######## design 1 ########
**Design 1: register map, names as in the netlist**

Scale: 3 px per µm. Other sequential cells in the stronger gray, the rest of the logic in the fainter gray.
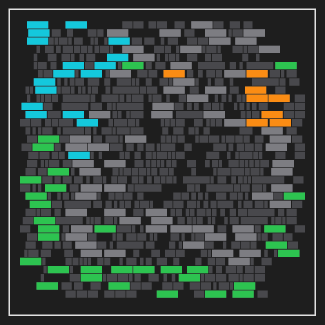
**Design 1: pin placement**

Scale: 3 px per µm. Pins as bars across the die edge, other pins in gray.
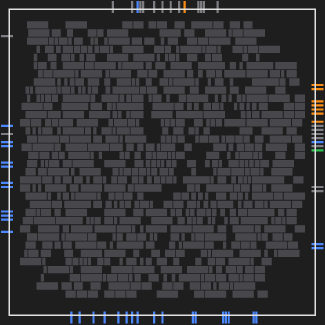
**Design 1: wires at chosen ports, followed through buffers**

Scale: 4 px per µm.
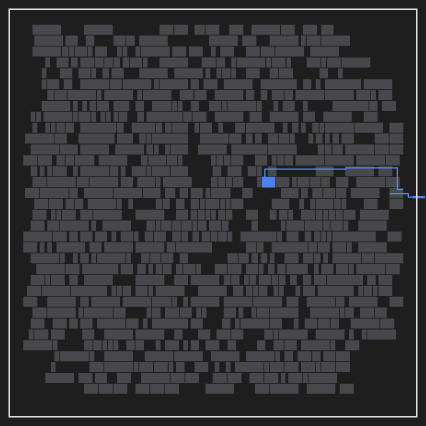
### config.mk
export PLATFORM = sky130hd
export DESIGN_NAME = sseg_scan_ctrl
export DESIGN_NICKNAME = d
export VERILOG_FILES = /design/src/rtl/sseg_scan_ctrl.sv
export SDC_FILE = /design/constraint.sdc
export NUM_CORES = 1
export LEC_CHECK = 0
export CAP_MARGIN = 20
export CORE_MARGIN = 3
export CORE_UTILIZATION = 60
export DETAILED_ROUTE_END_ITERATION = 7
export GPL_TIMING_DRIVEN = 1
export PLACE_DENSITY = 0.84
export SYNTH_ARGS = -nofsm -noshare
export SYNTH_HDL_FRONTEND = slang
export SYNTH_SLANG_ARGS = --single-unit
### constraint.sdc
create_clock -name clk -period 7.8 [get_ports clk]
set_input_delay 2.34 -clock clk [delete_from_list [all_inputs] [get_ports clk]]
set_output_delay 2.34 -clock clk [all_outputs]
set_load 0.01 [all_outputs]
### src/rtl/sseg_scan_ctrl.sv
// Time-multiplexed seven-segment scan controller with double-buffered loads, leading-zero
// blanking and per-digit decimal points. Define SSEG_DIM_EN to add PWM brightness control.
module sseg_scan_ctrl #(
    parameter int unsigned NUM_DIGITS = 8,
    parameter int unsigned TICK_DIV   = 100000
) (
    input  logic                    clk,
    input  logic                    rst,
    input  logic [4*NUM_DIGITS-1:0] value,
    input  logic                    load,
    input  logic [NUM_DIGITS-1:0]   dp_in,
    input  logic                    blank_lz,
    input  logic                    enable,
`ifdef SSEG_DIM_EN
    input  logic [3:0]              brightness,
`endif
    output logic [NUM_DIGITS-1:0]   SSEG_AN,
    output logic [7:0]              SSEG_CA,
    output logic                    frame_done
);

    localparam int unsigned PW = (TICK_DIV > 2) ? $clog2(TICK_DIV) : 1;
    localparam int unsigned IW = (NUM_DIGITS > 1) ? $clog2(NUM_DIGITS) : 1;
    localparam logic [PW-1:0] TickMax = PW'(TICK_DIV - 1);
    localparam logic [IW-1:0] LastIdx = IW'(NUM_DIGITS - 1);

    logic [PW-1:0]           presc_q;
    logic [IW-1:0]           idx_q;
    logic [4*NUM_DIGITS-1:0] disp_val_q;
    logic [NUM_DIGITS-1:0]   disp_dp_q;
    logic [4*NUM_DIGITS-1:0] pend_val_q;
    logic [NUM_DIGITS-1:0]   pend_dp_q;
    logic                    pend_flag_q;

    logic                  tick;
    logic                  boundary;
    logic [3:0]            nib;
    logic                  dp_sel;
    logic                  blank;
    logic                  lz;
    logic [NUM_DIGITS-1:0] an_sel;
    logic                  an_on;

    function automatic logic [6:0] hex_glyph(input logic [3:0] h);
        hex_glyph = 7'h7F;
        unique case (h)
            4'h0: hex_glyph = 7'h40;
            4'h1: hex_glyph = 7'h79;
            4'h2: hex_glyph = 7'h24;
            4'h3: hex_glyph = 7'h30;
            4'h4: hex_glyph = 7'h19;
            4'h5: hex_glyph = 7'h12;
            4'h6: hex_glyph = 7'h02;
            4'h7: hex_glyph = 7'h78;
            4'h8: hex_glyph = 7'h00;
            4'h9: hex_glyph = 7'h10;
            4'hA: hex_glyph = 7'h08;
            4'hB: hex_glyph = 7'h03;
            4'hC: hex_glyph = 7'h46;
            4'hD: hex_glyph = 7'h21;
            4'hE: hex_glyph = 7'h06;
            4'hF: hex_glyph = 7'h0E;
        endcase
    endfunction

    assign tick     = (presc_q == TickMax);
    assign boundary = tick && (idx_q == LastIdx);

    // Walk from the top digit down so lz means "this digit and all above are zero".
    always_comb begin
        nib    = 4'h0;
        dp_sel = 1'b0;
        blank  = 1'b0;
        an_sel = '1;
        lz     = 1'b1;
        for (int i = int'(NUM_DIGITS) - 1; i >= 0; i--) begin
            lz = lz && (disp_val_q[4*i +: 4] == 4'h0);
            if (idx_q == IW'(i)) begin
                nib       = disp_val_q[4*i +: 4];
                dp_sel    = disp_dp_q[i];
                blank     = blank_lz && lz && (i != 0);
                an_sel[i] = 1'b0;
            end
        end
    end

`ifdef SSEG_DIM_EN
    logic [3:0] pwm_cnt;

    always_ff @(posedge clk) begin
        if (rst) pwm_cnt <= 4'h0;
        else     pwm_cnt <= pwm_cnt + 4'h1;
    end

    assign an_on = (pwm_cnt <= brightness);
`else
    assign an_on = 1'b1;
`endif

    always_ff @(posedge clk) begin
        if (rst) begin
            presc_q     <= '0;
            idx_q       <= '0;
            disp_val_q  <= '0;
            disp_dp_q   <= '0;
            pend_val_q  <= '0;
            pend_dp_q   <= '0;
            pend_flag_q <= 1'b0;
        end else begin
            presc_q <= tick ? '0 : presc_q + 1'b1;
            if (tick) idx_q <= (idx_q == LastIdx) ? '0 : idx_q + 1'b1;
            if (boundary && pend_flag_q) begin
                disp_val_q  <= pend_val_q;
                disp_dp_q   <= pend_dp_q;
                pend_flag_q <= 1'b0;
            end
            // A load in the boundary cycle lands in pending after the old contents commit.
            if (load) begin
                pend_val_q  <= value;
                pend_dp_q   <= dp_in;
                pend_flag_q <= 1'b1;
            end
        end
    end

    always_ff @(posedge clk) begin
        if (rst) begin
            SSEG_AN    <= '1;
            SSEG_CA    <= 8'hFF;
            frame_done <= 1'b0;
        end else begin
            frame_done <= boundary;
            if (!enable) begin
                SSEG_AN <= '1;
                SSEG_CA <= 8'hFF;
            end else begin
                SSEG_AN <= an_on ? an_sel : '1;
                SSEG_CA <= {~dp_sel, blank ? 7'h7F : hex_glyph(nib)};
            end
        end
    end

endmodule

==> results.yml <==
# implementation run metrics
yosys:
  yosys_warnings: 0
  adder_share_pct: 2.97
  synth.top_cells.by_count: "dfxtp_1 (118), nor2_1 (73), nand2_1 (62), mux2i_1 (43), a21oi_2 (41)"
  synth.avg_cell_area_um2: 9.06
  ys_sh_xor_pct: 2.40
  logic_family: "simple AND/OR/NAND/NOR gates"
  edf_count: 0
  ys_sh_mux_pct: 7.86
  ys.flop_type: "dfxtp_1"
  ys_cells: 604
timing:
  post-route-min-period_ps: 4160
  drv_slew: 0
  worst_clock_skew_ps: 6.96
  rsz0062_at_grt: "no"
  final.setup.worst_slack_ps: 3640
layout:
  comb_share_pct: 43.0
  logic_gate_count: 432
  reg.largest.list: "disp_val_q (32), pend_val_q (32), presc_q (17)"
  logic_area_um2: 2810
  clock_buffers: 23
  register_area_um2: 2360
  clkCellAreaFrac_pct: 8.29
  final_layout_size_suffix_gt1_share_pct: 18.5
  utilization_pct: 74.3
  nets: 705
  syn_to_final_growth_pct: 19.5
  nonClkBufAreaFrac_pct: 9.76
floorplanning:
  taps: 108
  core_um2: 8810
power_and_ir_drop:
  power_switching_share_pct: 21.3
  p_comb_share_pct: 4.9
  power_density_nw_per_um2: 214
  pwr-share-clk_pct: 50.1
  p_total_mw: 1.40
worst_setup_path:
  end_kind: "flip-flop"
  crit_buf_inv: 2
  crit_path_start: "idx_q[2]$_SDFFE_PP0N_"
  reg2regPathDepth: 10
  crit_family: "AND-OR/OR-AND gates"
  start_kind: "flip-flop"
  cpPeakStageDelay_ps: 910
  cp_slowest_cell: "dfxtp_1"
global_routing:
  grt_pass1_vias: 4199
  gr-usage-all-layers_pct: 23.6
job:
  drv_cap: 0
  warnings: 35
routing:
  drt_iter0_markers: 369
  num_vias: 4389
  drt_pass1_iterations: 6
  drcViolationCount: 0
clocking:
  holdBufCountCts: 0
  clk_latency_ps: 500
  cts_made_buffers: 17
  cts.path.max_buffers: 2
  cts-root-buf: "clkbuf_8"
min_path:
  hold_path.class: "reg2reg"
  hp-start: "pend_val_q[20]$_SDFFE_PP0P_"
placement:
  placed_area_um2: 5980
  place_hpwl_um: 7870
  pre_cts_ws_ps: 3610
run_status:
  status: "completed"
About 'register map, names as in the netlist' of design 1:
- `SSEG_AN`: orange (sequential cells 8)
- `presc_q`: cyan (sequential cells 17; where top left)
- `pend_val_q`: green (sequential cells 32)
- not colored: 61
flop share of the area: 36.1%
Seq power: 0.630 mW

About 'pin placement' of design 1:
- `blank_lz`: green (pins 1; direction input; edge right)
- `SSEG_AN`: orange (pins 8; direction output; edge 7 right, 1 top)
- `value`: blue (pins 32; direction input; edge 17 bottom, 11 left, 3 right, 1 top)
- all pins by edge: 18 right, 17 bottom, 14 top, 13 left
die y size: 102 µm
die width: 102 µm

About 'wires at chosen ports, followed through buffers' of design 1:
- `blank_lz`: blue (bits 1; direction input; edge right; end cells 1; buffers 1; wire 49.9 µm)
num ports: 62
PortBufs: 61

==> worst max path at each step <==
stage                             endpoint  slack, ps  cells past startpoint
floorplan            frame_done$_SDFF_PP0_       4420                      4
global placement    presc_q[11]$_SDFF_PP0_       3680                      4
detailed placement   presc_q[8]$_SDFF_PP0_       3610                      4
CTS                  SSEG_CA[4]$_SDFF_PP1_       3730                     10
global route         SSEG_CA[4]$_SDFF_PP1_       3360                     10
finish               SSEG_CA[4]$_SDFF_PP1_       3640                     10
==> per-layer routing <==
metal / share of wire (%) / GRT usage [%]
met4: 1.2 / 6.44
met1: 44 / 29.9
met2: 49 / 39.9
met5: 0 / 0
met3: 5.0 / 6.27
==> power groups by stage <==
| stage | registers [mW] | clock network (mW) | logic (mW) |
|---|---|---|---|
| after floorplan | 0.641 | 0 | 0.0369 |
| final | 0.630 | 0.700 | 0.0689 |
| after detailed placement | 0.642 | 0 | 0.0686 |
| after global placement | 0.642 | 0 | 0.0661 |
| after global routing | 0.631 | 0.737 | 0.0749 |
| after CTS | 0.630 | 0.708 | 0.0692 |

######## design 2 ########
**Design 2: track usage over the die**

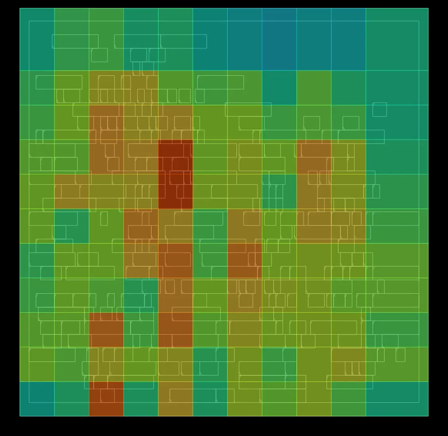
[src/rtl/seg_scan_ctrl_pkg.sv]
// Shared types and constants for the two-digit 7-segment scan controller.
// Holds the scan FSM state encoding and the active-low anode patterns.
package seg_pkg;

  typedef enum logic [1:0] {
    UNITS_ON,
    BLANK_U,
    TENS_ON,
    BLANK_T
  } scan_state_t;

  localparam logic [1:0] AN_OFF   = 2'b11;
  localparam logic [1:0] AN_UNITS = 2'b10;
  localparam logic [1:0] AN_TENS  = 2'b01;
  localparam logic [3:0] TENS_MAX = 4'd9;

  function automatic logic [3:0] bcd_inc(
    input logic [3:0] v
  );
    return (v >= TENS_MAX) ? 4'd0 : v + 4'd1;
  endfunction

endpackage

[src/rtl/seg_scan_ctrl_if.sv]
// Display-side bundle: units digit and button in; decoder nibble,
// anodes, tens count and digit select out.
interface seg_scan_ctrl_if;

  logic [3:0] units_i;
  logic       btn_i;
  logic [3:0] bin_o;
  logic [1:0] an_o;
  logic [3:0] tens_o;
  logic       dig_sel_o;

  modport slave (
    input  units_i,
    input  btn_i,
    output bin_o,
    output an_o,
    output tens_o,
    output dig_sel_o
  );

  modport master (
    output units_i,
    output btn_i,
    input  bin_o,
    input  an_o,
    input  tens_o,
    input  dig_sel_o
  );

endinterface

[src/rtl/seg_scan_ctrl_btn_debounce.sv]
// Button conditioner: 2-flop synchronizer, debounce counter, press pulse.
// Ports: clk, rst_n, btn_i (raw), btn_db_o (accepted level), press_o.
module btn_debounce #(
  parameter int DEBOUNCE_CYC = 270000
) (
  input  logic clk,
  input  logic rst_n,
  input  logic btn_i,
  output logic btn_db_o,
  output logic press_o
);

  localparam int CW = $clog2(DEBOUNCE_CYC + 1);
  typedef logic [CW-1:0] dcnt_t;
  localparam dcnt_t LAST = dcnt_t'(DEBOUNCE_CYC - 1);

  logic  sync1_q;
  logic  sync2_q;
  dcnt_t cnt_q;

  always_ff @(posedge clk or negedge rst_n) begin
    if (!rst_n) begin
      sync1_q <= 1'b0;
      sync2_q <= 1'b0;
    end else begin
      sync1_q <= btn_i;
      sync2_q <= sync1_q;
    end
  end

  // Count consecutive cycles of disagreement; any agreement restarts.
  // The pulse is registered, so the count lands one edge after the flip.
  always_ff @(posedge clk or negedge rst_n) begin
    if (!rst_n) begin
      cnt_q    <= '0;
      btn_db_o <= 1'b0;
      press_o  <= 1'b0;
    end else begin
      press_o <= 1'b0;
      if (sync2_q != btn_db_o) begin
        if (cnt_q == LAST) begin
          cnt_q    <= '0;
          btn_db_o <= sync2_q;
          press_o  <= sync2_q;
        end else begin
          cnt_q <= cnt_q + dcnt_t'(1);
        end
      end else begin
        cnt_q <= '0;
      end
    end
  end

endmodule

[src/rtl/seg_scan_ctrl.sv]
// Two-digit scan controller sharing one 7-seg decoder between units/tens.
// Ports: clk, rst_n, io (units_i, btn_i -> bin_o, an_o, tens_o, dig_sel_o).
module seg_scan_ctrl
  import seg_pkg::*;
#(
  parameter int REFRESH_CYC  = 27000,
  parameter int BLANK_CYC    = 270,
  parameter int DEBOUNCE_CYC = 270000,
  parameter bit LZ_BLANK     = 1'b1
) (
  input  logic            clk,
  input  logic            rst_n,
  seg_scan_ctrl_if.slave  io
);

  localparam int CMAX =
    (REFRESH_CYC > BLANK_CYC) ? REFRESH_CYC : BLANK_CYC;
  localparam int CW = $clog2(CMAX + 1);
  typedef logic [CW-1:0] scnt_t;
  localparam scnt_t ON_LAST = scnt_t'(REFRESH_CYC - 1);
  localparam scnt_t BL_LAST = scnt_t'(BLANK_CYC - 1);

  scan_state_t state_q;
  scan_state_t state_d;
  scnt_t       cnt_q;
  logic        slot_end;

  logic [3:0]  tens_q;
  logic        btn_db;
  logic        press;

  logic [1:0]  an_d;
  logic [3:0]  bin_d;
  logic        dig_d;
  logic [1:0]  an_q;
  logic [3:0]  bin_q;
  logic        dig_q;

  btn_debounce #(
    .DEBOUNCE_CYC (DEBOUNCE_CYC)
  ) u_btn (
    .clk      (clk),
    .rst_n    (rst_n),
    .btn_i    (io.btn_i),
    .btn_db_o (btn_db),
    .press_o  (press)
  );

  always_comb begin
    slot_end = 1'b0;
    unique case (1'b1)
      (state_q == UNITS_ON),
      (state_q == TENS_ON): slot_end = (cnt_q == ON_LAST);
      default:              slot_end = (cnt_q == BL_LAST);
    endcase
  end

  always_ff @(posedge clk or negedge rst_n) begin
    if (!rst_n) begin
      state_q <= BLANK_T;
      cnt_q   <= '0;
    end else begin
      state_q <= state_d;
      cnt_q   <= slot_end ? '0 : cnt_q + scnt_t'(1);
    end
  end

  always_comb begin
    state_d = state_q;
    if (slot_end) begin
      unique case (state_q)
        BLANK_T:  state_d = UNITS_ON;
        UNITS_ON: state_d = BLANK_U;
        BLANK_U:  state_d = TENS_ON;
        TENS_ON:  state_d = BLANK_T;
        default:  state_d = BLANK_T;
      endcase
    end
  end

  // Blank states preload the upcoming digit so the decoder has settled
  // before its anode turns on.
  always_comb begin
    an_d  = AN_OFF;
    bin_d = io.units_i;
    dig_d = 1'b0;
    unique case (state_q)
      BLANK_T: begin
        an_d  = AN_OFF;
        bin_d = io.units_i;
        dig_d = 1'b0;
      end
      UNITS_ON: begin
        an_d  = AN_UNITS;
        bin_d = io.units_i;
        dig_d = 1'b0;
      end
      BLANK_U: begin
        an_d  = AN_OFF;
        bin_d = tens_q;
        dig_d = 1'b1;
      end
      TENS_ON: begin
        an_d  = (LZ_BLANK && tens_q == 4'd0) ? AN_OFF : AN_TENS;
        bin_d = tens_q;
        dig_d = 1'b1;
      end
      default: begin
        an_d  = AN_OFF;
        bin_d = io.units_i;
        dig_d = 1'b0;
      end
    endcase
  end

  always_ff @(posedge clk or negedge rst_n) begin
    if (!rst_n) begin
      an_q  <= AN_OFF;
      bin_q <= 4'h0;
      dig_q <= 1'b1;
    end else begin
      an_q  <= an_d;
      bin_q <= bin_d;
      dig_q <= dig_d;
    end
  end

  // Press only fires on a rising accepted level, so btn_db is high here.
  always_ff @(posedge clk or negedge rst_n) begin
    if (!rst_n) begin
      tens_q <= 4'd0;
    end else if (press && btn_db) begin
      tens_q <= bcd_inc(tens_q);
    end
  end

  assign io.an_o      = an_q;
  assign io.bin_o     = bin_q;
  assign io.dig_sel_o = dig_q;
  assign io.tens_o    = tens_q;

endmodule

[src/flat_wrapper.sv]
// flat-port wrapper written by rule: the top's interface ports become plain ports
module seg_scan_ctrl_flat import seg_pkg::*;
#(
  parameter int REFRESH_CYC  = 27000,
  parameter int BLANK_CYC    = 270,
  parameter int DEBOUNCE_CYC = 270000,
  parameter bit LZ_BLANK     = 1'b1
)
  (clk, rst_n, io_units_i, io_btn_i, io_bin_o, io_an_o, io_tens_o, io_dig_sel_o);
  seg_scan_ctrl_if io_i ();
  input  logic clk;
  input  logic rst_n;
  input wire logic [$bits(io_i.units_i)-1:0] io_units_i;
  input wire logic [$bits(io_i.btn_i)-1:0] io_btn_i;
  output wire logic [$bits(io_i.bin_o)-1:0] io_bin_o;
  output wire logic [$bits(io_i.an_o)-1:0] io_an_o;
  output wire logic [$bits(io_i.tens_o)-1:0] io_tens_o;
  output wire logic [$bits(io_i.dig_sel_o)-1:0] io_dig_sel_o;
  assign io_i.units_i = io_units_i;
  assign io_i.btn_i = io_btn_i;
  assign io_bin_o = io_i.bin_o;
  assign io_an_o = io_i.an_o;
  assign io_tens_o = io_i.tens_o;
  assign io_dig_sel_o = io_i.dig_sel_o;
  seg_scan_ctrl #(.REFRESH_CYC(REFRESH_CYC), .BLANK_CYC(BLANK_CYC), .DEBOUNCE_CYC(DEBOUNCE_CYC), .LZ_BLANK(LZ_BLANK)) u_core (.clk(clk), .rst_n(rst_n), .io(io_i));
endmodule
[config.mk]
export PLATFORM = sky130hd
export DESIGN_NAME = seg_scan_ctrl_flat
export DESIGN_NICKNAME = d
export VERILOG_FILES = /design/src/rtl/seg_scan_ctrl_pkg.sv /design/src/rtl/seg_scan_ctrl_if.sv /design/src/rtl/seg_scan_ctrl_btn_debounce.sv /design/src/rtl/seg_scan_ctrl.sv /design/src/flat_wrapper.sv
export SDC_FILE = /design/constraint.sdc
export NUM_CORES = 1
export LEC_CHECK = 0
export CAP_MARGIN = 20
export CORE_MARGIN = 1.5
export CORE_UTILIZATION = 40
export DETAILED_ROUTE_END_ITERATION = 8
export HOLD_SLACK_MARGIN = 0.03
export PLACE_DENSITY = 0.57
export SETUP_SLACK_MARGIN = 0.4
export SYNTH_ARGS = -nofsm -noshare
export SYNTH_HDL_FRONTEND = slang
export SYNTH_SLANG_ARGS = --single-unit
[constraint.sdc]
create_clock -name clk -period 3.3 [get_ports clk]
set_input_delay 0.495 -clock clk [delete_from_list [all_inputs] [get_ports clk]]
set_output_delay 0.495 -clock clk [all_outputs]
set_load 0.1 [all_outputs]
==> results.yml <==
# implementation run metrics
yosys:
  synthArstFlopShare_pct: 100
  synth.distinct_cells: 43
  area_leaders: "dfrtp_1 (47%), xnor2_1 (8.2%), dfstp_2 (5.3%)"
  synthCells: 231
  yosysTopAreaCellShare_pct: 46.8
  ys_area_um2: 2460
  yosys_warnings: 0
  ys.flop_type: "dfrtp_1"
timing:
  whs_ps: 237
  fmax_mhz: 422
  finalSetupTns_ps: 0
run_status:
  status: "completed"
routing:
  postRouteWirelength_um: 4550
clocking:
  cts.path.max_buffers: 2
  cts_tree: "yes"
  clk_pin_slew_ps: 90
  cts_setup_buffers: 0
worst_setup_path:
  reg2reg_slack_ps: 1260
  cpPeakStageDelay_ps: 1160
  rr_endpoint: "u_core.state_q[1]$_DFFE_PN1N_"
power_and_ir_drop:
  p_comb_share_pct: 4.8
job:
  warnings: 32
global_routing:
  met2_usage_pct: 26.1
  antenna_found_initial: 0
layout:
  logic_area_um2: 1100
floorplanning:
  fp-row-count: 28
Notes on 'track usage over the die' of design 2 above:
routing usage on met3: 4.11%
met1 Track Usage GR: 20.4%
DR WL/cell: 13.9 µm
final core occ: 47.3%

## metrics by stage
step | cells | setup slack (ps) | cell area, µm² | util, %
final | 327 | 929 | 2800 | 47.3
after floorplan | 231 | 1260 | 2460 | -
after global placement | 319 | 1250 | 2680 | 45.3
after detailed placement | 319 | 1250 | 2680 | 45.3
after CTS | 327 | 896 | 2800 | 47.3
after global routing | 327 | 869 | 2800 | 47.3
## layout make-up
type / count / area share, %
clock buffer: 6 / 2.95
clock inverter: 2 / 1.25
inverter: 11 / 1.47
multi-input combinational: 163 / 39.2
sequential: 51 / 45.8
tap: 75 / 3.35
timing repair buffer: 19 / 5.98
## power by group through the flow
stage / Clock (mW) / Combinational (mW) / Sequential (mW)
floorplan: 0 / 0.0128 / 0.666
global placement: 0 / 0.0568 / 0.648
detailed placement: 0 / 0.0572 / 0.648
CTS: 0.474 / 0.0575 / 0.636
global route: 0.494 / 0.0611 / 0.637
finish: 0.449 / 0.0552 / 0.636
## metal layers
metal	vias to the layer above	share of wire (%)	wire, µm
met3	4	2.1	97
li1	842	-	-
met4	0	1.2	54
met5	-	0	0
met1	816	48	2200
met2	14	48	2200

######## design 3 ########
[config.mk]
export PLATFORM = sky130hd
export DESIGN_NAME = fib_seq_ctrl_flat
export DESIGN_NICKNAME = d
export VERILOG_FILES = /design/src/rtl/cod02_pkg.sv /design/src/rtl/fib_seq_ctrl_if.sv /design/src/rtl/fib_seq_ctrl.sv /design/src/flat_wrapper.sv
export SDC_FILE = /design/constraint.sdc
export NUM_CORES = 1
export LEC_CHECK = 0
export CORE_MARGIN = 4
export CORE_UTILIZATION = 30
export DETAILED_ROUTE_END_ITERATION = 12
export GPL_TIMING_DRIVEN = 0
export MAX_ROUTING_LAYER = met4
export PLACE_DENSITY = 0.65
export SYNTH_ARGS = -nofsm -noshare
export SYNTH_HDL_FRONTEND = slang
export SYNTH_SLANG_ARGS = --single-unit
[constraint.sdc]
create_clock -name clk -period 2.6 [get_ports clk]
set_input_delay 0.52 -clock clk [delete_from_list [all_inputs] [get_ports clk]]
set_output_delay 0.52 -clock clk [all_outputs]
set_load 0.005 [all_outputs]
[src/rtl/cod02_pkg.sv]
// Shared definitions for the COD02 datapath: state encoding and parameter defaults
// for the Fibonacci fill sequencer.
package cod02_pkg;
  localparam int DATA_W_DEF    = 32;
  localparam int ADDR_W_DEF    = 5;
  localparam int START_IDX_DEF = 2;
  localparam int LAST_IDX_DEF  = 31;

  typedef enum logic [1:0] {
    IDLE  = 2'd0,
    READ  = 2'd1,
    WRITE = 2'd2,
    DONE  = 2'd3
  } state_t;
endpackage

[src/rtl/fib_seq_ctrl_if.sv]
// Three-port register file bus: two registered read ports (r1/r2) and one write port (r3).
interface fib_seq_ctrl_if
  import cod02_pkg::*;
#(
  parameter int DATA_W = DATA_W_DEF,
  parameter int ADDR_W = ADDR_W_DEF
);
  logic [ADDR_W-1:0] r1_addr;
  logic [ADDR_W-1:0] r2_addr;
  logic [DATA_W-1:0] r1_dout;
  logic [DATA_W-1:0] r2_dout;
  logic [ADDR_W-1:0] r3_addr;
  logic [DATA_W-1:0] r3_din;
  logic              r3_wr;

  modport master (
    output r1_addr, r2_addr, r3_addr, r3_din, r3_wr,
    input  r1_dout, r2_dout
  );

  modport slave (
    input  r1_addr, r2_addr, r3_addr, r3_din, r3_wr,
    output r1_dout, r2_dout
  );
endinterface

[src/rtl/fib_seq_ctrl.sv]
// Fills register file entries START_IDX..LAST_IDX with data[n] = data[n-2] + data[n-1],
// two cycles per entry (READ presents addresses, WRITE stores the sum).
module fib_seq_ctrl
  import cod02_pkg::*;
#(
  parameter int DATA_W    = DATA_W_DEF,
  parameter int ADDR_W    = ADDR_W_DEF,
  parameter int START_IDX = START_IDX_DEF,
  parameter int LAST_IDX  = LAST_IDX_DEF
) (
  input  logic              clk,
  input  logic              rst,
  input  logic              start,
  fib_seq_ctrl_if.master    rf,
  output logic              busy,
  output logic              done,
  output logic              overflow,
  output logic [ADDR_W-1:0] cur_idx
);

  localparam logic [ADDR_W-1:0] START_A = ADDR_W'(START_IDX);
  localparam logic [ADDR_W-1:0] LAST_A  = ADDR_W'(LAST_IDX);

  state_t            state;
  logic [ADDR_W-1:0] idx;
  logic [DATA_W:0]   sum;

  // Extra top bit carries the adder carry-out into the sticky overflow flag.
  assign sum = {1'b0, rf.r1_dout} + {1'b0, rf.r2_dout};

  always_ff @(posedge clk) begin
    if (rst) begin
      state    <= IDLE;
      idx      <= '0;
      overflow <= 1'b0;
    end else begin
      case (state)
        IDLE: begin
          if (start) begin
            idx      <= START_A;
            overflow <= 1'b0;
            state    <= READ;
          end
        end
        READ: state <= WRITE;
        WRITE: begin
          overflow <= overflow | sum[DATA_W];
          if (idx == LAST_A) begin
            state <= DONE;
          end else begin
            idx   <= idx + ADDR_W'(1);
            state <= READ;
          end
        end
        DONE: state <= IDLE;
        default: state <= IDLE;
      endcase
    end
  end

  // Read addresses stay on the bus through WRITE; the file holds its outputs while r3_wr is high.
  always_comb begin
    rf.r1_addr = '0;
    rf.r2_addr = '0;
    rf.r3_addr = '0;
    rf.r3_din  = '0;
    rf.r3_wr   = 1'b0;
    busy       = 1'b0;
    done       = 1'b0;
    cur_idx    = '0;
    case (state)
      READ: begin
        busy       = 1'b1;
        cur_idx    = idx;
        rf.r1_addr = idx - ADDR_W'(2);
        rf.r2_addr = idx - ADDR_W'(1);
      end
      WRITE: begin
        busy       = 1'b1;
        cur_idx    = idx;
        rf.r1_addr = idx - ADDR_W'(2);
        rf.r2_addr = idx - ADDR_W'(1);
        rf.r3_wr   = 1'b1;
        rf.r3_addr = idx;
        rf.r3_din  = sum[DATA_W-1:0];
      end
      DONE: done = 1'b1;
      default: ;
    endcase
  end

endmodule

[src/flat_wrapper.sv]
// flat-port wrapper written by rule: the top's interface ports become plain ports
module fib_seq_ctrl_flat import cod02_pkg::*;
#(
  parameter int DATA_W    = DATA_W_DEF,
  parameter int ADDR_W    = ADDR_W_DEF,
  parameter int START_IDX = START_IDX_DEF,
  parameter int LAST_IDX  = LAST_IDX_DEF
)
  (clk, rst, start, busy, done, overflow, cur_idx, rf_r1_addr, rf_r2_addr, rf_r3_addr, rf_r3_din, rf_r3_wr, rf_r1_dout, rf_r2_dout);
  fib_seq_ctrl_if #(.DATA_W(DATA_W), .ADDR_W(ADDR_W)) rf_i ();
  input  logic clk;
  input  logic rst;
  input  logic start;
  output logic busy;
  output logic done;
  output logic overflow;
  output logic [ADDR_W-1:0] cur_idx;
  output wire logic [$bits(rf_i.r1_addr)-1:0] rf_r1_addr;
  output wire logic [$bits(rf_i.r2_addr)-1:0] rf_r2_addr;
  output wire logic [$bits(rf_i.r3_addr)-1:0] rf_r3_addr;
  output wire logic [$bits(rf_i.r3_din)-1:0] rf_r3_din;
  output wire logic [$bits(rf_i.r3_wr)-1:0] rf_r3_wr;
  input wire logic [$bits(rf_i.r1_dout)-1:0] rf_r1_dout;
  input wire logic [$bits(rf_i.r2_dout)-1:0] rf_r2_dout;
  assign rf_r1_addr = rf_i.r1_addr;
  assign rf_r2_addr = rf_i.r2_addr;
  assign rf_r3_addr = rf_i.r3_addr;
  assign rf_r3_din = rf_i.r3_din;
  assign rf_r3_wr = rf_i.r3_wr;
  assign rf_i.r1_dout = rf_r1_dout;
  assign rf_i.r2_dout = rf_r2_dout;
  fib_seq_ctrl #(.DATA_W(DATA_W), .ADDR_W(ADDR_W), .START_IDX(START_IDX), .LAST_IDX(LAST_IDX)) u_core (.clk(clk), .rst(rst), .start(start), .rf(rf_i), .busy(busy), .done(done), .overflow(overflow), .cur_idx(cur_idx));
endmodule
==> results.yml <==
# implementation run metrics
floorplanning:
  taps: 108
yosys:
  ys_sh_simple_pct: 27.7
  yosys_warnings: 0
  aoi_share_pct: 29.3
  yosysTopAreaCellShare_pct: 19.2
  synth.top_cells.by_count: "nor2_1 (46), ha_1 (41), nand2_1 (33), a21oi_1 (27), xnor2_1 (19)"
  logic_family: "AND-OR/OR-AND gates"
  synthArstFlopShare_pct: 0
global_routing:
  grt_overflow_total: 0
  grt_pass1_wl_um: 18100
  grt_start_max_net_pins: 16
timing:
  fmax_mhz: 328
  worst_clock_skew_ps: 1.59
  finalSetupTns_ps: -8360
  fin_crit_sh_pct: 117
  final.setup.worst_slack_ps: -448
  drv_slew: 0
  setup_viol: 26
  finalHoldViolCount: 0
  rsz0062_at_grt: "yes"
layout:
  seq_cells: 8
worst_setup_path:
  crit_family: "AND-OR/OR-AND gates"
  reg2reg_slack_ps: 680
  cp-endpoint: "rf_r3_din[31]"
  cp_slowest_cell: "a221oi_4"
routing:
  num_vias: 3694
  drt_pass1_iterations: 5
  drt_iter0_markers: 222
placement:
  gp_congestion: 0.907
min_path:
  hold_path.class: "reg2reg"
clocking:
  cts_tree: "yes"
  holdBufCountCts: 0
run_status:
  violations: "setup timing"
  status: "finished, violations left"
power_and_ir_drop:
  p_int_mw: 1.01
  p_seq_mw: 0.147
state kept, by name, indices dropped and copies added, names as in the netlist:
name,cells
u_core.state,2
u_core.idx,5
u_core.overflow,1
how the worst min path moves through the flow:
stage          slack, ps                            to  depth (start not counted)                          from
2_1_floorplan        500  u_core.state[0]$_SDFFE_PP0P_                          2  u_core.state[0]$_SDFFE_PP0P_
3_3_place_gp         520  u_core.state[0]$_SDFFE_PP0P_                          2  u_core.state[0]$_SDFFE_PP0P_
3_5_place_dp         540  u_core.state[0]$_SDFFE_PP0P_                          2  u_core.state[0]$_SDFFE_PP0P_
4_1_cts              550  u_core.state[0]$_SDFFE_PP0P_                          2  u_core.state[0]$_SDFFE_PP0P_
5_1_grt              610  u_core.state[0]$_SDFFE_PP0P_                          2  u_core.state[0]$_SDFFE_PP0P_
6_report             540  u_core.state[0]$_SDFFE_PP0P_                          2  u_core.state[0]$_SDFFE_PP0P_
through the flow:
stage               util [%]  instances  hold WS, ps  worst slack (ps)  cell area, µm²
floorplan                  -        372          504             -20.0            2710
global placement        46.8        602          521             -1350            4060
detailed placement      46.8        602          541             -1320            4060
CTS                     59.6        678          547              -407            5170
global route            61.9        684          606              -560            5370
finish                  61.9        684          540              -448            5370
**Design 3: track usage over the die**

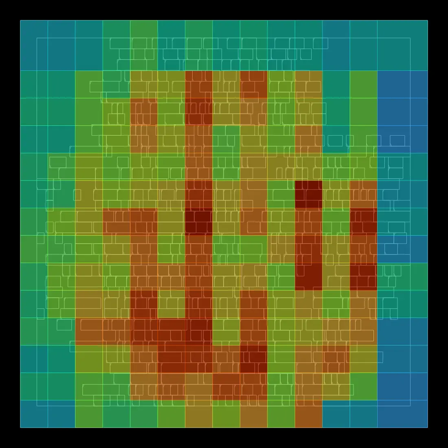
routing usage on met3: 1.91%
DR WL/cell: 17.0 µm
total track usage: 21.7%
met1 Track Usage GR: 26.5%

**Design 3: pin placement**

Scale: 3 px per µm. Pins as bars across the die edge, other pins in gray.
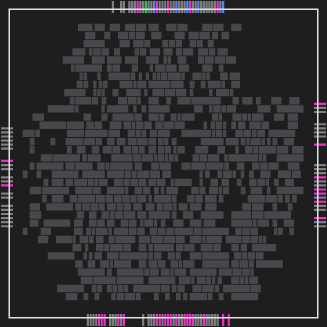
- `rf_r3_din`: magenta (pins 32; direction output; edge 18 bottom, 7 right, 5 top, 2 left)
- `overflow`: green (pins 1; direction output; edge top)
- `cur_idx`: blue (pins 5; direction output; edge top)
PortBufs: 122
die width: 102 µm


######## design 4 ########
**Design 4: track usage over the die**

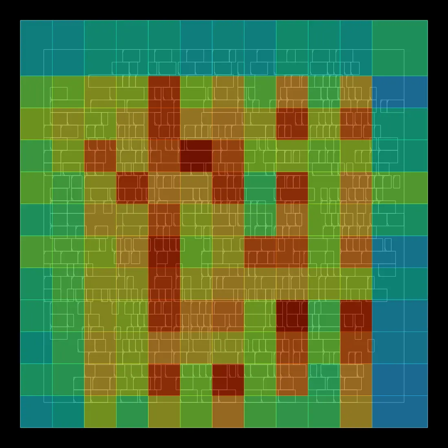
**Design 4: wires at chosen ports, followed through buffers**

Scale: 4 px per µm.
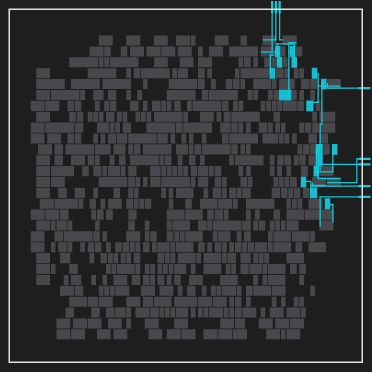
`src/rtl/dogx_range_combiner_if.sv`:
```
// Sample bus of the range combiner: the multi-range sample strobe going in and
// the combined word (with its selection tag) coming out.
interface dogx_range_combiner_if #(
    parameter int N_RANGES = 3,
    parameter int IN_W     = 9,
    parameter int OUT_W    = 16
);
    logic                          valid_in;
    logic [N_RANGES*IN_W-1:0]      data_in;
    logic                          valid_out;
    logic signed [OUT_W-1:0]       data_out;
    logic [1:0]                    sel_out;
    logic                          range_changed;

    // Sample source side (upstream noise-shaper datapaths / test driver)
    modport master (
        output valid_in, data_in,
        input  valid_out, data_out, sel_out, range_changed
    );

    // Combiner side
    modport slave (
        input  valid_in, data_in,
        output valid_out, data_out, sel_out, range_changed
    );
endinterface

```
`src/rtl/dogx_range_combiner.sv`:
```
// Multi-range gain combiner. Picks one of N_RANGES signed samples per strobe
// using an up-step / hold-then-down-step policy (or a forced range), rescales
// the picked sample by that range's shift and emits one registered word.
// A selection decision made on one sample only affects the following sample.
module dogx_range_combiner #(
    parameter int N_RANGES = 3,
    parameter int IN_W     = 9,
    parameter int OUT_W    = 16
) (
    input  logic                    CLK_3M,
    input  logic                    reset,
    dogx_range_combiner_if.slave    bus,
    input  logic [N_RANGES*3-1:0]   gain_shift,
    input  logic [IN_W-1:0]         th_high,
    input  logic [IN_W-1:0]         th_low,
    input  logic [7:0]              hold_len,
    input  logic                    manual_en,
    input  logic [1:0]              manual_sel
);

    // Refuse to build configurations the datapath cannot represent.
    if ((N_RANGES < 2) || (N_RANGES > 4) || (OUT_W < IN_W + 7)) begin : g_bad_cfg
        $error("dogx_range_combiner: need 2 <= N_RANGES <= 4 and OUT_W >= IN_W+7");
    end

    localparam logic [1:0] TOP_SEL = 2'(N_RANGES - 1);

    typedef enum logic {
        MODE_AUTO   = 1'b0,
        MODE_MANUAL = 1'b1
    } mode_e;

    // Selection state and registered outputs
    logic [1:0]              sel_r;
    logic [7:0]              hold_r;
    logic                    valid_out_r;
    logic signed [OUT_W-1:0] data_out_r;
    logic [1:0]              sel_out_r;
    logic                    range_changed_r;

    // Combinational datapath / next-state
    logic signed [IN_W-1:0]  slice_s [4];
    logic [2:0]              shift_s [4];
    logic signed [IN_W-1:0]  x_s;
    logic [2:0]              x_shift_s;
    logic [IN_W-1:0]         mag_s;
    logic signed [OUT_W-1:0] scaled_s;
    logic [8:0]              hold_inc_s;
    logic [1:0]              man_sel_s;
    mode_e                   mode_s;
    logic [1:0]              sel_nxt_s;
    logic [7:0]              hold_nxt_s;

    // Unpack ranges into a fixed 4-entry table so a 2-bit index is always legal;
    // unused entries read as zero.
    for (genvar r = 0; r < 4; r++) begin : g_slice
        if (r < N_RANGES) begin : g_used
            assign slice_s[r] = bus.data_in[r*IN_W +: IN_W];
            assign shift_s[r] = gain_shift[r*3 +: 3];
        end else begin : g_unused
            assign slice_s[r] = {IN_W{1'b0}};
            assign shift_s[r] = 3'd0;
        end
    end

    // Pick the sample of the current (pre-update) range, its magnitude and its scaled value.
    always_comb begin
        x_s       = slice_s[sel_r];
        x_shift_s = shift_s[sel_r];
        mag_s     = x_s;
        if (x_s[IN_W-1]) begin
            // Two's-complement negate; the most negative code maps to 2^(IN_W-1) unsigned.
            mag_s = ~x_s + {{(IN_W-1){1'b0}}, 1'b1};
        end else begin
            mag_s = x_s;
        end
        scaled_s   = {{(OUT_W-IN_W){x_s[IN_W-1]}}, x_s} <<< x_shift_s;
        hold_inc_s = {1'b0, hold_r} + 9'd1;
    end

    // Mode decode and clamp of the forced range to the implemented ranges.
    always_comb begin
        mode_s    = MODE_AUTO;
        man_sel_s = manual_sel;
        if (manual_en) begin
            mode_s = MODE_MANUAL;
        end else begin
            mode_s = MODE_AUTO;
        end
        if (manual_sel > TOP_SEL) begin
            man_sel_s = TOP_SEL;
        end else begin
            man_sel_s = manual_sel;
        end
    end

    // Next selection / hold count: up-step wins, down-step only after hold_len quiet samples.
    always_comb begin
        sel_nxt_s  = sel_r;
        hold_nxt_s = hold_r;
        if (bus.valid_in) begin
            case (mode_s)
                MODE_MANUAL: begin
                    sel_nxt_s  = man_sel_s;
                    hold_nxt_s = 8'd0;
                end
                MODE_AUTO: begin
                    if (mag_s >= th_high) begin
                        hold_nxt_s = 8'd0;
                        if (sel_r < TOP_SEL) begin
                            sel_nxt_s = sel_r + 2'd1;
                        end else begin
                            sel_nxt_s = sel_r;
                        end
                    end else if (mag_s < th_low) begin
                        if ((hold_len != 8'd0) && (hold_inc_s == {1'b0, hold_len})) begin
                            // Quiet long enough: count restarts whether or not a lower range exists.
                            hold_nxt_s = 8'd0;
                            if (sel_r != 2'd0) begin
                                sel_nxt_s = sel_r - 2'd1;
                            end else begin
                                sel_nxt_s = sel_r;
                            end
                        end else if (hold_r == 8'd255) begin
                            hold_nxt_s = 8'd255;
                        end else begin
                            hold_nxt_s = hold_inc_s[7:0];
                        end
                    end else begin
                        hold_nxt_s = 8'd0;
                    end
                end
                default: begin
                    sel_nxt_s  = sel_r;
                    hold_nxt_s = hold_r;
                end
            endcase
        end else begin
            sel_nxt_s  = sel_r;
            hold_nxt_s = hold_r;
        end
    end

    // State and output registers; idle cycles hold everything except the strobes.
    always_ff @(posedge CLK_3M) begin
        if (!reset) begin
            sel_r           <= 2'd0;
            hold_r          <= 8'd0;
            valid_out_r     <= 1'b0;
            data_out_r      <= {OUT_W{1'b0}};
            sel_out_r       <= 2'd0;
            range_changed_r <= 1'b0;
        end else begin
            sel_r       <= sel_nxt_s;
            hold_r      <= hold_nxt_s;
            valid_out_r <= bus.valid_in;
            if (bus.valid_in) begin
                data_out_r      <= scaled_s;
                sel_out_r       <= sel_r;
                range_changed_r <= (sel_nxt_s != sel_r);
            end else begin
                range_changed_r <= 1'b0;
            end
        end
    end

    assign bus.valid_out     = valid_out_r;
    assign bus.data_out      = data_out_r;
    assign bus.sel_out       = sel_out_r;
    assign bus.range_changed = range_changed_r;

endmodule

```
`src/flat_wrapper.sv`:
```
// flat-port wrapper written by rule: the top's interface ports become plain ports
module dogx_range_combiner_flat 
#(
    parameter int N_RANGES = 3,
    parameter int IN_W     = 9,
    parameter int OUT_W    = 16
)
  (CLK_3M, reset, gain_shift, th_high, th_low, hold_len, manual_en, manual_sel, bus_valid_in, bus_data_in, bus_valid_out, bus_data_out, bus_sel_out, bus_range_changed);
  dogx_range_combiner_if #(.N_RANGES(N_RANGES), .IN_W(IN_W), .OUT_W(OUT_W)) bus_i ();
  input  logic CLK_3M;
  input  logic reset;
  input  logic [N_RANGES*3-1:0] gain_shift;
  input  logic [IN_W-1:0] th_high;
  input  logic [IN_W-1:0] th_low;
  input  logic [7:0] hold_len;
  input  logic manual_en;
  input  logic [1:0] manual_sel;
  input wire logic [$bits(bus_i.valid_in)-1:0] bus_valid_in;
  input wire logic [$bits(bus_i.data_in)-1:0] bus_data_in;
  output wire logic [$bits(bus_i.valid_out)-1:0] bus_valid_out;
  output wire logic [$bits(bus_i.data_out)-1:0] bus_data_out;
  output wire logic [$bits(bus_i.sel_out)-1:0] bus_sel_out;
  output wire logic [$bits(bus_i.range_changed)-1:0] bus_range_changed;
  assign bus_i.valid_in = bus_valid_in;
  assign bus_i.data_in = bus_data_in;
  assign bus_valid_out = bus_i.valid_out;
  assign bus_data_out = bus_i.data_out;
  assign bus_sel_out = bus_i.sel_out;
  assign bus_range_changed = bus_i.range_changed;
  dogx_range_combiner #(.N_RANGES(N_RANGES), .IN_W(IN_W), .OUT_W(OUT_W)) u_core (.CLK_3M(CLK_3M), .reset(reset), .bus(bus_i), .gain_shift(gain_shift), .th_high(th_high), .th_low(th_low), .hold_len(hold_len), .manual_en(manual_en), .manual_sel(manual_sel));
endmodule
```
`config.mk`:
```
export PLATFORM = sky130hd
export DESIGN_NAME = dogx_range_combiner_flat
export DESIGN_NICKNAME = d
export VERILOG_FILES = /design/src/rtl/dogx_range_combiner_if.sv /design/src/rtl/dogx_range_combiner.sv /design/src/flat_wrapper.sv
export SDC_FILE = /design/constraint.sdc
export NUM_CORES = 1
export LEC_CHECK = 0
export ABC_AREA = 1
export ABC_CLOCK_PERIOD_IN_PS = 7900
export CORE_MARGIN = 5
export CORE_UTILIZATION = 48
export CTS_BUF_LIST = sky130_fd_sc_hd__clkbuf_4
export DETAILED_ROUTE_END_ITERATION = 12
export GPL_ROUTABILITY_DRIVEN = 0
export PLACE_DENSITY = 0.79
export SETUP_SLACK_MARGIN = 0.2
export SLEW_MARGIN = 0
export SYNTH_ARGS = -nofsm -noshare
export SYNTH_HDL_FRONTEND = slang
export SYNTH_SLANG_ARGS = --single-unit
```
`constraint.sdc`:
```
create_clock -name CLK_3M -period 7.9 [get_ports CLK_3M]
set_clock_uncertainty 0.2 [all_clocks]
set_input_delay 0.79 -clock CLK_3M [delete_from_list [all_inputs] [get_ports CLK_3M]]
set_output_delay 0.79 -clock CLK_3M [all_outputs]
set_load 0.01 [all_outputs]
```
==> results.yml <==
# implementation run metrics
timing:
  finalSetupTns_ps: 0
  fmax_mhz: 228
  setup_viol: 0
  finalHoldViolCount: 0
  slew_headroom_pct: 50.4
  drv_slew: 0
power_and_ir_drop:
  power_density_nw_per_um2: 136
  pwr-share-clk_pct: 16.7
  power_switching_share_pct: 40.2
  p_int_mw: 0.315
  p_comb_share_pct: 50.6
  p_clk_mw: 0.0881
  maxPowerGroup: "combinational logic"
  seq_power_share_pct: 32.7
layout:
  fillers: 569
  syn_to_final_growth_pct: 32.7
  lay_top_count: "nand2_1"
  lay_top_cells: "nand2_1 (129), clkdlybuf4s50_1 (87), inv_1 (65), a21oi_1 (32), dfxtp_1 (30)"
  logic_area_um2: 1960
  nets: 637
  final_layout_size_suffix_gt1_share_pct: 9.85
global_routing:
  top_usage_layer: "met2"
  use_met3_pct: 4.14
clocking:
  cts-root-buf: "clkbuf_4"
  holdBufCountCts: 0
  clock-sinks: 30
  clk_latency_ps: 320
routing:
  topRoutingLayerUsed: "met4"
  drt_iter0_markers: 153
yosys:
  synth.distinct_cells: 43
  yosys_warnings: 0
  yosysTopAreaCellShare_pct: 20.6
  synth_seq_share_pct: 20.6
  top_area_cell: "dfxtp_1"
  synth.avg_cell_area_um2: 6.27
  edf_count: 0
  syn_area_um2: 2910
  ys_cells: 464
  synthMostInstantiatedCell: "nand2_1"
  syn_nets: 554
  synthArstFlopShare_pct: 0
worst_setup_path:
  cp_cell_sequence: "inv_2, nand2_1, nand3_1, o21ai_1, inv_1, ha_1, inv_1, nor2_1, nand3_1, nand2_1, xor2_1, ha_1, a21oi_1, nor2_1, nor3_1, nand2_1, nor2_2, nand3_1, a211oi_4, nand2_1, a21oi_1"
  rr_endpoint: "u_core.hold_r[6]$_SDFFE_PN0P_"
  cp-endpoint: "u_core.hold_r[6]$_SDFFE_PN0P_"
  start_kind: "flip-flop"
  critical_path_arrival_ps: 4440
  cp_common_cell: "nand2_1"
  cp_data_required_time_ps: 7950
  crit_family: "simple AND/OR/NAND/NOR gates"
  cpPeakStageDelay_ps: 730
min_path:
  holdPathEnd: "u_core.bus.data_out[1]$_SDFFE_PN0P_"
  hp-start: "u_core.bus.data_out[1]$_SDFFE_PN0P_"
floorplanning:
  die_h_um: 87.9
run_status:
  status: "completed"
About 'track usage over the die' of design 4:
met1 Track Usage GR: 27.4%
final core occ: 65.3%
DR WL/cell: 13.4 µm

About 'wires at chosen ports, followed through buffers' of design 4:
- `hold_len`: cyan (bits 8; direction input; edge 5 right, 3 top; end cells 16; buffers 8; wire 213 µm)
PortBufs: 87
num ports: 88

==> registers in the layout, indices dropped and copies added (netlist names) <==
name	cells
u_core.bus.sel_out	2
u_core.sel_r	2
u_core.bus.valid_out	1
u_core.bus.data_out	16
u_core.hold_r	8
u_core.bus.range_changed	1
==> cell type report <==
| cell class | count | share of cell area [%] |
|---|---|---|
| inverter | 77 | 7.48 |
| tap | 75 | 2.43 |
| timing repair buffer | 87 | 22.5 |
| sequential | 30 | 15.5 |
| multi-input combinational | 346 | 50.6 |
| clock buffer | 5 | 0.971 |
| clock inverter | 3 | 0.421 |
==> logic make-up after synthesis <==
family | after synthesis | share of synthesized area [%]
muxes | 1 | 0.344
and+or+nand+nor | 230 | 36.5
AOI/OAI and AO/OA | 86 | 18.8
buffers and inverters | 88 | 12.2
adders and majority gates | 22 | 9.45
DFF | 30 | 20.6
xor gates and xnor gates | 7 | 2.11
==> stage by stage <==
stage,power (mW),setup WS [ps],area [µm²],instances
after floorplan,0.347,4280,2910,464
after global placement,0.434,3440,3810,615
after detailed placement,0.440,3320,3810,615
after CTS,0.528,3510,3860,623
after global routing,0.571,3110,3860,623
final,0.527,3510,3860,623

######## design 5 ########
**Design 5: track usage over the die**

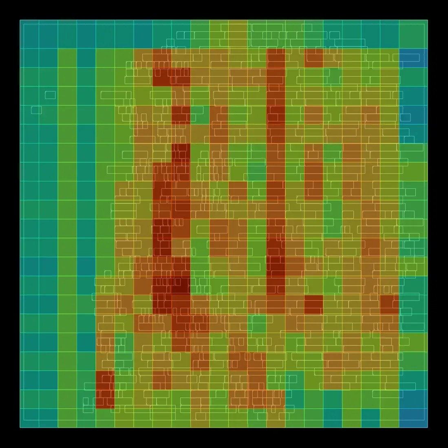
**Design 5: wires at chosen ports, followed through buffers**

Scale: 2 px per µm.
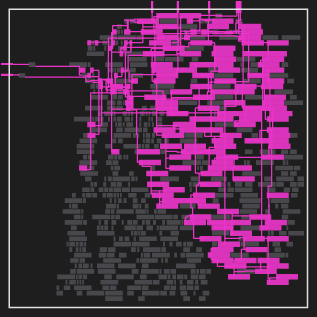
`config.mk`:
```
export PLATFORM = sky130hd
export DESIGN_NAME = uart_packet_decoder
export DESIGN_NICKNAME = d
export VERILOG_FILES = /design/src/rtl/uart_packet_decoder.sv
export SDC_FILE = /design/constraint.sdc
export NUM_CORES = 1
export LEC_CHECK = 0
export ABC_CLOCK_PERIOD_IN_PS = 2600
export CAP_MARGIN = 15
export CORE_MARGIN = 1
export CORE_UTILIZATION = 40
export DETAILED_ROUTE_END_ITERATION = 16
export SLEW_MARGIN = 30
export SYNTH_ARGS = -nofsm -noshare
export SYNTH_HDL_FRONTEND = slang
export SYNTH_SLANG_ARGS = --single-unit
export TNS_END_PERCENT = 30
```
`constraint.sdc`:
```
create_clock -name clk -period 2.6 [get_ports clk]
set_input_delay 0.26 -clock clk [delete_from_list [all_inputs] [get_ports clk]]
set_output_delay 0.26 -clock clk [all_outputs]
set_load 0.02 [all_outputs]
```
`src/rtl/uart_packet_decoder.sv`:
```
// Framed packet parser behind the UART receiver: SOF, LEN, payload, XOR CHK.
// Ports: clk/rstN, baudTick, byte_in/byte_valid in; out_* stream, pkt_len, busy, error pulses.
module uart_packet_decoder #(
  parameter int MAX_PAYLOAD   = 16,
  parameter int TIMEOUT_TICKS = 640
) (
  input  logic       clk,
  input  logic       rstN,
  input  logic       baudTick,
  input  logic [7:0] byte_in,
  input  logic       byte_valid,
  output logic [7:0] out_data,
  output logic       out_valid,
  input  logic       out_ready,
  output logic       out_last,
  output logic [7:0] pkt_len,
  output logic       busy,
  output logic       chk_err,
  output logic       len_err,
  output logic       timeout_err,
  output logic       overrun_err
);

  localparam int IW = (MAX_PAYLOAD > 1) ? $clog2(MAX_PAYLOAD) : 1;
  localparam int CW = $clog2(TIMEOUT_TICKS + 1);
  localparam logic [CW-1:0] TLIM = CW'(TIMEOUT_TICKS - 1);
  localparam logic [7:0] MAXL = 8'(MAX_PAYLOAD);
  localparam logic [7:0] SOF = 8'hA5;

  typedef enum logic [2:0] {
    S_IDLE, S_LEN, S_PAY, S_CHK, S_SEND
  } state_t;

  state_t state;
  logic [7:0] len_q;
  logic [7:0] chk_q;
  logic [IW-1:0] wr_idx;
  logic [IW-1:0] rd_idx;
  logic [CW-1:0] tcnt;
  logic [7:0] pbuf [MAX_PAYLOAD];

  logic [IW-1:0] rd_nxt;
  logic [7:0] chk_nxt;
  logic in_frame;
  logic tmo;

  assign rd_nxt = rd_idx + 1'b1;
  assign chk_nxt = chk_q ^ byte_in;
  assign in_frame = (state == S_LEN) || (state == S_PAY) ||
                    (state == S_CHK);
  // A byte arriving on the limit tick wins over the timeout.
  assign tmo = in_frame && !byte_valid && baudTick && (tcnt == TLIM);

  // Payload storage needs no reset; it is always written before read.
  always_ff @(posedge clk) begin
    if (state == S_PAY && byte_valid)
      pbuf[wr_idx] <= byte_in;
  end

  always_ff @(posedge clk or negedge rstN) begin
    if (!rstN) begin
      state       <= S_IDLE;
      len_q       <= '0;
      chk_q       <= '0;
      wr_idx      <= '0;
      rd_idx      <= '0;
      tcnt        <= '0;
      out_data    <= '0;
      out_valid   <= 1'b0;
      out_last    <= 1'b0;
      pkt_len     <= '0;
      busy        <= 1'b0;
      chk_err     <= 1'b0;
      len_err     <= 1'b0;
      timeout_err <= 1'b0;
      overrun_err <= 1'b0;
    end else begin
      chk_err     <= 1'b0;
      len_err     <= 1'b0;
      timeout_err <= 1'b0;
      overrun_err <= 1'b0;

      // Outside a frame the counter sits at zero, so LEN starts fresh.
      if (!in_frame)
        tcnt <= '0;
      else if (byte_valid)
        tcnt <= '0;
      else if (baudTick)
        tcnt <= tcnt + 1'b1;

      if (tmo) begin
        state       <= S_IDLE;
        busy        <= 1'b0;
        timeout_err <= 1'b1;
      end else begin
        unique case (state)
          S_IDLE: begin
            if (byte_valid && byte_in == SOF) begin
              state <= S_LEN;
              busy  <= 1'b1;
            end
          end
          S_LEN: begin
            if (byte_valid) begin
              if (byte_in == 8'd0 || byte_in > MAXL) begin
                len_err <= 1'b1;
                state   <= S_IDLE;
                busy    <= 1'b0;
              end else begin
                len_q  <= byte_in;
                chk_q  <= byte_in;
                wr_idx <= '0;
                state  <= S_PAY;
              end
            end
          end
          S_PAY: begin
            if (byte_valid) begin
              chk_q  <= chk_nxt;
              wr_idx <= wr_idx + 1'b1;
              if (8'(wr_idx) == len_q - 8'd1)
                state <= S_CHK;
            end
          end
          S_CHK: begin
            if (byte_valid) begin
              if (byte_in == chk_q) begin
                state     <= S_SEND;
                pkt_len   <= len_q;
                rd_idx    <= '0;
                out_valid <= 1'b1;
                out_data  <= pbuf[0];
                out_last  <= (len_q == 8'd1);
              end else begin
                chk_err <= 1'b1;
                state   <= S_IDLE;
                busy    <= 1'b0;
              end
            end
          end
          S_SEND: begin
            if (byte_valid)
              overrun_err <= 1'b1;
            if (out_ready) begin
              if (out_last) begin
                state     <= S_IDLE;
                busy      <= 1'b0;
                out_valid <= 1'b0;
                out_last  <= 1'b0;
              end else begin
                rd_idx   <= rd_nxt;
                out_data <= pbuf[rd_nxt];
                out_last <= (8'(rd_nxt) == pkt_len - 8'd1);
              end
            end
          end
          default: begin
            state <= S_IDLE;
            busy  <= 1'b0;
          end
        endcase
      end
    end
  end

endmodule

```
==> results.yml <==
# implementation run metrics
run_status:
  status: "completed"
layout:
  logic_gate_count: 339
  nets: 653
  seq_cells: 188
  seq_share_pct: 53.4
  fin_area_um2: 10000
  utilization_pct: 47.6
  lay_top_count: "edfxtp_1"
  fillers: 1770
  comb_share_pct: 30.0
  register_area_um2: 5350
  nonClkBufAreaFrac_pct: 7.12
  dominant_cells: "registers"
  antenna_cells_inserted: 0
  inv_count: 8
worst_setup_path:
  cp_cell_sequence: "inv_1, ha_1, or3b_1, or4b_1, nand3_1, nand4b_1, a311oi_2"
  start_kind: "flip-flop"
  reg2regPathDepth: 7
  end_kind: "flip-flop"
  crit_family: "simple AND/OR/NAND/NOR gates"
  critical_path_arrival_ps: 2730
  cp_data_required_time_ps: 2940
  critPathMaxFanout: 6
  crit_buf_inv: 1
global_routing:
  antenna_found_initial: 0
  grt_overflow_total: 0
  met2_usage_pct: 32.2
routing:
  topRoutingLayerUsed: "met4"
  drtAntennaViolNets: 0
  postRouteWirelength_um: 19200
  drt_iter0_markers: 377
  num_vias: 5018
  dr_wl_met3_um: 648
yosys:
  adder_share_pct: 1.43
  area_leaders: "edfxtp_1 (45%), dfrtp_1 (18%), mux4_1 (7.7%)"
  synth.top_cells.by_count: "edfxtp_1 (128), dfrtp_1 (60), nand2_1 (38), nor2_1 (33), mux2_2 (28)"
  yosysTopAreaCellShare_pct: 44.9
  syn_area_um2: 8570
  ys_cells: 559
  synthMostInstantiatedCell: "edfxtp_1"
  ys.flop_type: "edfxtp_1"
  ys.flops: 188
  yosys_warnings: 0
  ys_sh_simple_pct: 9.23
  synth.avg_cell_area_um2: 15.3
  aoi_share_pct: 5.62
  synthCells: 559
floorplanning:
  die_width_um: 148
  die_h_um: 148
  fp_util_pct: 40.8
timing:
  final.setup.worst_slack_ps: 210
  fin_crit_sh_pct: 91.9
job:
  drv_cap: 0
  warnings: 30
clocking:
  htree_num_levels: 4
  cts_tree: "yes"
  cts.path.max_buffers: 2
placement:
  place_hpwl_um: 13200
  pre_cts_ws_ps: 162
  dp_cells: 886
power_and_ir_drop:
  p_total_mw: 5.86
About 'track usage over the die' of design 5:
DR WL/cell: 20.9 µm
total track usage: 18.8%
met1 Track Usage GR: 23.3%
global routing's busiest layer: met2
routing usage on met3: 2.76%

About 'wires at chosen ports, followed through buffers' of design 5:
- `byte_in`: magenta (bits 8; direction input; edge 6 top, 2 left; end cells 163; buffers 17; wire 2480 µm)
num ports: 36
PortBufs: 35

## worst max path at each step
stage | cells after the start | start | slack [ps] | endpoint
floorplan | 7 | state[0]$_DFFE_PN0P_ | 350 | pbuf[3][0]$_DFFE_PP_
global placement | 6 | byte_in[0] | 170 | len_q[0]$_DFFE_PN0P_
detailed placement | 6 | byte_in[0] | 160 | out_data[0]$_DFFE_PN0P_
CTS | 7 | rd_idx[0]$_DFFE_PN0P_ | 170 | out_data[1]$_DFFE_PN0P_
global route | 7 | len_q[1]$_DFFE_PN0P_ | 70 | state[0]$_DFFE_PN0P_
finish | 7 | len_q[1]$_DFFE_PN0P_ | 210 | state[0]$_DFFE_PN0P_
## power groups by stage
stage	clock [mW]	combinational, mW	sequential, mW
2_1_floorplan	0	0.0376	3.27
3_3_place_gp	0	0.145	3.27
3_5_place_dp	0	0.151	3.27
4_1_cts	2.55	0.152	3.21
5_1_grt	2.66	0.164	3.21
6_report	2.50	0.150	3.21
## sequential cells by signal, summed over array words and instances, names as in the netlist, 3 cells and up
register,count
pbuf,128
tcnt,10
chk_q,8
len_q,8
out_data,8
pkt_len,8
rd_idx,4
wr_idx,4
state,3

######## design 6 ########
===== config.mk =====
export PLATFORM = sky130hd
export DESIGN_NAME = reg_file
export DESIGN_NICKNAME = d
export VERILOG_FILES = /design/src/rtl/y86_pkg.sv /design/src/rtl/reg_file_read_port.sv /design/src/rtl/reg_file.sv
export SDC_FILE = /design/constraint.sdc
export NUM_CORES = 2
export LEC_CHECK = 0
export ABC_AREA = 0
export CAP_MARGIN = 40
export CORE_AREA = 2 2 382 536
export DETAILED_ROUTE_END_ITERATION = 8
export DIE_AREA = 0 0 384 538
export PLACE_DENSITY = 0.54
export SLEW_MARGIN = 5
export SYNTH_ARGS = -nofsm -noshare
export SYNTH_HDL_FRONTEND = slang
export SYNTH_SLANG_ARGS = --single-unit

===== constraint.sdc =====
create_clock -name clk -period 3.6 [get_ports clk]
set_clock_uncertainty 0.1 [all_clocks]
set_input_delay 0.72 -clock clk [delete_from_list [all_inputs] [get_ports clk]]
set_output_delay 0.72 -clock clk [all_outputs]
set_load 0.02 [all_outputs]

===== src/rtl/y86_pkg.sv =====
// y86_pkg: register IDs and register-file sizing shared by decode and write-back
package y86_pkg;
    localparam logic [3:0] RRSP      = 4'h4;
    localparam logic [3:0] RNONE     = 4'hF;
    localparam int         NREGS_DEF = 15;
endpackage


===== src/rtl/reg_file_read_port.sv =====
// reg_read_port: one read port (ID decode plus optional write bypass)
//   src_i             read ID; RNONE or out-of-range reads return zero
//   regs_i            current register contents
//   wr_en_i, dst_*_i, val_*_i   this cycle's write ports, used only when BYPASS != 0
//   val_o             read data
module reg_read_port
    import y86_pkg::*;
#(
    parameter int NREGS  = NREGS_DEF,
    parameter int BYPASS = 0
) (
    input  logic [3:0]  src_i,
    input  logic [63:0] regs_i [NREGS],
    input  logic        wr_en_i,
    input  logic [3:0]  dst_e_i,
    input  logic [63:0] val_e_i,
    input  logic [3:0]  dst_m_i,
    input  logic [63:0] val_m_i,
    output logic [63:0] val_o
);
    logic hit_e, hit_m, none;
    always_comb begin
        none  = (src_i == RNONE) || (int'(src_i) >= NREGS);
        // M is checked first so a same-register E/M pair forwards M, matching the write priority
        hit_m = (BYPASS != 0) && wr_en_i && !none && (src_i == dst_m_i);
        hit_e = (BYPASS != 0) && wr_en_i && !none && (src_i == dst_e_i);
        val_o = none ? 64'h0 : hit_m ? val_m_i : hit_e ? val_e_i : regs_i[src_i];
    end
endmodule


===== src/rtl/reg_file.sv =====
// reg_file: Y86 register file, two write ports (E, M), three read ports (A, B, debug)
//   clk, reset        single clock, synchronous active-high reset
//   wr_en             global write enable (low = stall)
//   dstE/valE, dstM/valM   write ports; ID 0xF = none; M wins on a same-register collision
//   srcA/valA, srcB/valB, dbg_id/dbg_val   combinational read ports
//   wr_cnt            count of distinct registers written, wraps mod 2^32
module reg_file
    import y86_pkg::*;
#(
    parameter int          NREGS   = NREGS_DEF,
    parameter logic [63:0] SP_INIT = 64'h0,
    parameter int          BYPASS  = 0
) (
    input  logic        clk,
    input  logic        reset,
    input  logic        wr_en,
    input  logic [3:0]  dstE,
    input  logic [63:0] valE,
    input  logic [3:0]  dstM,
    input  logic [63:0] valM,
    input  logic [3:0]  srcA,
    input  logic [3:0]  srcB,
    output logic [63:0] valA,
    output logic [63:0] valB,
    input  logic [3:0]  dbg_id,
    output logic [63:0] dbg_val,
    output logic [31:0] wr_cnt
);
    logic [63:0] regs_q [NREGS];
    logic [63:0] regs_d [NREGS];
    logic [31:0] wr_cnt_q, wr_cnt_d;
    logic        we_e, we_m;
    always_comb begin
        regs_d   = regs_q;
        we_e     = wr_en && (dstE != RNONE) && (int'(dstE) < NREGS);
        we_m     = wr_en && (dstM != RNONE) && (int'(dstM) < NREGS);
        if (we_e) regs_d[dstE] = valE;
        // M written after E so it overrides on a collision
        if (we_m) regs_d[dstM] = valM;
        wr_cnt_d = wr_cnt_q + 32'(we_e) + 32'(we_m && !(we_e && dstE == dstM));
    end
    always_ff @(posedge clk) begin
        if (reset) begin
            for (int i = 0; i < NREGS; i++)
                regs_q[i] <= (i == int'(RRSP)) ? SP_INIT : 64'h0;
            wr_cnt_q <= '0;
        end else begin
            regs_q   <= regs_d;
            wr_cnt_q <= wr_cnt_d;
        end
    end
    assign wr_cnt = wr_cnt_q;
    reg_read_port #(.NREGS(NREGS), .BYPASS(BYPASS)) u_rd_a (
        .src_i(srcA), .regs_i(regs_q), .wr_en_i(wr_en), .dst_e_i(dstE), .val_e_i(valE),
        .dst_m_i(dstM), .val_m_i(valM), .val_o(valA)
    );
    reg_read_port #(.NREGS(NREGS), .BYPASS(BYPASS)) u_rd_b (
        .src_i(srcB), .regs_i(regs_q), .wr_en_i(wr_en), .dst_e_i(dstE), .val_e_i(valE),
        .dst_m_i(dstM), .val_m_i(valM), .val_o(valB)
    );
    reg_read_port #(.NREGS(NREGS), .BYPASS(BYPASS)) u_rd_dbg (
        .src_i(dbg_id), .regs_i(regs_q), .wr_en_i(wr_en), .dst_e_i(dstE), .val_e_i(valE),
        .dst_m_i(dstM), .val_m_i(valM), .val_o(dbg_val)
    );
endmodule


==> results.yml <==
# implementation run metrics
run_status:
  status: "finished, violations left"
  violations: "setup timing"
timing:
  fin_crit_sh_pct: 101
  setup_viol: 4
  finalHoldViolCount: 0
  final.setup.worst_slack_ps: -36.5
  worst_pin_slew_ps: 941
layout:
  final_layout_size_suffix_gt1_share_pct: 21.8
  syn_to_final_growth_pct: 20.5
  seq_cells: 992
  logic_area_um2: 43000
  fillers: 19476
routing:
  num_vias: 62780
  drt_iter0_markers: 8111
worst_setup_path:
  critical_path_arrival_ps: 2820
  cp_slowest_cell: "clkdlybuf4s50_1"
  crit_buf_inv: 5
  end_kind: "output pin"
  cp_data_required_time_ps: 2780
  reg2reg_from: "wr_cnt[13]$_SDFF_PP0_"
  crit_family: "buffers and inverters"
job:
  warnings: 37
clocking:
  cts_resized: 158
  htree_num_levels: 3
floorplanning:
  core_um2: 202000
  die_area_um2: 207000
yosys:
  ys.flops: 992
power_and_ir_drop:
  power_density_nw_per_um2: 370
  p_clk_mw: 13.0
  p_leak_nw: 29.4
placement:
  place_hpwl_um: 188000
global_routing:
  met2_usage_pct: 44.7
==> flip-flops by register name (all words and copies together), names as in the netlist <==
register / flops
wr_cnt: 32
regs_q: 960
==> cells by family (layout without fill, tap and decap cells) <==
family	after synthesis	after routing	synth area share, %
AND-OR/OR-AND	1560	1560	16.4
XOR/XNOR	14	14	0.185
adder cells (fa/ha/maj)	2	2	0.0491
buffers and inverters	885	1025	5.65
flip-flops	992	992	30.0
multiplexers	1650	1650	38.5
other	0	20	0
AND/OR/NAND/NOR	1555	1555	9.19
==> cells in the mapped netlist (7+ instances only) <==
cell type	count	area share, %
nand4_1	14	0.13
buf_6	8	0.14
mux4_2	719	24
nor2b_1	8	0.076
mux2i_1	930	14
nor2_1	972	5.5
buf_4	43	0.49
a21oi_1	19	0.14
buf_1	51	0.29
nand2_1	489	2.8
o21ai_0	467	3.5
o2bb2ai_1	49	0.65
clkbuf_1	621	3.5
or3_1	7	0.066
a311oi_1	320	4.2
a211oi_1	640	7.3
xor2_1	8	0.11
o31ai_1	13	0.15
dfxtp_1	992	30
nand3_1	15	0.11
buf_2	158	1.2
o22ai_1	49	0.46
or4_1	16	0.18
**Design 6: track usage over the die**

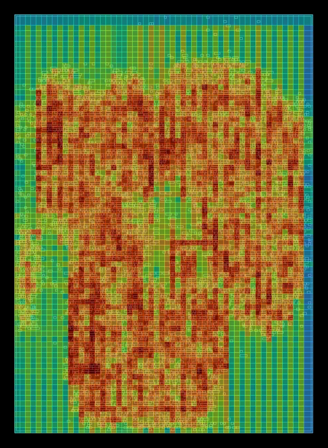
routing usage on met3: 6.51%
final core occ: 39.4%
met1 Track Usage GR: 38.5%
global routing's busiest layer: met2

**Design 6: register map, names as in the netlist**

Scale: 1 px per µm. Other cells in gray.
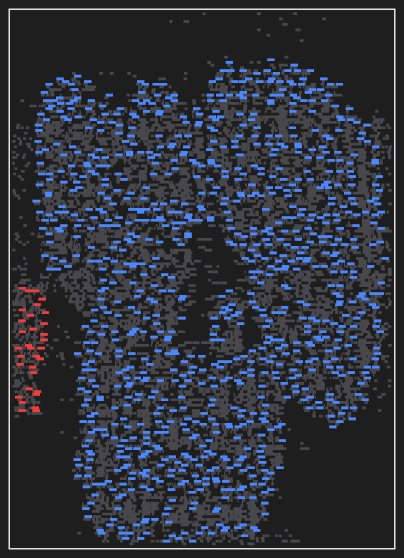
- `wr_cnt`: red (sequential cells 32)
- `regs_q`: blue (sequential cells 960; where spread over the die)
flop share of the area: 24.9%
sequential standard cell area: 19900 µm²
Seq power: 11.7 mW


######## design 7 ########
**Design 7: pin placement**

Scale: 1.5 px per µm. Pins as bars across the die edge, other pins in gray.
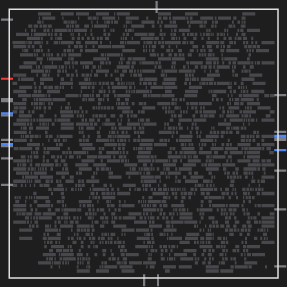
**Design 7: track usage over the die**

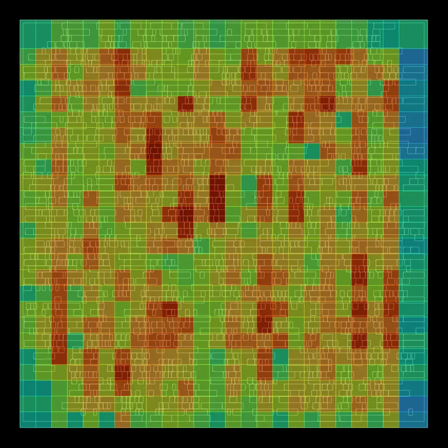
**Design 7: register map, names as in the netlist**

Scale: 1.5 px per µm. Other sequential cells in the stronger gray, the rest of the logic in the fainter gray.
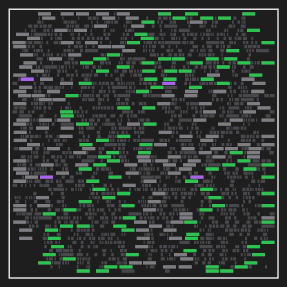
`src/rtl/game_pkg.sv`:
```
// Shared definitions for the input debouncing path: per-channel FSM encoding and
// default timing constants for a 100 MHz system clock.
package game_pkg;

  typedef enum logic [1:0] {
    ST_LOW  = 2'd0,
    ST_RISE = 2'd1,
    ST_HIGH = 2'd2,
    ST_FALL = 2'd3
  } db_state_e;

  localparam int unsigned DB_10MS   = 1_000_000;
  localparam int unsigned HOLD_1S   = 100_000_000;
  localparam int unsigned CNT_W_DEF = 27;

  // A debounced level is asserted in both stable-high and pending-fall states.
  function automatic logic level_of(input db_state_e st);
    return (st == ST_HIGH) || (st == ST_FALL);
  endfunction

endpackage

```
`src/rtl/debounce_channel.sv`:
```
// One debounced input: 2-flop synchroniser, stability counter FSM, and a
// saturating hold counter that produces a single long-press strobe per press.
module debounce_channel
  import game_pkg::*;
#(
  parameter int unsigned STABLE_CYCLES = DB_10MS,
  parameter int unsigned HOLD_CYCLES   = HOLD_1S,
  parameter int unsigned CNT_W         = CNT_W_DEF
) (
  input  logic clk,
  input  logic rst,
  input  logic en,
  input  logic btn_in,
  output logic btn_db,
  output logic press,
  output logic btn_release,
  output logic long_press
);

  localparam logic [CNT_W-1:0] STABLE_LAST = CNT_W'(STABLE_CYCLES - 1);
  localparam logic [CNT_W-1:0] HOLD_MAX    = CNT_W'(HOLD_CYCLES);
  localparam logic [CNT_W-1:0] CNT_ONE     = CNT_W'(1);

  logic             sync1_q;
  logic             sync2_q;
  db_state_e        state_q;
  logic [CNT_W-1:0] cnt_q;
  logic [CNT_W-1:0] hold_q;
  logic [CNT_W-1:0] hold_d;
  logic             db_q;
  logic             press_q;
  logic             rel_q;
  logic             long_q;
  logic             hold_run;

  // The synchroniser runs regardless of en so no stale level survives a pause.
  always_ff @(posedge clk or negedge rst) begin
    if (!rst) begin
      sync1_q <= 1'b0;
      sync2_q <= 1'b0;
    end else begin
      sync1_q <= btn_in;
      sync2_q <= sync1_q;
    end
  end

  assign hold_run = level_of(state_q) && (hold_q != HOLD_MAX);
  assign hold_d   = hold_q + CNT_ONE;

  always_ff @(posedge clk or negedge rst) begin
    if (!rst) begin
      state_q <= ST_LOW;
      cnt_q   <= '0;
      hold_q  <= '0;
      db_q    <= 1'b0;
      press_q <= 1'b0;
      rel_q   <= 1'b0;
      long_q  <= 1'b0;
    end else begin
      press_q <= 1'b0;
      rel_q   <= 1'b0;
      long_q  <= 1'b0;
      if (!en) begin
        cnt_q   <= '0;
        state_q <= db_q ? ST_HIGH : ST_LOW;
      end else begin
        if (hold_run) begin
          hold_q <= hold_d;
          if (hold_d == HOLD_MAX) begin
            long_q <= 1'b1;
          end
        end
        case (state_q)
          ST_LOW: begin
            if (sync2_q) begin
              state_q <= ST_RISE;
              cnt_q   <= CNT_ONE;
            end
          end
          ST_RISE: begin
            if (!sync2_q) begin
              state_q <= ST_LOW;
              cnt_q   <= '0;
            end else if (cnt_q == STABLE_LAST) begin
              state_q <= ST_HIGH;
              db_q    <= 1'b1;
              press_q <= 1'b1;
              cnt_q   <= '0;
              hold_q  <= '0;
            end else begin
              cnt_q <= cnt_q + CNT_ONE;
            end
          end
          ST_HIGH: begin
            if (!sync2_q) begin
              state_q <= ST_FALL;
              cnt_q   <= CNT_ONE;
            end
          end
          ST_FALL: begin
            // Bounce back to high keeps the hold count so long-press timing is unaffected.
            if (sync2_q) begin
              state_q <= ST_HIGH;
              cnt_q   <= '0;
            end else if (cnt_q == STABLE_LAST) begin
              state_q <= ST_LOW;
              db_q    <= 1'b0;
              rel_q   <= 1'b1;
              cnt_q   <= '0;
              hold_q  <= '0;
            end else begin
              cnt_q <= cnt_q + CNT_ONE;
            end
          end
          default: begin
            state_q <= ST_LOW;
            cnt_q   <= '0;
          end
        endcase
      end
    end
  end

  assign btn_db      = db_q;
  assign press       = press_q;
  assign btn_release = rel_q;
  assign long_press  = long_q;

endmodule

```
`src/rtl/multi_debouncer.sv`:
```
// N independent debounce channels packed onto vector ports.
// The release strobe port is btn_release because "release" is a reserved word.
module multi_debouncer
  import game_pkg::*;
#(
  parameter int unsigned CHANNELS      = 4,
  parameter int unsigned STABLE_CYCLES = DB_10MS,
  parameter int unsigned HOLD_CYCLES   = HOLD_1S,
  parameter int unsigned CNT_W         = CNT_W_DEF
) (
  input  logic                clk,
  input  logic                rst,
  input  logic                en,
  input  logic [CHANNELS-1:0] btn_in,
  output logic [CHANNELS-1:0] btn_db,
  output logic [CHANNELS-1:0] press,
  output logic [CHANNELS-1:0] btn_release,
  output logic [CHANNELS-1:0] long_press
);

  for (genvar gi = 0; gi < CHANNELS; gi++) begin : g_ch
    debounce_channel #(
      .STABLE_CYCLES(STABLE_CYCLES),
      .HOLD_CYCLES  (HOLD_CYCLES),
      .CNT_W        (CNT_W)
    ) u_ch (
      .clk        (clk),
      .rst        (rst),
      .en         (en),
      .btn_in     (btn_in[gi]),
      .btn_db     (btn_db[gi]),
      .press      (press[gi]),
      .btn_release(btn_release[gi]),
      .long_press (long_press[gi])
    );
  end

endmodule

```
`config.mk`:
```
export PLATFORM = sky130hd
export DESIGN_NAME = multi_debouncer
export DESIGN_NICKNAME = d
export VERILOG_FILES = /design/src/rtl/game_pkg.sv /design/src/rtl/debounce_channel.sv /design/src/rtl/multi_debouncer.sv
export SDC_FILE = /design/constraint.sdc
export NUM_CORES = 1
export LEC_CHECK = 0
export CAP_MARGIN = 20
export CELL_PAD_IN_SITES_DETAIL_PLACEMENT = 0
export CELL_PAD_IN_SITES_GLOBAL_PLACEMENT = 1
export CORE_UTILIZATION = 49
export DETAILED_ROUTE_END_ITERATION = 16
export PLACE_DENSITY = 0.78
export RECOVER_POWER = 50
export SLEW_MARGIN = 40
export SYNTH_ARGS = -nofsm -noshare
export SYNTH_HDL_FRONTEND = slang
export SYNTH_SLANG_ARGS = --single-unit
```
`constraint.sdc`:
```
create_clock -name clk -period 3.6 [get_ports clk]
set_clock_uncertainty 0.2 [all_clocks]
set_input_delay 0.72 -clock clk [delete_from_list [all_inputs] [get_ports clk]]
set_output_delay 0.72 -clock clk [all_outputs]
set_load 0.01 [all_outputs]
```
==> results.yml <==
# implementation run metrics
floorplanning:
  die_area_um2: 31700
  taps: 396
  core_um2: 30500
  fp_util_pct: 49.8
job:
  warnings: 34
  drv_cap: 1
routing:
  drt_pass1_iterations: 5
  drt_iter0_markers: 1032
  postRouteWirelength_um: 39800
  vias_per_cell: 6.30
  drcViolationCount: 0
  wl_per_cell_um: 18.2
global_routing:
  grt_pass1_wl_um: 66500
  grt_start_max_net_pins: 89
timing:
  fin_crit_sh_pct: 91.6
  setup_viol: 0
  post-route-min-period_ps: 3300
  fmax_mhz: 303
  drv_slew: 86
  worst_pin_slew_ps: 2330
  whs_ps: 149
yosys:
  synth.distinct_cells: 76
  synthArstFlopShare_pct: 100
  syn_nets: 1819
  synth_seq_share_pct: 40.8
  ys_cells: 1796
  synthMostInstantiatedCell: "dfrtp_1"
  yosysTopAreaCellShare_pct: 40.8
  edf_count: 0
  synthCells: 1796
  area_leaders: "dfrtp_1 (41%), o21ai_0 (5.9%), nand3_1 (4.4%)"
  synth.avg_cell_area_um2: 8.46
  ys.flop_type: "dfrtp_1"
layout:
  final_layout_size_suffix_gt1_share_pct: 7.53
  inv_count: 43
  lay_top_count: "dfrtp_1"
  logic_gate_count: 1376
  comb_share_pct: 49.5
  syn_to_final_growth_pct: 10.9
  nonClkBufAreaFrac_pct: 3.65
run_status:
  status: "finished, violations left"
  violations: "capacitance limit, slew limit"
clocking:
  cts_tree: "yes"
  htree_num_levels: 1
  clk_pin_slew_ps: 60
  cts_resized: 0
  cts_setup_buffers: 0
  cts.path.max_buffers: 3
  holdBufCountCts: 0
  clock-sinks: 248
  cts_made_buffers: 30
min_path:
  holdPathEnd: "g_ch[2].u_ch.sync2_q$_DFF_PN0_"
  hold_path.class: "reg2reg"
  whs_path_depth: 0
power_and_ir_drop:
  p_total_mw: 7.27
  seq_power_share_pct: 44.9
  pg_comb_mw: 0.836
  p_leak_nw: 6.43
placement:
  gp_congestion: 0.893
  pre_cts_ws_ps: 326
  io_buffer_count: 22
  placed_area_um2: 15800
  dp_cells: 2134
worst_setup_path:
  reg2reg_slack_ps: 300
  start_kind: "flip-flop"
  end_kind: "flip-flop"
  cp_data_required_time_ps: 3840
  rr_endpoint: "g_ch[1].u_ch.long_press$_DFF_PN0_"
  critPathMaxFanout: 10
About 'pin placement' of design 7:
- `press`: blue (pins 4; direction output; edge 2 right, 2 left)
- `en`: red (pins 1; direction input; edge left)
die y size: 178 µm
die width: 178 µm

About 'track usage over the die' of design 7:
routing usage on met3: 3.09%
total track usage: 25.4%
grt met2 use: 39.5%

About 'register map, names as in the netlist' of design 7:
- `g_ch.u_ch.sync2_q`: purple (sequential cells 4)
- `g_ch.u_ch.hold_q`: green (sequential cells 108; where spread over the die)
sequential standard cell area: 6210 µm²
flop share of the area: 36.8%
Seq power: 3.26 mW
final core occ: 55.2%

## cells by family after synthesis
group / count (synthesis) / share of synthesized area, %
flip-flops: 248 / 40.8
adder cells (fa/ha/maj): 16 / 1.32
multiplexers: 5 / 0.329
AND/OR/NAND/NOR: 812 / 28.7
XOR/XNOR: 91 / 5.25
AND-OR/OR-AND: 452 / 18.7
buffers and inverters: 172 / 4.81
## routing by layer
| metal | vias up | routed length, µm | global-route usage [%] |
|---|---|---|---|
| met4 | 0 | 688 | 5.34 |
| met5 | - | 0 | 0 |
| li1 | 6644 | - | - |
| met1 | 6753 | 19300 | 37.6 |
| met3 | 51 | 1740 | 3.09 |
| met2 | 341 | 18000 | 39.5 |
## registers in the layout (all words and copies together), names as in the netlist, named ones only
register	cells
g_ch.u_ch.btn_db	4
g_ch.u_ch.btn_release	4
g_ch.u_ch.cnt_q	108
g_ch.u_ch.hold_q	108
g_ch.u_ch.long_press	4
g_ch.u_ch.press	4
g_ch.u_ch.state_q	4
g_ch.u_ch.sync1_q	4
g_ch.u_ch.sync2_q	4

######## design 8 ########
## src/rtl/io_pkg.sv

```systemverilog
// Shared definitions for the IO register block: register select bits,
// UART control/status bit positions and the drain FSM encoding.
package io_pkg;

  localparam int IO_LEDS_bit      = 0;
  localparam int IO_UART_DAT_bit  = 1;
  localparam int IO_UART_CTRL_bit = 2;
  localparam int IO_SSEG_bit      = 3;
  localparam int IO_TIMER_bit     = 4;

  localparam int CTRL_FLUSH_bit   = 0;
  localparam int CTRL_CLROVF_bit  = 1;
  localparam int STAT_FULL_bit    = 8;
  localparam int STAT_BUSY_bit    = 9;
  localparam int STAT_OVF_bit     = 10;

  typedef enum logic [1:0] {
    DRAIN_IDLE = 2'd0,
    DRAIN_ARM  = 2'd1,
    DRAIN_WAIT = 2'd2
  } drainState_t;

  // Isolate the lowest set bit so overlapping selects resolve to one register.
  function automatic logic [4:0] lowestBit(input logic [4:0] v);
    return v & (~v + 5'd1);
  endfunction

endpackage

```

## src/rtl/io_fifo.sv

```systemverilog
// Synchronous FIFO with combinational head output and flush.
module io_fifo #(
  parameter int WIDTH = 8,
  parameter int DEPTH = 16,
  localparam int AW = $clog2(DEPTH)
) (
  input  logic             clk,
  input  logic             reset,
  input  logic             push,
  input  logic             pop,
  input  logic             flush,
  input  logic [WIDTH-1:0] din,
  output logic [WIDTH-1:0] dout,
  output logic [AW:0]      count,
  output logic             full,
  output logic             empty
);

  logic [WIDTH-1:0] mem [DEPTH];
  logic [AW-1:0]    rdPtr, wrPtr;
  logic             doPush, doPop;

  assign full   = (count == (AW+1)'(DEPTH));
  assign empty  = (count == '0);
  assign doPush = push & ~full;
  assign doPop  = pop & ~empty;
  assign dout   = mem[rdPtr];

  always_ff @(posedge clk) begin
    if (doPush && !flush) mem[wrPtr] <= din;
  end

  always_ff @(posedge clk or posedge reset) begin
    if (reset) begin
      rdPtr <= '0;
      wrPtr <= '0;
      count <= '0;
    end else if (flush) begin
      rdPtr <= '0;
      wrPtr <= '0;
      count <= '0;
    end else begin
      if (doPush) wrPtr <= wrPtr + AW'(1);
      if (doPop)  rdPtr <= rdPtr + AW'(1);
      case ({doPush, doPop})
        2'b10:   count <= count + (AW+1)'(1);
        2'b01:   count <= count - (AW+1)'(1);
        default: count <= count;
      endcase
    end
  end

endmodule

```

## src/rtl/io_hub.sv

```systemverilog
// Memory-mapped IO block: LED/SSEG registers, buffered UART TX with drain FSM,
// free-running cycle timer and registered read-back.
module io_hub
  import io_pkg::*;
#(
  parameter int LED_W      = 16,
  parameter int SSEG_W     = 32,
  parameter int FIFO_DEPTH = 16,
  parameter int TIMER_EN   = 1
) (
  input  logic              clk,
  input  logic              reset,
  input  logic              io_sel,
  input  logic [4:0]        word_addr,
  input  logic [31:0]       mem_wdata,
  input  logic [3:0]        mem_wmask,
  input  logic              mem_rstrb,
  output logic [31:0]       mem_rdata,
  output logic [LED_W-1:0]  leds,
  output logic [SSEG_W-1:0] sseg,
  output logic              uart_wr,
  output logic [7:0]        uart_data,
  input  logic              uart_busy
);

  localparam int CW = $clog2(FIFO_DEPTH) + 1;

  logic [4:0]  sel;
  logic        wrEn, rdEn;
  logic        push, flush, clrOvf, pop;
  logic        ovf, txBusy;
  logic        fifoFull, fifoEmpty;
  logic [7:0]  fifoHead;
  logic [CW-1:0] fifoCount;
  logic [31:0] timer, status, rdMux;
  drainState_t state, stateNext;

  assign sel    = lowestBit(word_addr);
  assign wrEn   = io_sel & (|mem_wmask);
  assign rdEn   = io_sel & mem_rstrb;
  assign push   = wrEn & sel[IO_UART_DAT_bit] & mem_wmask[0];
  assign flush  = wrEn & sel[IO_UART_CTRL_bit] & mem_wdata[CTRL_FLUSH_bit];
  assign clrOvf = wrEn & sel[IO_UART_CTRL_bit] & mem_wdata[CTRL_CLROVF_bit];

  // Byte-masked registers; bits above the width simply have no storage.
  always_ff @(posedge clk or posedge reset) begin
    if (reset) begin
      leds <= '0;
      sseg <= '0;
    end else if (wrEn) begin
      for (int i = 0; i < LED_W; i++)
        if (sel[IO_LEDS_bit] && mem_wmask[i/8]) leds[i] <= mem_wdata[i];
      for (int i = 0; i < SSEG_W; i++)
        if (sel[IO_SSEG_bit] && mem_wmask[i/8]) sseg[i] <= mem_wdata[i];
    end
  end

  io_fifo #(.WIDTH(8), .DEPTH(FIFO_DEPTH)) uFifo (
    .clk   (clk),
    .reset (reset),
    .push  (push),
    .pop   (pop),
    .flush (flush),
    .din   (mem_wdata[7:0]),
    .dout  (fifoHead),
    .count (fifoCount),
    .full  (fifoFull),
    .empty (fifoEmpty)
  );

  always_ff @(posedge clk or posedge reset) begin
    if (reset)                  ovf <= 1'b0;
    else if (clrOvf)            ovf <= 1'b0;
    else if (push && fifoFull)  ovf <= 1'b1;
  end

  generate
    if (TIMER_EN != 0) begin : gTimer
      always_ff @(posedge clk or posedge reset) begin
        if (reset)                          timer <= '0;
        else if (wrEn && sel[IO_TIMER_bit]) timer <= mem_wdata;
        else                                timer <= timer + 32'd1;
      end
    end else begin : gNoTimer
      assign timer = '0;
    end
  endgenerate

  // Drain FSM: one pop per transfer, then a fixed arm cycle before polling busy.
  always_ff @(posedge clk or posedge reset) begin
    if (reset) state <= DRAIN_IDLE;
    else       state <= stateNext;
  end

  always_comb begin
    stateNext = state;
    pop       = 1'b0;
    case (state)
      DRAIN_IDLE: if (!fifoEmpty && !uart_busy) begin
        pop       = 1'b1;
        stateNext = DRAIN_ARM;
      end
      DRAIN_ARM:  stateNext = DRAIN_WAIT;
      DRAIN_WAIT: if (!uart_busy) stateNext = DRAIN_IDLE;
      default:    stateNext = DRAIN_IDLE;
    endcase
  end

  always_ff @(posedge clk or posedge reset) begin
    if (reset) begin
      uart_wr   <= 1'b0;
      uart_data <= '0;
    end else begin
      uart_wr <= pop;
      if (pop) uart_data <= fifoHead;
    end
  end

  assign txBusy = (fifoCount != '0) | (state != DRAIN_IDLE) | uart_busy;

  always_comb begin
    status                = '0;
    status[7:0]           = 8'(fifoCount);
    status[STAT_FULL_bit] = fifoFull;
    status[STAT_BUSY_bit] = txBusy;
    status[STAT_OVF_bit]  = ovf;
  end

  always_comb begin
    rdMux = '0;
    if      (sel[IO_LEDS_bit])      rdMux = 32'(leds);
    else if (sel[IO_UART_DAT_bit])  rdMux = '0;
    else if (sel[IO_UART_CTRL_bit]) rdMux = status;
    else if (sel[IO_SSEG_bit])      rdMux = 32'(sseg);
    else if (sel[IO_TIMER_bit])     rdMux = timer;
  end

  always_ff @(posedge clk or posedge reset) begin
    if (reset)     mem_rdata <= '0;
    else if (rdEn) mem_rdata <= rdMux;
  end

endmodule

```

## config.mk

```make
export PLATFORM = sky130hd
export DESIGN_NAME = io_hub
export DESIGN_NICKNAME = d
export VERILOG_FILES = /design/src/rtl/io_pkg.sv /design/src/rtl/io_fifo.sv /design/src/rtl/io_hub.sv
export SDC_FILE = /design/constraint.sdc
export NUM_CORES = 1
export LEC_CHECK = 0
export CAP_MARGIN = 5
export CORE_MARGIN = 2
export CORE_UTILIZATION = 60
export CTS_BUF_LIST = sky130_fd_sc_hd__clkbuf_2 sky130_fd_sc_hd__clkbuf_4 sky130_fd_sc_hd__clkbuf_8
export DETAILED_ROUTE_END_ITERATION = 8
export PLACE_DENSITY = 0.92
export RECOVER_POWER = 50
export SLEW_MARGIN = 10
export SYNTH_ARGS = -nofsm -noshare
export SYNTH_HDL_FRONTEND = slang
export SYNTH_SLANG_ARGS = --single-unit
```

## constraint.sdc

```tcl
create_clock -name clk -period 8.85 [get_ports clk]
set_clock_uncertainty 0.15 [all_clocks]
set_input_delay 1.77 -clock clk [delete_from_list [all_inputs] [get_ports clk]]
set_output_delay 1.77 -clock clk [all_outputs]
set_load 0.01 [all_outputs]
```

**Design 8: track usage over the die**

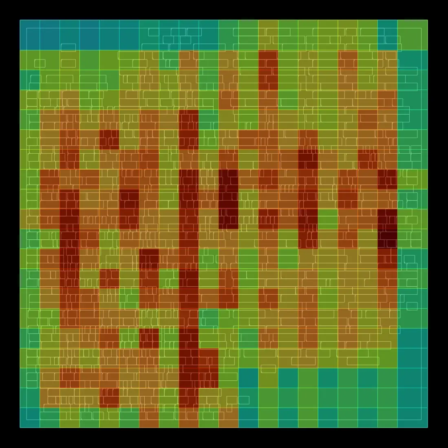
total track usage: 28.4%
global routing's busiest layer: met2

==> results.yml <==
# implementation run metrics
min_path:
  hp-start: "mem_rdata[20]$_DFFE_PP0P_"
layout:
  dominant_cells: "registers"
  fillers: 1153
  comb_share_pct: 28.2
  syn_to_final_growth_pct: 20.7
  logic_area_um2: 3860
job:
  drv_cap: 1
run_status:
  violations: "capacitance limit, slew limit"
  status: "finished, violations left"
yosys:
  synth_seq_share_pct: 64.1
  yosysTopAreaCellShare_pct: 33.9
  synth.avg_cell_area_um2: 13.7
  ys.flops: 265
  syn_area_um2: 11400
  yosys_warnings: 0
  logic_family: "multiplexers"
timing:
  drv_slew: 86
  rsz0062_at_grt: "no"
power_and_ir_drop:
  ir_drop_uv: 126
  p_seq_mw: 1.70
floorplanning:
  fp_util_pct: 60.9
worst_setup_path:
  rr_endpoint: "uFifo.count[4]$_DFFE_PP0P_"
  reg2regPathDepth: 10
routing:
  wl_per_cell_um: 22.6
  drt_pass1_iterations: 6
  postRouteWirelength_um: 27800
  drt-met1-wl_um: 10700
placement:
  placed_area_um2: 12900
clocking:
  holdBufCountCts: 0
**Design 8: pin placement**

Scale: 2 px per µm. Pins as bars across the die edge, other pins in gray.
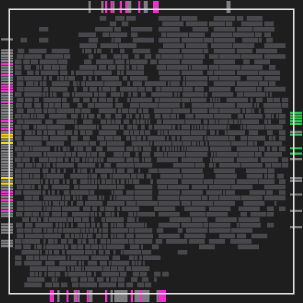
- `uart_data`: green (pins 8; direction output; edge right)
- `mem_rdata`: magenta (pins 32; direction output; edge 12 left, 12 bottom, 8 top)
- `word_addr`: yellow (pins 5; direction input; edge left)
die width: 142 µm
die y size: 142 µm
PortBufs: 134

-- critical path: stages --
cell and delay, ps:
dlygate4sd3_1 850, nand4b_1 390, a21oi_1 710, nor2_1 170, xor2_1 200, ha_1 250
o31ai_1 280, nand3b_1 150, nor2_1 190, a2bb2oi_1 200, o32ai_1 90
-- cells in the final DEF (no fill, tap or decap), drive strengths merged, types with 3 or more instances in the layout --
cell type        n
a211o            8
a21oi           22
a221o            3
a222oi           5
a22oi           24
a31oi            4
and2             4
and3            10
and4             4
buf              7
clkbuf          64
clkdlybuf4s50   81
clkinv           6
dfrtp          137
dlygate4sd3     53
edfxtp         128
ha               8
inv             11
mux2            49
mux2i           18
mux4            32
nand2           70
nand2b           3
nand3           22
nand4           13
nor2            53
nor3            13
nor4             6
o21a             6
o21ai           55
o22ai            8
o31ai            3
or3              5
xnor2           12
xor2            23
-- state kept, by name, summed over array words and instances, names as in the netlist --
| name | flops |
|---|---|
| uFifo.count | 5 |
| leds | 16 |
| uFifo.wrPtr | 4 |
| mem_rdata | 32 |
| state | 2 |
| uart_wr | 1 |
| uart_data | 8 |
| uFifo.rdPtr | 4 |
| uFifo.mem | 128 |
| timer | 32 |
| ovf | 1 |
| sseg | 32 |

######## design 9 ########
**Design 9: track usage over the die**

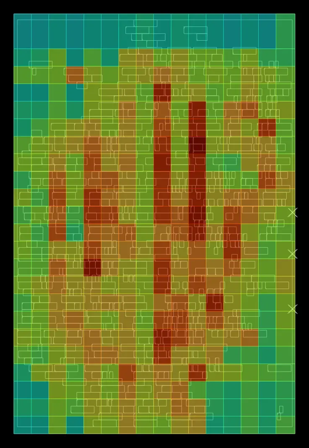
**Design 9: wires at chosen ports, followed through buffers**

Scale: 2 px per µm.
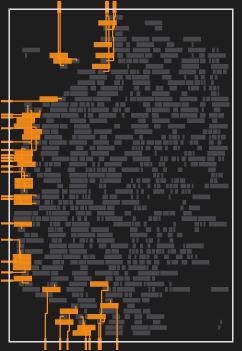
**Design 9: register map, names as in the netlist**

Scale: 1.5 px per µm. Other sequential cells in the stronger gray, the rest of the logic in the fainter gray.
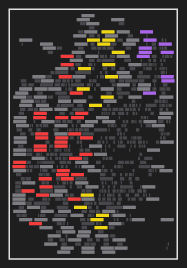
[src/rtl/delay_frame_gen.sv]
// ---------------------------------------------------------------------------
// delay_frame_gen
//
// Transmit-side test frame generator for the delay tester. While gen_en is
// high it emits periodic Ethernet frames into the MAC client TX interface.
// Each frame carries a 16-bit sequence number and a 32-bit departure
// timestamp. The MAC TX path runs on rx_clk, so no clock crossing is needed.
//
// Frame layout (byte index):
//   0-5   DST_MAC, MSB first       6-11  SRC_MAC, MSB first
//   12-13 ETHERTYPE               14-15 sequence number, MSB first
//   16-19 timestamp, MSB first    20..FRAME_LEN-1  low byte of the index
//   FRAME_LEN..+3  FCS, LSB first (FRAME_GEN_FCS_EN builds only)
//
// Optional feature macro: FRAME_GEN_FCS_EN
//   defined   : CRC-32 is computed internally and appended;
//               conf_tx_no_gen_crc = 1
//   undefined : the MAC appends the FCS; conf_tx_no_gen_crc = 0
//
// Ports
//   rx_clk             in   clock, everything on posedge
//   reset              in   asynchronous, active-high reset
//   gen_en             in   level, 1 = keep generating frames
//   conf_tx_en         out  MAC TX enable, 1 from the first clock after reset
//   conf_tx_no_gen_crc out  1 = MAC must not append an FCS
//   conf_tx_jumbo_en   out  MAC jumbo enable, always 0
//   mac_tx_data        out  TX byte
//   mac_tx_dvld        out  TX data valid
//   mac_tx_ack         in   MAC accepted byte 0 (1-cycle pulse)
//   tx_seq             out  sequence number of the last completed frame
//   tx_timestamp       out  timestamp carried in the last completed frame
//   frame_sent         out  1-cycle pulse on the cycle after the last byte
// ---------------------------------------------------------------------------
module delay_frame_gen #(
    parameter int          FRAME_LEN  = 64,
    parameter int          GAP_CYCLES = 1000,
    parameter logic [47:0] DST_MAC    = 48'hFFFFFFFFFFFF,
    parameter logic [47:0] SRC_MAC    = 48'h000A35000001,
    parameter logic [15:0] ETHERTYPE  = 16'h88B5
) (
    input  logic        rx_clk,
    input  logic        reset,
    input  logic        gen_en,
    output logic        conf_tx_en,
    output logic        conf_tx_no_gen_crc,
    output logic        conf_tx_jumbo_en,
    output logic [7:0]  mac_tx_data,
    output logic        mac_tx_dvld,
    input  logic        mac_tx_ack,
    output logic [15:0] tx_seq,
    output logic [31:0] tx_timestamp,
    output logic        frame_sent
);

`ifdef FRAME_GEN_FCS_EN
    localparam int   FCS_BYTES  = 4;
    localparam logic NO_GEN_CRC = 1'b1;
`else
    localparam int   FCS_BYTES  = 0;
    localparam logic NO_GEN_CRC = 1'b0;
`endif

    localparam int TOTAL   = FRAME_LEN + FCS_BYTES;
    localparam int CNT_W   = $clog2(TOTAL + 1);
    // A zero gap would let dvld stay high between frames; one idle cycle minimum.
    localparam int GAP_EFF = (GAP_CYCLES < 1) ? 1 : GAP_CYCLES;
    localparam int GAP_W   = $clog2(GAP_EFF + 1);

    localparam logic [CNT_W-1:0] LAST_IDX = CNT_W'(TOTAL - 1);
    localparam logic [CNT_W-1:0] CNT_ONE  = CNT_W'(1);
    localparam logic [GAP_W-1:0] GAP_LAST = GAP_W'(GAP_EFF - 1);
    localparam logic [GAP_W-1:0] GAP_ONE  = GAP_W'(1);

    typedef enum logic [3:0] {
        ST_IDLE     = 4'd0,
        ST_WAIT_ACK = 4'd1,
        ST_DATA     = 4'd2,
        ST_GAP      = 4'd3,
        ST_RESET    = 4'd15
    } state_t;

    state_t           state;
    logic [15:0]      seq_cnt;
    logic [31:0]      ts_cnt;
    logic [15:0]      hdr_seq;
    logic [31:0]      hdr_ts;
    logic [CNT_W-1:0] byte_cnt;
    logic [GAP_W-1:0] gap_cnt;
    logic [31:0]      fcs;
    logic [7:0]       next_byte;
    logic             start;

    // Byte at position idx of the frame currently being sent.
    function automatic logic [7:0] frame_byte(input int idx, input logic [15:0] seq,
                                              input logic [31:0] ts, input logic [31:0] crc_out);
        logic [159:0] hdr;
        hdr = {DST_MAC, SRC_MAC, ETHERTYPE, seq, ts};
        if (idx < 20)
            return hdr[8*(19-idx) +: 8];
        else if (idx < FRAME_LEN)
            return idx[7:0];
        else
            return crc_out[8*(idx-FRAME_LEN) +: 8];
    endfunction

`ifdef FRAME_GEN_FCS_EN
    localparam logic [CNT_W-1:0] FL_IDX = CNT_W'(FRAME_LEN);

    logic [31:0] crc_reg;
    logic [31:0] crc_cur;

    // Reflected CRC-32 (0x04C11DB7 reversed), one byte LSB first.
    function automatic logic [31:0] crc_byte(input logic [31:0] crc, input logic [7:0] b);
        logic [31:0] c;
        c = crc ^ {24'h0, b};
        for (int i = 0; i < 8; i++)
            c = c[0] ? ((c >> 1) ^ 32'hEDB88320) : (c >> 1);
        return c;
    endfunction

    // The byte on the bus is folded in combinationally so the first FCS byte
    // can be produced while the last payload byte is still being presented.
    always_comb begin
        crc_cur = crc_reg;
        if (byte_cnt < FL_IDX)
            crc_cur = crc_byte(crc_reg, mac_tx_data);
    end

    assign fcs = ~crc_cur;
`else
    assign fcs = '0;
`endif

    assign next_byte        = frame_byte(int'(byte_cnt) + 1, hdr_seq, hdr_ts, fcs);
    assign start            = gen_en && ((state == ST_IDLE) ||
                                         ((state == ST_GAP) && (gap_cnt == GAP_LAST)));
    assign conf_tx_jumbo_en = 1'b0;

    // NOTE: async reset puts dvld low immediately, abandoning any frame in flight.
    always_ff @(posedge rx_clk or posedge reset) begin
        if (reset) begin
            state              <= ST_RESET;
            seq_cnt            <= '0;
            ts_cnt             <= '0;
            hdr_seq            <= '0;
            hdr_ts             <= '0;
            byte_cnt           <= '0;
            gap_cnt            <= '0;
            conf_tx_en         <= 1'b0;
            conf_tx_no_gen_crc <= 1'b0;
            mac_tx_data        <= '0;
            mac_tx_dvld        <= 1'b0;
            tx_seq             <= '0;
            tx_timestamp       <= '0;
            frame_sent         <= 1'b0;
`ifdef FRAME_GEN_FCS_EN
            crc_reg            <= '1;
`endif
        end else begin
            // NOTE: non-blocking assignments: every read below sees pre-edge values.
            ts_cnt             <= ts_cnt + 32'd1;
            conf_tx_en         <= 1'b1;
            conf_tx_no_gen_crc <= NO_GEN_CRC;
            frame_sent         <= 1'b0;

            case (state)
                ST_RESET: state <= ST_IDLE;
                ST_IDLE:  if (gen_en) state <= ST_WAIT_ACK;
                ST_WAIT_ACK: begin
                    if (mac_tx_ack) begin
                        state       <= ST_DATA;
                        byte_cnt    <= CNT_ONE;
                        mac_tx_data <= next_byte;
`ifdef FRAME_GEN_FCS_EN
                        crc_reg     <= crc_cur;
`endif
                    end
                end
                ST_DATA: begin
                    if (byte_cnt == LAST_IDX) begin
                        state        <= ST_GAP;
                        mac_tx_dvld  <= 1'b0;
                        mac_tx_data  <= '0;
                        gap_cnt      <= '0;
                        frame_sent   <= 1'b1;
                        tx_seq       <= hdr_seq;
                        tx_timestamp <= hdr_ts;
                        seq_cnt      <= seq_cnt + 16'd1;
                    end else begin
                        byte_cnt    <= byte_cnt + CNT_ONE;
                        mac_tx_data <= next_byte;
`ifdef FRAME_GEN_FCS_EN
                        crc_reg     <= crc_cur;
`endif
                    end
                end
                ST_GAP: begin
                    if (gap_cnt == GAP_LAST)
                        state <= gen_en ? ST_WAIT_ACK : ST_IDLE;
                    else
                        gap_cnt <= gap_cnt + GAP_ONE;
                end
                default: state <= ST_RESET;
            endcase

            // Frame setup shared by the IDLE and end-of-GAP entries to WAIT_ACK.
            if (start) begin
                hdr_seq     <= seq_cnt;
                hdr_ts      <= ts_cnt;
                byte_cnt    <= '0;
                mac_tx_dvld <= 1'b1;
                mac_tx_data <= DST_MAC[47:40];
`ifdef FRAME_GEN_FCS_EN
                crc_reg     <= '1;
`endif
            end
        end
    end

endmodule

[config.mk]
export PLATFORM = sky130hd
export DESIGN_NAME = delay_frame_gen
export DESIGN_NICKNAME = d
export VERILOG_FILES = /design/src/rtl/delay_frame_gen.sv
export SDC_FILE = /design/constraint.sdc
export NUM_CORES = 1
export LEC_CHECK = 0
export ABC_CLOCK_PERIOD_IN_PS = 6100
export CORE_ASPECT_RATIO = 1.5
export CORE_UTILIZATION = 45
export CTS_CLUSTER_SIZE = 25
export DETAILED_ROUTE_END_ITERATION = 8
export DONT_BUFFER_PORTS = 1
export PLACE_DENSITY = 0.68
export REMOVE_ABC_BUFFERS = 1
export SLEW_MARGIN = 20
export SYNTH_ARGS = -nofsm -noshare
export SYNTH_HDL_FRONTEND = slang
export SYNTH_SLANG_ARGS = --single-unit
[constraint.sdc]
create_clock -name rx_clk -period 6.1 [get_ports rx_clk]
set_input_delay 0.915 -clock rx_clk [delete_from_list [all_inputs] [get_ports rx_clk]]
set_output_delay 0.915 -clock rx_clk [all_outputs]
set_load 0.02 [all_outputs]
==> results.yml <==
# implementation run metrics
placement:
  gp_congestion: 0.818
  placed_area_um2: 8130
floorplanning:
  die_area_um2: 18400
  die_width_um: 111
yosys:
  area_leaders: "dfrtp_1 (54%), mux2_2 (13%), xnor2_1 (4.0%)"
  synth.avg_cell_area_um2: 12.1
  synth.distinct_cells: 64
  ys_sh_xor_pct: 6.47
  ys_sh_simple_pct: 10.7
  yosysTopAreaCellShare_pct: 53.6
  synthArstFlopShare_pct: 100
  logic_family: "multiplexers"
  aoi_share_pct: 8.51
  ys_sh_mux_pct: 15.8
  ys_cells: 661
  edf_count: 0
worst_setup_path:
  end_kind: "flip-flop"
  rr_endpoint: "mac_tx_data[2]$_DFFE_PP0P_"
  critical_path_depth: 9
  crit_path_start: "byte_cnt[0]$_DFFE_PP0P_"
  critical_path_arrival_ps: 4780
  cp_slowest_cell: "dfrtp_1"
  start_kind: "flip-flop"
clocking:
  cts_resized: 0
  cts_made_buffers: 17
  holdBufCountCts: 0
  cts.path.max_buffers: 2
  cts_setup_buffers: 0
  cts-root-buf: "clkbuf_16"
timing:
  drv_slew: 0
  worst_clock_skew_ps: 10.2
  finalSetupTns_ps: 0
  final.setup.worst_slack_ps: 1660
  slew_headroom_pct: 30.0
  finalHoldViolCount: 0
  fin_crit_sh_pct: 72.8
power_and_ir_drop:
  p_clk_mw: 1.13
  p_int_mw: 1.84
  maxPowerGroup: "registers"
  pwr-share-clk_pct: 48.9
  p_seq_mw: 1.16
  pg_comb_mw: 0.0242
min_path:
  hp-start: "ts_cnt[31]$_DFF_PP0_"
  whs_path_depth: 1
layout:
  final_layout_size_suffix_gt1_share_pct: 22.8
  lay_top_count: "dfrtp_1"
  antenna_cells_inserted: 0
  fillers: 1542
  logic_area_um2: 3420
run_status:
  status: "finished, violations left"
  violations: "DRC"
routing:
  postRouteWirelength_um: 17600
  drcViolationCount: 6
  drt_pass1_iterations: 6
  drt_iter0_markers: 289
  num_vias: 5060
global_routing:
  gr-usage-all-layers_pct: 20.8
  antenna_found_initial: 0
  grt_pass1_vias: 5281
  grt_overflow_total: 0
job:
  warnings: 26
## Picture notes: 'track usage over the die' of design 9
grt met2 use: 37.7%
routing usage on met3: 4.01%

## Picture notes: 'wires at chosen ports, followed through buffers' of design 9
- `tx_timestamp`: orange (bits 32; direction output; edge 18 left, 8 bottom, 6 top; end cells 32; buffers 0; wire 675 µm)
num ports: 65
PortBufs: 0

## Picture notes: 'register map, names as in the netlist' of design 9
- `seq_cnt`: yellow (sequential cells 16)
- `ts_cnt`: red (sequential cells 32)
- `gap_cnt`: purple (sequential cells 10; where top right)
final core occ: 50.3%
flop share of the area: 50.0%

-- Yosys cell counts (all sizes together) (11+ instances only) --
| library cell | number |
|---|---|
| clkbuf | 11 |
| xor2 | 18 |
| mux2 | 96 |
| nor2 | 41 |
| buf | 24 |
| a21oi | 18 |
| nand3 | 23 |
| o21ai | 28 |
| xnor2 | 37 |
| inv | 11 |
| and3 | 11 |
| nand4 | 15 |
| nand2 | 42 |
| dfrtp | 172 |
-- area by class of cell --
class	instances	share of cell area, %
Multi-Input combinational cell	441	39.0
Clock inverter	10	1.73
Tap cell	213	3.04
Sequential cell	175	50.0
Timing Repair Buffer	3	0.300
Inverter	11	0.528
Clock buffer	21	5.37
-- sequential cells by signal, indices dropped and copies added (netlist names), 8 cells and up --
signal        flops
hdr_ts           32
ts_cnt           32
tx_timestamp     32
hdr_seq          16
seq_cnt          16
tx_seq           16
gap_cnt          10
mac_tx_data       8
-- routing by layer --
| layer | up-vias | GRT usage (%) | routed length, µm |
|---|---|---|---|
| li1 | 2344 | - | - |
| met1 | 2601 | 24.4 | 6960 |
| met2 | 92 | 37.7 | 9610 |
| met3 | 23 | 4.01 | 673 |
| met4 | 0 | 7.92 | 407 |
| met5 | - | 0 | 0 |

######## design 10 ########
**config.mk**
```make
export PLATFORM = sky130hd
export DESIGN_NAME = sec_counter
export DESIGN_NICKNAME = d
export VERILOG_FILES = /design/src/rtl/sec_counter.sv
export SDC_FILE = /design/constraint.sdc
export NUM_CORES = 1
export LEC_CHECK = 0
export ABC_AREA = 1
export CAP_MARGIN = 20
export CORE_UTILIZATION = 35
export CTS_CLUSTER_SIZE = 20
export DETAILED_ROUTE_END_ITERATION = 8
export GPL_ROUTABILITY_DRIVEN = 0
export GPL_TIMING_DRIVEN = 0
export PLACE_DENSITY = 0.57
export SYNTH_ARGS = -nofsm -noshare
export SYNTH_HDL_FRONTEND = slang
export SYNTH_SLANG_ARGS = --single-unit
```
**constraint.sdc**
```tcl
create_clock -name clk -period 1.6 [get_ports clk]
set_input_delay 0.16 -clock clk [delete_from_list [all_inputs] [get_ports clk]]
set_output_delay 0.16 -clock clk [all_outputs]
set_load 0.03 [all_outputs]
```
**src/rtl/sec_counter.sv**
```systemverilog
// Seconds stage: divides clk to a 1 Hz tick, keeps a BCD 00-59 seconds count
// and raises a registered minute carry on each counted 59 -> 00 wrap.
module sec_counter #(
    parameter int TICK_DIV = 50_000_000,
    parameter int CNT_W    = 26
) (
    input  logic       clk,
    input  logic       rst,
    input  logic       run,
    input  logic       clr,
    input  logic       adj,
    output logic [7:0] second,
    output logic       m_bit,
    output logic       tick
);

    localparam logic [CNT_W-1:0] PCNT_LAST = CNT_W'(TICK_DIV - 1);
    localparam logic [CNT_W-1:0] PCNT_ONE  = CNT_W'(1);

    logic [CNT_W-1:0] pcnt_q, pcnt_d;
    logic [7:0]       second_q, second_d;
    logic             m_bit_q, m_bit_d;
    logic             tick_q, tick_d;
    logic             tick_en;
    logic [7:0]       second_inc;
    logic             wraps;

    // Any code outside 00-59 lands on 00 rather than propagating garbage.
    function automatic logic [7:0] bcd_inc(input logic [7:0] v);
        logic [3:0] tens;
        logic [3:0] units;
        logic [7:0] r;
        tens  = v[7:4];
        units = v[3:0];
        if (tens > 4'd5 || units > 4'd9) begin
            r = 8'h00;
        end else if (units == 4'd9) begin
            r = (tens == 4'd5) ? 8'h00 : {tens + 4'd1, 4'd0};
        end else begin
            r = {tens, units + 4'd1};
        end
        return r;
    endfunction

    assign tick_en    = run && (pcnt_q == PCNT_LAST);
    assign second_inc = bcd_inc(second_q);
    assign wraps      = (second_q == 8'h59);

    always_comb begin
        // NOTE: every next-state signal gets a default first so no path leaves it unassigned (no latch).
        pcnt_d   = pcnt_q;
        second_d = second_q;
        m_bit_d  = m_bit_q;
        tick_d   = 1'b0;

        if (clr) begin
            pcnt_d   = '0;
            second_d = 8'h00;
            m_bit_d  = 1'b0;
        end else if (adj) begin
            // A manual set restarts the second and never carries into minutes.
            pcnt_d   = '0;
            second_d = second_inc;
            m_bit_d  = 1'b0;
        end else if (tick_en) begin
            pcnt_d   = '0;
            second_d = second_inc;
            m_bit_d  = wraps;
            tick_d   = 1'b1;
        end else if (run) begin
            pcnt_d   = pcnt_q + PCNT_ONE;
        end
    end

    // NOTE: sequential state uses non-blocking assignments so all flops update together.
    always_ff @(posedge clk or posedge rst) begin
        if (rst) begin
            pcnt_q   <= '0;
            second_q <= 8'h00;
            m_bit_q  <= 1'b0;
            tick_q   <= 1'b0;
        end else begin
            pcnt_q   <= pcnt_d;
            second_q <= second_d;
            m_bit_q  <= m_bit_d;
            tick_q   <= tick_d;
        end
    end

    assign second = second_q;
    assign m_bit  = m_bit_q;
    assign tick   = tick_q;

endmodule

```
**Design 10: track usage over the die**

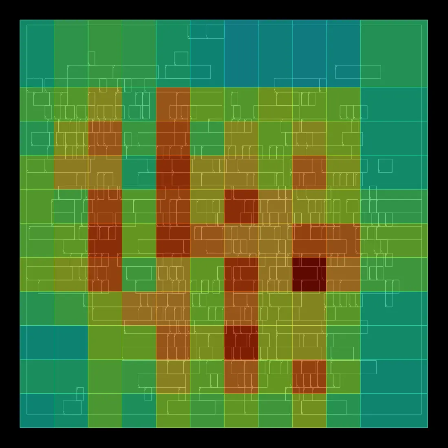
final core occ: 46.2%
global routing's busiest layer: met2

**Design 10: pin placement**

Scale: 3 px per µm. Pins as bars across the die edge, other pins in gray.
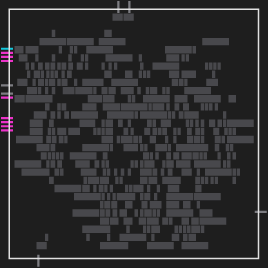
- `clk`: cyan (pins 1; direction input; edge left)
- `second`: magenta (pins 8; direction output; edge left)
- all pins by edge: 11 left, 2 top, 1 bottom, 1 right
die width: 82.6 µm
die y size: 82.6 µm
PortBufs: 14

==> results.yml <==
# implementation run metrics
run_status:
  status: "completed"
yosys:
  ys_sh_mux_pct: 0
  synth.avg_cell_area_um2: 7.31
  synth.top_cells.by_count: "nand2_1 (75), nor2_1 (51), inv_1 (44), dfrtp_1 (36), nand3_1 (21)"
  ys_sh_simple_pct: 42.7
  synthMostInstantiatedCell: "nand2_1"
  yosys_warnings: 0
  ys_sh_xor_pct: 3.08
routing:
  vias_per_cell: 4.84
  drtAntennaViolNets: 0
  drcViolationCount: 0
layout:
  finalNonFillerCells: 428
  final_layout_size_suffix_gt1_share_pct: 21.4
min_path:
  hold_path.class: "in2async"
clocking:
  clk_pin_slew_ps: 70
  cts_made_buffers: 5
placement:
  dp_cells: 402
  placed_area_um2: 2510
worst_setup_path:
  cp_data_required_time_ps: 1780
  critical_path_depth: 10
  reg2regPathDepth: 10
  critical_path_arrival_ps: 1720
layer usage:
layer / wire [µm] / share of wire [%]
met1: 2590 / 49
met2: 2530 / 47
met3: 177 / 3.3
met4: 48 / 0.90
met5: 0 / 0
power by group through the flow:
| stage | logic [mW] | registers [mW] | clock network (mW) |
|---|---|---|---|
| 6_report | 0.177 | 0.935 | 0.882 |
| 3_3_place_gp | 0.155 | 0.952 | 0 |
| 2_1_floorplan | 0.0846 | 0.966 | 0 |
| 5_1_grt | 0.197 | 0.937 | 0.939 |
| 3_5_place_dp | 0.157 | 0.951 | 0 |
| 4_1_cts | 0.165 | 0.933 | 0.903 |
cell type report:
type | count | area [µm²]
tap | 77 | 96.3
timing repair buffer | 31 | 298
clock inverter | 1 | 30.0
fill | 652 | 3400
buffer | 3 | 37.5
sequential | 36 | 905
multi-input combinational | 228 | 1280
inverter | 45 | 169
clock buffer | 7 | 96.3
what timing repair did:
action,CTS,global route
buffers inserted,3,13
pin swaps,1,8
setup endpoints to repair,34,36
gates resized,6,30
gates cloned,0,2
sequential cells by signal, indices dropped and copies added, names as in the netlist:
| name | cells |
|---|---|
| pcnt_q | 26 |
| second | 8 |
| m_bit | 1 |
| tick | 1 |

######## design 11 ########
**Design 11: track usage over the die**

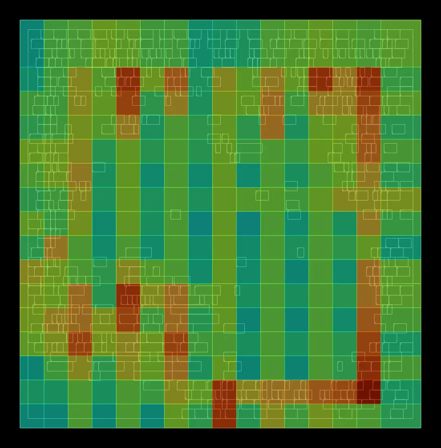
**Design 11: register map, names as in the netlist**

Scale: 2 px per µm. Other sequential cells in the stronger gray, the rest of the logic in the fainter gray.
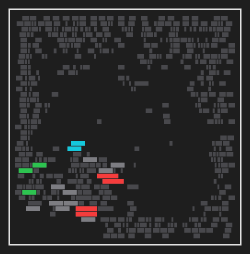
**Design 11: pin placement**

Scale: 2 px per µm. Pins as bars across the die edge, other pins in gray.
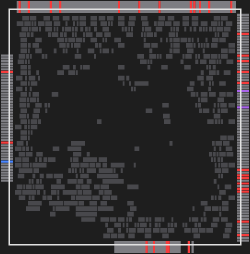
**config.mk**
```make
export PLATFORM = sky130hd
export DESIGN_NAME = cpu7_mem_arb
export DESIGN_NICKNAME = d
export VERILOG_FILES = /design/src/rtl/cpu7_mem_arb.sv
export SDC_FILE = /design/constraint.sdc
export NUM_CORES = 1
export LEC_CHECK = 0
export CORE_AREA = 2 2 113 115
export CTS_BUF_LIST = sky130_fd_sc_hd__clkbuf_4 sky130_fd_sc_hd__clkbuf_8
export DETAILED_ROUTE_END_ITERATION = 16
export DIE_AREA = 0 0 115 117
export SKIP_LAST_GASP = 1
export SLEW_MARGIN = 30
export SYNTH_ARGS = -nofsm -noshare
export SYNTH_HDL_FRONTEND = slang
export SYNTH_SLANG_ARGS = --single-unit
export TNS_END_PERCENT = 30
```
**constraint.sdc**
```tcl
create_clock -name clk -period 3.15 [get_ports clk]
set_input_delay 0.315 -clock clk [delete_from_list [all_inputs] [get_ports clk]]
set_output_delay 0.315 -clock clk [all_outputs]
set_load 0.02 [all_outputs]
```
**src/rtl/cpu7_mem_arb.sv**
```systemverilog
// rtl/cpu7_mem_arb.sv - round-robin multi-channel memory request arbiter with in-order response routing
//
// Ports:
//   clk, reset                      clock, synchronous active-high reset
//   ch_req/addr/wr/wstrb/wdata      per-channel request fields (channel i in slice i)
//   ch_cancel                       per-channel cancel pulse: discard that channel's pending responses
//   ch_addr_ok, ch_data_ok          per-channel accept / response strobes (one-hot or zero)
//   ch_rdata                        response data shared by all channels
//   mem_req/addr/wr/wstrb/wdata     merged downstream request
//   mem_addr_ok                     downstream accepted the request this cycle
//   mem_data_ok, mem_rdata          downstream in-order response
//   outst_cnt                       accepted-but-unanswered request count
//   err_resp                        sticky: response arrived with nothing outstanding
module cpu7_mem_arb #(
  parameter int NCH    = 2,
  parameter int ADDR_W = 32,
  parameter int DATA_W = 32,
  parameter int OUTST  = 4,
  localparam int IDW   = (NCH > 1) ? $clog2(NCH) : 1,
  localparam int PTR_W = (OUTST > 1) ? $clog2(OUTST) : 1,
  localparam int CNT_W = $clog2(OUTST + 1),
  localparam int SW    = DATA_W / 8
) (
  input  logic                  clk,
  input  logic                  reset,
  input  logic [NCH-1:0]        ch_req,
  input  logic [NCH*ADDR_W-1:0] ch_addr,
  input  logic [NCH-1:0]        ch_wr,
  input  logic [NCH*SW-1:0]     ch_wstrb,
  input  logic [NCH*DATA_W-1:0] ch_wdata,
  input  logic [NCH-1:0]        ch_cancel,
  output logic [NCH-1:0]        ch_addr_ok,
  output logic [NCH-1:0]        ch_data_ok,
  output logic [DATA_W-1:0]     ch_rdata,
  output logic                  mem_req,
  output logic [ADDR_W-1:0]     mem_addr,
  output logic                  mem_wr,
  output logic [SW-1:0]         mem_wstrb,
  output logic [DATA_W-1:0]     mem_wdata,
  input  logic                  mem_addr_ok,
  input  logic                  mem_data_ok,
  input  logic [DATA_W-1:0]     mem_rdata,
  output logic [CNT_W-1:0]      outst_cnt,
  output logic                  err_resp
);

  logic [IDW-1:0]   rr_ptr;
  logic [IDW-1:0]   grant;
  logic             any_req;
  logic             full;
  logic             empty;
  logic             accept;
  logic             pop;
  logic [PTR_W-1:0] wr_ptr;
  logic [PTR_W-1:0] rd_ptr;
  logic [IDW-1:0]   tag_id [OUTST];
  logic [OUTST-1:0] tag_disc;
  logic [IDW-1:0]   head_id;
  logic [IDW-1:0]   next_ptr;

  // Round-robin search starting at rr_ptr, wrapping modulo NCH.
  always_comb begin
    int   idx;
    logic found;
    grant = '0;
    found = 1'b0;
    idx   = 0;
    for (int k = 0; k < NCH; k++) begin
      idx = int'(rr_ptr) + k;
      if (idx >= NCH) idx = idx - NCH;
      if (!found && ch_req[idx]) begin
        grant = IDW'(idx);
        found = 1'b1;
      end
    end
  end

  assign any_req = |ch_req;
  assign full    = (outst_cnt == CNT_W'(OUTST));
  assign empty   = (outst_cnt == '0);

  // Full uses the pre-edge count, so a same-cycle pop cannot open a slot.
  assign mem_req = any_req && !full && !reset;
  assign accept  = mem_req && mem_addr_ok;

  always_comb begin
    mem_addr  = '0;
    mem_wr    = 1'b0;
    mem_wstrb = '0;
    mem_wdata = '0;
    if (any_req) begin
      mem_addr  = ch_addr[grant*ADDR_W +: ADDR_W];
      mem_wr    = ch_wr[grant];
      mem_wstrb = ch_wstrb[grant*SW +: SW];
      mem_wdata = ch_wdata[grant*DATA_W +: DATA_W];
    end
  end

  assign ch_addr_ok = accept ? (NCH'(1) << grant) : '0;

  assign head_id  = tag_id[rd_ptr];
  assign pop      = mem_data_ok && !empty && !reset;
  // A cancel arriving in the pop cycle suppresses that response too.
  assign ch_data_ok = (pop && !tag_disc[rd_ptr] && !ch_cancel[head_id])
                      ? (NCH'(1) << head_id) : '0;
  assign ch_rdata = mem_rdata;

  assign next_ptr = (grant == IDW'(NCH - 1)) ? '0 : grant + IDW'(1);

  always_ff @(posedge clk) begin
    if (reset) begin
      rr_ptr    <= '0;
      wr_ptr    <= '0;
      rd_ptr    <= '0;
      outst_cnt <= '0;
      tag_disc  <= '0;
      err_resp  <= 1'b0;
    end else begin
      for (int j = 0; j < OUTST; j++) begin
        if (ch_cancel[tag_id[j]]) tag_disc[j] <= 1'b1;
      end
      if (accept) begin
        // Written after the cancel sweep so a stale flag in this slot is overwritten,
        // while a same-cycle cancel for the granted channel still marks it.
        tag_id[wr_ptr]   <= grant;
        tag_disc[wr_ptr] <= ch_cancel[grant];
        wr_ptr           <= wr_ptr + PTR_W'(1);
        rr_ptr           <= next_ptr;
      end
      if (pop) rd_ptr <= rd_ptr + PTR_W'(1);
      case ({accept, pop})
        2'b10:   outst_cnt <= outst_cnt + CNT_W'(1);
        2'b01:   outst_cnt <= outst_cnt - CNT_W'(1);
        default: outst_cnt <= outst_cnt;
      endcase
      if (mem_data_ok && empty) err_resp <= 1'b1;
    end
  end

endmodule

```
==> results.yml <==
# implementation run metrics
timing:
  drv_slew: 0
  finalHoldViolCount: 0
clocking:
  clk_pin_slew_ps: 70
  cts_tree: "yes"
  cts.path.max_buffers: 2
  clock-sinks: 19
routing:
  drcViolationCount: 0
  wl_per_cell_um: 15.8
  dr_wl_met3_um: 1010
yosys:
  syn_area_um2: 2190
  synth_seq_share_pct: 19.2
  edf_count: 4
  synthArstFlopShare_pct: 0
run_status:
  status: "completed"
placement:
  pre_cts_ws_ps: 404
  place_hpwl_um: 8650
worst_setup_path:
  critical_path_depth: 5
global_routing:
  grt_start_max_net_pins: 74
floorplanning:
  fp_util_pct: 17.8
layout:
  clkCellAreaFrac_pct: 1.06
min_path:
  whs_path_depth: 2
Notes on 'track usage over the die' of design 11 above:
grt met2 use: 22.2%
routing usage on met3: 3.86%

Notes on 'register map, names as in the netlist' of design 11 above:
- `outst_cnt`: green (sequential cells 3)
- `wr_ptr`: cyan (sequential cells 2)
- `tag_id`: red (sequential cells 4)
final core occ: 35.5%
flop share of the area: 9.62%
Seq power: 0.280 mW

Notes on 'pin placement' of design 11 above:
- `mem_rdata`: red (pins 32; direction input; edge 13 right, 12 top, 5 bottom, 2 left)
- `ch_wr`: purple (pins 2; direction input; edge right)
- `mem_data_ok`: blue (pins 1; direction input; edge left)
die width: 115 µm
die y size: 117 µm
PortBufs: 223

==> cells by family after synthesis <==
kind of cell / synth area share, %
AOI/OAI and AO/OA: 6.35
xor gates and xnor gates: 2.00
adders and majority gates: 3.78
buffers and inverters: 17.3
DFF: 19.2
muxes: 4.58
and+or+nand+nor: 46.8
==> placed cells by master, fill, tap and decap left out, drive strengths merged <==
cell	instances
a211oi	9
a21oi	4
and2	5
and3	1
buf	8
clkbuf	3
clkdlybuf4s50	222
clkinv	1
dfxtp	15
edfxtp	4
fa	1
ha	5
inv	9
mux2	4
mux2i	1
mux4	2
nand2	140
nand2b	1
nand3	69
nand3b	1
nor2	11
nor3	2
nor3b	1
o21ai	2
o21ba	1
or3	2
or3b	1
xnor2	1
xor2	4
==> power by group through the flow <==
stage / registers [mW] / logic (mW) / clock network, mW
finish: 0.280 / 0.696 / 0.169
global route: 0.282 / 0.746 / 0.182
CTS: 0.280 / 0.702 / 0.173
detailed placement: 0.285 / 0.697 / 0
global placement: 0.284 / 0.697 / 0
floorplan: 0.287 / 0.346 / 0

######## design 12 ########
**Design 12: track usage over the die**

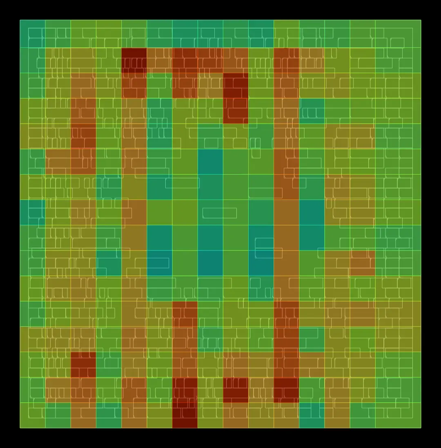
## src/rtl/alu_arbiter.sv

```systemverilog
// alu_arbiter: round-robin share of one registered ALU between two requesters, results returned tagged
//   CLK/RST_N                  clock, async active-low reset
//   REQn/OP1_n/OP2_n/OPR_n     requester n operation, held until GNTn
//   GNTn                       combinational accept for requester n
//   ALU_OPERAND1/2/OPERATOR    registered issue stage into the ALU
//   ALU_RESULT                 ALU output, trusted only when the wait stage is valid
//   RSP_VALIDn/RSP_DATA        one-cycle result pulse per requester, shared data
//   BUSY                       issue or wait stage occupied
module alu_arbiter #(
  parameter int WORD_LEN = 32,
  parameter int OPERATOR_LEN = 4,
  parameter logic [OPERATOR_LEN-1:0] NOP_CODE = '0
) (
  input  logic                    CLK,
  input  logic                    RST_N,
  input  logic                    REQ0,
  input  logic [WORD_LEN-1:0]     OP1_0,
  input  logic [WORD_LEN-1:0]     OP2_0,
  input  logic [OPERATOR_LEN-1:0] OPR_0,
  output logic                    GNT0,
  input  logic                    REQ1,
  input  logic [WORD_LEN-1:0]     OP1_1,
  input  logic [WORD_LEN-1:0]     OP2_1,
  input  logic [OPERATOR_LEN-1:0] OPR_1,
  output logic                    GNT1,
  output logic [WORD_LEN-1:0]     ALU_OPERAND1,
  output logic [WORD_LEN-1:0]     ALU_OPERAND2,
  output logic [OPERATOR_LEN-1:0] ALU_OPERATOR,
  input  logic [WORD_LEN-1:0]     ALU_RESULT,
  output logic                    RSP_VALID0,
  output logic                    RSP_VALID1,
  output logic [WORD_LEN-1:0]     RSP_DATA,
  output logic                    BUSY
);
  logic                    w_gnt0, w_gnt1;
  logic                    r_ptr, r_issue_v, r_issue_id, r_wait_v, r_wait_id, r_rsp_v0, r_rsp_v1;
  logic [WORD_LEN-1:0]     r_op1, r_op2, r_rsp_data;
  logic [OPERATOR_LEN-1:0] r_opr;
  // r_ptr names the port favoured on contention; gating with RST_N keeps grants low in reset
  always_comb begin
    w_gnt0 = RST_N & REQ0 & (~REQ1 | ~r_ptr);
    w_gnt1 = RST_N & REQ1 & (~REQ0 | r_ptr);
  end
  always_ff @(posedge CLK or negedge RST_N) begin
    if (!RST_N) begin
      r_ptr      <= 1'b0;
      r_issue_v  <= 1'b0;
      r_issue_id <= 1'b0;
      r_op1      <= '0;
      r_op2      <= '0;
      r_opr      <= NOP_CODE;
      r_wait_v   <= 1'b0;
      r_wait_id  <= 1'b0;
      r_rsp_v0   <= 1'b0;
      r_rsp_v1   <= 1'b0;
      r_rsp_data <= '0;
    end else begin
      r_ptr      <= w_gnt0 ? 1'b1 : w_gnt1 ? 1'b0 : r_ptr;
      r_issue_v  <= w_gnt0 | w_gnt1;
      r_issue_id <= w_gnt1;
      r_op1      <= w_gnt0 ? OP1_0 : w_gnt1 ? OP1_1 : '0;
      r_op2      <= w_gnt0 ? OP2_0 : w_gnt1 ? OP2_1 : '0;
      r_opr      <= w_gnt0 ? OPR_0 : w_gnt1 ? OPR_1 : NOP_CODE;
      r_wait_v   <= r_issue_v;
      r_wait_id  <= r_issue_id;
      r_rsp_v0   <= r_wait_v & ~r_wait_id;
      r_rsp_v1   <= r_wait_v & r_wait_id;
      if (r_wait_v) r_rsp_data <= ALU_RESULT;
    end
  end
  assign GNT0         = w_gnt0;
  assign GNT1         = w_gnt1;
  assign ALU_OPERAND1 = r_op1;
  assign ALU_OPERAND2 = r_op2;
  assign ALU_OPERATOR = r_opr;
  assign RSP_VALID0   = r_rsp_v0;
  assign RSP_VALID1   = r_rsp_v1;
  assign RSP_DATA     = r_rsp_data;
  assign BUSY         = r_issue_v | r_wait_v;
endmodule
```

## config.mk

```make
export PLATFORM = sky130hd
export DESIGN_NAME = alu_arbiter
export DESIGN_NICKNAME = d
export VERILOG_FILES = /design/src/rtl/alu_arbiter.sv
export SDC_FILE = /design/constraint.sdc
export NUM_CORES = 1
export LEC_CHECK = 0
export CORE_AREA = 2 2 107 109
export DETAILED_ROUTE_END_ITERATION = 16
export DIE_AREA = 0 0 109 111
export PLACE_DENSITY = 0.85
export SLEW_MARGIN = 20
export SYNTH_ARGS = -nofsm -noshare
export SYNTH_HDL_FRONTEND = slang
export SYNTH_SLANG_ARGS = --single-unit
```

## constraint.sdc

```tcl
create_clock -name CLK -period 2.75 [get_ports CLK]
set_input_delay 0.275 -clock CLK [delete_from_list [all_inputs] [get_ports CLK]]
set_output_delay 0.275 -clock CLK [all_outputs]
set_load 0.005 [all_outputs]
```

==> results.yml <==
# implementation run metrics
clocking:
  cts-root-buf: "clkbuf_16"
  cts_setup_buffers: 0
  cts.path.max_buffers: 2
layout:
  antenna_cells_inserted: 0
  logic_area_um2: 1370
  register_area_um2: 2680
  clkCellAreaFrac_pct: 4.26
  syn_to_final_growth_pct: 75.2
  nets: 823
  comb_share_pct: 18.5
  final_layout_size_suffix_gt1_share_pct: 9.15
  nonClkBufAreaFrac_pct: 38.4
  logic_gate_count: 248
routing:
  drcViolationCount: 0
  drtAntennaViolNets: 0
  postRouteWirelength_um: 12300
  met2_wirelength_um: 6170
  topRoutingLayerUsed: "met4"
  drt_pass1_iterations: 4
  drt-met1-wl_um: 4430
  vias_per_cell: 4.84
yosys:
  synthCells: 390
  synth.avg_cell_area_um2: 10.8
  edf_count: 0
  synthArstFlopShare_pct: 100
  yosys_warnings: 0
power_and_ir_drop:
  pg_comb_mw: 0.900
  p_int_mw: 3.06
  p_leak_nw: 3.14
  p_seq_mw: 1.78
  maxPowerGroup: "registers"
worst_setup_path:
  reg2reg_from: "r_ptr$_DFFE_PN0P_"
  crit_buf_inv: 3
  cp_slowest_cell: "clkdlybuf4s50_1"
  end_kind: "output pin"
  cp_common_cell: "clkdlybuf4s50_1"
  critical_path_arrival_ps: 1570
  reg2regPathDepth: 3
  rr_endpoint: "ALU_OPERAND1[31]$_DFF_PN0_"
  cp_cell_sequence: "clkdlybuf4s50_1, inv_2, o21ai_4, nor2_1, clkdlybuf4s50_1"
  cp_data_required_time_ps: 2480
  cpPeakStageDelay_ps: 510
  crit_path_start: "REQ0"
floorplanning:
  die_h_um: 111
  die_width_um: 109
  die_area_um2: 12100
  taps: 143
  fp-row-count: 39
global_routing:
  grt_pass1_wl_um: 18300
  grt_overflow_total: 0
  antenna_found_initial: 0
  met2_usage_pct: 34.4
  grt_pass1_vias: 3728
job:
  drv_cap: 0
placement:
  pre_cts_ws_ps: 901
  dp_cells: 783
run_status:
  status: "completed"
timing:
  setup_viol: 0
  worst_pin_slew_ps: 845
  final.setup.worst_slack_ps: 907
  rsz0062_at_grt: "no"
  finalHoldViolCount: 0
  post-route-min-period_ps: 1840
## Picture notes: 'track usage over the die' of design 12
DR WL/cell: 15.3 µm
routing usage on met3: 7.41%
final core occ: 66.6%

-- placed cells by master (no fill, tap or decap) --
master and instances:
nand2_1 137, nor2b_1 1, o21ai_4 1, clkbuf_16 9, bufinv_16 1, buf_4 6, clkinvlp_4 3, a21oi_1 1
o22ai_1 68, or2_2 1, a31oi_1 1, and2_1 1, inv_1 1, clkdlybuf4s50_1 275, nand2_2 1, clkinv_4 1
mux2_2 32, clkbuf_8 3, inv_2 1, nor2_1 4, buf_12 1, dfrtp_1 107
-- sequential cells by signal (all words and copies together), names as in the netlist --
| register | count |
|---|---|
| RSP_DATA | 32 |
| r_issue_id | 1 |
| ALU_OPERAND1 | 32 |
| ALU_OPERAND2 | 32 |
| ALU_OPERATOR | 4 |
| r_wait_v | 1 |
| RSP_VALID1 | 1 |
| r_wait_id | 1 |
| r_ptr | 1 |
| r_issue_v | 1 |
| RSP_VALID0 | 1 |
-- cells by family (layout without fill, tap and decap cells) --
kind of cell | count (synthesis) | in the layout
buffers and inverters | 35 | 301
flip-flops | 107 | 107
AND/OR/NAND/NOR | 145 | 145
multiplexers | 32 | 32
AND-OR/OR-AND | 71 | 71

######## design 13 ########
**Design 13: pin placement**

Scale: 3 px per µm. Pins as bars across the die edge, other pins in gray.
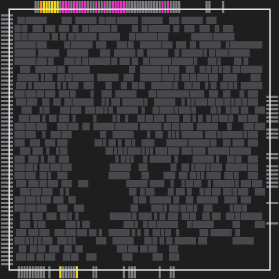
**Design 13: track usage over the die**

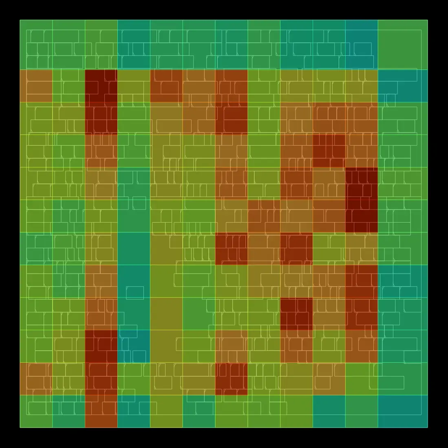
===== src/rtl/dmem_arbiter.sv =====
// Round-robin arbiter sharing a single-port data memory between the core (c) and the loader (l).
// Each access runs IDLE -> ACCESS (-> WAIT for reads); saturating per-port grant counters.
module dmem_arbiter #(
    parameter int AW      = 8,
    parameter int DW      = 16,
    parameter int MEM_LAT = 1
) (
    input  logic          CLK,
    input  logic          start,
    input  logic          c_req,
    input  logic          c_we,
    input  logic [AW-1:0] c_addr,
    input  logic [DW-1:0] c_wdata,
    output logic          c_gnt,
    output logic          c_rvalid,
    output logic [DW-1:0] c_rdata,
    input  logic          l_req,
    input  logic          l_we,
    input  logic [AW-1:0] l_addr,
    input  logic [DW-1:0] l_wdata,
    output logic          l_gnt,
    output logic          l_rvalid,
    output logic [DW-1:0] l_rdata,
    output logic          mem_en,
    output logic          mem_we,
    output logic [AW-1:0] mem_addr,
    output logic [DW-1:0] mem_wdata,
    input  logic [DW-1:0] mem_rdata,
    output logic          busy,
    output logic [15:0]   c_count,
    output logic [15:0]   l_count
);

    typedef enum logic [1:0] {IDLE, ACCESS, WAIT} state_t;

    localparam logic [2:0] WAIT_INIT = 3'(MEM_LAT - 1);

    state_t        state, state_next;
    logic          sel;
    logic          last;
    logic          pick;
    logic          pick_valid;
    logic [2:0]    wait_cnt;
    logic          sel_we;
    logic [AW-1:0] sel_addr;
    logic [DW-1:0] sel_wdata;

    // sel/last: 0 = core, 1 = loader; on a tie the port that did not win last time goes
    assign pick_valid = c_req | l_req;
    assign pick       = c_req ? (l_req ? ~last : 1'b0) : 1'b1;

    assign sel_we    = sel ? l_we    : c_we;
    assign sel_addr  = sel ? l_addr  : c_addr;
    assign sel_wdata = sel ? l_wdata : c_wdata;

    assign busy    = (state != IDLE);
    assign c_rdata = c_rvalid ? mem_rdata : '0;
    assign l_rdata = l_rvalid ? mem_rdata : '0;

    always_ff @(posedge CLK) begin
        if (start) begin
            state    <= IDLE;
            sel      <= 1'b0;
            last     <= 1'b1;
            wait_cnt <= '0;
            c_count  <= '0;
            l_count  <= '0;
        end else begin
            state <= state_next;
            case (state)
                IDLE: begin
                    if (pick_valid) begin
                        sel  <= pick;
                        last <= pick;
                    end
                end
                ACCESS: begin
                    if (!sel_we) begin
                        wait_cnt <= WAIT_INIT;
                    end
                    if (!sel && c_count != 16'hFFFF) begin
                        c_count <= c_count + 16'd1;
                    end
                    if (sel && l_count != 16'hFFFF) begin
                        l_count <= l_count + 16'd1;
                    end
                end
                WAIT: begin
                    if (wait_cnt != 3'd0) begin
                        wait_cnt <= wait_cnt - 3'd1;
                    end
                end
                default: ;
            endcase
        end
    end

    // A pending start suppresses strobes so nothing is issued in the cycle being reset
    always_comb begin
        state_next = state;
        mem_en     = 1'b0;
        mem_we     = 1'b0;
        mem_addr   = '0;
        mem_wdata  = '0;
        c_gnt      = 1'b0;
        l_gnt      = 1'b0;
        c_rvalid   = 1'b0;
        l_rvalid   = 1'b0;
        case (state)
            IDLE: begin
                if (pick_valid) begin
                    state_next = ACCESS;
                end
            end
            ACCESS: begin
                mem_en     = 1'b1;
                mem_we     = sel_we;
                mem_addr   = sel_addr;
                mem_wdata  = sel_wdata;
                c_gnt      = ~sel;
                l_gnt      = sel;
                state_next = sel_we ? IDLE : WAIT;
            end
            WAIT: begin
                if (wait_cnt == 3'd0) begin
                    c_rvalid   = ~sel;
                    l_rvalid   = sel;
                    state_next = IDLE;
                end
            end
            default: state_next = IDLE;
        endcase
        if (start) begin
            mem_en    = 1'b0;
            mem_we    = 1'b0;
            mem_addr  = '0;
            mem_wdata = '0;
            c_gnt     = 1'b0;
            l_gnt     = 1'b0;
            c_rvalid  = 1'b0;
            l_rvalid  = 1'b0;
        end
    end

endmodule


===== config.mk =====
export PLATFORM = sky130hd
export DESIGN_NAME = dmem_arbiter
export DESIGN_NICKNAME = d
export VERILOG_FILES = /design/src/rtl/dmem_arbiter.sv
export SDC_FILE = /design/constraint.sdc
export NUM_CORES = 1
export LEC_CHECK = 0
export CAP_MARGIN = 20
export CORE_UTILIZATION = 37
export CTS_CLUSTER_DIAMETER = 120
export DETAILED_ROUTE_END_ITERATION = 8
export PLACE_DENSITY = 0.81
export SLEW_MARGIN = 15
export SYNTH_ARGS = -nofsm -noshare
export SYNTH_HDL_FRONTEND = slang
export SYNTH_SLANG_ARGS = --single-unit

===== constraint.sdc =====
create_clock -name CLK -period 2.5 [get_ports CLK]
set_input_delay 0.375 -clock CLK [delete_from_list [all_inputs] [get_ports CLK]]
set_output_delay 0.375 -clock CLK [all_outputs]
set_load 0.05 [all_outputs]

==> results.yml <==
# implementation run metrics
power_and_ir_drop:
  pwr-share-clk_pct: 37.3
  p_total_mw: 1.66
  p_comb_share_pct: 24.0
yosys:
  edf_count: 0
  ys.flop_type: "dfxtp_1"
  synth_seq_share_pct: 29.6
routing:
  num_vias: 3125
  drt_iter0_markers: 144
  drcViolationCount: 0
  postRouteWirelength_um: 8880
worst_setup_path:
  crit_family: "simple AND/OR/NAND/NOR gates"
  rr_endpoint: "l_count[14]$_SDFFE_PP0P_"
  cp_common_cell: "ha_1"
  reg2reg_from: "l_count[0]$_SDFFE_PP0P_"
  critical_path_arrival_ps: 1960
  cp-endpoint: "l_rdata[0]"
  critical_path_class: "reg2out"
placement:
  place_hpwl_um: 7040
clocking:
  holdBufCountCts: 0
  clock-sinks: 39
timing:
  fin_crit_sh_pct: 93.2
min_path:
  hold_path.class: "reg2reg"
  whs_path_depth: 2
  holdPathEnd: "l_count[1]$_SDFFE_PP0P_"
floorplanning:
  fp_util_pct: 38.6
global_routing:
  grt_overflow_total: 0
  grt_pass1_vias: 2938
layout:
  lay_top_count: "clkdlybuf4s50_1"
  syn_to_final_growth_pct: 82.4
  lay_top_cells: "clkdlybuf4s50_1 (102), nor2_1 (56), dfxtp_1 (38), buf_4 (38), buf_12 (34)"
run_status:
  status: "completed"
job:
  drv_cap: 0
## Picture notes: 'pin placement' of design 13
- `mem_rdata`: magenta (pins 16; direction input; edge top)
- `c_rvalid`: orange (pins 1; direction output; edge top)
- `mem_addr`: yellow (pins 8; direction output; edge 6 top, 2 bottom)
PortBufs: 164
die width: 86.4 µm
die y size: 86.4 µm

## Picture notes: 'track usage over the die' of design 13
grt met2 use: 44.9%
total track usage: 23.6%
global routing's busiest layer: met2
final core occ: 70.4%

==> flip-flops by register name (all words and copies together), names as in the netlist <==
signal / count
c_count: 16
l_count: 16
wait_cnt: 3
state: 2
last: 1
sel: 1
==> synth_stat cells, types with 4 or more instances <==
cell type,instances,share of area [%]
mux2_2,12,5.1
and2_1,32,7.6
nor4_1,5,1.2
o21ai_0,5,0.95
nor2b_1,11,2.6
ha_1,4,1.9
a211oi_1,4,1.1
or4_1,8,2.3
mux2i_1,27,10
o31ai_1,9,2.6
a21oi_1,17,3.2
nand2_1,19,2.7
dfxtp_1,39,30
o41ai_1,4,1.3
nor2_1,56,8.0
clkbuf_1,11,1.6
inv_1,10,1.4
nand4_1,5,1.2
nand3_1,9,1.7
==> cell type report <==
type | instances | area, µm²
clock inverter | 2 | 60.1
multi-input combinational | 268 | 1750
sequential | 39 | 782
fill | 545 | 2020
timing repair buffer | 174 | 1990
inverter | 11 | 41.3
tap | 96 | 120
clock buffer | 6 | 72.6
==> metal layers <==
metal,global-route usage [%],share of wire [%],up-vias
met2,44.9,54,114
met3,6.19,6.4,12
met1,25.2,38,1460
met5,0,0,-
met4,7.27,1.7,0
li1,-,-,1539

######## design 14 ########
**Design 14: wiring by layer**

Scale: 8 px per µm.
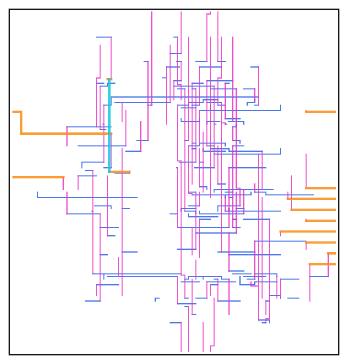
[config.mk]
export PLATFORM = sky130hd
export DESIGN_NAME = gray_counter_n
export DESIGN_NICKNAME = d
export VERILOG_FILES = /design/src/rtl/gray_counter_n.sv
export SDC_FILE = /design/constraint.sdc
export NUM_CORES = 1
export LEC_CHECK = 0
export CORE_AREA = 2 2 39 41
export DETAILED_ROUTE_END_ITERATION = 8
export DIE_AREA = 0 0 41 43
export PLACE_DENSITY = 0.77
export SLEW_MARGIN = 20
export SYNTH_ARGS = -nofsm -noshare
export SYNTH_HDL_FRONTEND = slang
export SYNTH_SLANG_ARGS = --single-unit
[constraint.sdc]
create_clock -name clk -period 2.9 [get_ports clk]
set_input_delay 0.725 -clock clk [delete_from_list [all_inputs] [get_ports clk]]
set_output_delay 0.725 -clock clk [all_outputs]
set_load 0.03 [all_outputs]
[src/rtl/gray_counter_n.sv]
`timescale 1ns/1ps
// gray_counter_n
//   N-bit up/down counter that presents its value both in binary and in Gray
//   code. It supports a synchronous parallel load and, selected by a
//   parameter, either wraps around or saturates at the ends. Terminal-count
//   and cascade-enable outputs let several stages be chained together.
//
//   Parameters
//     WIDTH    counter width, 2..16
//     WRAP     1 = wrap around at the ends, 0 = saturate (hold) at the ends
//     RST_VAL  binary value forced while r is high
//
//   Ports
//     clk   in   system clock, rising edge
//     r     in   asynchronous active-high reset
//     ce    in   count enable, one step per edge
//     up    in   direction, 1 = increment, 0 = decrement
//     ld    in   synchronous load strobe; has priority over ce
//     din   in   binary load value
//     Y     out  registered Gray count
//     B     out  registered binary count
//     TC    out  terminal count for the current direction (combinational)
//     CEO   out  cascade enable, ce & TC
module gray_counter_n #(
    parameter int               WIDTH   = 4,
    parameter int               WRAP    = 1,
    parameter logic [WIDTH-1:0] RST_VAL = '0
) (
    input  logic             clk,
    input  logic             r,
    input  logic             ce,
    input  logic             up,
    input  logic             ld,
    input  logic [WIDTH-1:0] din,
    output logic [WIDTH-1:0] Y,
    output logic [WIDTH-1:0] B,
    output logic             TC,
    output logic             CEO
);

    localparam logic [WIDTH-1:0] MAX = '1;

    logic [WIDTH-1:0] cnt;
    logic [WIDTH-1:0] cnt_nxt;
    logic             at_max;
    logic             at_zero;

    function automatic logic [WIDTH-1:0] to_gray(input logic [WIDTH-1:0] b);
        return b ^ (b >> 1);
    endfunction

    assign at_max  = (cnt == MAX);
    assign at_zero = (cnt == '0);

    always_comb begin
        cnt_nxt = cnt;
        if (ld) begin
            cnt_nxt = din;
        end else if (ce) begin
            if (up) begin
                if (!at_max) begin
                    cnt_nxt = cnt + WIDTH'(1);
                end else if (WRAP != 0) begin
                    cnt_nxt = '0;
                end
            end else begin
                if (!at_zero) begin
                    cnt_nxt = cnt - WIDTH'(1);
                end else if (WRAP != 0) begin
                    cnt_nxt = MAX;
                end
            end
        end
    end

    // Y is a register of its own, fed from the next binary value, so the
    // Gray output never sees the decode glitches of the binary register.
    always_ff @(posedge clk or posedge r) begin
        if (r) begin
            cnt <= RST_VAL;
            Y   <= to_gray(RST_VAL);
        end else begin
            cnt <= cnt_nxt;
            Y   <= to_gray(cnt_nxt);
        end
    end

    assign B   = cnt;
    // TC follows the live direction input, not the direction last counted.
    assign TC  = up ? at_max : at_zero;
    assign CEO = ce & TC;

endmodule

==> results.yml <==
# implementation run metrics
worst_setup_path:
  end_kind: "output pin"
  critical_path_class: "in2out"
  critPathMaxFanout: 2
yosys:
  edf_count: 0
  ys_cells: 50
  logic_family: "AND-OR/OR-AND gates"
  aoi_share_pct: 20.5
  synthMostInstantiatedCell: "dfrtp_1"
  synth.avg_cell_area_um2: 9.66
  yosys_warnings: 0
layout:
  antenna_cells_inserted: 0
  logic_area_um2: 263
  syn_to_final_growth_pct: 43.5
run_status:
  status: "completed"
routing:
  drt_iter0_markers: 4
  drtAntennaViolNets: 0
timing:
  worst_pin_slew_ps: 393
  whs_ps: 708
  rsz0062_at_grt: "no"
global_routing:
  grt_pass1_vias: 406
  grt_pass1_wl_um: 1560
clocking:
  cts_setup_buffers: 0
  clock-sinks: 7
  cts_resized: 0
  clk_latency_ps: 250
  clk_pin_slew_ps: 50
power_and_ir_drop:
  power_density_nw_per_um2: 604
min_path:
  hold_path.class: "in2async"
floorplanning:
  core_um2: 1380
  die_area_um2: 1760
  io_pins: 19
Notes on 'wiring by layer' of design 14 above:
- M1: blue (wire length 355 µm)
- M4: cyan (wire length 11.6 µm)
- M2: magenta (wire length 566 µm)
- M3: orange (wire length 60.1 µm)
DR WL/cell: 11.4 µm
total track usage: 13.3%
total wire length: 992 µm

## flip-flops by register name, summed over array words and instances (netlist names)
name and count:
Y 4, B 3
## critical path: stages
cell and delay [ps]:
clkdlybuf4s50_1 410, or3b_1 380, o21ai_1 150, and2_1 140, buf_4 150
## per-layer routing
metal	GRT usage, %	up-vias	part of all wire, %
met5	0	-	0
met2	24.1	13	57
li1	-	212	-
met3	1.57	2	6.0
met4	8.00	0	1.1
met1	13.1	200	36
## report_power, final
group / switching, mW / internal [mW] / total (mW)
clock: 0.0330 / 0.0523 / 0.0853
sequential: 0.0186 / 0.119 / 0.137
combinational: 0.108 / 0.0881 / 0.196
total: 0.159 / 0.259 / 0.418
## stage by stage
step / utilization (%) / setup slack, ps / instances
finish: 50.1 / 213 / 87
global placement: 48.2 / 222 / 83
CTS: 50.1 / 199 / 87
floorplan: - / 119 / 50
global route: 50.1 / 81.3 / 87
detailed placement: 48.2 / 204 / 83
## layout make-up
type / instances / area share, %
multi-input cells: 34 / 37.9
inverters: 7 / 3.79
well taps: 16 / 2.89
repair buffers: 19 / 26.4
flip-flops and latches: 7 / 25.3
clock buffers: 4 / 3.79

######## design 15 ########
$ cat src/rtl/fetch_unit_pkg.sv
// Shared types and constants for the instruction-fetch front end.
//   fetch_state_e  : fetch control states
//   fetch_entry_t  : buffered fetch entry {pc, inst, err}
//   NopInst        : instruction word presented with a misaligned-fetch fault
//   CntW           : width of the small credit/occupancy counters
package fetch_unit_pkg;

    localparam logic        Enable  = 1'b1;
    localparam logic        Disable = 1'b0;
    localparam logic [31:0] NopInst = 32'h0000_0013;

    // Wide enough to hold outst + occ without overflow for MAX_OUTST <= 2.
    localparam int unsigned CntW = 3;

    typedef enum logic [1:0] {
        StRun     = 2'd0,
        StErrEmit = 2'd1,
        StHalt    = 2'd2
    } fetch_state_e;

    typedef struct packed {
        logic [31:0] pc;
        logic [31:0] inst;
        logic        err;
    } fetch_entry_t;

endpackage

$ cat src/rtl/fetch_fifo.sv
// Two-entry synchronous FIFO of fetch entries with flush.
//   clk, rst_n : clock, asynchronous active-low reset
//   flush_i    : drop all entries (wins over push/pop)
//   push_i     : write entry_i (ignored when full unless popping this cycle)
//   pop_i      : retire head (ignored when empty)
//   entry_o    : head entry (registered storage, no bypass from entry_i)
//   full_o     : two entries held
//   empty_o    : no entries held
module fetch_fifo
    import fetch_unit_pkg::*;
(
    input  logic         clk,
    input  logic         rst_n,
    input  logic         flush_i,
    input  logic         push_i,
    input  fetch_entry_t entry_i,
    input  logic         pop_i,
    output fetch_entry_t entry_o,
    output logic         full_o,
    output logic         empty_o
);

    fetch_entry_t mem_q [2];
    logic [1:0]   cnt_q, cnt_d;
    logic         wr_q, rd_q;
    logic         push_ok, pop_ok;

    always_comb begin
        full_o  = (cnt_q == 2'd2);
        empty_o = (cnt_q == 2'd0);
        pop_ok  = pop_i & ~empty_o;
        // A full FIFO still accepts a push when the head leaves in the same cycle.
        push_ok = push_i & (~full_o | pop_i);
        entry_o = mem_q[rd_q];
        if (flush_i) begin
            cnt_d = 2'd0;
        end else begin
            cnt_d = cnt_q + {1'b0, push_ok} - {1'b0, pop_ok};
        end
    end

    always_ff @(posedge clk or negedge rst_n) begin
        if (!rst_n) begin
            mem_q[0] <= '0;
            mem_q[1] <= '0;
            cnt_q    <= 2'd0;
            wr_q     <= 1'b0;
            rd_q     <= 1'b0;
        end else begin
            cnt_q <= cnt_d;
            if (flush_i) begin
                wr_q <= 1'b0;
                rd_q <= 1'b0;
            end else begin
                if (push_ok) begin
                    mem_q[wr_q] <= entry_i;
                    wr_q        <= ~wr_q;
                end
                if (pop_ok) begin
                    rd_q <= ~rd_q;
                end
            end
        end
    end

endmodule

$ cat src/rtl/fetch_unit.sv
// Instruction-fetch front end: owns the PC, issues in-order word fetches,
// buffers responses with their PCs and presents them to decode.
//   clk, rst_n               : clock, asynchronous active-low reset
//   redirect_valid/_pc       : execute-stage redirect (level) and target
//   imem_req_valid/_ready    : fetch request handshake
//   imem_req_addr            : byte PC of the request
//   imem_rsp_valid/_data     : in-order response, no backpressure
//   if_valid/_ready          : decode handshake
//   if_pc, if_inst, if_err   : presented entry (if_err = misaligned-fetch fault)
module fetch_unit
    import fetch_unit_pkg::*;
#(
    parameter logic [31:0] RESET_PC  = 32'h0000_0000,
    parameter int unsigned MAX_OUTST = 2
) (
    input  logic        clk,
    input  logic        rst_n,
    input  logic        redirect_valid,
    input  logic [31:0] redirect_pc,
    output logic        imem_req_valid,
    input  logic        imem_req_ready,
    output logic [31:0] imem_req_addr,
    input  logic        imem_rsp_valid,
    input  logic [31:0] imem_rsp_data,
    output logic        if_valid,
    input  logic        if_ready,
    output logic [31:0] if_pc,
    output logic [31:0] if_inst,
    output logic        if_err
);

    fetch_state_e    state_q, state_d;
    logic [31:0]     pc_q, pc_d;
    logic [CntW-1:0] outst_q, outst_d;
    logic [CntW-1:0] drop_q, drop_d;
    logic [CntW-1:0] occ_d, fifo_cnt;
    logic            req_valid_q, req_valid_d;

    // PCs of requests whose responses will be kept, oldest at pcq_rd_q.
    logic [31:0]     pcq_q [2];
    logic            pcq_rd_q, pcq_wr_q;

    logic            req_hs, rsp_keep, rsp_drop;
    logic            err_push, push, pop;
    logic            fifo_full, fifo_empty;
    fetch_entry_t    push_entry, head;

    always_comb begin
        req_hs   = req_valid_q & imem_req_ready;
        rsp_keep = imem_rsp_valid & (drop_q == '0);
        rsp_drop = imem_rsp_valid & (drop_q != '0);
        pop      = ~fifo_empty & if_ready & ~redirect_valid;
        err_push = (state_q == StErrEmit) & fifo_empty & ~redirect_valid;
        push     = (rsp_keep & ~redirect_valid) | err_push;

        if (err_push) begin
            push_entry.pc   = pc_q;
            push_entry.inst = NopInst;
            push_entry.err  = 1'b1;
        end else begin
            push_entry.pc   = pcq_q[pcq_rd_q];
            push_entry.inst = imem_rsp_data;
            push_entry.err  = 1'b0;
        end

        fifo_cnt = fifo_full ? CntW'(2) : (fifo_empty ? CntW'(0) : CntW'(1));
        outst_d  = outst_q + CntW'(req_hs) - CntW'(imem_rsp_valid);

        pc_d    = pc_q;
        state_d = state_q;
        drop_d  = drop_q;
        occ_d   = fifo_cnt + CntW'(push) - CntW'(pop);
        if (redirect_valid) begin
            // Everything still in flight after this cycle belongs to the old path.
            drop_d  = outst_d;
            occ_d   = '0;
            pc_d    = redirect_pc;
            state_d = (redirect_pc[1:0] == 2'b00) ? StRun : StErrEmit;
        end else begin
            if (rsp_drop) begin
                drop_d = drop_q - CntW'(1);
            end
            if (req_hs) begin
                pc_d = pc_q + 32'd4;
            end
            if (err_push) begin
                state_d = StHalt;
            end
        end

        // Registered so the request never depends combinationally on redirect/if_ready.
        req_valid_d = (state_d == StRun) && ((outst_d + occ_d) < CntW'(MAX_OUTST));
    end

    always_ff @(posedge clk or negedge rst_n) begin
        if (!rst_n) begin
            state_q     <= StRun;
            pc_q        <= RESET_PC;
            outst_q     <= '0;
            drop_q      <= '0;
            req_valid_q <= 1'b0;
            pcq_q[0]    <= '0;
            pcq_q[1]    <= '0;
            pcq_rd_q    <= 1'b0;
            pcq_wr_q    <= 1'b0;
        end else begin
            state_q     <= state_d;
            pc_q        <= pc_d;
            outst_q     <= outst_d;
            drop_q      <= drop_d;
            req_valid_q <= req_valid_d;
            if (redirect_valid) begin
                pcq_rd_q <= 1'b0;
                pcq_wr_q <= 1'b0;
            end else begin
                if (req_hs) begin
                    pcq_q[pcq_wr_q] <= pc_q;
                    pcq_wr_q        <= ~pcq_wr_q;
                end
                if (rsp_keep) begin
                    pcq_rd_q <= ~pcq_rd_q;
                end
            end
        end
    end

    fetch_fifo u_fifo (
        .clk     (clk),
        .rst_n   (rst_n),
        .flush_i (redirect_valid),
        .push_i  (push),
        .entry_i (push_entry),
        .pop_i   (pop),
        .entry_o (head),
        .full_o  (fifo_full),
        .empty_o (fifo_empty)
    );

    assign imem_req_valid = req_valid_q;
    assign imem_req_addr  = pc_q;
    assign if_valid       = ~fifo_empty;
    assign if_pc          = head.pc;
    assign if_inst        = head.inst;
    assign if_err         = head.err;

endmodule
$ cat config.mk
export PLATFORM = sky130hd
export DESIGN_NAME = fetch_unit
export DESIGN_NICKNAME = d
export VERILOG_FILES = /design/src/rtl/fetch_unit_pkg.sv /design/src/rtl/fetch_fifo.sv /design/src/rtl/fetch_unit.sv
export SDC_FILE = /design/constraint.sdc
export NUM_CORES = 1
export LEC_CHECK = 0
export ABC_AREA = 1
export CAP_MARGIN = 10
export CORE_UTILIZATION = 35
export CTS_CLUSTER_SIZE = 16
export DETAILED_ROUTE_END_ITERATION = 6
export PLACE_DENSITY = 0.57
export REMOVE_ABC_BUFFERS = 1
export SETUP_SLACK_MARGIN = 0.3
export SYNTH_ARGS = -nofsm -noshare
export SYNTH_HDL_FRONTEND = slang
export SYNTH_SLANG_ARGS = --single-unit
$ cat constraint.sdc
create_clock -name clk -period 7.69 [get_ports clk]
set_input_delay 1.1535 -clock clk [delete_from_list [all_inputs] [get_ports clk]]
set_output_delay 1.1535 -clock clk [all_outputs]
set_load 0.05 [all_outputs]
**Design 15: wiring by layer**

Scale: 2 px per µm.
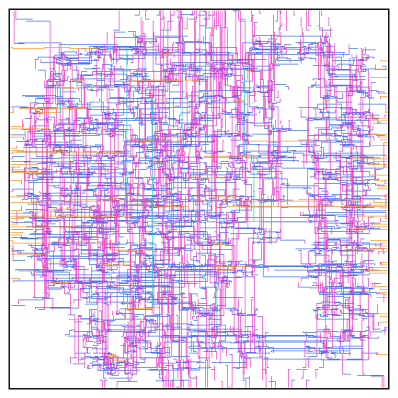
- M4: cyan (wire length 606 µm)
- M1: blue (wire length 16200 µm)
- M2: magenta (wire length 15500 µm)
- M3: orange (wire length 1810 µm)
DR WL/cell: 15.1 µm
Vias: 10680
total wire length: 34100 µm
total track usage: 19.2%

**Design 15: register map, names as in the netlist**

Scale: 1.5 px per µm. Other sequential cells in the stronger gray, the rest of the logic in the fainter gray.
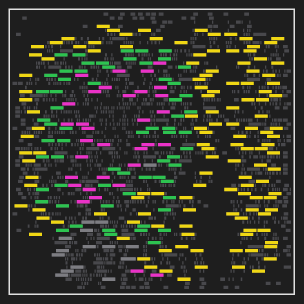
- `u_fifo.mem_q`: yellow (sequential cells 130; where spread over the die)
- `pcq_q`: green (sequential cells 64)
- `imem_req_addr`: magenta (sequential cells 32)
Seq power: 1.94 mW
flop share of the area: 40.1%
sequential standard cell area: 6030 µm²

**Design 15: wires at chosen ports, followed through buffers**

Scale: 2 px per µm.
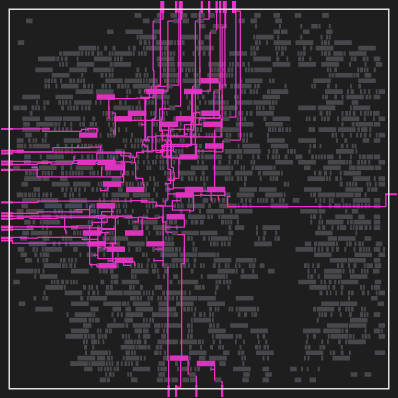
- `imem_req_addr`: magenta (bits 32; direction output; edge 14 left, 13 top, 4 bottom, 1 right; end cells 32; buffers 32; wire 3000 µm)
PortBufs: 168
num ports: 169

==> results.yml <==
# implementation run metrics
run_status:
  status: "completed"
worst_setup_path:
  cp-endpoint: "if_pc[26]"
  cp_cell_sequence: "buf_4, nand2_1, o21ai_0, clkdlybuf4s50_1"
  cpPeakStageDelay_ps: 890
  critical_path_depth: 4
  end_kind: "output pin"
  cp_slowest_cell: "clkdlybuf4s50_1"
yosys:
  ys.flop_type: "dfrtp_1"
  syn_area_um2: 12200
  synth.top_cells.by_count: "nand2_1 (648), o21ai_0 (246), dfrtp_1 (241), inv_1 (177), nor2_1 (92)"
  synthCells: 1664
  adder_share_pct: 1.41
  top_area_cell: "dfrtp_1"
  yosys_warnings: 0
  logic_family: "simple AND/OR/NAND/NOR gates"
layout:
  final_layout_size_suffix_gt1_share_pct: 3.82
  fin_area_um2: 15000
timing:
  rsz0062_at_grt: "no"
  worst_clock_skew_ps: 9.30
placement:
  gp_congestion: 0.811
  place_hpwl_um: 21700
  dp_cells: 2208
floorplanning:
  fp_util_pct: 35.5
  die_width_um: 189
routing:
  drt_iter0_markers: 670
job:
  drv_cap: 0
power_and_ir_drop:
  p_comb_share_pct: 46.3
global_routing:
  grtUsageMet1_pct: 26.7
  grt_overflow_total: 0
==> layout by cell type, fill, tap and decap left out, drive strengths merged, types with 3 or more instances in the layout <==
master	n
nand2	649
o21ai	319
dfrtp	241
inv	181
clkdlybuf4s50	166
nor2	95
clkbuf	47
nand3	40
buf	13
xor2	9
ha	9
o211ai	6
clkinv	5
a21oi	4
nor3	3
or2	3
fa	3
==> worst reg2reg max path: cells and delay by family (launching register included) <==
family                   cells  cell delay (ps)
AND/OR/NAND/NOR              4             1660
buffers and inverters        2              780
flip-flops                   1              370
AND-OR/OR-AND                2              310
adder cells (fa/ha/maj)      1              180
==> through the flow <==
step	power, mW	util (%)
after global placement	4.76	41.0
after global routing	6.53	43.6
after CTS	6.16	43.6
after detailed placement	4.81	41.0
final	6.09	43.6
after floorplan	3.81	-
==> area by class of cell <==
class / count / area (µm²)
Clock buffer: 47 / 873
Multi-Input combinational cell: 1150 / 5060
Sequential cell: 241 / 6030
Fill cell: 3515 / 19400
Inverter: 183 / 689
Timing Repair Buffer: 179 / 1760
Clock inverter: 4 / 51.3
Tap cell: 455 / 569

######## design 16 ########
**src/rtl/serial_sub.sv**
```systemverilog
// serial_sub: bit-serial unsigned subtractor, diff = a - b, borr = (a < b).
// Latency: result registered WIDTH edges after the accepting edge; WIDTH+2 cycles per op minimum.
// Backpressure: one op in flight; in_ready low until the result is taken via out_valid/out_ready.
module serial_sub #(
  parameter int WIDTH = 8
) (
  input  logic             clk,
  input  logic             rst_n,
  input  logic             in_valid,
  output logic             in_ready,
  input  logic [WIDTH-1:0] a,
  input  logic [WIDTH-1:0] b,
  output logic             out_valid,
  input  logic             out_ready,
  output logic [WIDTH-1:0] diff,
  output logic             borr,
  output logic             busy
);

  localparam int CW = $clog2(WIDTH) + 1;
  localparam logic [CW-1:0] LAST = CW'(WIDTH - 1);

  typedef enum logic [1:0] {
    IDLE  = 2'd0,
    SHIFT = 2'd1,
    DONE  = 2'd2
  } state_t;

  state_t           state;
  logic [CW-1:0]    count;
  logic             borrow;
  logic [WIDTH-1:0] a_sh;
  logic [WIDTH-1:0] b_sh;
  logic [WIDTH-1:0] diff_sh;

  // one-bit subtract cell on the current LSBs
  logic             x;
  logic             y;
  logic             c;
  logic             d;
  logic             borrow_nx;
  logic [WIDTH-1:0] diff_nx;

  // Full-subtractor cell; new difference bit enters the result at the MSB
  always_comb begin
    x         = a_sh[0];
    y         = b_sh[0];
    c         = borrow;
    d         = x ^ y ^ c;
    borrow_nx = (~x & y) | (~(x ^ y) & c);
    diff_nx   = diff_sh >> 1;
    diff_nx[WIDTH-1] = d;
  end

  // Control FSM with datapath shift registers and registered handshake outputs
  always_ff @(posedge clk) begin
    if (!rst_n) begin
      state     <= IDLE;
      count     <= '0;
      borrow    <= 1'b0;
      a_sh      <= '0;
      b_sh      <= '0;
      diff_sh   <= '0;
      diff      <= '0;
      borr      <= 1'b0;
      out_valid <= 1'b0;
      busy      <= 1'b0;
      in_ready  <= 1'b1;
    end else begin
      case (state)
        IDLE: begin
          if (in_valid && in_ready) begin
            a_sh     <= a;
            b_sh     <= b;
            borrow   <= 1'b0;
            count    <= '0;
            diff_sh  <= '0;
            in_ready <= 1'b0;
            busy     <= 1'b1;
            state    <= SHIFT;
          end
        end
        SHIFT: begin
          a_sh    <= a_sh >> 1;
          b_sh    <= b_sh >> 1;
          borrow  <= borrow_nx;
          diff_sh <= diff_nx;
          count   <= count + CW'(1);
          // last bit: publish the completed word and final borrow together
          if (count == LAST) begin
            diff      <= diff_nx;
            borr      <= borrow_nx;
            out_valid <= 1'b1;
            state     <= DONE;
          end
        end
        DONE: begin
          if (out_ready) begin
            out_valid <= 1'b0;
            in_ready  <= 1'b1;
            busy      <= 1'b0;
            state     <= IDLE;
          end
        end
        default: begin
          out_valid <= 1'b0;
          in_ready  <= 1'b1;
          busy      <= 1'b0;
          state     <= IDLE;
        end
      endcase
    end
  end

endmodule

```
**config.mk**
```make
export PLATFORM = sky130hd
export DESIGN_NAME = serial_sub
export DESIGN_NICKNAME = d
export VERILOG_FILES = /design/src/rtl/serial_sub.sv
export SDC_FILE = /design/constraint.sdc
export NUM_CORES = 1
export LEC_CHECK = 0
export ABC_AREA = 1
export CAP_MARGIN = 20
export CORE_ASPECT_RATIO = 1.1
export CORE_MARGIN = 3
export CORE_UTILIZATION = 45
export CTS_CLUSTER_DIAMETER = 200
export DETAILED_ROUTE_END_ITERATION = 7
export DONT_BUFFER_PORTS = 1
export GPL_TIMING_DRIVEN = 1
export PLACE_DENSITY = 0.61
export SYNTH_ARGS = -nofsm -noshare
export SYNTH_HDL_FRONTEND = slang
export SYNTH_SLANG_ARGS = --single-unit
```
**constraint.sdc**
```tcl
create_clock -name clk -period 2.7 [get_ports clk]
set_input_delay 0.54 -clock clk [delete_from_list [all_inputs] [get_ports clk]]
set_output_delay 0.54 -clock clk [all_outputs]
set_load 0.01 [all_outputs]
```
**Design 16: track usage over the die**

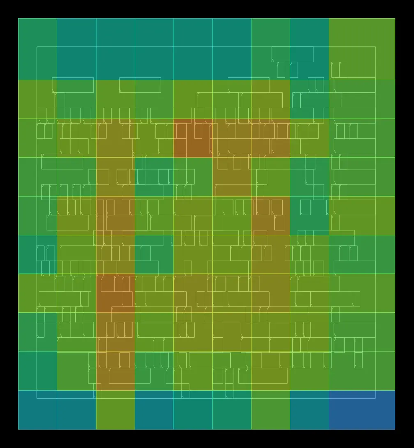
grt met2 use: 23.5%
DR WL/cell: 10.8 µm
total track usage: 15.1%
routing usage on met3: 4.78%
final core occ: 50.7%

**Design 16: wiring by layer**

Scale: 4 px per µm.
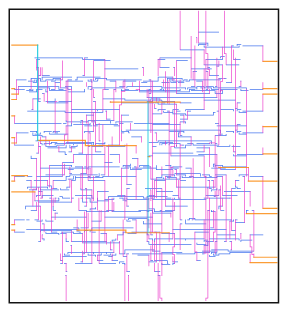
- M1: blue (wire length 1630 µm)
- M3: orange (wire length 147 µm)
- M4: cyan (wire length 56.4 µm)
- M2: magenta (wire length 1440 µm)
total wire length: 3270 µm
Vias: 1449

worst max path at each step:
stage / start / endpoint / slack [ps] / cells after the start
6_report: state[1]$_SDFFE_PN0P_ / diff[3]$_SDFFE_PN0P_ / 1090 / 7
5_1_grt: state[1]$_SDFFE_PN0P_ / borr$_SDFFE_PN0P_ / 870 / 7
4_1_cts: state[1]$_SDFFE_PN0P_ / diff[3]$_SDFFE_PN0P_ / 1070 / 7
3_5_place_dp: state[1]$_SDFFE_PN0P_ / diff[3]$_SDFFE_PN0P_ / 1080 / 7
3_3_place_gp: state[1]$_SDFFE_PN0P_ / diff[2]$_SDFFE_PN0P_ / 1140 / 7
2_1_floorplan: count[0]$_SDFFE_PN0P_ / diff[0]$_SDFFE_PN0P_ / 1490 / 7
sequential cells by signal, summed over array words and instances (netlist names):
signal and flops:
a_sh 8, b_sh 8, borr 1, borrow 1
busy 1, count 4, diff 8, diff_sh 7
in_ready 1, out_valid 1, state 2
kinds of logic (layout without fill, tap and decap cells):
family | after synthesis | after routing
compound gates | 41 | 41
fa+ha+maj | 2 | 2
simple gates | 123 | 123
buf+inv | 51 | 46
flops | 42 | 42
==> results.yml <==
# implementation run metrics
run_status:
  status: "completed"
power_and_ir_drop:
  power_switching_share_pct: 26.0
  p_total_mw: 1.21
  p_int_mw: 0.896
  pwr-share-clk_pct: 33.7
  p_comb_share_pct: 11.3
  p_leak_nw: 0.764
layout:
  dominant_cells: "registers"
  nonClkBufAreaFrac_pct: 0
  comb_share_pct: 40.5
  finalNonFillerCells: 304
  seq_share_pct: 44.0
  seq_cells: 42
  clock_buffers: 7
job:
  drv_cap: 0
yosys:
  logic_family: "simple AND/OR/NAND/NOR gates"
  synth.avg_cell_area_um2: 7.10
  yosys_warnings: 0
  yosysTopAreaCellShare_pct: 45.7
  synth.top_cells.by_count: "nor2_1 (63), dfxtp_1 (42), inv_1 (34), a21oi_1 (30), nand3_1 (30)"
  area_leaders: "dfxtp_1 (46%), nor2_1 (13%), a21oi_1 (8.2%)"
timing:
  worst_pin_slew_ps: 492
  worst_clock_skew_ps: 4.00
  fmax_mhz: 619
  final.setup.worst_slack_ps: 1090
placement:
  place_hpwl_um: 2100
  pre_cts_ws_ps: 1080
routing:
  drcViolationCount: 0
  drt_iter0_markers: 60
worst_setup_path:
  crit_family: "simple AND/OR/NAND/NOR gates"
  end_kind: "flip-flop"
  reg2regPathDepth: 7
  rr_endpoint: "diff[3]$_SDFFE_PN0P_"
clocking:
  cts_setup_buffers: 0
global_routing:
  grt_overflow_total: 0
min_path:
  hp-start: "rst_n"

######## design 17 ########
**Design 17: wiring by layer**

Scale: 2 px per µm.
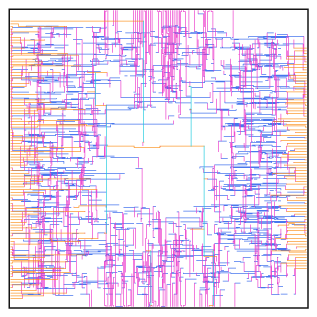
**Design 17: signal wires on met2**

Scale: 2 px per µm.
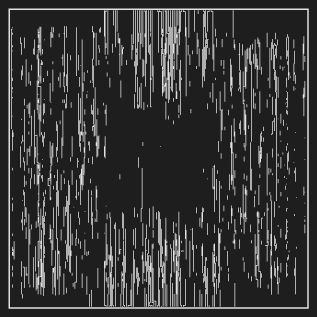
**src/rtl/cardinal_nic.sv**
```systemverilog
`default_nettype none
// ============================================================================
// Module   : cardinal_nic
// Purpose  : Memory-mapped NIC between a processor node and its mesh router
//            port: one-entry input/output buffers with VC polarity gating.
//            Optional counters: define CARDINAL_NIC_STATS_EN.
// Revision : 1.0 - initial release
// ============================================================================
module cardinal_nic #(
  parameter int         DATA_WIDTH    = 64,
  parameter logic [0:1] ADDR_IN_BUF   = 2'b00,
  parameter logic [0:1] ADDR_IN_STAT  = 2'b01,
  parameter logic [0:1] ADDR_OUT_BUF  = 2'b10,
  parameter logic [0:1] ADDR_OUT_STAT = 2'b11
) (
  input  logic                  clk,
  input  logic                  reset,
  input  logic [0:1]            addr,
  input  logic [0:DATA_WIDTH-1] d_in,
  output logic [0:DATA_WIDTH-1] d_out,
  input  logic                  nicEn,
  input  logic                  nicWrEn,
  input  logic                  net_si,
  input  logic                  net_ri,
  input  logic [0:DATA_WIDTH-1] net_di,
  output logic                  net_so,
  output logic                  net_ro,
  output logic [0:DATA_WIDTH-1] net_do,
  input  logic                  net_polarity
);

  // Counter field sits at big-endian bits [32:47] of a 64-bit word.
  localparam int CNT_MSB = DATA_WIDTH - 32;
  localparam int CNT_LSB = DATA_WIDTH - 17;

  logic [0:DATA_WIDTH-1] r_in_buf;
  logic [0:DATA_WIDTH-1] r_out_buf;
  logic                  r_in_full;
  logic                  r_out_full;

  logic                  w_rd;
  logic                  w_rd_in_buf;
  logic                  w_wr_out_buf;
  logic                  w_rx_accept;
  logic                  w_tx_send;
  logic [15:0]           w_rx_cnt;
  logic [15:0]           w_tx_cnt;

  assign w_rd         = nicEn & ~nicWrEn;
  assign w_rd_in_buf  = w_rd & (addr == ADDR_IN_BUF);
  assign w_wr_out_buf = nicEn & nicWrEn & (addr == ADDR_OUT_BUF) & ~r_out_full;

  assign net_ro       = ~r_in_full;
  assign w_rx_accept  = net_si & ~r_in_full;
  assign w_tx_send    = r_out_full & net_ri & (net_polarity == r_out_buf[0]);
  assign net_so       = w_tx_send;
  assign net_do       = r_out_buf;

  // An accept only happens when empty, so it always wins over a same-cycle read.
  always_ff @(posedge clk or posedge reset) begin
    if (reset) begin
      r_in_buf  <= '0;
      r_in_full <= 1'b0;
    end else if (w_rx_accept) begin
      r_in_buf  <= net_di;
      r_in_full <= 1'b1;
    end else if (w_rd_in_buf) begin
      r_in_full <= 1'b0;
    end
  end

  always_ff @(posedge clk or posedge reset) begin
    if (reset) begin
      r_out_buf  <= '0;
      r_out_full <= 1'b0;
    end else if (w_wr_out_buf) begin
      r_out_buf  <= d_in;
      r_out_full <= 1'b1;
    end else if (w_tx_send) begin
      r_out_full <= 1'b0;
    end
  end

`ifdef CARDINAL_NIC_STATS_EN
  logic [15:0] r_rx_cnt;
  logic [15:0] r_tx_cnt;

  always_ff @(posedge clk or posedge reset) begin
    if (reset) begin
      r_rx_cnt <= 16'h0;
      r_tx_cnt <= 16'h0;
    end else begin
      if (w_rx_accept) r_rx_cnt <= r_rx_cnt + 16'd1;
      if (w_tx_send)   r_tx_cnt <= r_tx_cnt + 16'd1;
    end
  end

  assign w_rx_cnt = r_rx_cnt;
  assign w_tx_cnt = r_tx_cnt;
`else
  assign w_rx_cnt = 16'h0;
  assign w_tx_cnt = 16'h0;
`endif

  always_comb begin
    d_out = '0;
    if (w_rd) begin
      case (addr)
        ADDR_IN_BUF: d_out = r_in_buf;
        ADDR_IN_STAT: begin
          d_out[DATA_WIDTH-1]     = r_in_full;
          d_out[CNT_MSB:CNT_LSB]  = w_rx_cnt;
        end
        ADDR_OUT_STAT: begin
          d_out[DATA_WIDTH-1]     = r_out_full;
          d_out[CNT_MSB:CNT_LSB]  = w_tx_cnt;
        end
        default: d_out = '0;
      endcase
    end
  end

endmodule
`default_nettype wire

```
**config.mk**
```make
export PLATFORM = sky130hd
export DESIGN_NAME = cardinal_nic
export DESIGN_NICKNAME = d
export VERILOG_FILES = /design/src/rtl/cardinal_nic.sv
export SDC_FILE = /design/constraint.sdc
export NUM_CORES = 1
export LEC_CHECK = 0
export CELL_PAD_IN_SITES_DETAIL_PLACEMENT = 1
export CELL_PAD_IN_SITES_GLOBAL_PLACEMENT = 1
export CORE_MARGIN = 5
export CORE_UTILIZATION = 29
export DETAILED_ROUTE_END_ITERATION = 10
export PLACE_DENSITY_LB_ADDON = 0.25
export REMOVE_ABC_BUFFERS = 1
export SYNTH_ARGS = -nofsm -noshare
export SYNTH_HDL_FRONTEND = slang
export SYNTH_SLANG_ARGS = --single-unit
```
**constraint.sdc**
```tcl
create_clock -name clk -period 3.85 [get_ports clk]
set_input_delay 0.385 -clock clk [delete_from_list [all_inputs] [get_ports clk]]
set_output_delay 0.385 -clock clk [all_outputs]
set_load 0.01 [all_outputs]
```
==> results.yml <==
# implementation run metrics
run_status:
  status: "completed"
clocking:
  cts-root-buf: "clkbuf_16"
  cts_tree: "yes"
  clk_latency_ps: 410
  clock-sinks: 130
yosys:
  top_area_cell: "dfrtp_1"
  synth.top_cells.by_count: "dfrtp_1 (130), mux2_2 (79), and2_1 (63), mux2_4 (49), buf_2 (7)"
  edf_count: 0
  synthArstFlopShare_pct: 100
  ys_sh_xor_pct: 0.157
  syn_area_um2: 5580
layout:
  utilization_pct: 48.5
  inv_count: 3
  clkCellAreaFrac_pct: 7.16
  seq_cells: 130
  nonClkBufAreaFrac_pct: 30.0
  logic_gate_count: 204
timing:
  worst_clock_skew_ps: 8.43
  slew_headroom_pct: 43.8
  rsz0062_at_grt: "no"
  final.setup.worst_slack_ps: 1120
  setup_viol: 0
power_and_ir_drop:
  p_total_mw: 6.42
  p_leak_nw: 3.80
worst_setup_path:
  crit_buf_inv: 3
  end_kind: "output pin"
  crit_family: "buffers and inverters"
  critical_path_class: "in2out"
  reg2reg_slack_ps: 1930
  crit_path_start: "addr[1]"
  cp_slowest_cell: "clkdlybuf4s50_1"
global_routing:
  grt_overflow_total: 0
  grt_pass1_wl_um: 25300
  grt_pass1_vias: 4359
job:
  warnings: 25
min_path:
  hold_path.class: "in2async"
routing:
  topRoutingLayerUsed: "met4"
  drt-met1-wl_um: 6730
  met2_wirelength_um: 7030
placement:
  gp_congestion: 0.766
About 'wiring by layer' of design 17:
- M1: blue (wire length 6730 µm)
- M3: orange (wire length 2250 µm)
- M2: magenta (wire length 7030 µm)
- M4: cyan (wire length 281 µm)
total track usage: 14.8%
Vias: 3841

About 'signal wires on met2' of design 17:
- nets with wire on the layer: 700
- wire length on this layer: 7030 µm
- share of all routed wire: 43%
- longest straight run: 54.6 µm
- main direction: vertical
grt met2 use: 21.6%
total wire length: 16300 µm

cell families after synthesis:
family | count (synthesis)
buffers and inverters | 23
and+or+nand+nor | 71
DFF | 130
xor gates and xnor gates | 1
muxes | 129
AOI/OAI and AO/OA | 3
cells in the final DEF, fill, tap and decap left out:
master           instances
bufinv_16                4
and3_1                   1
and3b_1                  1
nand2_1                  1
inv_6                    3
nor3_4                   2
mux2_4                  49
nand3_1                  1
o21ai_0                  1
xnor2_1                  1
inv_1                    2
clkinvlp_4               3
nand2b_4                 1
buf_4                    8
clkdlybuf4s50_1        266
mux2i_1                  1
clkinv_4                 1
buf_12                   1
nor2b_4                  1
dfrtp_1                130
and2_1                  63
mux2_2                  79
clkbuf_16               17
clkbuf_8                 4
o21bai_1                 2
clkinv_2                 1
routing by layer:
layer / vias up / GRT usage (%)
li1: 1768 / -
met1: 1849 / 18.5
met2: 204 / 21.6
met3: 20 / 8.29
met4: 0 / 5.22
met5: - / 0
report_power, final:
part	total (mW)	switching, mW	internal [mW]
registers	2.44	0.381	2.05
logic	2.22	0.733	1.48
clock network	1.77	0.613	1.16
sequential cells by signal (all words and copies together) (netlist names):
signal	flops
r_out_full	1
net_do	64
r_in_buf	64
r_in_full	1

######## design 18 ########
### src/rtl/mcdf_prio_arbiter_if.sv
// Arbiter-side bundle: slave requests/priorities, formatter handshake, per-slave acks.
// The arbiter uses the master modport; the slave/formatter side uses the slave modport.
interface mcdf_prio_arbiter_if #(
  parameter int PRIO_W = 2
);
  logic              slv0_req_i;
  logic              slv1_req_i;
  logic              slv2_req_i;
  logic [PRIO_W-1:0] slv0_prio_i;
  logic [PRIO_W-1:0] slv1_prio_i;
  logic [PRIO_W-1:0] slv2_prio_i;
  logic              fmt_grant_i;
  logic              fmt_end_i;
  logic              fmt_req_o;
  logic [1:0]        fmt_chid_o;
  logic              a2s0_ack_o;
  logic              a2s1_ack_o;
  logic              a2s2_ack_o;
  logic              busy_o;

  modport master (
    input  slv0_req_i, slv1_req_i, slv2_req_i,
    input  slv0_prio_i, slv1_prio_i, slv2_prio_i,
    input  fmt_grant_i, fmt_end_i,
    output fmt_req_o, fmt_chid_o,
    output a2s0_ack_o, a2s1_ack_o, a2s2_ack_o, busy_o
  );

  modport slave (
    output slv0_req_i, slv1_req_i, slv2_req_i,
    output slv0_prio_i, slv1_prio_i, slv2_prio_i,
    output fmt_grant_i, fmt_end_i,
    input  fmt_req_o, fmt_chid_o,
    input  a2s0_ack_o, a2s1_ack_o, a2s2_ack_o, busy_o
  );
endinterface

### src/rtl/mcdf_prio_arbiter.sv
// Three-channel formatter arbiter: lowest priority value wins, round-robin among equals,
// then a req/grant handshake with the formatter and ownership held until end of packet.
module mcdf_prio_arbiter #(
  parameter int PRIO_W = 2,
  parameter int CH_NUM = 3
) (
  input logic                 clk_i,
  input logic                 rst_i,
  mcdf_prio_arbiter_if.master bus
);

  typedef enum logic [1:0] {IDLE, REQ, XFER} state_t;

  state_t              state, state_nxt;
  logic [1:0]          last_id, last_id_nxt;
  logic [1:0]          chid, chid_nxt;
  logic                fmt_req, fmt_req_nxt;
  logic                busy, busy_nxt;
  logic [CH_NUM-1:0]   ack, ack_nxt;

  logic [CH_NUM-1:0]   req;
  logic [PRIO_W-1:0]   prio [CH_NUM];
  logic                win_vld;
  logic [1:0]          win_id;
  logic [PRIO_W-1:0]   win_prio;

  assign req     = {bus.slv2_req_i, bus.slv1_req_i, bus.slv0_req_i};
  assign prio[0] = bus.slv0_prio_i;
  assign prio[1] = bus.slv1_prio_i;
  assign prio[2] = bus.slv2_prio_i;

  function automatic logic [1:0] scan_id(input logic [1:0] base, input int step);
    int s;
    s = (int'(base) + step) % CH_NUM;
    return 2'(s);
  endfunction

  // Scan from the channel after the last owner; only a strictly lower value
  // displaces an earlier find, so ties go to the first channel in scan order.
  always_comb begin
    logic [1:0] idx;
    idx      = 2'd0;
    win_vld  = 1'b0;
    win_id   = 2'd0;
    win_prio = '0;
    for (int k = 1; k <= CH_NUM; k++) begin
      idx = scan_id(last_id, k);
      if (req[idx] && (!win_vld || prio[idx] < win_prio)) begin
        win_vld  = 1'b1;
        win_id   = idx;
        win_prio = prio[idx];
      end
    end
  end

  always_comb begin
    state_nxt = state;
    unique case (state)
      IDLE:    if (win_vld) state_nxt = REQ;
      REQ: begin
        // Withdrawal beats a simultaneous grant.
        if (!req[chid])           state_nxt = IDLE;
        else if (bus.fmt_grant_i) state_nxt = XFER;
      end
      XFER:    if (bus.fmt_end_i) state_nxt = IDLE;
      default: state_nxt = IDLE;
    endcase
  end

  always_comb begin
    fmt_req_nxt = (state_nxt == REQ);
    busy_nxt    = (state_nxt != IDLE);
    chid_nxt    = chid;
    ack_nxt     = '0;
    last_id_nxt = last_id;
    if (state == IDLE && win_vld)        chid_nxt      = win_id;
    if (state == REQ && state_nxt == XFER) ack_nxt[chid] = 1'b1;
    if (state == XFER && state_nxt == IDLE) last_id_nxt  = chid;
  end

  always_ff @(posedge clk_i) begin
    if (rst_i) begin
      state   <= IDLE;
      last_id <= 2'd2;
      chid    <= 2'd0;
      fmt_req <= 1'b0;
      busy    <= 1'b0;
      ack     <= '0;
    end else begin
      state   <= state_nxt;
      last_id <= last_id_nxt;
      chid    <= chid_nxt;
      fmt_req <= fmt_req_nxt;
      busy    <= busy_nxt;
      ack     <= ack_nxt;
    end
  end

  assign bus.fmt_req_o  = fmt_req;
  assign bus.fmt_chid_o = chid;
  assign bus.a2s0_ack_o = ack[0];
  assign bus.a2s1_ack_o = ack[1];
  assign bus.a2s2_ack_o = ack[2];
  assign bus.busy_o     = busy;

endmodule

### src/flat_wrapper.sv
// flat-port wrapper written by rule: the top's interface ports become plain ports
module mcdf_prio_arbiter_flat 
#(
  parameter int PRIO_W = 2,
  parameter int CH_NUM = 3
)
  (clk_i, rst_i, bus_slv0_req_i, bus_slv1_req_i, bus_slv2_req_i, bus_slv0_prio_i, bus_slv1_prio_i, bus_slv2_prio_i, bus_fmt_grant_i, bus_fmt_end_i, bus_fmt_req_o, bus_fmt_chid_o, bus_a2s0_ack_o, bus_a2s1_ack_o, bus_a2s2_ack_o, bus_busy_o);
  mcdf_prio_arbiter_if #(.PRIO_W(PRIO_W)) bus_i ();
  input logic clk_i;
  input logic rst_i;
  input wire logic [$bits(bus_i.slv0_req_i)-1:0] bus_slv0_req_i;
  input wire logic [$bits(bus_i.slv1_req_i)-1:0] bus_slv1_req_i;
  input wire logic [$bits(bus_i.slv2_req_i)-1:0] bus_slv2_req_i;
  input wire logic [$bits(bus_i.slv0_prio_i)-1:0] bus_slv0_prio_i;
  input wire logic [$bits(bus_i.slv1_prio_i)-1:0] bus_slv1_prio_i;
  input wire logic [$bits(bus_i.slv2_prio_i)-1:0] bus_slv2_prio_i;
  input wire logic [$bits(bus_i.fmt_grant_i)-1:0] bus_fmt_grant_i;
  input wire logic [$bits(bus_i.fmt_end_i)-1:0] bus_fmt_end_i;
  output wire logic [$bits(bus_i.fmt_req_o)-1:0] bus_fmt_req_o;
  output wire logic [$bits(bus_i.fmt_chid_o)-1:0] bus_fmt_chid_o;
  output wire logic [$bits(bus_i.a2s0_ack_o)-1:0] bus_a2s0_ack_o;
  output wire logic [$bits(bus_i.a2s1_ack_o)-1:0] bus_a2s1_ack_o;
  output wire logic [$bits(bus_i.a2s2_ack_o)-1:0] bus_a2s2_ack_o;
  output wire logic [$bits(bus_i.busy_o)-1:0] bus_busy_o;
  assign bus_i.slv0_req_i = bus_slv0_req_i;
  assign bus_i.slv1_req_i = bus_slv1_req_i;
  assign bus_i.slv2_req_i = bus_slv2_req_i;
  assign bus_i.slv0_prio_i = bus_slv0_prio_i;
  assign bus_i.slv1_prio_i = bus_slv1_prio_i;
  assign bus_i.slv2_prio_i = bus_slv2_prio_i;
  assign bus_i.fmt_grant_i = bus_fmt_grant_i;
  assign bus_i.fmt_end_i = bus_fmt_end_i;
  assign bus_fmt_req_o = bus_i.fmt_req_o;
  assign bus_fmt_chid_o = bus_i.fmt_chid_o;
  assign bus_a2s0_ack_o = bus_i.a2s0_ack_o;
  assign bus_a2s1_ack_o = bus_i.a2s1_ack_o;
  assign bus_a2s2_ack_o = bus_i.a2s2_ack_o;
  assign bus_busy_o = bus_i.busy_o;
  mcdf_prio_arbiter #(.PRIO_W(PRIO_W), .CH_NUM(CH_NUM)) u_core (.clk_i(clk_i), .rst_i(rst_i), .bus(bus_i));
endmodule
### config.mk
export PLATFORM = sky130hd
export DESIGN_NAME = mcdf_prio_arbiter_flat
export DESIGN_NICKNAME = d
export VERILOG_FILES = /design/src/rtl/mcdf_prio_arbiter_if.sv /design/src/rtl/mcdf_prio_arbiter.sv /design/src/flat_wrapper.sv
export SDC_FILE = /design/constraint.sdc
export NUM_CORES = 1
export LEC_CHECK = 0
export CAP_MARGIN = 20
export CORE_MARGIN = 2
export CORE_UTILIZATION = 35
export CTS_CLUSTER_SIZE = 10
export DETAILED_ROUTE_END_ITERATION = 6
export GPL_TIMING_DRIVEN = 0
export PLACE_DENSITY = 0.6
export SETUP_SLACK_MARGIN = 0.05
export SLEW_MARGIN = 20
export SYNTH_ARGS = -nofsm -noshare
export SYNTH_HDL_FRONTEND = slang
export SYNTH_SLANG_ARGS = --single-unit
### constraint.sdc
create_clock -name clk_i -period 3.41 [get_ports clk_i]
set_input_delay 1.023 -clock clk_i [delete_from_list [all_inputs] [get_ports clk_i]]
set_output_delay 1.023 -clock clk_i [all_outputs]
set_load 0.005 [all_outputs]
**Design 18: wiring by layer**

Scale: 6 px per µm.
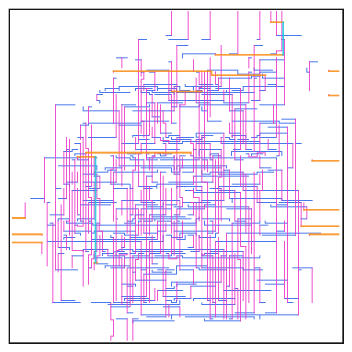
- M4: cyan (wire length 23.1 µm)
- M3: orange (wire length 101 µm)
- M1: blue (wire length 1320 µm)
- M2: magenta (wire length 1610 µm)
DR WL/cell: 15.0 µm
Vias: 1088

**Design 18: track usage over the die**

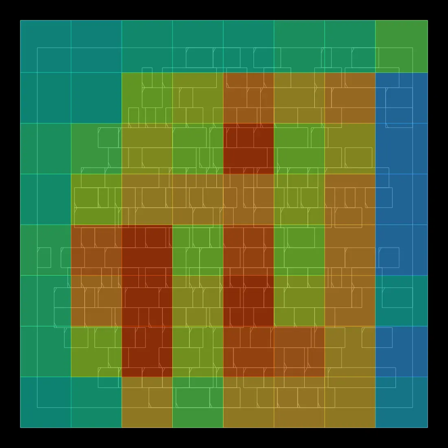
met1 Track Usage GR: 23.5%
global routing's busiest layer: met2
final core occ: 63.3%
routing usage on met3: 4.45%
grt met2 use: 33.7%

==> results.yml <==
# implementation run metrics
yosys:
  adder_share_pct: 6.77
  synthCells: 114
  synth.avg_cell_area_um2: 8.11
  edf_count: 0
  ys.flop_type: "dfxtp_1"
  yosysTopAreaCellShare_pct: 23.8
  area_leaders: "dfxtp_1 (24%), mux2i_1 (11%), ha_1 (6.8%)"
  synth.top_cells.by_count: "dfxtp_1 (11), nor2_1 (11), mux2i_1 (10), nand2_1 (9), o21ai_0 (9)"
power_and_ir_drop:
  seq_power_share_pct: 37.2
  switchingPower_mw: 0.124
  pwr-share-clk_pct: 21.9
routing:
  postRouteWirelength_um: 3050
  drt_iter0_markers: 24
  met2_wirelength_um: 1610
  topRoutingLayerUsed: "met4"
  drt-met1-wl_um: 1320
job:
  warnings: 31
floorplanning:
  die_area_um2: 3070
  fp_util_pct: 37.0
  core_um2: 2500
  fp-row-count: 18
  die_width_um: 55.4
layout:
  largest_register_ffs: 3
  fillers: 221
  fin_area_um2: 1580
  nets: 193
  lay_top_count: "buf_4"
  finalNonFillerCells: 204
  final_layout_size_suffix_gt1_share_pct: 44.3
  top_register: "u_core.ack"
placement:
  gp_congestion: 0.745
global_routing:
  grt_start_max_net_pins: 11
  antenna_found_initial: 0
clocking:
  holdBufCountCts: 0
  clock-sinks: 11
  clk_pin_slew_ps: 70
timing:
  rsz0062_at_grt: "yes"
  whs_ps: 548
  finalHoldViolCount: 0
worst_setup_path:
  crit_buf_inv: 1
  critPathMaxFanout: 2
  crit_family: "AND-OR/OR-AND gates"
run_status:
  status: "completed"
**Design 18: wires at chosen ports, followed through buffers**

Scale: 6 px per µm.
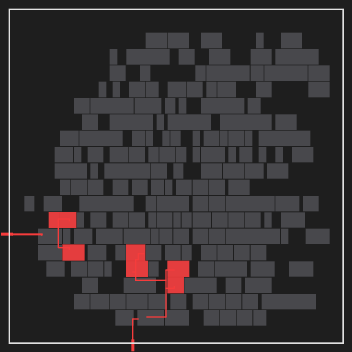
- `bus_slv2_prio_i`: red (bits 2; direction input; edge 1 bottom, 1 left; end cells 7; buffers 2; wire 44.1 µm)
num ports: 20
PortBufs: 18

## layout make-up
| cell class | count | area [µm²] | area share (%) |
|---|---|---|---|
| tap | 30 | 37.5 | 2.37 |
| clock buffer | 4 | 26.3 | 1.66 |
| multi-input combinational | 94 | 753 | 47.6 |
| timing repair buffer | 56 | 467 | 29.5 |
| sequential | 11 | 228 | 14.4 |
| buffer | 5 | 56.3 | 3.56 |
| inverter | 4 | 15.0 | 0.949 |
## final timing paths
| kind | to | slack (ps) | depth (start not counted) |
|---|---|---|---|
| hold / removal | u_core.last_id[1]$_SDFFE_PP1P_ | 550 | 2 |
| hold reg to reg | u_core.last_id[1]$_SDFFE_PP1P_ | 550 | 2 |
| setup / recovery | u_core.bus.fmt_chid_o[1]$_SDFFE_PP0P_ | 20 | 16 |
| setup reg to reg | u_core.bus.fmt_chid_o[1]$_SDFFE_PP0P_ | 70 | 18 |
## what timing repair did
| item | in CTS | in global routing |
|---|---|---|
| gates resized | 46 | 17 |
| pin swaps | 15 | 16 |
| endpoints found under the setup margin | 2 | 2 |
| setup buffers | 30 | 9 |
| endpoints found under the hold margin | 0 | 0 |

######## design 19 ########
**Design 19: track usage over the die**

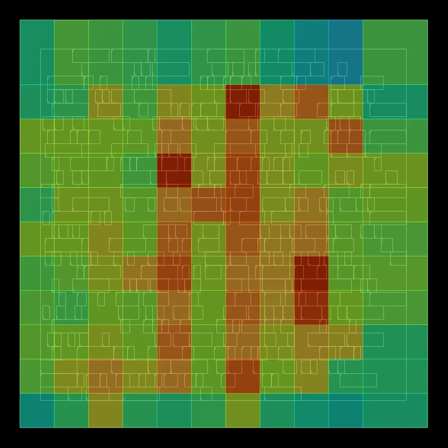
**Design 19: pin placement**

Scale: 3 px per µm. Pins as bars across the die edge, other pins in gray.
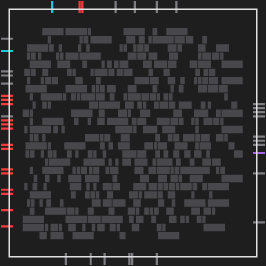
File: config.mk
export PLATFORM = sky130hd
export DESIGN_NAME = my_acc_16
export DESIGN_NICKNAME = d
export VERILOG_FILES = /design/src/rtl/my_acc_16.sv
export SDC_FILE = /design/constraint.sdc
export NUM_CORES = 1
export LEC_CHECK = 0
export CAP_MARGIN = 20
export CORE_MARGIN = 4
export CORE_UTILIZATION = 50
export CTS_CLUSTER_DIAMETER = 40
export DETAILED_ROUTE_END_ITERATION = 7
export DONT_BUFFER_PORTS = 1
export SLEW_MARGIN = 30
export SYNTH_ARGS = -nofsm -noshare
export SYNTH_HDL_FRONTEND = slang
export SYNTH_SLANG_ARGS = --single-unit
File: constraint.sdc
create_clock -name clk -period 4.1 [get_ports clk]
set_input_delay 0.82 -clock clk [delete_from_list [all_inputs] [get_ports clk]]
set_output_delay 0.82 -clock clk [all_outputs]
set_load 0.005 [all_outputs]
File: src/rtl/my_acc_16.sv
// 16-bit accumulator: {op, D} command in, ACC +/- D (mod 2^WIDTH) out with carry/ovf/zero; MY_ACC_SATURATE_EN clamps on signed overflow.
// Latency: command accepted at edge N, result valid after edge N+1; three cycles per command minimum.
// Backpressure: in_ready only while idle; result held in DONE until out_ready.
module my_acc_16 #(
  parameter int WIDTH = 16
) (
  input  logic             clk,
  input  logic             rst,
  input  logic             in_valid,
  output logic             in_ready,
  input  logic [1:0]       op,
  input  logic [WIDTH-1:0] D,
  output logic             out_valid,
  input  logic             out_ready,
  output logic [WIDTH-1:0] ACC,
  output logic             carry,
  output logic             ovf,
  output logic             zero
);

  localparam logic [1:0] OP_LOAD  = 2'b00;
  localparam logic [1:0] OP_ADD   = 2'b01;
  localparam logic [1:0] OP_SUB   = 2'b10;
  localparam logic [1:0] OP_CLEAR = 2'b11;

  typedef enum logic [1:0] {
    IDLE = 2'b00,
    EXEC = 2'b01,
    DONE = 2'b10
  } state_t;

  state_t           state_q, state_d;
  logic [1:0]       op_q;
  logic [WIDTH-1:0] d_q;
  logic [WIDTH-1:0] acc_q, acc_nxt;
  logic             carry_q, carry_nxt;
  logic             ovf_q, ovf_nxt;

  logic [WIDTH-1:0] a, b, r;
  logic [WIDTH:0]   sum_ext;
  logic             sub, ovf_now;

  // Extended-width add/sub: bit WIDTH is carry-out for ADD and borrow (A < B) for SUB.
  always_comb begin
    a       = acc_q;
    b       = d_q;
    sub     = (op_q == OP_SUB);
    sum_ext = sub ? ({1'b0, a} - {1'b0, b}) : ({1'b0, a} + {1'b0, b});
    r       = sum_ext[WIDTH-1:0];
    if (sub) begin
      ovf_now = (a[WIDTH-1] != b[WIDTH-1]) && (r[WIDTH-1] != a[WIDTH-1]);
    end else begin
      ovf_now = (a[WIDTH-1] == b[WIDTH-1]) && (r[WIDTH-1] != a[WIDTH-1]);
    end
  end

  always_comb begin
    acc_nxt   = acc_q;
    carry_nxt = 1'b0;
    ovf_nxt   = 1'b0;
    case (op_q)
      OP_LOAD: acc_nxt = d_q;
      OP_ADD, OP_SUB: begin
        carry_nxt = sum_ext[WIDTH];
        ovf_nxt   = ovf_q | ovf_now;
`ifdef MY_ACC_SATURATE_EN
        if (ovf_now) begin
          acc_nxt = a[WIDTH-1] ? {1'b1, {(WIDTH-1){1'b0}}} : {1'b0, {(WIDTH-1){1'b1}}};
        end else begin
          acc_nxt = r;
        end
`else
        acc_nxt = r;
`endif
      end
      OP_CLEAR: acc_nxt = '0;
      default:  acc_nxt = acc_q;
    endcase
  end

  always_comb begin
    state_d = state_q;
    case (state_q)
      IDLE:    if (in_valid) state_d = EXEC;
      EXEC:    state_d = DONE;
      DONE:    if (out_ready) state_d = IDLE;
      default: state_d = IDLE;
    endcase
  end

  always_ff @(posedge clk) begin
    if (rst) begin
      state_q <= IDLE;
      op_q    <= OP_LOAD;
      d_q     <= '0;
      acc_q   <= '0;
      carry_q <= 1'b0;
      ovf_q   <= 1'b0;
    end else begin
      state_q <= state_d;
      if (state_q == IDLE && in_valid) begin
        op_q <= op;
        d_q  <= D;
      end
      if (state_q == EXEC) begin
        acc_q   <= acc_nxt;
        carry_q <= carry_nxt;
        ovf_q   <= ovf_nxt;
      end
    end
  end

  assign in_ready  = (state_q == IDLE);
  assign out_valid = (state_q == DONE);
  assign ACC       = acc_q;
  assign carry     = carry_q;
  assign ovf       = ovf_q;
  assign zero      = (acc_q == '0);

endmodule

==> results.yml <==
# implementation run metrics
yosys:
  synthCells: 358
  ys_cells: 358
  ys_area_um2: 2740
  synth.top_cells.by_count: "nor2_1 (46), a21oi_1 (43), nand2_1 (42), dfxtp_1 (38)"
  yosysTopAreaCellShare_pct: 27.8
  yosys_warnings: 0
  synth.distinct_cells: 53
min_path:
  whs_path_depth: 2
  holdPathEnd: "op_q[0]$_SDFFE_PP0P_"
worst_setup_path:
  rr_endpoint: "ACC[12]$_SDFFE_PP0N_"
  critical_path_arrival_ps: 3520
  cp_slowest_cell: "a21oi_1"
  cpPeakStageDelay_ps: 450
  reg2regPathDepth: 11
  start_kind: "flip-flop"
  crit_family: "AND-OR/OR-AND gates"
  cp-endpoint: "ACC[12]$_SDFFE_PP0N_"
placement:
  place_hpwl_um: 5470
power_and_ir_drop:
  p_leak_nw: 1.07
  power_density_nw_per_um2: 412
global_routing:
  antenna_found_initial: 0
  grt_start_max_net_pins: 42
  grt_overflow_total: 0
  grt_pass1_vias: 2458
clocking:
  holdBufCountCts: 0
  cts_setup_buffers: 0
  cts_resized: 0
  clk_pin_slew_ps: 90
routing:
  drt_iter0_markers: 151
  vias_per_cell: 6.06
  drtAntennaViolNets: 0
  postRouteWirelength_um: 7400
timing:
  worst_clock_skew_ps: 5.83
  worst_pin_slew_ps: 826
  fin_crit_sh_pct: 80.9
layout:
  fillers: 519
  final_layout_size_suffix_gt1_share_pct: 5.73
job:
  warnings: 28
run_status:
  status: "completed"
About 'track usage over the die' of design 19:
routing usage on met3: 3.51%
grt met2 use: 35.9%
DR WL/cell: 17.7 µm
total track usage: 23.9%
final core occ: 55.0%

About 'pin placement' of design 19:
- `op`: cyan (pins 2; direction input; edge 1 left, 1 top)
- `zero`: purple (pins 1; direction output; edge right)
- `D`: red (pins 16; direction input; edge 14 left, 2 top)
die y size: 82.0 µm
die width: 82.0 µm

-- metrics by stage --
stage | power (mW) | cells | area [µm²] | hold slack (ps)
floorplan | 0.812 | 358 | 2740 | 436
CTS | 1.18 | 419 | 2870 | 457
global route | 1.27 | 419 | 2870 | 485
detailed placement | 0.897 | 411 | 2770 | 445
global placement | 0.897 | 411 | 2770 | 440
finish | 1.18 | 419 | 2870 | 450
-- registers in the layout, indices dropped and copies added, names as in the netlist --
name	flops
ACC	16
b	16
op_q	2
state_q	2
carry	1
ovf	1
-- area by class of cell --
type,instances,area share (%)
Clock buffer,6,2.88
Clock inverter,2,0.568
Inverter,14,1.83
Multi-Input combinational cell,286,64.3
Sequential cell,38,26.6
Tap cell,70,3.06
Timing Repair Buffer,3,0.786
-- report_power, final --
group / leakage (nW) / switching [mW] / internal [mW] / total, mW
logic: 0.710 / 0.274 / 0.187 / 0.461
registers: 0.312 / 0.0381 / 0.394 / 0.432
clock network: 0.0478 / 0.149 / 0.139 / 0.288
-- tightest hold or removal path, stage by stage (launching register included) --
cell and delay, ps:
dfxtp_1 320, nand2_1 50, a21oi_1 50

######## design 20 ########
**Design 20: wires at chosen ports, followed through buffers**

Scale: 4 px per µm.
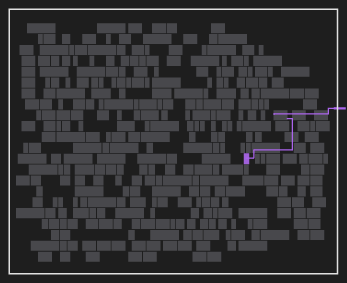
### config.mk
export PLATFORM = sky130hd
export DESIGN_NAME = hazard_control_unit_flat
export DESIGN_NICKNAME = d
export VERILOG_FILES = /design/src/rtl/pipeline_pkg.sv /design/src/rtl/hazard_control_unit_if.sv /design/src/rtl/load_use_detect.sv /design/src/rtl/hazard_control_unit.sv /design/src/flat_wrapper.sv
export SDC_FILE = /design/constraint.sdc
export NUM_CORES = 1
export LEC_CHECK = 0
export CORE_ASPECT_RATIO = 0.8
export CORE_UTILIZATION = 45
export DETAILED_ROUTE_END_ITERATION = 7
export PLACE_DENSITY = 0.76
export SYNTH_ARGS = -nofsm -noshare
export SYNTH_HDL_FRONTEND = slang
export SYNTH_SLANG_ARGS = --single-unit
### constraint.sdc
create_clock -name clk -period 3.77 [get_ports clk]
set_clock_uncertainty 0.2 [all_clocks]
set_input_delay 0.754 -clock clk [delete_from_list [all_inputs] [get_ports clk]]
set_output_delay 0.754 -clock clk [all_outputs]
set_load 0.03 [all_outputs]
### src/rtl/pipeline_pkg.sv
// Shared pipeline-control definitions used by the hazard and forwarding units.
package pipeline_pkg;

    localparam int REG_ADDR_W = 5;
    localparam logic [REG_ADDR_W-1:0] REG_ZERO = 5'd0;
    localparam int CNT_W = 16;

    typedef enum logic [1:0] {
        HZ_RUN      = 2'd0,
        HZ_MEM_WAIT = 2'd1,
        HZ_BUBBLE   = 2'd2,
        HZ_ERROR    = 2'd3
    } hz_state_t;

endpackage

### src/rtl/hazard_control_unit_if.sv
// Pipeline-side view of the hazard control unit: hazard sources in, stage enables/flushes out.
interface hazard_control_unit_if;
    import pipeline_pkg::*;

    logic [REG_ADDR_W-1:0] id_rs1;
    logic [REG_ADDR_W-1:0] id_rs2;
    logic                  id_uses_rs1;
    logic                  id_uses_rs2;
    logic [REG_ADDR_W-1:0] ex_rd;
    logic                  ex_memread;
    logic                  ex_branch_taken;
    logic                  mem_req;
    logic                  mem_ready;
    logic                  counter_clear;

    logic                  pc_write;
    logic                  ifid_write;
    logic                  ifid_flush;
    logic                  idex_flush;
    logic                  exmem_hold;
    logic [1:0]            state;
    logic                  mem_timeout;
    logic [CNT_W-1:0]      stall_cnt;
    logic [CNT_W-1:0]      flush_cnt;

    // The pipeline datapath drives hazard sources and consumes the controls.
    modport master (
        output id_rs1, id_rs2, id_uses_rs1, id_uses_rs2, ex_rd, ex_memread,
               ex_branch_taken, mem_req, mem_ready, counter_clear,
        input  pc_write, ifid_write, ifid_flush, idex_flush, exmem_hold,
               state, mem_timeout, stall_cnt, flush_cnt
    );

    modport slave (
        input  id_rs1, id_rs2, id_uses_rs1, id_uses_rs2, ex_rd, ex_memread,
               ex_branch_taken, mem_req, mem_ready, counter_clear,
        output pc_write, ifid_write, ifid_flush, idex_flush, exmem_hold,
               state, mem_timeout, stall_cnt, flush_cnt
    );

endinterface

### src/rtl/load_use_detect.sv
// Flags an ID instruction that reads the destination of a load currently in EX.
module load_use_detect
    import pipeline_pkg::*;
(
    input  logic [REG_ADDR_W-1:0] id_rs1,
    input  logic [REG_ADDR_W-1:0] id_rs2,
    input  logic                  id_uses_rs1,
    input  logic                  id_uses_rs2,
    input  logic [REG_ADDR_W-1:0] ex_rd,
    input  logic                  ex_memread,
    output logic                  load_use
);

    // x0 is hardwired to zero, so a load targeting it never creates a dependency.
    assign load_use = ex_memread && (ex_rd != REG_ZERO) &&
                      ((id_uses_rs1 && (id_rs1 == ex_rd)) ||
                       (id_uses_rs2 && (id_rs2 == ex_rd)));

endmodule

### src/rtl/hazard_control_unit.sv
// Pipeline hazard FSM: memory-wait stalls with timeout, branch flushes, load-use bubbles,
// plus saturating stall/flush performance counters.
module hazard_control_unit
    import pipeline_pkg::*;
#(
    parameter int MAX_WAIT = 16
) (
    input  logic                 clk,
    input  logic                 rst,
    hazard_control_unit_if.slave hz
);

    localparam logic [7:0]       WAIT_LIMIT = 8'(MAX_WAIT);
    localparam logic [CNT_W-1:0] CNT_MAX    = '1;
    localparam logic [CNT_W-1:0] CNT_ONE    = {{(CNT_W-1){1'b0}}, 1'b1};

    hz_state_t        state_q, state_next;
    logic [7:0]       wait_cnt_q, wait_cnt_next;
    logic             mem_timeout_q;
    logic [CNT_W-1:0] stall_cnt_q, flush_cnt_q;
    logic             load_use, use_lu;
    logic             pc_write, ifid_write, ifid_flush, idex_flush, exmem_hold;

    load_use_detect u_load_use_detect (
        .id_rs1      (hz.id_rs1),
        .id_rs2      (hz.id_rs2),
        .id_uses_rs1 (hz.id_uses_rs1),
        .id_uses_rs2 (hz.id_uses_rs2),
        .ex_rd       (hz.ex_rd),
        .ex_memread  (hz.ex_memread),
        .load_use    (load_use)
    );

    // Mealy outputs and next state; a completing memory access falls straight into the run rules.
    always_comb begin
        state_next    = state_q;
        wait_cnt_next = wait_cnt_q;
        pc_write      = 1'b1;
        ifid_write    = 1'b1;
        ifid_flush    = 1'b0;
        idex_flush    = 1'b0;
        exmem_hold    = 1'b0;
        use_lu        = load_use && (state_q != HZ_BUBBLE);

        case (state_q)
            HZ_RUN, HZ_BUBBLE, HZ_MEM_WAIT: begin
                if ((state_q == HZ_MEM_WAIT) && !hz.mem_ready) begin
                    pc_write   = 1'b0;
                    ifid_write = 1'b0;
                    exmem_hold = 1'b1;
                    if (wait_cnt_q == WAIT_LIMIT) begin
                        state_next = HZ_ERROR;
                    end else begin
                        wait_cnt_next = wait_cnt_q + 8'd1;
                    end
                end else if ((state_q != HZ_MEM_WAIT) && hz.mem_req && !hz.mem_ready) begin
                    pc_write      = 1'b0;
                    ifid_write    = 1'b0;
                    exmem_hold    = 1'b1;
                    state_next    = HZ_MEM_WAIT;
                    wait_cnt_next = 8'd1;
                end else begin
                    state_next    = HZ_RUN;
                    wait_cnt_next = 8'd0;
                    if (hz.ex_branch_taken) begin
                        ifid_flush = 1'b1;
                        idex_flush = 1'b1;
                    end else if (use_lu) begin
                        pc_write   = 1'b0;
                        ifid_write = 1'b0;
                        idex_flush = 1'b1;
                        state_next = HZ_BUBBLE;
                    end
                end
            end
            HZ_ERROR: begin
                pc_write   = 1'b0;
                ifid_write = 1'b0;
                exmem_hold = 1'b1;
            end
            default: state_next = HZ_RUN;
        endcase

        // Reset keeps the front end flushed and frozen until it is released.
        if (rst) begin
            pc_write   = 1'b0;
            ifid_write = 1'b0;
            ifid_flush = 1'b1;
            idex_flush = 1'b1;
            exmem_hold = 1'b0;
        end
    end

    always_ff @(posedge clk) begin
        if (rst) begin
            state_q       <= HZ_RUN;
            wait_cnt_q    <= 8'd0;
            mem_timeout_q <= 1'b0;
            stall_cnt_q   <= '0;
            flush_cnt_q   <= '0;
        end else begin
            state_q    <= state_next;
            wait_cnt_q <= wait_cnt_next;
            if (state_next == HZ_ERROR) begin
                mem_timeout_q <= 1'b1;
            end
            if (hz.counter_clear) begin
                stall_cnt_q <= '0;
                flush_cnt_q <= '0;
            end else begin
                if (!pc_write && (stall_cnt_q != CNT_MAX)) begin
                    stall_cnt_q <= stall_cnt_q + CNT_ONE;
                end
                if (ifid_flush && (flush_cnt_q != CNT_MAX)) begin
                    flush_cnt_q <= flush_cnt_q + CNT_ONE;
                end
            end
        end
    end

    assign hz.pc_write    = pc_write;
    assign hz.ifid_write  = ifid_write;
    assign hz.ifid_flush  = ifid_flush;
    assign hz.idex_flush  = idex_flush;
    assign hz.exmem_hold  = exmem_hold;
    assign hz.state       = state_q;
    assign hz.mem_timeout = mem_timeout_q;
    assign hz.stall_cnt   = stall_cnt_q;
    assign hz.flush_cnt   = flush_cnt_q;

endmodule
### src/flat_wrapper.sv
// flat-port wrapper written by rule: the top's interface ports become plain ports
module hazard_control_unit_flat import pipeline_pkg::*;
#(
    parameter int MAX_WAIT = 16
)
  (clk, rst, hz_id_rs1, hz_id_rs2, hz_id_uses_rs1, hz_id_uses_rs2, hz_ex_rd, hz_ex_memread, hz_ex_branch_taken, hz_mem_req, hz_mem_ready, hz_counter_clear, hz_pc_write, hz_ifid_write, hz_ifid_flush, hz_idex_flush, hz_exmem_hold, hz_state, hz_mem_timeout, hz_stall_cnt, hz_flush_cnt);
  hazard_control_unit_if hz_i ();
  input  logic clk;
  input  logic rst;
  input wire logic [$bits(hz_i.id_rs1)-1:0] hz_id_rs1;
  input wire logic [$bits(hz_i.id_rs2)-1:0] hz_id_rs2;
  input wire logic [$bits(hz_i.id_uses_rs1)-1:0] hz_id_uses_rs1;
  input wire logic [$bits(hz_i.id_uses_rs2)-1:0] hz_id_uses_rs2;
  input wire logic [$bits(hz_i.ex_rd)-1:0] hz_ex_rd;
  input wire logic [$bits(hz_i.ex_memread)-1:0] hz_ex_memread;
  input wire logic [$bits(hz_i.ex_branch_taken)-1:0] hz_ex_branch_taken;
  input wire logic [$bits(hz_i.mem_req)-1:0] hz_mem_req;
  input wire logic [$bits(hz_i.mem_ready)-1:0] hz_mem_ready;
  input wire logic [$bits(hz_i.counter_clear)-1:0] hz_counter_clear;
  output wire logic [$bits(hz_i.pc_write)-1:0] hz_pc_write;
  output wire logic [$bits(hz_i.ifid_write)-1:0] hz_ifid_write;
  output wire logic [$bits(hz_i.ifid_flush)-1:0] hz_ifid_flush;
  output wire logic [$bits(hz_i.idex_flush)-1:0] hz_idex_flush;
  output wire logic [$bits(hz_i.exmem_hold)-1:0] hz_exmem_hold;
  output wire logic [$bits(hz_i.state)-1:0] hz_state;
  output wire logic [$bits(hz_i.mem_timeout)-1:0] hz_mem_timeout;
  output wire logic [$bits(hz_i.stall_cnt)-1:0] hz_stall_cnt;
  output wire logic [$bits(hz_i.flush_cnt)-1:0] hz_flush_cnt;
  assign hz_i.id_rs1 = hz_id_rs1;
  assign hz_i.id_rs2 = hz_id_rs2;
  assign hz_i.id_uses_rs1 = hz_id_uses_rs1;
  assign hz_i.id_uses_rs2 = hz_id_uses_rs2;
  assign hz_i.ex_rd = hz_ex_rd;
  assign hz_i.ex_memread = hz_ex_memread;
  assign hz_i.ex_branch_taken = hz_ex_branch_taken;
  assign hz_i.mem_req = hz_mem_req;
  assign hz_i.mem_ready = hz_mem_ready;
  assign hz_i.counter_clear = hz_counter_clear;
  assign hz_pc_write = hz_i.pc_write;
  assign hz_ifid_write = hz_i.ifid_write;
  assign hz_ifid_flush = hz_i.ifid_flush;
  assign hz_idex_flush = hz_i.idex_flush;
  assign hz_exmem_hold = hz_i.exmem_hold;
  assign hz_state = hz_i.state;
  assign hz_mem_timeout = hz_i.mem_timeout;
  assign hz_stall_cnt = hz_i.stall_cnt;
  assign hz_flush_cnt = hz_i.flush_cnt;
  hazard_control_unit #(.MAX_WAIT(MAX_WAIT)) u_core (.clk(clk), .rst(rst), .hz(hz_i));
endmodule
==> results.yml <==
# implementation run metrics
power_and_ir_drop:
  maxPowerGroup: "registers"
  pg_comb_mw: 0.106
  p_int_mw: 0.635
  pwr-share-clk_pct: 33.5
  p_clk_mw: 0.286
  power_switching_share_pct: 25.7
  ir_drop_uv: 269
  p_seq_mw: 0.462
worst_setup_path:
  cp_data_required_time_ps: 2820
  critical_path_class: "in2out"
  end_kind: "output pin"
global_routing:
  grt_overflow_total: 0
layout:
  nonClkBufAreaFrac_pct: 21.1
  seq_cells: 43
  comb_share_pct: 44.0
  register_area_um2: 861
  clock_buffers: 5
  utilization_pct: 63.9
  final_layout_size_suffix_gt1_share_pct: 6.91
  antenna_cells_inserted: 0
placement:
  gp_congestion: 0.875
  place_hpwl_um: 4010
  placed_area_um2: 2940
  dp_cells: 385
  pre_cts_ws_ps: 256
timing:
  slew_headroom_pct: 56.3
  finalSetupTns_ps: 0
  fmax_mhz: 284
  final.setup.worst_slack_ps: 255
  finalHoldViolCount: 0
  setup_viol: 0
yosys:
  synthMostInstantiatedCell: "dfxtp_1"
  syn_nets: 300
  synth.distinct_cells: 39
  synthCells: 272
  synth_seq_share_pct: 37.7
  synth.avg_cell_area_um2: 8.40
  synthArstFlopShare_pct: 0
  ys_sh_xor_pct: 11.9
  yosys_warnings: 0
  logic_family: "simple AND/OR/NAND/NOR gates"
  ys.flops: 43
run_status:
  status: "completed"
clocking:
  clock-sinks: 43
  cts-root-buf: "clkbuf_8"
  cts.path.max_buffers: 2
  clk_pin_slew_ps: 80
routing:
  vias_per_cell: 5.49
  drt_iter0_markers: 131
  drcViolationCount: 0
  drt_pass1_iterations: 4
job:
  drv_cap: 0
About 'wires at chosen ports, followed through buffers' of design 20:
- `hz_ex_memread`: purple (bits 1; direction input; edge right; end cells 1; buffers 1; wire 39.8 µm)
PortBufs: 63
num ports: 64

## per-layer routing
layer  wire, µm  GRT usage (%)
met1       2650           30.5
met2       2380           35.8
met3        435           5.97
met4         49           5.48
met5          0              0
## cells in the final DEF (no fill, tap or decap), drive strengths merged
cell,netlist,layout
and4,6,6
xor2,15,15
clkbuf,4,5
ha,4,4
o21ai,3,3
nand3,11,11
or3,6,6
dfxtp,43,43
nor3b,1,1
nand2,28,28
or2,1,1
o21bai,1,1
clkinv,0,3
a221oi,1,1
nand2b,1,1
buf,8,5
nor3,2,2
inv,10,10
mux2i,5,5
o21a,3,3
nand4,15,15
and3,10,10
a311oi,1,1
o21ba,1,1
or4,9,9
clkdlybuf4s50,0,60
o31ai,9,9
xnor2,16,16
a211oi,2,2
nor2,31,31
nor4b,2,2
nor4,5,5
a221o,1,1
o22ai,1,1
a21oi,16,16
## registers in the layout (all words and copies together) (netlist names)
name,flops
u_core.wait_cnt_q,8
u_core.hz.mem_timeout,1
u_core.hz.state,2
u_core.hz.stall_cnt,16
u_core.hz.flush_cnt,16
## worst max-delay path, cell delays in order
cell,delay [ps]
clkdlybuf4s50_1,510
inv_1,90
a221o_1,420
nand2_1,120
clkdlybuf4s50_1,670

######## design 21 ########
$ cat src/rtl/console_arbiter.sv
// console_arbiter: hands the keypad stream and display to one of N_SRC client FSMs at a time.
module console_arbiter #(
  parameter int N_SRC = 2,
  parameter int DIGITS = 6,
  parameter int IDLE_TIMEOUT = 30000,
  parameter int DEFAULT_SRC = 0,
  parameter logic [3:0] BLANK = 4'hF,
  localparam int W = (N_SRC > 1) ? $clog2(N_SRC) : 1
) (
  input  logic                      clk,
  input  logic                      rst,
  input  logic [N_SRC-1:0]          req,
  input  logic [N_SRC-1:0]          rel,
  input  logic [N_SRC*DIGITS*4-1:0] src_bcd,
  input  logic [N_SRC-1:0]          src_bcd_en,
  input  logic                      key_valid,
  input  logic [3:0]                key_code,
  output logic [N_SRC-1:0]          key_valid_o,
  output logic [3:0]                key_code_o,
  output logic [DIGITS*4-1:0]       bcd_out,
  output logic                      bcd_enable,
  output logic [N_SRC-1:0]          grant,
  output logic [W-1:0]              owner,
  output logic                      timeout
);
  localparam int TW = $clog2(IDLE_TIMEOUT);
  localparam logic [0:0] OWN = 1'b0, HANDOVER = 1'b1;
  localparam logic [W-1:0] DEF = W'(DEFAULT_SRC);
  localparam logic [TW-1:0] TMAX = TW'(IDLE_TIMEOUT - 1);
  logic [0:0] state;
  logic [W-1:0] nxt, pick;
  logic [TW-1:0] timer;
  logic [N_SRC-1:0] own_oh, others;
  logic is_def, in_own, rel_go, to_go, req_go, go;
  assign own_oh = N_SRC'(1) << owner;
  assign others = req & ~own_oh;
  assign is_def = owner == DEF;
  assign in_own = state == OWN;
  assign rel_go = in_own && !is_def && |(rel & own_oh);
  assign to_go = in_own && !is_def && timer == TMAX && !key_valid && !rel_go;
  assign req_go = in_own && is_def && |others;
  assign go = rel_go || to_go || req_go;
  // Descending scan so the lowest waiting index wins; default when nobody waits.
  always_comb begin
    pick = DEF;
    for (int i = N_SRC - 1; i >= 0; i--)
      if (others[i]) pick = W'(i);
  end
  always_ff @(posedge clk) begin
    if (!rst) begin
      state <= OWN;
      owner <= DEF;
      nxt <= DEF;
      grant <= N_SRC'(1) << DEF;
      timer <= '0;
      timeout <= 1'b0;
      key_valid_o <= '0;
      key_code_o <= '0;
      bcd_out <= {DIGITS{BLANK}};
      bcd_enable <= 1'b0;
    end else begin
      state <= go ? HANDOVER : OWN;
      if (go) nxt <= to_go ? DEF : pick;
      if (!in_own) owner <= nxt;
      grant <= go ? '0 : !in_own ? N_SRC'(1) << nxt : grant;
      timeout <= to_go;
      timer <= (!in_own || is_def || key_valid || go) ? '0 : (timer == TMAX) ? timer : timer + 1'b1;
      key_valid_o <= (in_own && key_valid) ? own_oh : '0;
      if (in_own && key_valid) key_code_o <= key_code;
      bcd_out <= (in_own && !go) ? src_bcd[int'(owner)*DIGITS*4 +: DIGITS*4] : {DIGITS{BLANK}};
      bcd_enable <= in_own && !go && src_bcd_en[owner];
    end
  end
endmodule

$ cat config.mk
export PLATFORM = sky130hd
export DESIGN_NAME = console_arbiter
export DESIGN_NICKNAME = d
export VERILOG_FILES = /design/src/rtl/console_arbiter.sv
export SDC_FILE = /design/constraint.sdc
export NUM_CORES = 1
export LEC_CHECK = 0
export CORE_AREA = 2 2 75 77
export CTS_CLUSTER_DIAMETER = 80
export CTS_CLUSTER_SIZE = 10
export DETAILED_ROUTE_END_ITERATION = 6
export DIE_AREA = 0 0 77 79
export PLACE_DENSITY = 0.73
export SETUP_SLACK_MARGIN = 0.15
export SYNTH_ARGS = -nofsm -noshare
export SYNTH_HDL_FRONTEND = slang
export SYNTH_SLANG_ARGS = --single-unit
$ cat constraint.sdc
create_clock -name clk -period 2.5 [get_ports clk]
set_clock_uncertainty 0.05 [all_clocks]
set_input_delay 0.75 -clock clk [delete_from_list [all_inputs] [get_ports clk]]
set_output_delay 0.75 -clock clk [all_outputs]
set_load 0.01 [all_outputs]
==> results.yml <==
# implementation run metrics
yosys:
  synthCells: 201
  ys_cells: 201
  top_area_cell: "dfxtp_1"
  syn_area_um2: 2030
  logic_family: "simple AND/OR/NAND/NOR gates"
  synthMostInstantiatedCell: "dfxtp_1"
  adder_share_pct: 0.616
  syn_nets: 263
  aoi_share_pct: 3.20
  ys_sh_mux_pct: 14.8
  synthArstFlopShare_pct: 0
  ys_area_um2: 2030
  yosys_warnings: 0
  ys.flop_type: "dfxtp_1"
  synth.top_cells.by_count: "dfxtp_1 (52), mux2i_1 (30), nand2_1 (30), nor2_1 (18), nand3_1 (7)"
  synth.distinct_cells: 37
  synth.avg_cell_area_um2: 10.1
routing:
  drtAntennaViolNets: 0
  drcViolationCount: 0
  drt_pass1_iterations: 4
  wl_per_cell_um: 11.9
  drt-met1-wl_um: 1730
  drt_iter0_markers: 75
  met2_wirelength_um: 2130
  vias_per_cell: 4.61
  topRoutingLayerUsed: "met4"
global_routing:
  top_usage_layer: "met2"
  grt_pass1_wl_um: 7430
  grt_pass1_vias: 1659
worst_setup_path:
  cp_data_required_time_ps: 1700
  critical_path_class: "reg2out"
  reg2reg_slack_ps: 520
  cp-endpoint: "owner"
  end_kind: "output pin"
  reg2reg_from: "timer[7]$_SDFFE_PP0P_"
  rr_endpoint: "grant[0]$_SDFFE_PN1P_"
  critical_path_arrival_ps: 1350
layout:
  antenna_cells_inserted: 0
  lay_top_cells: "clkdlybuf4s50_1 (93), dfxtp_1 (52), mux2i_1 (30), nand2_1 (30), nor2_1 (18)"
  syn_to_final_growth_pct: 56.7
  nets: 359
timing:
  finalHoldViolCount: 0
  worst_pin_slew_ps: 467
  fin_crit_sh_pct: 85.9
  fmax_mhz: 466
  drv_slew: 0
job:
  warnings: 28
  drv_cap: 0
clocking:
  cts_made_buffers: 5
  cts_resized: 0
  clk_latency_ps: 300
  holdBufCountCts: 0
  cts_tree: "yes"
floorplanning:
  core_um2: 5340
  die_width_um: 77
  io_pins: 96
  fp-row-count: 27
placement:
  gp_congestion: 0.799
power_and_ir_drop:
  power_density_nw_per_um2: 544
  ir_drop_uv: 282
run_status:
  status: "completed"
[per-stage QoR]
step	worst slack [ps]	cell area (µm²)	std cells	utilization (%)	hold slack, ps
final	353	3180	370	59.6	421
after global routing	300	3180	370	59.6	463
after CTS	332	3180	370	59.6	422
after detailed placement	245	3060	362	57.3	408
after global placement	262	3060	362	57.3	407
after floorplan	522	2030	201	-	391
[sequential cells by signal, summed over array words and instances, names as in the netlist, 2 cells and up]
signal	flops
bcd_out	24
timer	15
key_code_o	4
grant	2
key_valid_o	2
[report_power, final]
group / switching (mW) / internal [mW] / leakage (nW)
clock network: 0.266 / 0.353 / 0.0645
logic: 0.0807 / 0.162 / 0.638
registers: 0.0113 / 0.858 / 0.425
total: 0.358 / 1.37 / 1.13
[cell type report]
type                       count  area (µm²)
timing repair buffer          97         973
sequential                    52        1040
clock inverter                 1        30.0
tap                           72        90.1
inverter                       3        11.3
fill                         500        2150
multi-input combinational    138         941
clock buffer                   7        96.3
[critical path, cell delays in order, from the launching register on]
cell	delay (ps)
dfxtp_1	320
buf_4	170
clkdlybuf4s50_1	550
**Design 21: wiring by layer**

Scale: 4 px per µm.
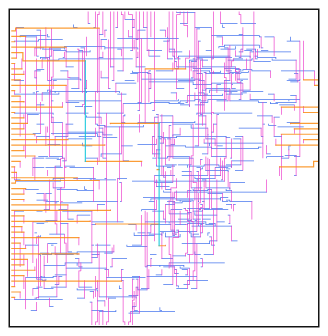
- M3: orange (wire length 486 µm)
- M2: magenta (wire length 2130 µm)
- M1: blue (wire length 1730 µm)
- M4: cyan (wire length 55.8 µm)
Vias: 1707
total track usage: 15.4%

**Design 21: pin placement**

Scale: 4 px per µm. Pins as bars across the die edge, other pins in gray.
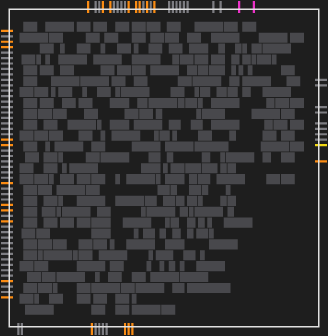
- `timeout`: yellow (pins 1; direction output; edge right)
- `bcd_out`: orange (pins 24; direction output; edge 11 left, 8 top, 4 bottom, 1 right)
- `grant`: magenta (pins 2; direction output; edge top)
PortBufs: 93
die y size: 79 µm


######## design 22 ########
[src/rtl/uart_csr_echo_sequencer.sv]
// uart_csr_echo_sequencer: AXI4-Lite master that drives the UART CSR block as a byte echo engine.
// It programs CONTROL once, then polls STATUS, pops RX_DATA and writes each byte back to TX_DATA.
module uart_csr_echo_sequencer #(
  parameter logic [31:0] CSR_BASE     = 32'h0000_0000,
  parameter logic [31:0] CONTROL_INIT = 32'h0000_0001,
  parameter int unsigned POLL_GAP     = 4,
  parameter int unsigned TIMEOUT      = 1024
) (
  input  logic        aclk,
  input  logic        areset,
  input  logic        enable,
  output logic        busy,
  output logic        error,
  output logic [15:0] echo_count,
  output logic [7:0]  last_byte,
  output logic [31:0] m_awaddr,
  output logic        m_awvalid,
  input  logic        m_awready,
  output logic [31:0] m_wdata,
  output logic [3:0]  m_wstrb,
  output logic        m_wvalid,
  input  logic        m_wready,
  input  logic [1:0]  m_bresp,
  input  logic        m_bvalid,
  output logic        m_bready,
  output logic [31:0] m_araddr,
  output logic        m_arvalid,
  input  logic        m_arready,
  input  logic [31:0] m_rdata,
  input  logic [1:0]  m_rresp,
  input  logic        m_rvalid,
  output logic        m_rready
);

  localparam logic [31:0] OFF_CONTROL = 32'h0000_0000;
  localparam logic [31:0] OFF_STATUS  = 32'h0000_0004;
  localparam logic [31:0] OFF_TX_DATA = 32'h0000_0008;
  localparam logic [31:0] OFF_RX_DATA = 32'h0000_000C;

  // Timer counts 0..TIMEOUT-1; gap counter counts 0..POLL_GAP-1.
  localparam int unsigned TW       = (TIMEOUT > 1) ? $clog2(TIMEOUT) : 1;
  localparam int unsigned GW       = (POLL_GAP > 1) ? $clog2(POLL_GAP) : 1;
  localparam int unsigned GAP_LAST = (POLL_GAP > 0) ? (POLL_GAP - 1) : 0;

  typedef enum logic [2:0] {
    IDLE, CFG_WR, POLL_RD, GAP, RX_RD, TX_POLL_RD, TX_WR, ERROR
  } state_t;

  state_t          state;
  logic            active;
  logic            aw_done, w_done, ar_done, r_done;
  logic [TW-1:0]   timer;
  logic [GW-1:0]   gap_cnt;
  logic [7:0]      hold;
  logic [7:0]      rdata_q;

  logic aw_hs, w_hs, b_hs, ar_hs, r_hs;
  logic aw_ok, w_ok, rd_fin, is_wr, txn_fin, txn_err, timed_out;
  logic [7:0] rd_byte;
  logic unused_rdata;

  // Handshake decode and transaction completion/failure conditions.
  assign aw_hs     = m_awvalid & m_awready;
  assign w_hs      = m_wvalid & m_wready;
  assign b_hs      = m_bready & m_bvalid;
  assign ar_hs     = m_arvalid & m_arready;
  assign r_hs      = m_rvalid & m_rready;
  assign aw_ok     = aw_done | aw_hs;
  assign w_ok      = w_done | w_hs;
  assign rd_fin    = (ar_done | ar_hs) & (r_done | r_hs);
  assign rd_byte   = r_hs ? m_rdata[7:0] : rdata_q;
  assign is_wr     = (state == CFG_WR) || (state == TX_WR);
  assign txn_fin   = is_wr ? b_hs : rd_fin;
  assign txn_err   = is_wr ? (b_hs && (m_bresp != 2'b00)) : (r_hs && (m_rresp != 2'b00));
  assign timed_out = (timer == TW'(TIMEOUT - 1));
  // Only the low byte of any read carries information used here.
  assign unused_rdata = ^m_rdata[31:8];

  // Sequencer FSM with registered AXI outputs and status.
  always_ff @(posedge aclk) begin
    if (areset) begin
      state      <= IDLE;
      active     <= 1'b0;
      aw_done    <= 1'b0;
      w_done     <= 1'b0;
      ar_done    <= 1'b0;
      r_done     <= 1'b0;
      timer      <= '0;
      gap_cnt    <= '0;
      hold       <= '0;
      rdata_q    <= '0;
      busy       <= 1'b0;
      error      <= 1'b0;
      echo_count <= '0;
      last_byte  <= '0;
      m_awaddr   <= '0;
      m_awvalid  <= 1'b0;
      m_wdata    <= '0;
      m_wstrb    <= '0;
      m_wvalid   <= 1'b0;
      m_bready   <= 1'b0;
      m_araddr   <= '0;
      m_arvalid  <= 1'b0;
      m_rready   <= 1'b0;
    end else if (active && (txn_err || (timed_out && !txn_fin))) begin
      // Bad response or timeout: abandon the transaction and park in ERROR.
      m_awvalid <= 1'b0;
      m_wvalid  <= 1'b0;
      m_bready  <= 1'b0;
      m_arvalid <= 1'b0;
      m_rready  <= 1'b0;
      active    <= 1'b0;
      error     <= 1'b1;
      busy      <= 1'b0;
      state     <= ERROR;
    end else begin
      case (state)
        IDLE: begin
          if (enable) begin
            state  <= CFG_WR;
            busy   <= 1'b1;
            active <= 1'b0;
          end
        end

        CFG_WR, TX_WR: begin
          if (!active) begin
            m_awaddr  <= CSR_BASE + ((state == TX_WR) ? OFF_TX_DATA : OFF_CONTROL);
            m_wdata   <= (state == TX_WR) ? {24'h0, hold} : CONTROL_INIT;
            m_wstrb   <= (state == TX_WR) ? 4'h1 : 4'hF;
            m_awvalid <= 1'b1;
            m_wvalid  <= 1'b1;
            aw_done   <= 1'b0;
            w_done    <= 1'b0;
            timer     <= '0;
            active    <= 1'b1;
          end else if (b_hs) begin
            m_bready <= 1'b0;
            active   <= 1'b0;
            state    <= POLL_RD;
            if (state == TX_WR) begin
              echo_count <= echo_count + 16'd1;
              last_byte  <= hold;
            end
          end else begin
            timer <= timer + TW'(1);
            if (aw_hs) begin
              m_awvalid <= 1'b0;
              aw_done   <= 1'b1;
            end
            if (w_hs) begin
              m_wvalid <= 1'b0;
              w_done   <= 1'b1;
            end
            if (aw_ok && w_ok) m_bready <= 1'b1;
          end
        end

        POLL_RD, RX_RD, TX_POLL_RD: begin
          if (!active) begin
            m_araddr  <= CSR_BASE + ((state == RX_RD) ? OFF_RX_DATA : OFF_STATUS);
            m_arvalid <= 1'b1;
            m_rready  <= 1'b1;
            ar_done   <= 1'b0;
            r_done    <= 1'b0;
            timer     <= '0;
            active    <= 1'b1;
          end else if (rd_fin) begin
            m_arvalid <= 1'b0;
            m_rready  <= 1'b0;
            active    <= 1'b0;
            case (state)
              POLL_RD: begin
                if (!rd_byte[2]) begin
                  state <= RX_RD;
                end else begin
                  state   <= GAP;
                  gap_cnt <= '0;
                end
              end
              RX_RD: begin
                hold  <= rd_byte;
                state <= TX_POLL_RD;
              end
              default: begin
                // TX FIFO full keeps us here; the cleared active flag relaunches the poll.
                if (!rd_byte[1]) state <= TX_WR;
              end
            endcase
          end else begin
            timer <= timer + TW'(1);
            if (ar_hs) begin
              m_arvalid <= 1'b0;
              ar_done   <= 1'b1;
            end
            if (r_hs) begin
              m_rready <= 1'b0;
              r_done   <= 1'b1;
              rdata_q  <= m_rdata[7:0];
            end
          end
        end

        GAP: begin
          if (!enable) begin
            state <= IDLE;
            busy  <= 1'b0;
          end else if (gap_cnt == GW'(GAP_LAST)) begin
            state <= POLL_RD;
          end else begin
            gap_cnt <= gap_cnt + GW'(1);
          end
        end

        ERROR: begin
          if (!enable) begin
            state <= IDLE;
            error <= 1'b0;
          end
        end

        default: begin
          state <= IDLE;
          busy  <= 1'b0;
        end
      endcase
    end
  end

endmodule

[config.mk]
export PLATFORM = sky130hd
export DESIGN_NAME = uart_csr_echo_sequencer
export DESIGN_NICKNAME = d
export VERILOG_FILES = /design/src/rtl/uart_csr_echo_sequencer.sv
export SDC_FILE = /design/constraint.sdc
export NUM_CORES = 1
export LEC_CHECK = 0
export CORE_MARGIN = 1
export CORE_UTILIZATION = 35
export CTS_CLUSTER_DIAMETER = 40
export DETAILED_ROUTE_END_ITERATION = 8
export GPL_TIMING_DRIVEN = 0
export PLACE_DENSITY = 0.67
export SYNTH_ARGS = -nofsm -noshare
export SYNTH_HDL_FRONTEND = slang
export SYNTH_SLANG_ARGS = --single-unit
export TNS_END_PERCENT = 50
[constraint.sdc]
create_clock -name aclk -period 2.9 [get_ports aclk]
set_clock_uncertainty 0.1 [all_clocks]
set_input_delay 0.725 -clock aclk [delete_from_list [all_inputs] [get_ports aclk]]
set_output_delay 0.725 -clock aclk [all_outputs]
set_load 0.05 [all_outputs]
**Design 22: register map, names as in the netlist**

Scale: 2 px per µm. Other sequential cells in the stronger gray, the rest of the logic in the fainter gray.
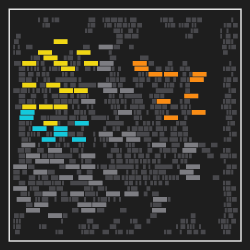
- `timer`: orange (sequential cells 10)
- `last_byte`: cyan (sequential cells 8; where left middle)
- `echo_count`: yellow (sequential cells 16)
- not colored: 46
flop share of the area: 26.9%
Seq power: 1.26 mW
sequential standard cell area: 1600 µm²
final core occ: 48.5%

==> results.yml <==
# implementation run metrics
run_status:
  status: "completed"
global_routing:
  use_met3_pct: 5.22
  met2_usage_pct: 30.3
layout:
  logic_area_um2: 2400
  comb_share_pct: 40.4
  seq_cells: 80
yosys:
  ys_sh_simple_pct: 22.2
  ys_area_um2: 4480
  yosysTopAreaCellShare_pct: 35.8
  logic_family: "simple AND/OR/NAND/NOR gates"
  aoi_share_pct: 14.2
clocking:
  clock-sinks: 80
  clk_latency_ps: 350
  holdBufCountCts: 0
  cts.path.max_buffers: 2
  cts-root-buf: "clkbuf_16"
worst_setup_path:
  cp_data_required_time_ps: 3040
  crit_family: "simple AND/OR/NAND/NOR gates"
placement:
  placed_area_um2: 5630
  gp_congestion: 0.868
timing:
  rsz0062_at_grt: "no"
  drv_slew: 0
  worst_pin_slew_ps: 969
job:
  warnings: 50
floorplanning:
  die_area_um2: 13200
routing:
  num_vias: 4052
**Design 22: wires at chosen ports, followed through buffers**

Scale: 3 px per µm.
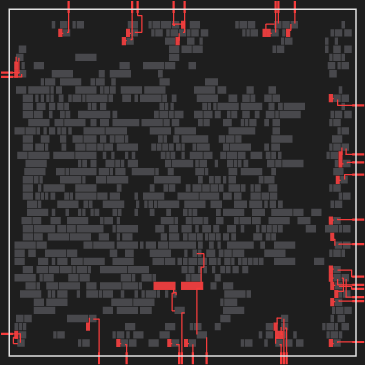
- `m_araddr`: red (bits 32; direction output; edge 12 right, 9 bottom, 8 top, 3 left; end cells 32; buffers 32; wire 307 µm)
num ports: 175
PortBufs: 63

layout by cell type (no fill, tap or decap), types with 7 or more instances in the layout:
cell	count
buf_4	88
conb_1	85
dfxtp_1	80
clkdlybuf4s50_1	61
nor2_1	47
nand2_1	43
a21oi_1	39
mux2i_1	20
nor3_1	15
nand3_1	13
clkbuf_1	12
o21ai_0	11
nand4_1	10
buf_2	9
clkbuf_16	9
xor2_1	8
nand2b_1	8
a22o_1	7
mux2_2	7
flip-flops by register name, indices dropped and copies added (netlist names), 2 cells and up:
signal and count:
state 3, echo_count 16, hold 8, m_araddr 2
m_wdata 8, last_byte 8, rdata_q 8, gap_cnt 2
timer 10, m_wstrb 2
metrics by stage:
| stage | TNS (ps) | setup slack [ps] | std cells |
|---|---|---|---|
| final | 0 | 146 | 854 |
| after global routing | 0 | 67.8 | 854 |
| after CTS | 0 | 89.9 | 854 |
| after detailed placement | -2570 | -381 | 838 |
| after global placement | -2240 | -332 | 838 |
| after floorplan | 0 | 446 | 607 |
power by group:
group	total, mW	switching (mW)	internal (mW)
clock	1.17	0.492	0.676
sequential	1.26	0.0857	1.17
combinational	1.44	0.966	0.475

######## design 23 ########
**Design 23: register map, names as in the netlist**

Scale: 6 px per µm. Other sequential cells in the stronger gray, the rest of the logic in the fainter gray.
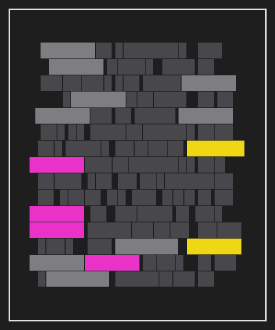
**Design 23: wiring by layer**

Scale: 8 px per µm.
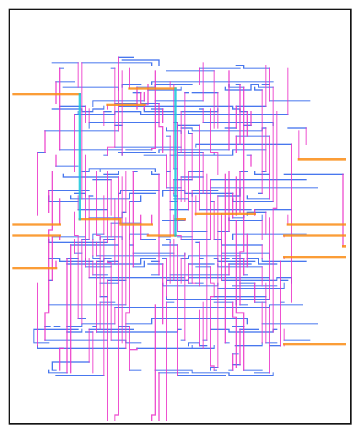
===== src/rtl/arbiter4_rr_if.sv =====
// Handshake bundle between four requesters and the round-robin arbiter.
// The master side drives req/done; the slave (arbiter) side drives the grant outputs.
interface arbiter4_rr_if;
  logic [3:0] req;
  logic       done;
  logic [3:0] grant;
  logic [1:0] gnt_idx;
  logic       busy;
  logic       timeout;

  modport master (output req, done, input grant, gnt_idx, busy, timeout);
  modport slave  (input req, done, output grant, gnt_idx, busy, timeout);
endinterface


===== src/rtl/arbiter4_rr.sv =====
// Four-way round-robin arbiter with a bounded hold time; every output is a register.
// The last owner drops to lowest priority on release, and there is always one idle bubble between grants.
module arbiter4_rr #(
  parameter int MAX_HOLD = 8
) (
  input  logic         clk,
  input  logic         rst_n,
  arbiter4_rr_if.slave bus
);
  localparam int N  = 4;
  localparam int CW = $clog2(MAX_HOLD + 1);

  typedef enum logic {IDLE, GRANT} state_t;

  state_t          state;
  logic [1:0]      ptr;
  logic [CW-1:0]   hold;
  logic [1:0]      win, idx;
  logic [N-1:0]    win_oh;
  logic            at_lim, rel;

  // Scan from the far end back toward ptr so the closest set bit wins.
  always_comb begin
    win = ptr;
    idx = ptr;
    for (int k = N-1; k >= 0; k--) begin
      idx = ptr + 2'(k);
      if (bus.req[idx]) win = idx;
    end
  end

  for (genvar i = 0; i < N; i++) begin : g_dec
    assign win_oh[i] = (win == 2'(i));
  end

  assign at_lim = (hold == CW'(MAX_HOLD));
  assign rel    = bus.done | ~bus.req[bus.gnt_idx] | at_lim;

  always_ff @(posedge clk or negedge rst_n) begin
    if (!rst_n) begin
      state       <= IDLE;
      ptr         <= '0;
      hold        <= '0;
      bus.grant   <= '0;
      bus.gnt_idx <= '0;
      bus.busy    <= 1'b0;
      bus.timeout <= 1'b0;
    end else begin
      bus.timeout <= 1'b0;
      case (state)
        IDLE: begin
          if (|bus.req) begin
            state       <= GRANT;
            bus.gnt_idx <= win;
            bus.grant   <= win_oh;
            bus.busy    <= 1'b1;
            hold        <= CW'(1);
          end
        end
        GRANT: begin
          if (rel) begin
            state       <= IDLE;
            bus.grant   <= '0;
            bus.busy    <= 1'b0;
            ptr         <= bus.gnt_idx + 2'd1;
            // Only flag a timeout when the limit alone ended the grant.
            bus.timeout <= at_lim & ~bus.done & bus.req[bus.gnt_idx];
          end else begin
            hold <= hold + CW'(1);
          end
        end
        default: state <= IDLE;
      endcase
    end
  end
endmodule

===== src/flat_wrapper.sv =====
// flat-port wrapper written by rule: the top's interface ports become plain ports
module arbiter4_rr_flat 
#(
  parameter int MAX_HOLD = 8
)
  (clk, rst_n, bus_req, bus_done, bus_grant, bus_gnt_idx, bus_busy, bus_timeout);
  arbiter4_rr_if bus_i ();
  input  logic clk;
  input  logic rst_n;
  input wire logic [$bits(bus_i.req)-1:0] bus_req;
  input wire logic [$bits(bus_i.done)-1:0] bus_done;
  output wire logic [$bits(bus_i.grant)-1:0] bus_grant;
  output wire logic [$bits(bus_i.gnt_idx)-1:0] bus_gnt_idx;
  output wire logic [$bits(bus_i.busy)-1:0] bus_busy;
  output wire logic [$bits(bus_i.timeout)-1:0] bus_timeout;
  assign bus_i.req = bus_req;
  assign bus_i.done = bus_done;
  assign bus_grant = bus_i.grant;
  assign bus_gnt_idx = bus_i.gnt_idx;
  assign bus_busy = bus_i.busy;
  assign bus_timeout = bus_i.timeout;
  arbiter4_rr #(.MAX_HOLD(MAX_HOLD)) u_core (.clk(clk), .rst_n(rst_n), .bus(bus_i));
endmodule

===== config.mk =====
export PLATFORM = sky130hd
export DESIGN_NAME = arbiter4_rr_flat
export DESIGN_NICKNAME = d
export VERILOG_FILES = /design/src/rtl/arbiter4_rr_if.sv /design/src/rtl/arbiter4_rr.sv /design/src/flat_wrapper.sv
export SDC_FILE = /design/constraint.sdc
export NUM_CORES = 1
export LEC_CHECK = 0
export CAP_MARGIN = 20
export CORE_ASPECT_RATIO = 1.25
export CORE_MARGIN = 3
export CORE_UTILIZATION = 50
export CTS_CLUSTER_SIZE = 24
export DETAILED_ROUTE_END_ITERATION = 6
export PLACE_DENSITY = 0.83
export RECOVER_POWER = 25
export SETUP_SLACK_MARGIN = 0.5
export SYNTH_ARGS = -nofsm -noshare
export SYNTH_HDL_FRONTEND = slang
export SYNTH_SLANG_ARGS = --single-unit

===== constraint.sdc =====
create_clock -name clk -period 1.9 [get_ports clk]
set_input_delay 0.38 -clock clk [delete_from_list [all_inputs] [get_ports clk]]
set_output_delay 0.38 -clock clk [all_outputs]
set_load 0.1 [all_outputs]

==> results.yml <==
# implementation run metrics
worst_setup_path:
  cp_cell_sequence: "buf_4, buf_12"
  cp-endpoint: "bus_gnt_idx[1]"
  critical_path_arrival_ps: 1140
  cpPeakStageDelay_ps: 530
  reg2regPathDepth: 4
  cp_slowest_cell: "dfrtp_4"
  start_kind: "flip-flop"
min_path:
  hold_path.class: "in2async"
power_and_ir_drop:
  ir_drop_uv: 1400
  p_clk_mw: 0.189
  power_switching_share_pct: 51.5
  pwr-share-clk_pct: 7.8
yosys:
  synthMostInstantiatedCell: "dfrtp_1"
  synthCells: 79
  ys_sh_simple_pct: 18.9
routing:
  drcViolationCount: 0
  vias_per_cell: 5.57
timing:
  whs_ps: 411
  slew_headroom_pct: 76.0
  post-route-min-period_ps: 1520
floorplanning:
  fp-row-count: 15
  die_width_um: 42.5
  core_um2: 1460
  die_area_um2: 2200
  die_h_um: 51.6
global_routing:
  grt_start_max_net_pins: 14
  grt_pass1_wl_um: 3670
clocking:
  cts_tree: "yes"
  clk_latency_ps: 290
  cts_made_buffers: 3
layout:
  nonClkBufAreaFrac_pct: 21.9
  comb_share_pct: 42.1
  lay_top_count: "buf_4"
  logic_area_um2: 522
  lay_top_cells: "buf_4 (19), nand2_1 (12), dfrtp_1 (12), nor2_1 (5), mux2i_1 (4)"
placement:
  gp_congestion: 0.805
run_status:
  status: "completed"
## Picture notes: 'register map, names as in the netlist' of design 23
- `u_core.bus.grant`: magenta (sequential cells 4)
- `u_core.ptr`: yellow (sequential cells 2)
Seq power: 0.605 mW
sequential standard cell area: 384 µm²
flop share of the area: 31.0%

## Picture notes: 'wiring by layer' of design 23
- M4: cyan (wire length 34.0 µm)
- M2: magenta (wire length 1120 µm)
- M3: orange (wire length 92.9 µm)
- M1: blue (wire length 952 µm)
DR WL/cell: 16.9 µm
Vias: 724
total wire length: 2200 µm
total track usage: 22.8%

routing by layer:
metal | share of wire [%] | track usage, % | vias to the layer above
met3 | 4.2 | 3.46 | 5
met5 | 0 | 0 | -
met4 | 1.5 | 7.77 | 0
met2 | 51 | 42.4 | 18
li1 | - | - | 352
met1 | 43 | 26.4 | 349
through the flow:
step	utilization [%]	TNS, ps	setup slack, ps	area (µm²)
after floorplan	-	0	194	851
after global placement	72.8	-115	-55.9	1070
after detailed placement	72.8	-289	-119	1070
after CTS	82.6	0	382	1210
after global routing	84.7	0	323	1240
final	84.7	0	383	1240
flip-flops by register name, summed over array words and instances (netlist names):
| signal | count |
|---|---|
| u_core.hold | 4 |
| u_core.bus.gnt_idx | 2 |
| u_core.ptr | 2 |
| u_core.state | 1 |
| u_core.bus.busy | 1 |
| u_core.bus.timeout | 1 |
| u_core.bus.grant | 4 |
worst max-delay path, delay by kind of cell (launching register included):
family | cells | cell delay [ps]
DFF | 1 | 530
buffers and inverters | 2 | 320
what timing repair did:
item,in CTS,in global routing
setup buffers,8,2
resized,16,10
pin swaps,3,1
setup endpoints to repair,14,16

######## design 24 ########
**Design 24: register map, names as in the netlist**

Scale: 2 px per µm. Other sequential cells in the stronger gray, the rest of the logic in the fainter gray.
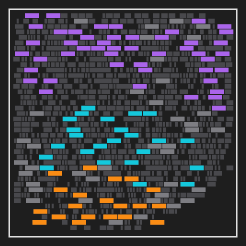
**Design 24: wiring by layer**

Scale: 3 px per µm.
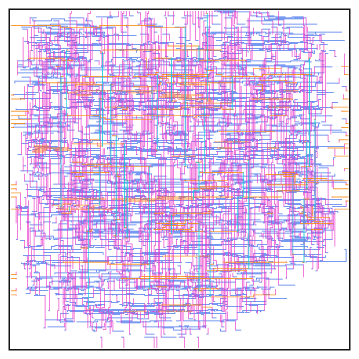
**Design 24: track usage over the die**

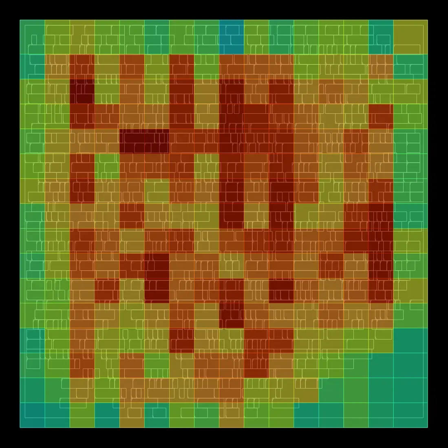
$ cat src/rtl/hf_seg7_bank_if.sv
// Bus bundle between user logic (master) and the hf_seg7_bank display driver (slave).
// With HF_SEG7_BLINK_EN defined the bundle also carries the per-digit blink mask.
interface hf_seg7_bank_if #(
    parameter int NDIGITS = 6,
    parameter int WIDTH   = 20
);
    logic                   load;
    logic [WIDTH-1:0]       value;
    logic                   mode;
    logic                   blank_lz;
    logic [NDIGITS-1:0]     dp;
`ifdef HF_SEG7_BLINK_EN
    logic [NDIGITS-1:0]     blink;
`endif
    logic                   busy;
    logic                   done;
    logic                   overflow;
    logic [8*NDIGITS-1:0]   seg;

    modport master (
        output load, value, mode, blank_lz, dp,
`ifdef HF_SEG7_BLINK_EN
        output blink,
`endif
        input  busy, done, overflow, seg
    );

    modport slave (
        input  load, value, mode, blank_lz, dp,
`ifdef HF_SEG7_BLINK_EN
        input  blink,
`endif
        output busy, done, overflow, seg
    );
endinterface

$ cat src/rtl/hf_seg7_bank.sv
// N-digit seven-segment driver: captures a binary value and shows it in hex or in decimal
// (iterative double-dabble). Optional digit blinking is enabled by defining HF_SEG7_BLINK_EN.
module hf_seg7_bank #(
    parameter int NDIGITS   = 6,
    parameter int WIDTH     = 20,
    parameter int BLINK_DIV = 25000000
) (
    input  logic           max10_clk1_50,
    input  logic           reset,
    hf_seg7_bank_if.slave  bus
);
    localparam logic [1:0] IDLE    = 2'd0;
    localparam logic [1:0] CONVERT = 2'd1;
    localparam logic [1:0] UPDATE  = 2'd2;

    localparam int BCD_W = 4 * NDIGITS;
    localparam int CNT_W = (WIDTH > 1) ? $clog2(WIDTH) : 1;

    function automatic logic [63:0] dec_limit(input int n);
        logic [63:0] r;
        r = 64'd1;
        for (int i = 0; i < n; i++) r = r * 64'd10;
        return r - 64'd1;
    endfunction

    localparam logic [63:0] DEC_MAX = dec_limit(NDIGITS);

    if (NDIGITS < 1 || NDIGITS > 8 || WIDTH < 1 || WIDTH > 32 || BLINK_DIV < 1) begin : g_bad_param
        $error("hf_seg7_bank: parameter out of range");
    end

    // Segment pattern gfedcba, active low, for one hex digit.
    function automatic logic [6:0] enc7(input logic [3:0] d);
        case (d)
            4'h0: enc7 = 7'h40;
            4'h1: enc7 = 7'h79;
            4'h2: enc7 = 7'h24;
            4'h3: enc7 = 7'h30;
            4'h4: enc7 = 7'h19;
            4'h5: enc7 = 7'h12;
            4'h6: enc7 = 7'h02;
            4'h7: enc7 = 7'h78;
            4'h8: enc7 = 7'h00;
            4'h9: enc7 = 7'h10;
            4'hA: enc7 = 7'h08;
            4'hB: enc7 = 7'h03;
            4'hC: enc7 = 7'h46;
            4'hD: enc7 = 7'h21;
            4'hE: enc7 = 7'h06;
            default: enc7 = 7'h0E;
        endcase
    endfunction

    logic [1:0]             state_reg;
    logic                   start_reg;
    logic                   busy_reg;
    logic                   done_reg;
    logic                   overflow_reg;
    logic [8*NDIGITS-1:0]   seg_reg;
    logic [WIDTH-1:0]       value_cap_reg;
    logic                   mode_cap_reg;
    logic                   blz_cap_reg;
    logic [NDIGITS-1:0]     dp_cap_reg;
    logic [BCD_W-1:0]       bcd_reg;
    logic [WIDTH-1:0]       bin_reg;
    logic [CNT_W-1:0]       cnt_reg;

    logic [BCD_W-1:0]       bcd_adj;
    logic [BCD_W+WIDTH-1:0] dd_shift;
    logic [BCD_W-1:0]       hex_ext;
    logic [63:0]            value_ext;
    logic                   ovf_calc;
    logic [NDIGITS:1]       upper_zero;
    logic [8*NDIGITS-1:0]   image;

    // Add-3 correction on every BCD digit before each shift.
    genvar gi;
    for (gi = 0; gi < NDIGITS; gi++) begin : g_dabble
        logic [3:0] d;
        assign d = bcd_reg[4*gi +: 4];
        assign bcd_adj[4*gi +: 4] = (d >= 4'd5) ? 4'(d + 4'd3) : d;
    end
    assign dd_shift = {bcd_adj, bin_reg} << 1;

    if (WIDTH >= BCD_W) begin : g_hex_trunc
        assign hex_ext = value_cap_reg[BCD_W-1:0];
    end else begin : g_hex_pad
        assign hex_ext = {{(BCD_W-WIDTH){1'b0}}, value_cap_reg};
    end

    assign value_ext = {{(64-WIDTH){1'b0}}, value_cap_reg};
    assign ovf_calc  = mode_cap_reg ? (value_ext > DEC_MAX)
                                    : ((value_ext >> BCD_W) != 64'd0);

    // A digit blanks when it and every digit above it are zero; digit 0 never blanks.
    assign upper_zero[NDIGITS] = 1'b1;
    for (gi = 0; gi < NDIGITS; gi++) begin : g_digit
        logic [3:0] nib;
        logic       blank;
        assign nib = mode_cap_reg ? bcd_reg[4*gi +: 4] : hex_ext[4*gi +: 4];
        if (gi == 0) begin : g_lsd
            assign blank = 1'b0;
        end else begin : g_upper
            assign upper_zero[gi] = (nib == 4'd0) && upper_zero[gi+1];
            assign blank = blz_cap_reg && upper_zero[gi];
        end
        assign image[8*gi +: 8] = ovf_calc ? 8'hBF
                                : {~dp_cap_reg[gi], blank ? 7'h7F : enc7(nib)};
    end

    // The cycle after capture (start_reg) seeds the converter, so both paths
    // spend one extra clock in IDLE before CONVERT or UPDATE.
    always_ff @(posedge max10_clk1_50) begin
        if (reset) begin
            state_reg     <= IDLE;
            start_reg     <= 1'b0;
            busy_reg      <= 1'b0;
            done_reg      <= 1'b0;
            overflow_reg  <= 1'b0;
            seg_reg       <= '1;
            value_cap_reg <= '0;
            mode_cap_reg  <= 1'b0;
            blz_cap_reg   <= 1'b0;
            dp_cap_reg    <= '0;
            bcd_reg       <= '0;
            bin_reg       <= '0;
            cnt_reg       <= '0;
        end else begin
            done_reg <= 1'b0;
            case (state_reg)
                IDLE: begin
                    if (start_reg) begin
                        start_reg <= 1'b0;
                        if (mode_cap_reg) begin
                            state_reg <= CONVERT;
                            bcd_reg   <= '0;
                            bin_reg   <= value_cap_reg;
                            cnt_reg   <= '0;
                        end else begin
                            state_reg <= UPDATE;
                        end
                    end else if (bus.load) begin
                        value_cap_reg <= bus.value;
                        mode_cap_reg  <= bus.mode;
                        blz_cap_reg   <= bus.blank_lz;
                        dp_cap_reg    <= bus.dp;
                        busy_reg      <= 1'b1;
                        start_reg     <= 1'b1;
                    end
                end
                CONVERT: begin
                    bcd_reg <= dd_shift[BCD_W+WIDTH-1:WIDTH];
                    bin_reg <= dd_shift[WIDTH-1:0];
                    cnt_reg <= cnt_reg + CNT_W'(1);
                    if (cnt_reg == CNT_W'(WIDTH - 1)) state_reg <= UPDATE;
                end
                UPDATE: begin
                    seg_reg      <= image;
                    overflow_reg <= ovf_calc;
                    done_reg     <= 1'b1;
                    busy_reg     <= 1'b0;
                    state_reg    <= IDLE;
                end
                default: state_reg <= IDLE;
            endcase
        end
    end

    assign bus.busy     = busy_reg;
    assign bus.done     = done_reg;
    assign bus.overflow = overflow_reg;

`ifdef HF_SEG7_BLINK_EN
    localparam int DIV_W = $clog2(BLINK_DIV + 1);

    logic [DIV_W-1:0]     div_cnt_reg;
    logic                 phase_reg;
    logic [8*NDIGITS-1:0] seg_out;

    always_ff @(posedge max10_clk1_50) begin
        if (reset) begin
            div_cnt_reg <= '0;
            phase_reg   <= 1'b0;
        end else if (div_cnt_reg == DIV_W'(BLINK_DIV - 1)) begin
            div_cnt_reg <= '0;
            phase_reg   <= ~phase_reg;
        end else begin
            div_cnt_reg <= div_cnt_reg + DIV_W'(1);
        end
    end

    // The blink mask is applied live so user logic can toggle it without a reload.
    always_comb begin
        seg_out = seg_reg;
        for (int i = 0; i < NDIGITS; i++) begin
            if (phase_reg && bus.blink[i]) seg_out[8*i +: 8] = 8'hFF;
        end
    end
    assign bus.seg = seg_out;
`else
    assign bus.seg = seg_reg;
`endif
endmodule
$ cat src/flat_wrapper.sv
// flat-port wrapper written by rule: the top's interface ports become plain ports
module hf_seg7_bank_flat 
#(
    parameter int NDIGITS   = 6,
    parameter int WIDTH     = 20,
    parameter int BLINK_DIV = 25000000
)
  (max10_clk1_50, reset, bus_load, bus_value, bus_mode, bus_blank_lz, bus_dp, bus_busy, bus_done, bus_overflow, bus_seg);
  hf_seg7_bank_if #(.NDIGITS(NDIGITS), .WIDTH(WIDTH)) bus_i ();
  input  logic max10_clk1_50;
  input  logic reset;
  input wire logic [$bits(bus_i.load)-1:0] bus_load;
  input wire logic [$bits(bus_i.value)-1:0] bus_value;
  input wire logic [$bits(bus_i.mode)-1:0] bus_mode;
  input wire logic [$bits(bus_i.blank_lz)-1:0] bus_blank_lz;
  input wire logic [$bits(bus_i.dp)-1:0] bus_dp;
  output wire logic [$bits(bus_i.busy)-1:0] bus_busy;
  output wire logic [$bits(bus_i.done)-1:0] bus_done;
  output wire logic [$bits(bus_i.overflow)-1:0] bus_overflow;
  output wire logic [$bits(bus_i.seg)-1:0] bus_seg;
  assign bus_i.load = bus_load;
  assign bus_i.value = bus_value;
  assign bus_i.mode = bus_mode;
  assign bus_i.blank_lz = bus_blank_lz;
  assign bus_i.dp = bus_dp;
  assign bus_busy = bus_i.busy;
  assign bus_done = bus_i.done;
  assign bus_overflow = bus_i.overflow;
  assign bus_seg = bus_i.seg;
  hf_seg7_bank #(.NDIGITS(NDIGITS), .WIDTH(WIDTH), .BLINK_DIV(BLINK_DIV)) u_core (.max10_clk1_50(max10_clk1_50), .reset(reset), .bus(bus_i));
endmodule
$ cat config.mk
export PLATFORM = sky130hd
export DESIGN_NAME = hf_seg7_bank_flat
export DESIGN_NICKNAME = d
export VERILOG_FILES = /design/src/rtl/hf_seg7_bank_if.sv /design/src/rtl/hf_seg7_bank.sv /design/src/flat_wrapper.sv
export SDC_FILE = /design/constraint.sdc
export NUM_CORES = 1
export LEC_CHECK = 0
export CAP_MARGIN = 20
export CORE_UTILIZATION = 57
export DETAILED_ROUTE_END_ITERATION = 6
export GPL_TIMING_DRIVEN = 0
export HOLD_SLACK_MARGIN = 0.06
export PLACE_DENSITY = 0.81
export SYNTH_ARGS = -nofsm -noshare
export SYNTH_HDL_FRONTEND = slang
export SYNTH_SLANG_ARGS = --single-unit
export TNS_END_PERCENT = 20
$ cat constraint.sdc
create_clock -name max10_clk1_50 -period 3.5 [get_ports max10_clk1_50]
set_input_delay 1.05 -clock max10_clk1_50 [delete_from_list [all_inputs] [get_ports max10_clk1_50]]
set_output_delay 1.05 -clock max10_clk1_50 [all_outputs]
set_load 0.1 [all_outputs]
==> results.yml <==
# implementation run metrics
run_status:
  status: "completed"
placement:
  io_buffer_count: 80
  pre_cts_ws_ps: -52.7
routing:
  vias_per_cell: 6.20
  drt_pass1_iterations: 6
  drtAntennaViolNets: 0
  drt_iter0_markers: 697
layout:
  dominant_cells: "logic gates"
  antenna_cells_inserted: 0
  n_all_buffers: 137
  nets: 1053
  logic_area_um2: 4100
  seq_cells: 131
  clkCellAreaFrac_pct: 6.84
  fin_area_um2: 8640
  fillers: 946
  logic_gate_count: 657
global_routing:
  grt_start_max_net_pins: 17
  grt_overflow_total: 0
  antenna_found_initial: 0
job:
  drv_cap: 0
yosys:
  synthArstFlopShare_pct: 0
  aoi_share_pct: 21.1
  yosysTopAreaCellShare_pct: 37.4
  ys_area_um2: 7020
  adder_share_pct: 8.73
  synth.top_cells.by_count: "nand2_1 (155), dfxtp_1 (131), nor2_1 (90), a21oi_1 (71), ha_1 (49)"
  syn_area_um2: 7020
  synth.avg_cell_area_um2: 8.04
worst_setup_path:
  cp-endpoint: "u_core.bus.seg[37]$_SDFFE_PP1P_"
  start_kind: "flip-flop"
  end_kind: "flip-flop"
  cp_data_required_time_ps: 3820
  reg2reg_slack_ps: 120
  crit_buf_inv: 5
  cp_common_cell: "buf_2"
  critical_path_class: "reg2reg"
  rr_endpoint: "u_core.bus.seg[37]$_SDFFE_PP1P_"
  reg2regPathDepth: 12
floorplanning:
  fp_util_pct: 58.4
  io_pins: 82
  core_um2: 12000
  fp-row-count: 40
  taps: 147
  die_width_um: 113
timing:
  finalSetupTns_ps: 0
  fmax_mhz: 296
  final.setup.worst_slack_ps: 124
power_and_ir_drop:
  seq_power_share_pct: 38.1
  p_clk_mw: 1.81
  p_leak_nw: 3.25
  p_comb_share_pct: 19.4
  p_int_mw: 2.96
  switchingPower_mw: 1.31
clocking:
  cts-root-buf: "clkbuf_16"
  holdBufCountCts: 0
  cts_setup_buffers: 0
min_path:
  hp-start: "u_core.dp_cap_reg[1]$_SDFFE_PP0P_"
  holdPathEnd: "u_core.dp_cap_reg[1]$_SDFFE_PP0P_"
Notes on 'register map, names as in the netlist' of design 24 above:
- `u_core.bcd_reg`: cyan (sequential cells 24)
- `u_core.bus.seg`: purple (sequential cells 48)
- `u_core.bin_reg`: orange (sequential cells 20)
- not colored: 39
final core occ: 71.9%
flop share of the area: 30.4%

Notes on 'wiring by layer' of design 24 above:
- M2: magenta (wire length 9640 µm)
- M3: orange (wire length 1420 µm)
- M4: cyan (wire length 725 µm)
- M1: blue (wire length 8740 µm)
DR WL/cell: 18.2 µm
Vias: 7008

Notes on 'track usage over the die' of design 24 above:
routing usage on met3: 7.07%
grt met2 use: 55.8%
total track usage: 33.4%
global routing's busiest layer: met2

[routing by layer]
metal	vias up	routed length (µm)	share of wire, %
li1	3272	-	-
met1	3341	8740	43
met2	327	9640	47
met3	68	1420	6.9
met4	0	725	3.5
met5	-	0	0
[layout by cell type, fill, tap and decap left out, types with 7 or more instances in the layout]
| cell | synthesis | layout |
|---|---|---|
| nand2_1 | 155 | 155 |
| o21ai_0 | 39 | 39 |
| xnor2_1 | 12 | 12 |
| a31oi_1 | 13 | 13 |
| inv_1 | 28 | 28 |
| a221oi_1 | 7 | 7 |
| a22oi_1 | 11 | 11 |
| o22ai_1 | 8 | 8 |
| nor2_1 | 90 | 90 |
| a21oi_1 | 71 | 71 |
| dfxtp_1 | 131 | 131 |
| mux2i_1 | 20 | 19 |
| nor3_1 | 19 | 19 |
| clkdlybuf4s50_1 | 0 | 80 |
| mux2_2 | 11 | 11 |
| or2_2 | 9 | 9 |
| ha_1 | 49 | 49 |
| nand3_1 | 15 | 15 |
| nand2b_1 | 16 | 16 |
| buf_2 | 9 | 8 |
| clkbuf_16 | 0 | 17 |
| clkbuf_1 | 47 | 47 |
| a311oi_1 | 21 | 21 |
| o211ai_1 | 8 | 8 |


## Gallery

Track usage over the die.
(a)
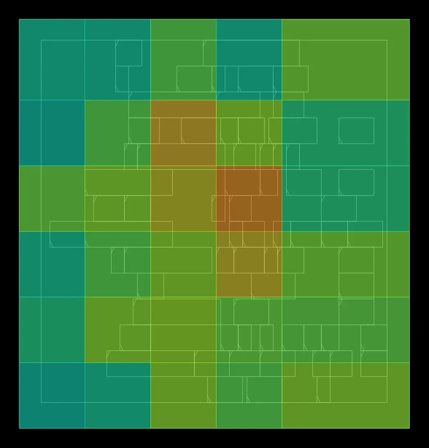
(b)
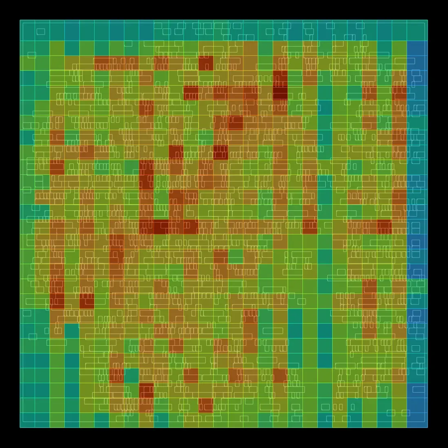
(c)
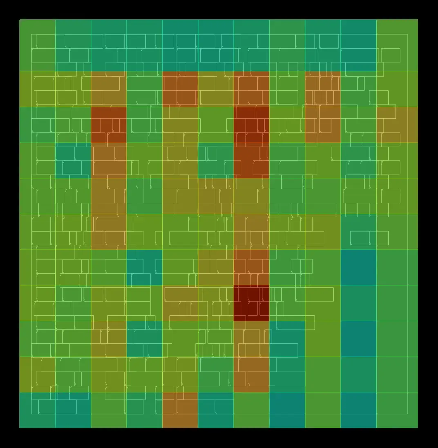
(d)
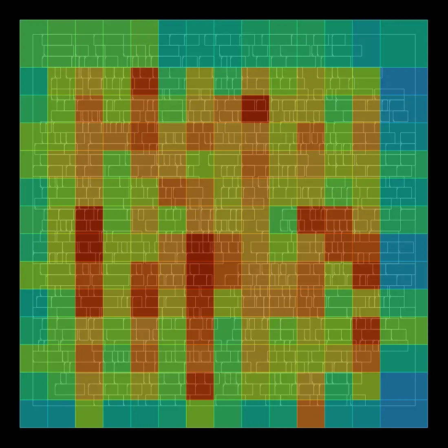
(e)
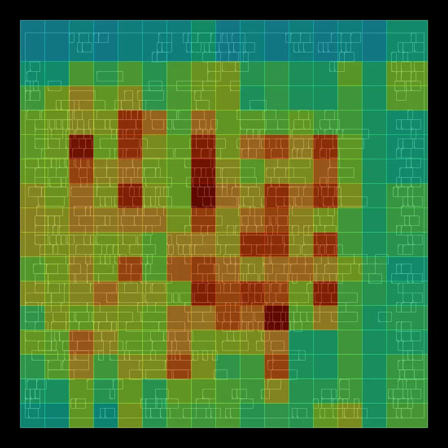
(f)
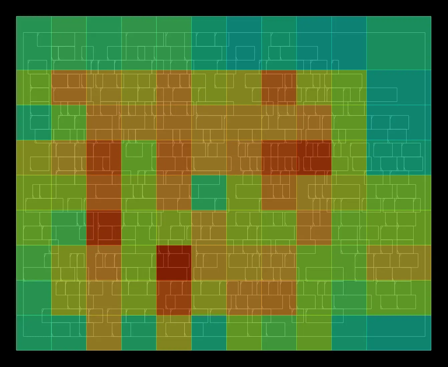
Of these, lowest track usage: (a)
| picture | from |
|---|---|
| (a) | design 14 |
| (b) | design 15 |
| (f) | design 20 |
| (d) | design 1 |
| (e) | design 22 |
| (c) | design 21 |


==> gallery <==
Wires at chosen ports, followed through buffers.
image #1
Scale: 4 px per µm.
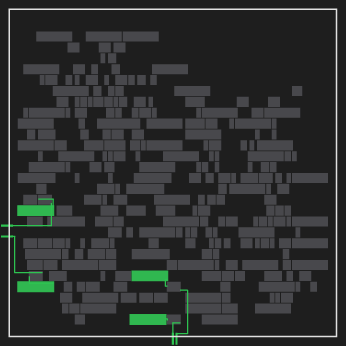
image #2
Scale: 4 px per µm.
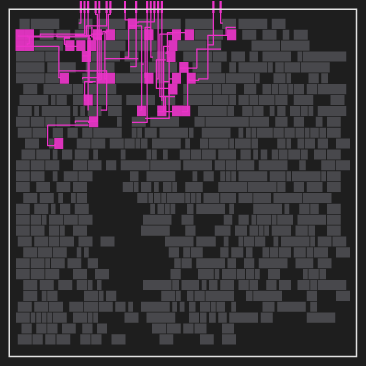
image #3
Scale: 2 px per µm.
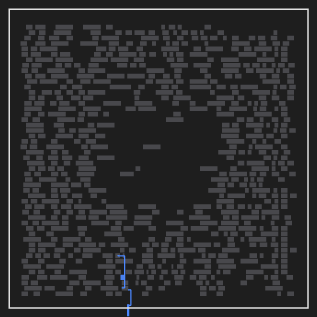
image #4
Scale: 8 px per µm.
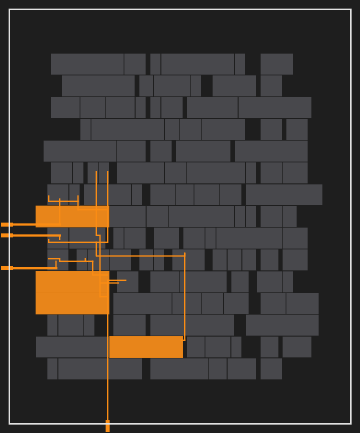
image #5
Scale: 3 px per µm.
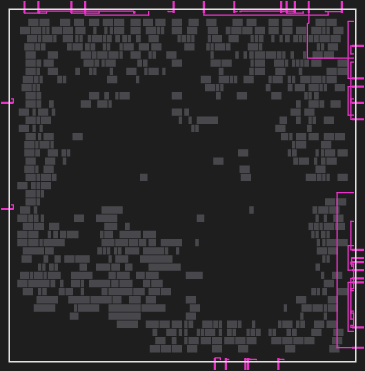
image #6
Scale: 8 px per µm.
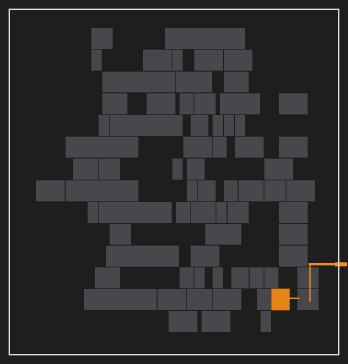
image #1 -> design 2
image #6 -> design 14
image #5 -> design 11
image #3 -> design 17
image #4 -> design 23
image #2 -> design 13
Of these, most cells: image #3
Of these, fewest cells: image #6

Key to image #4:
- `bus_grant`: orange (bits 4; direction output; edge 3 left, 1 bottom; end cells 4; buffers 4; wire 121 µm)

Power is estimated from default activity; no workload was simulated.
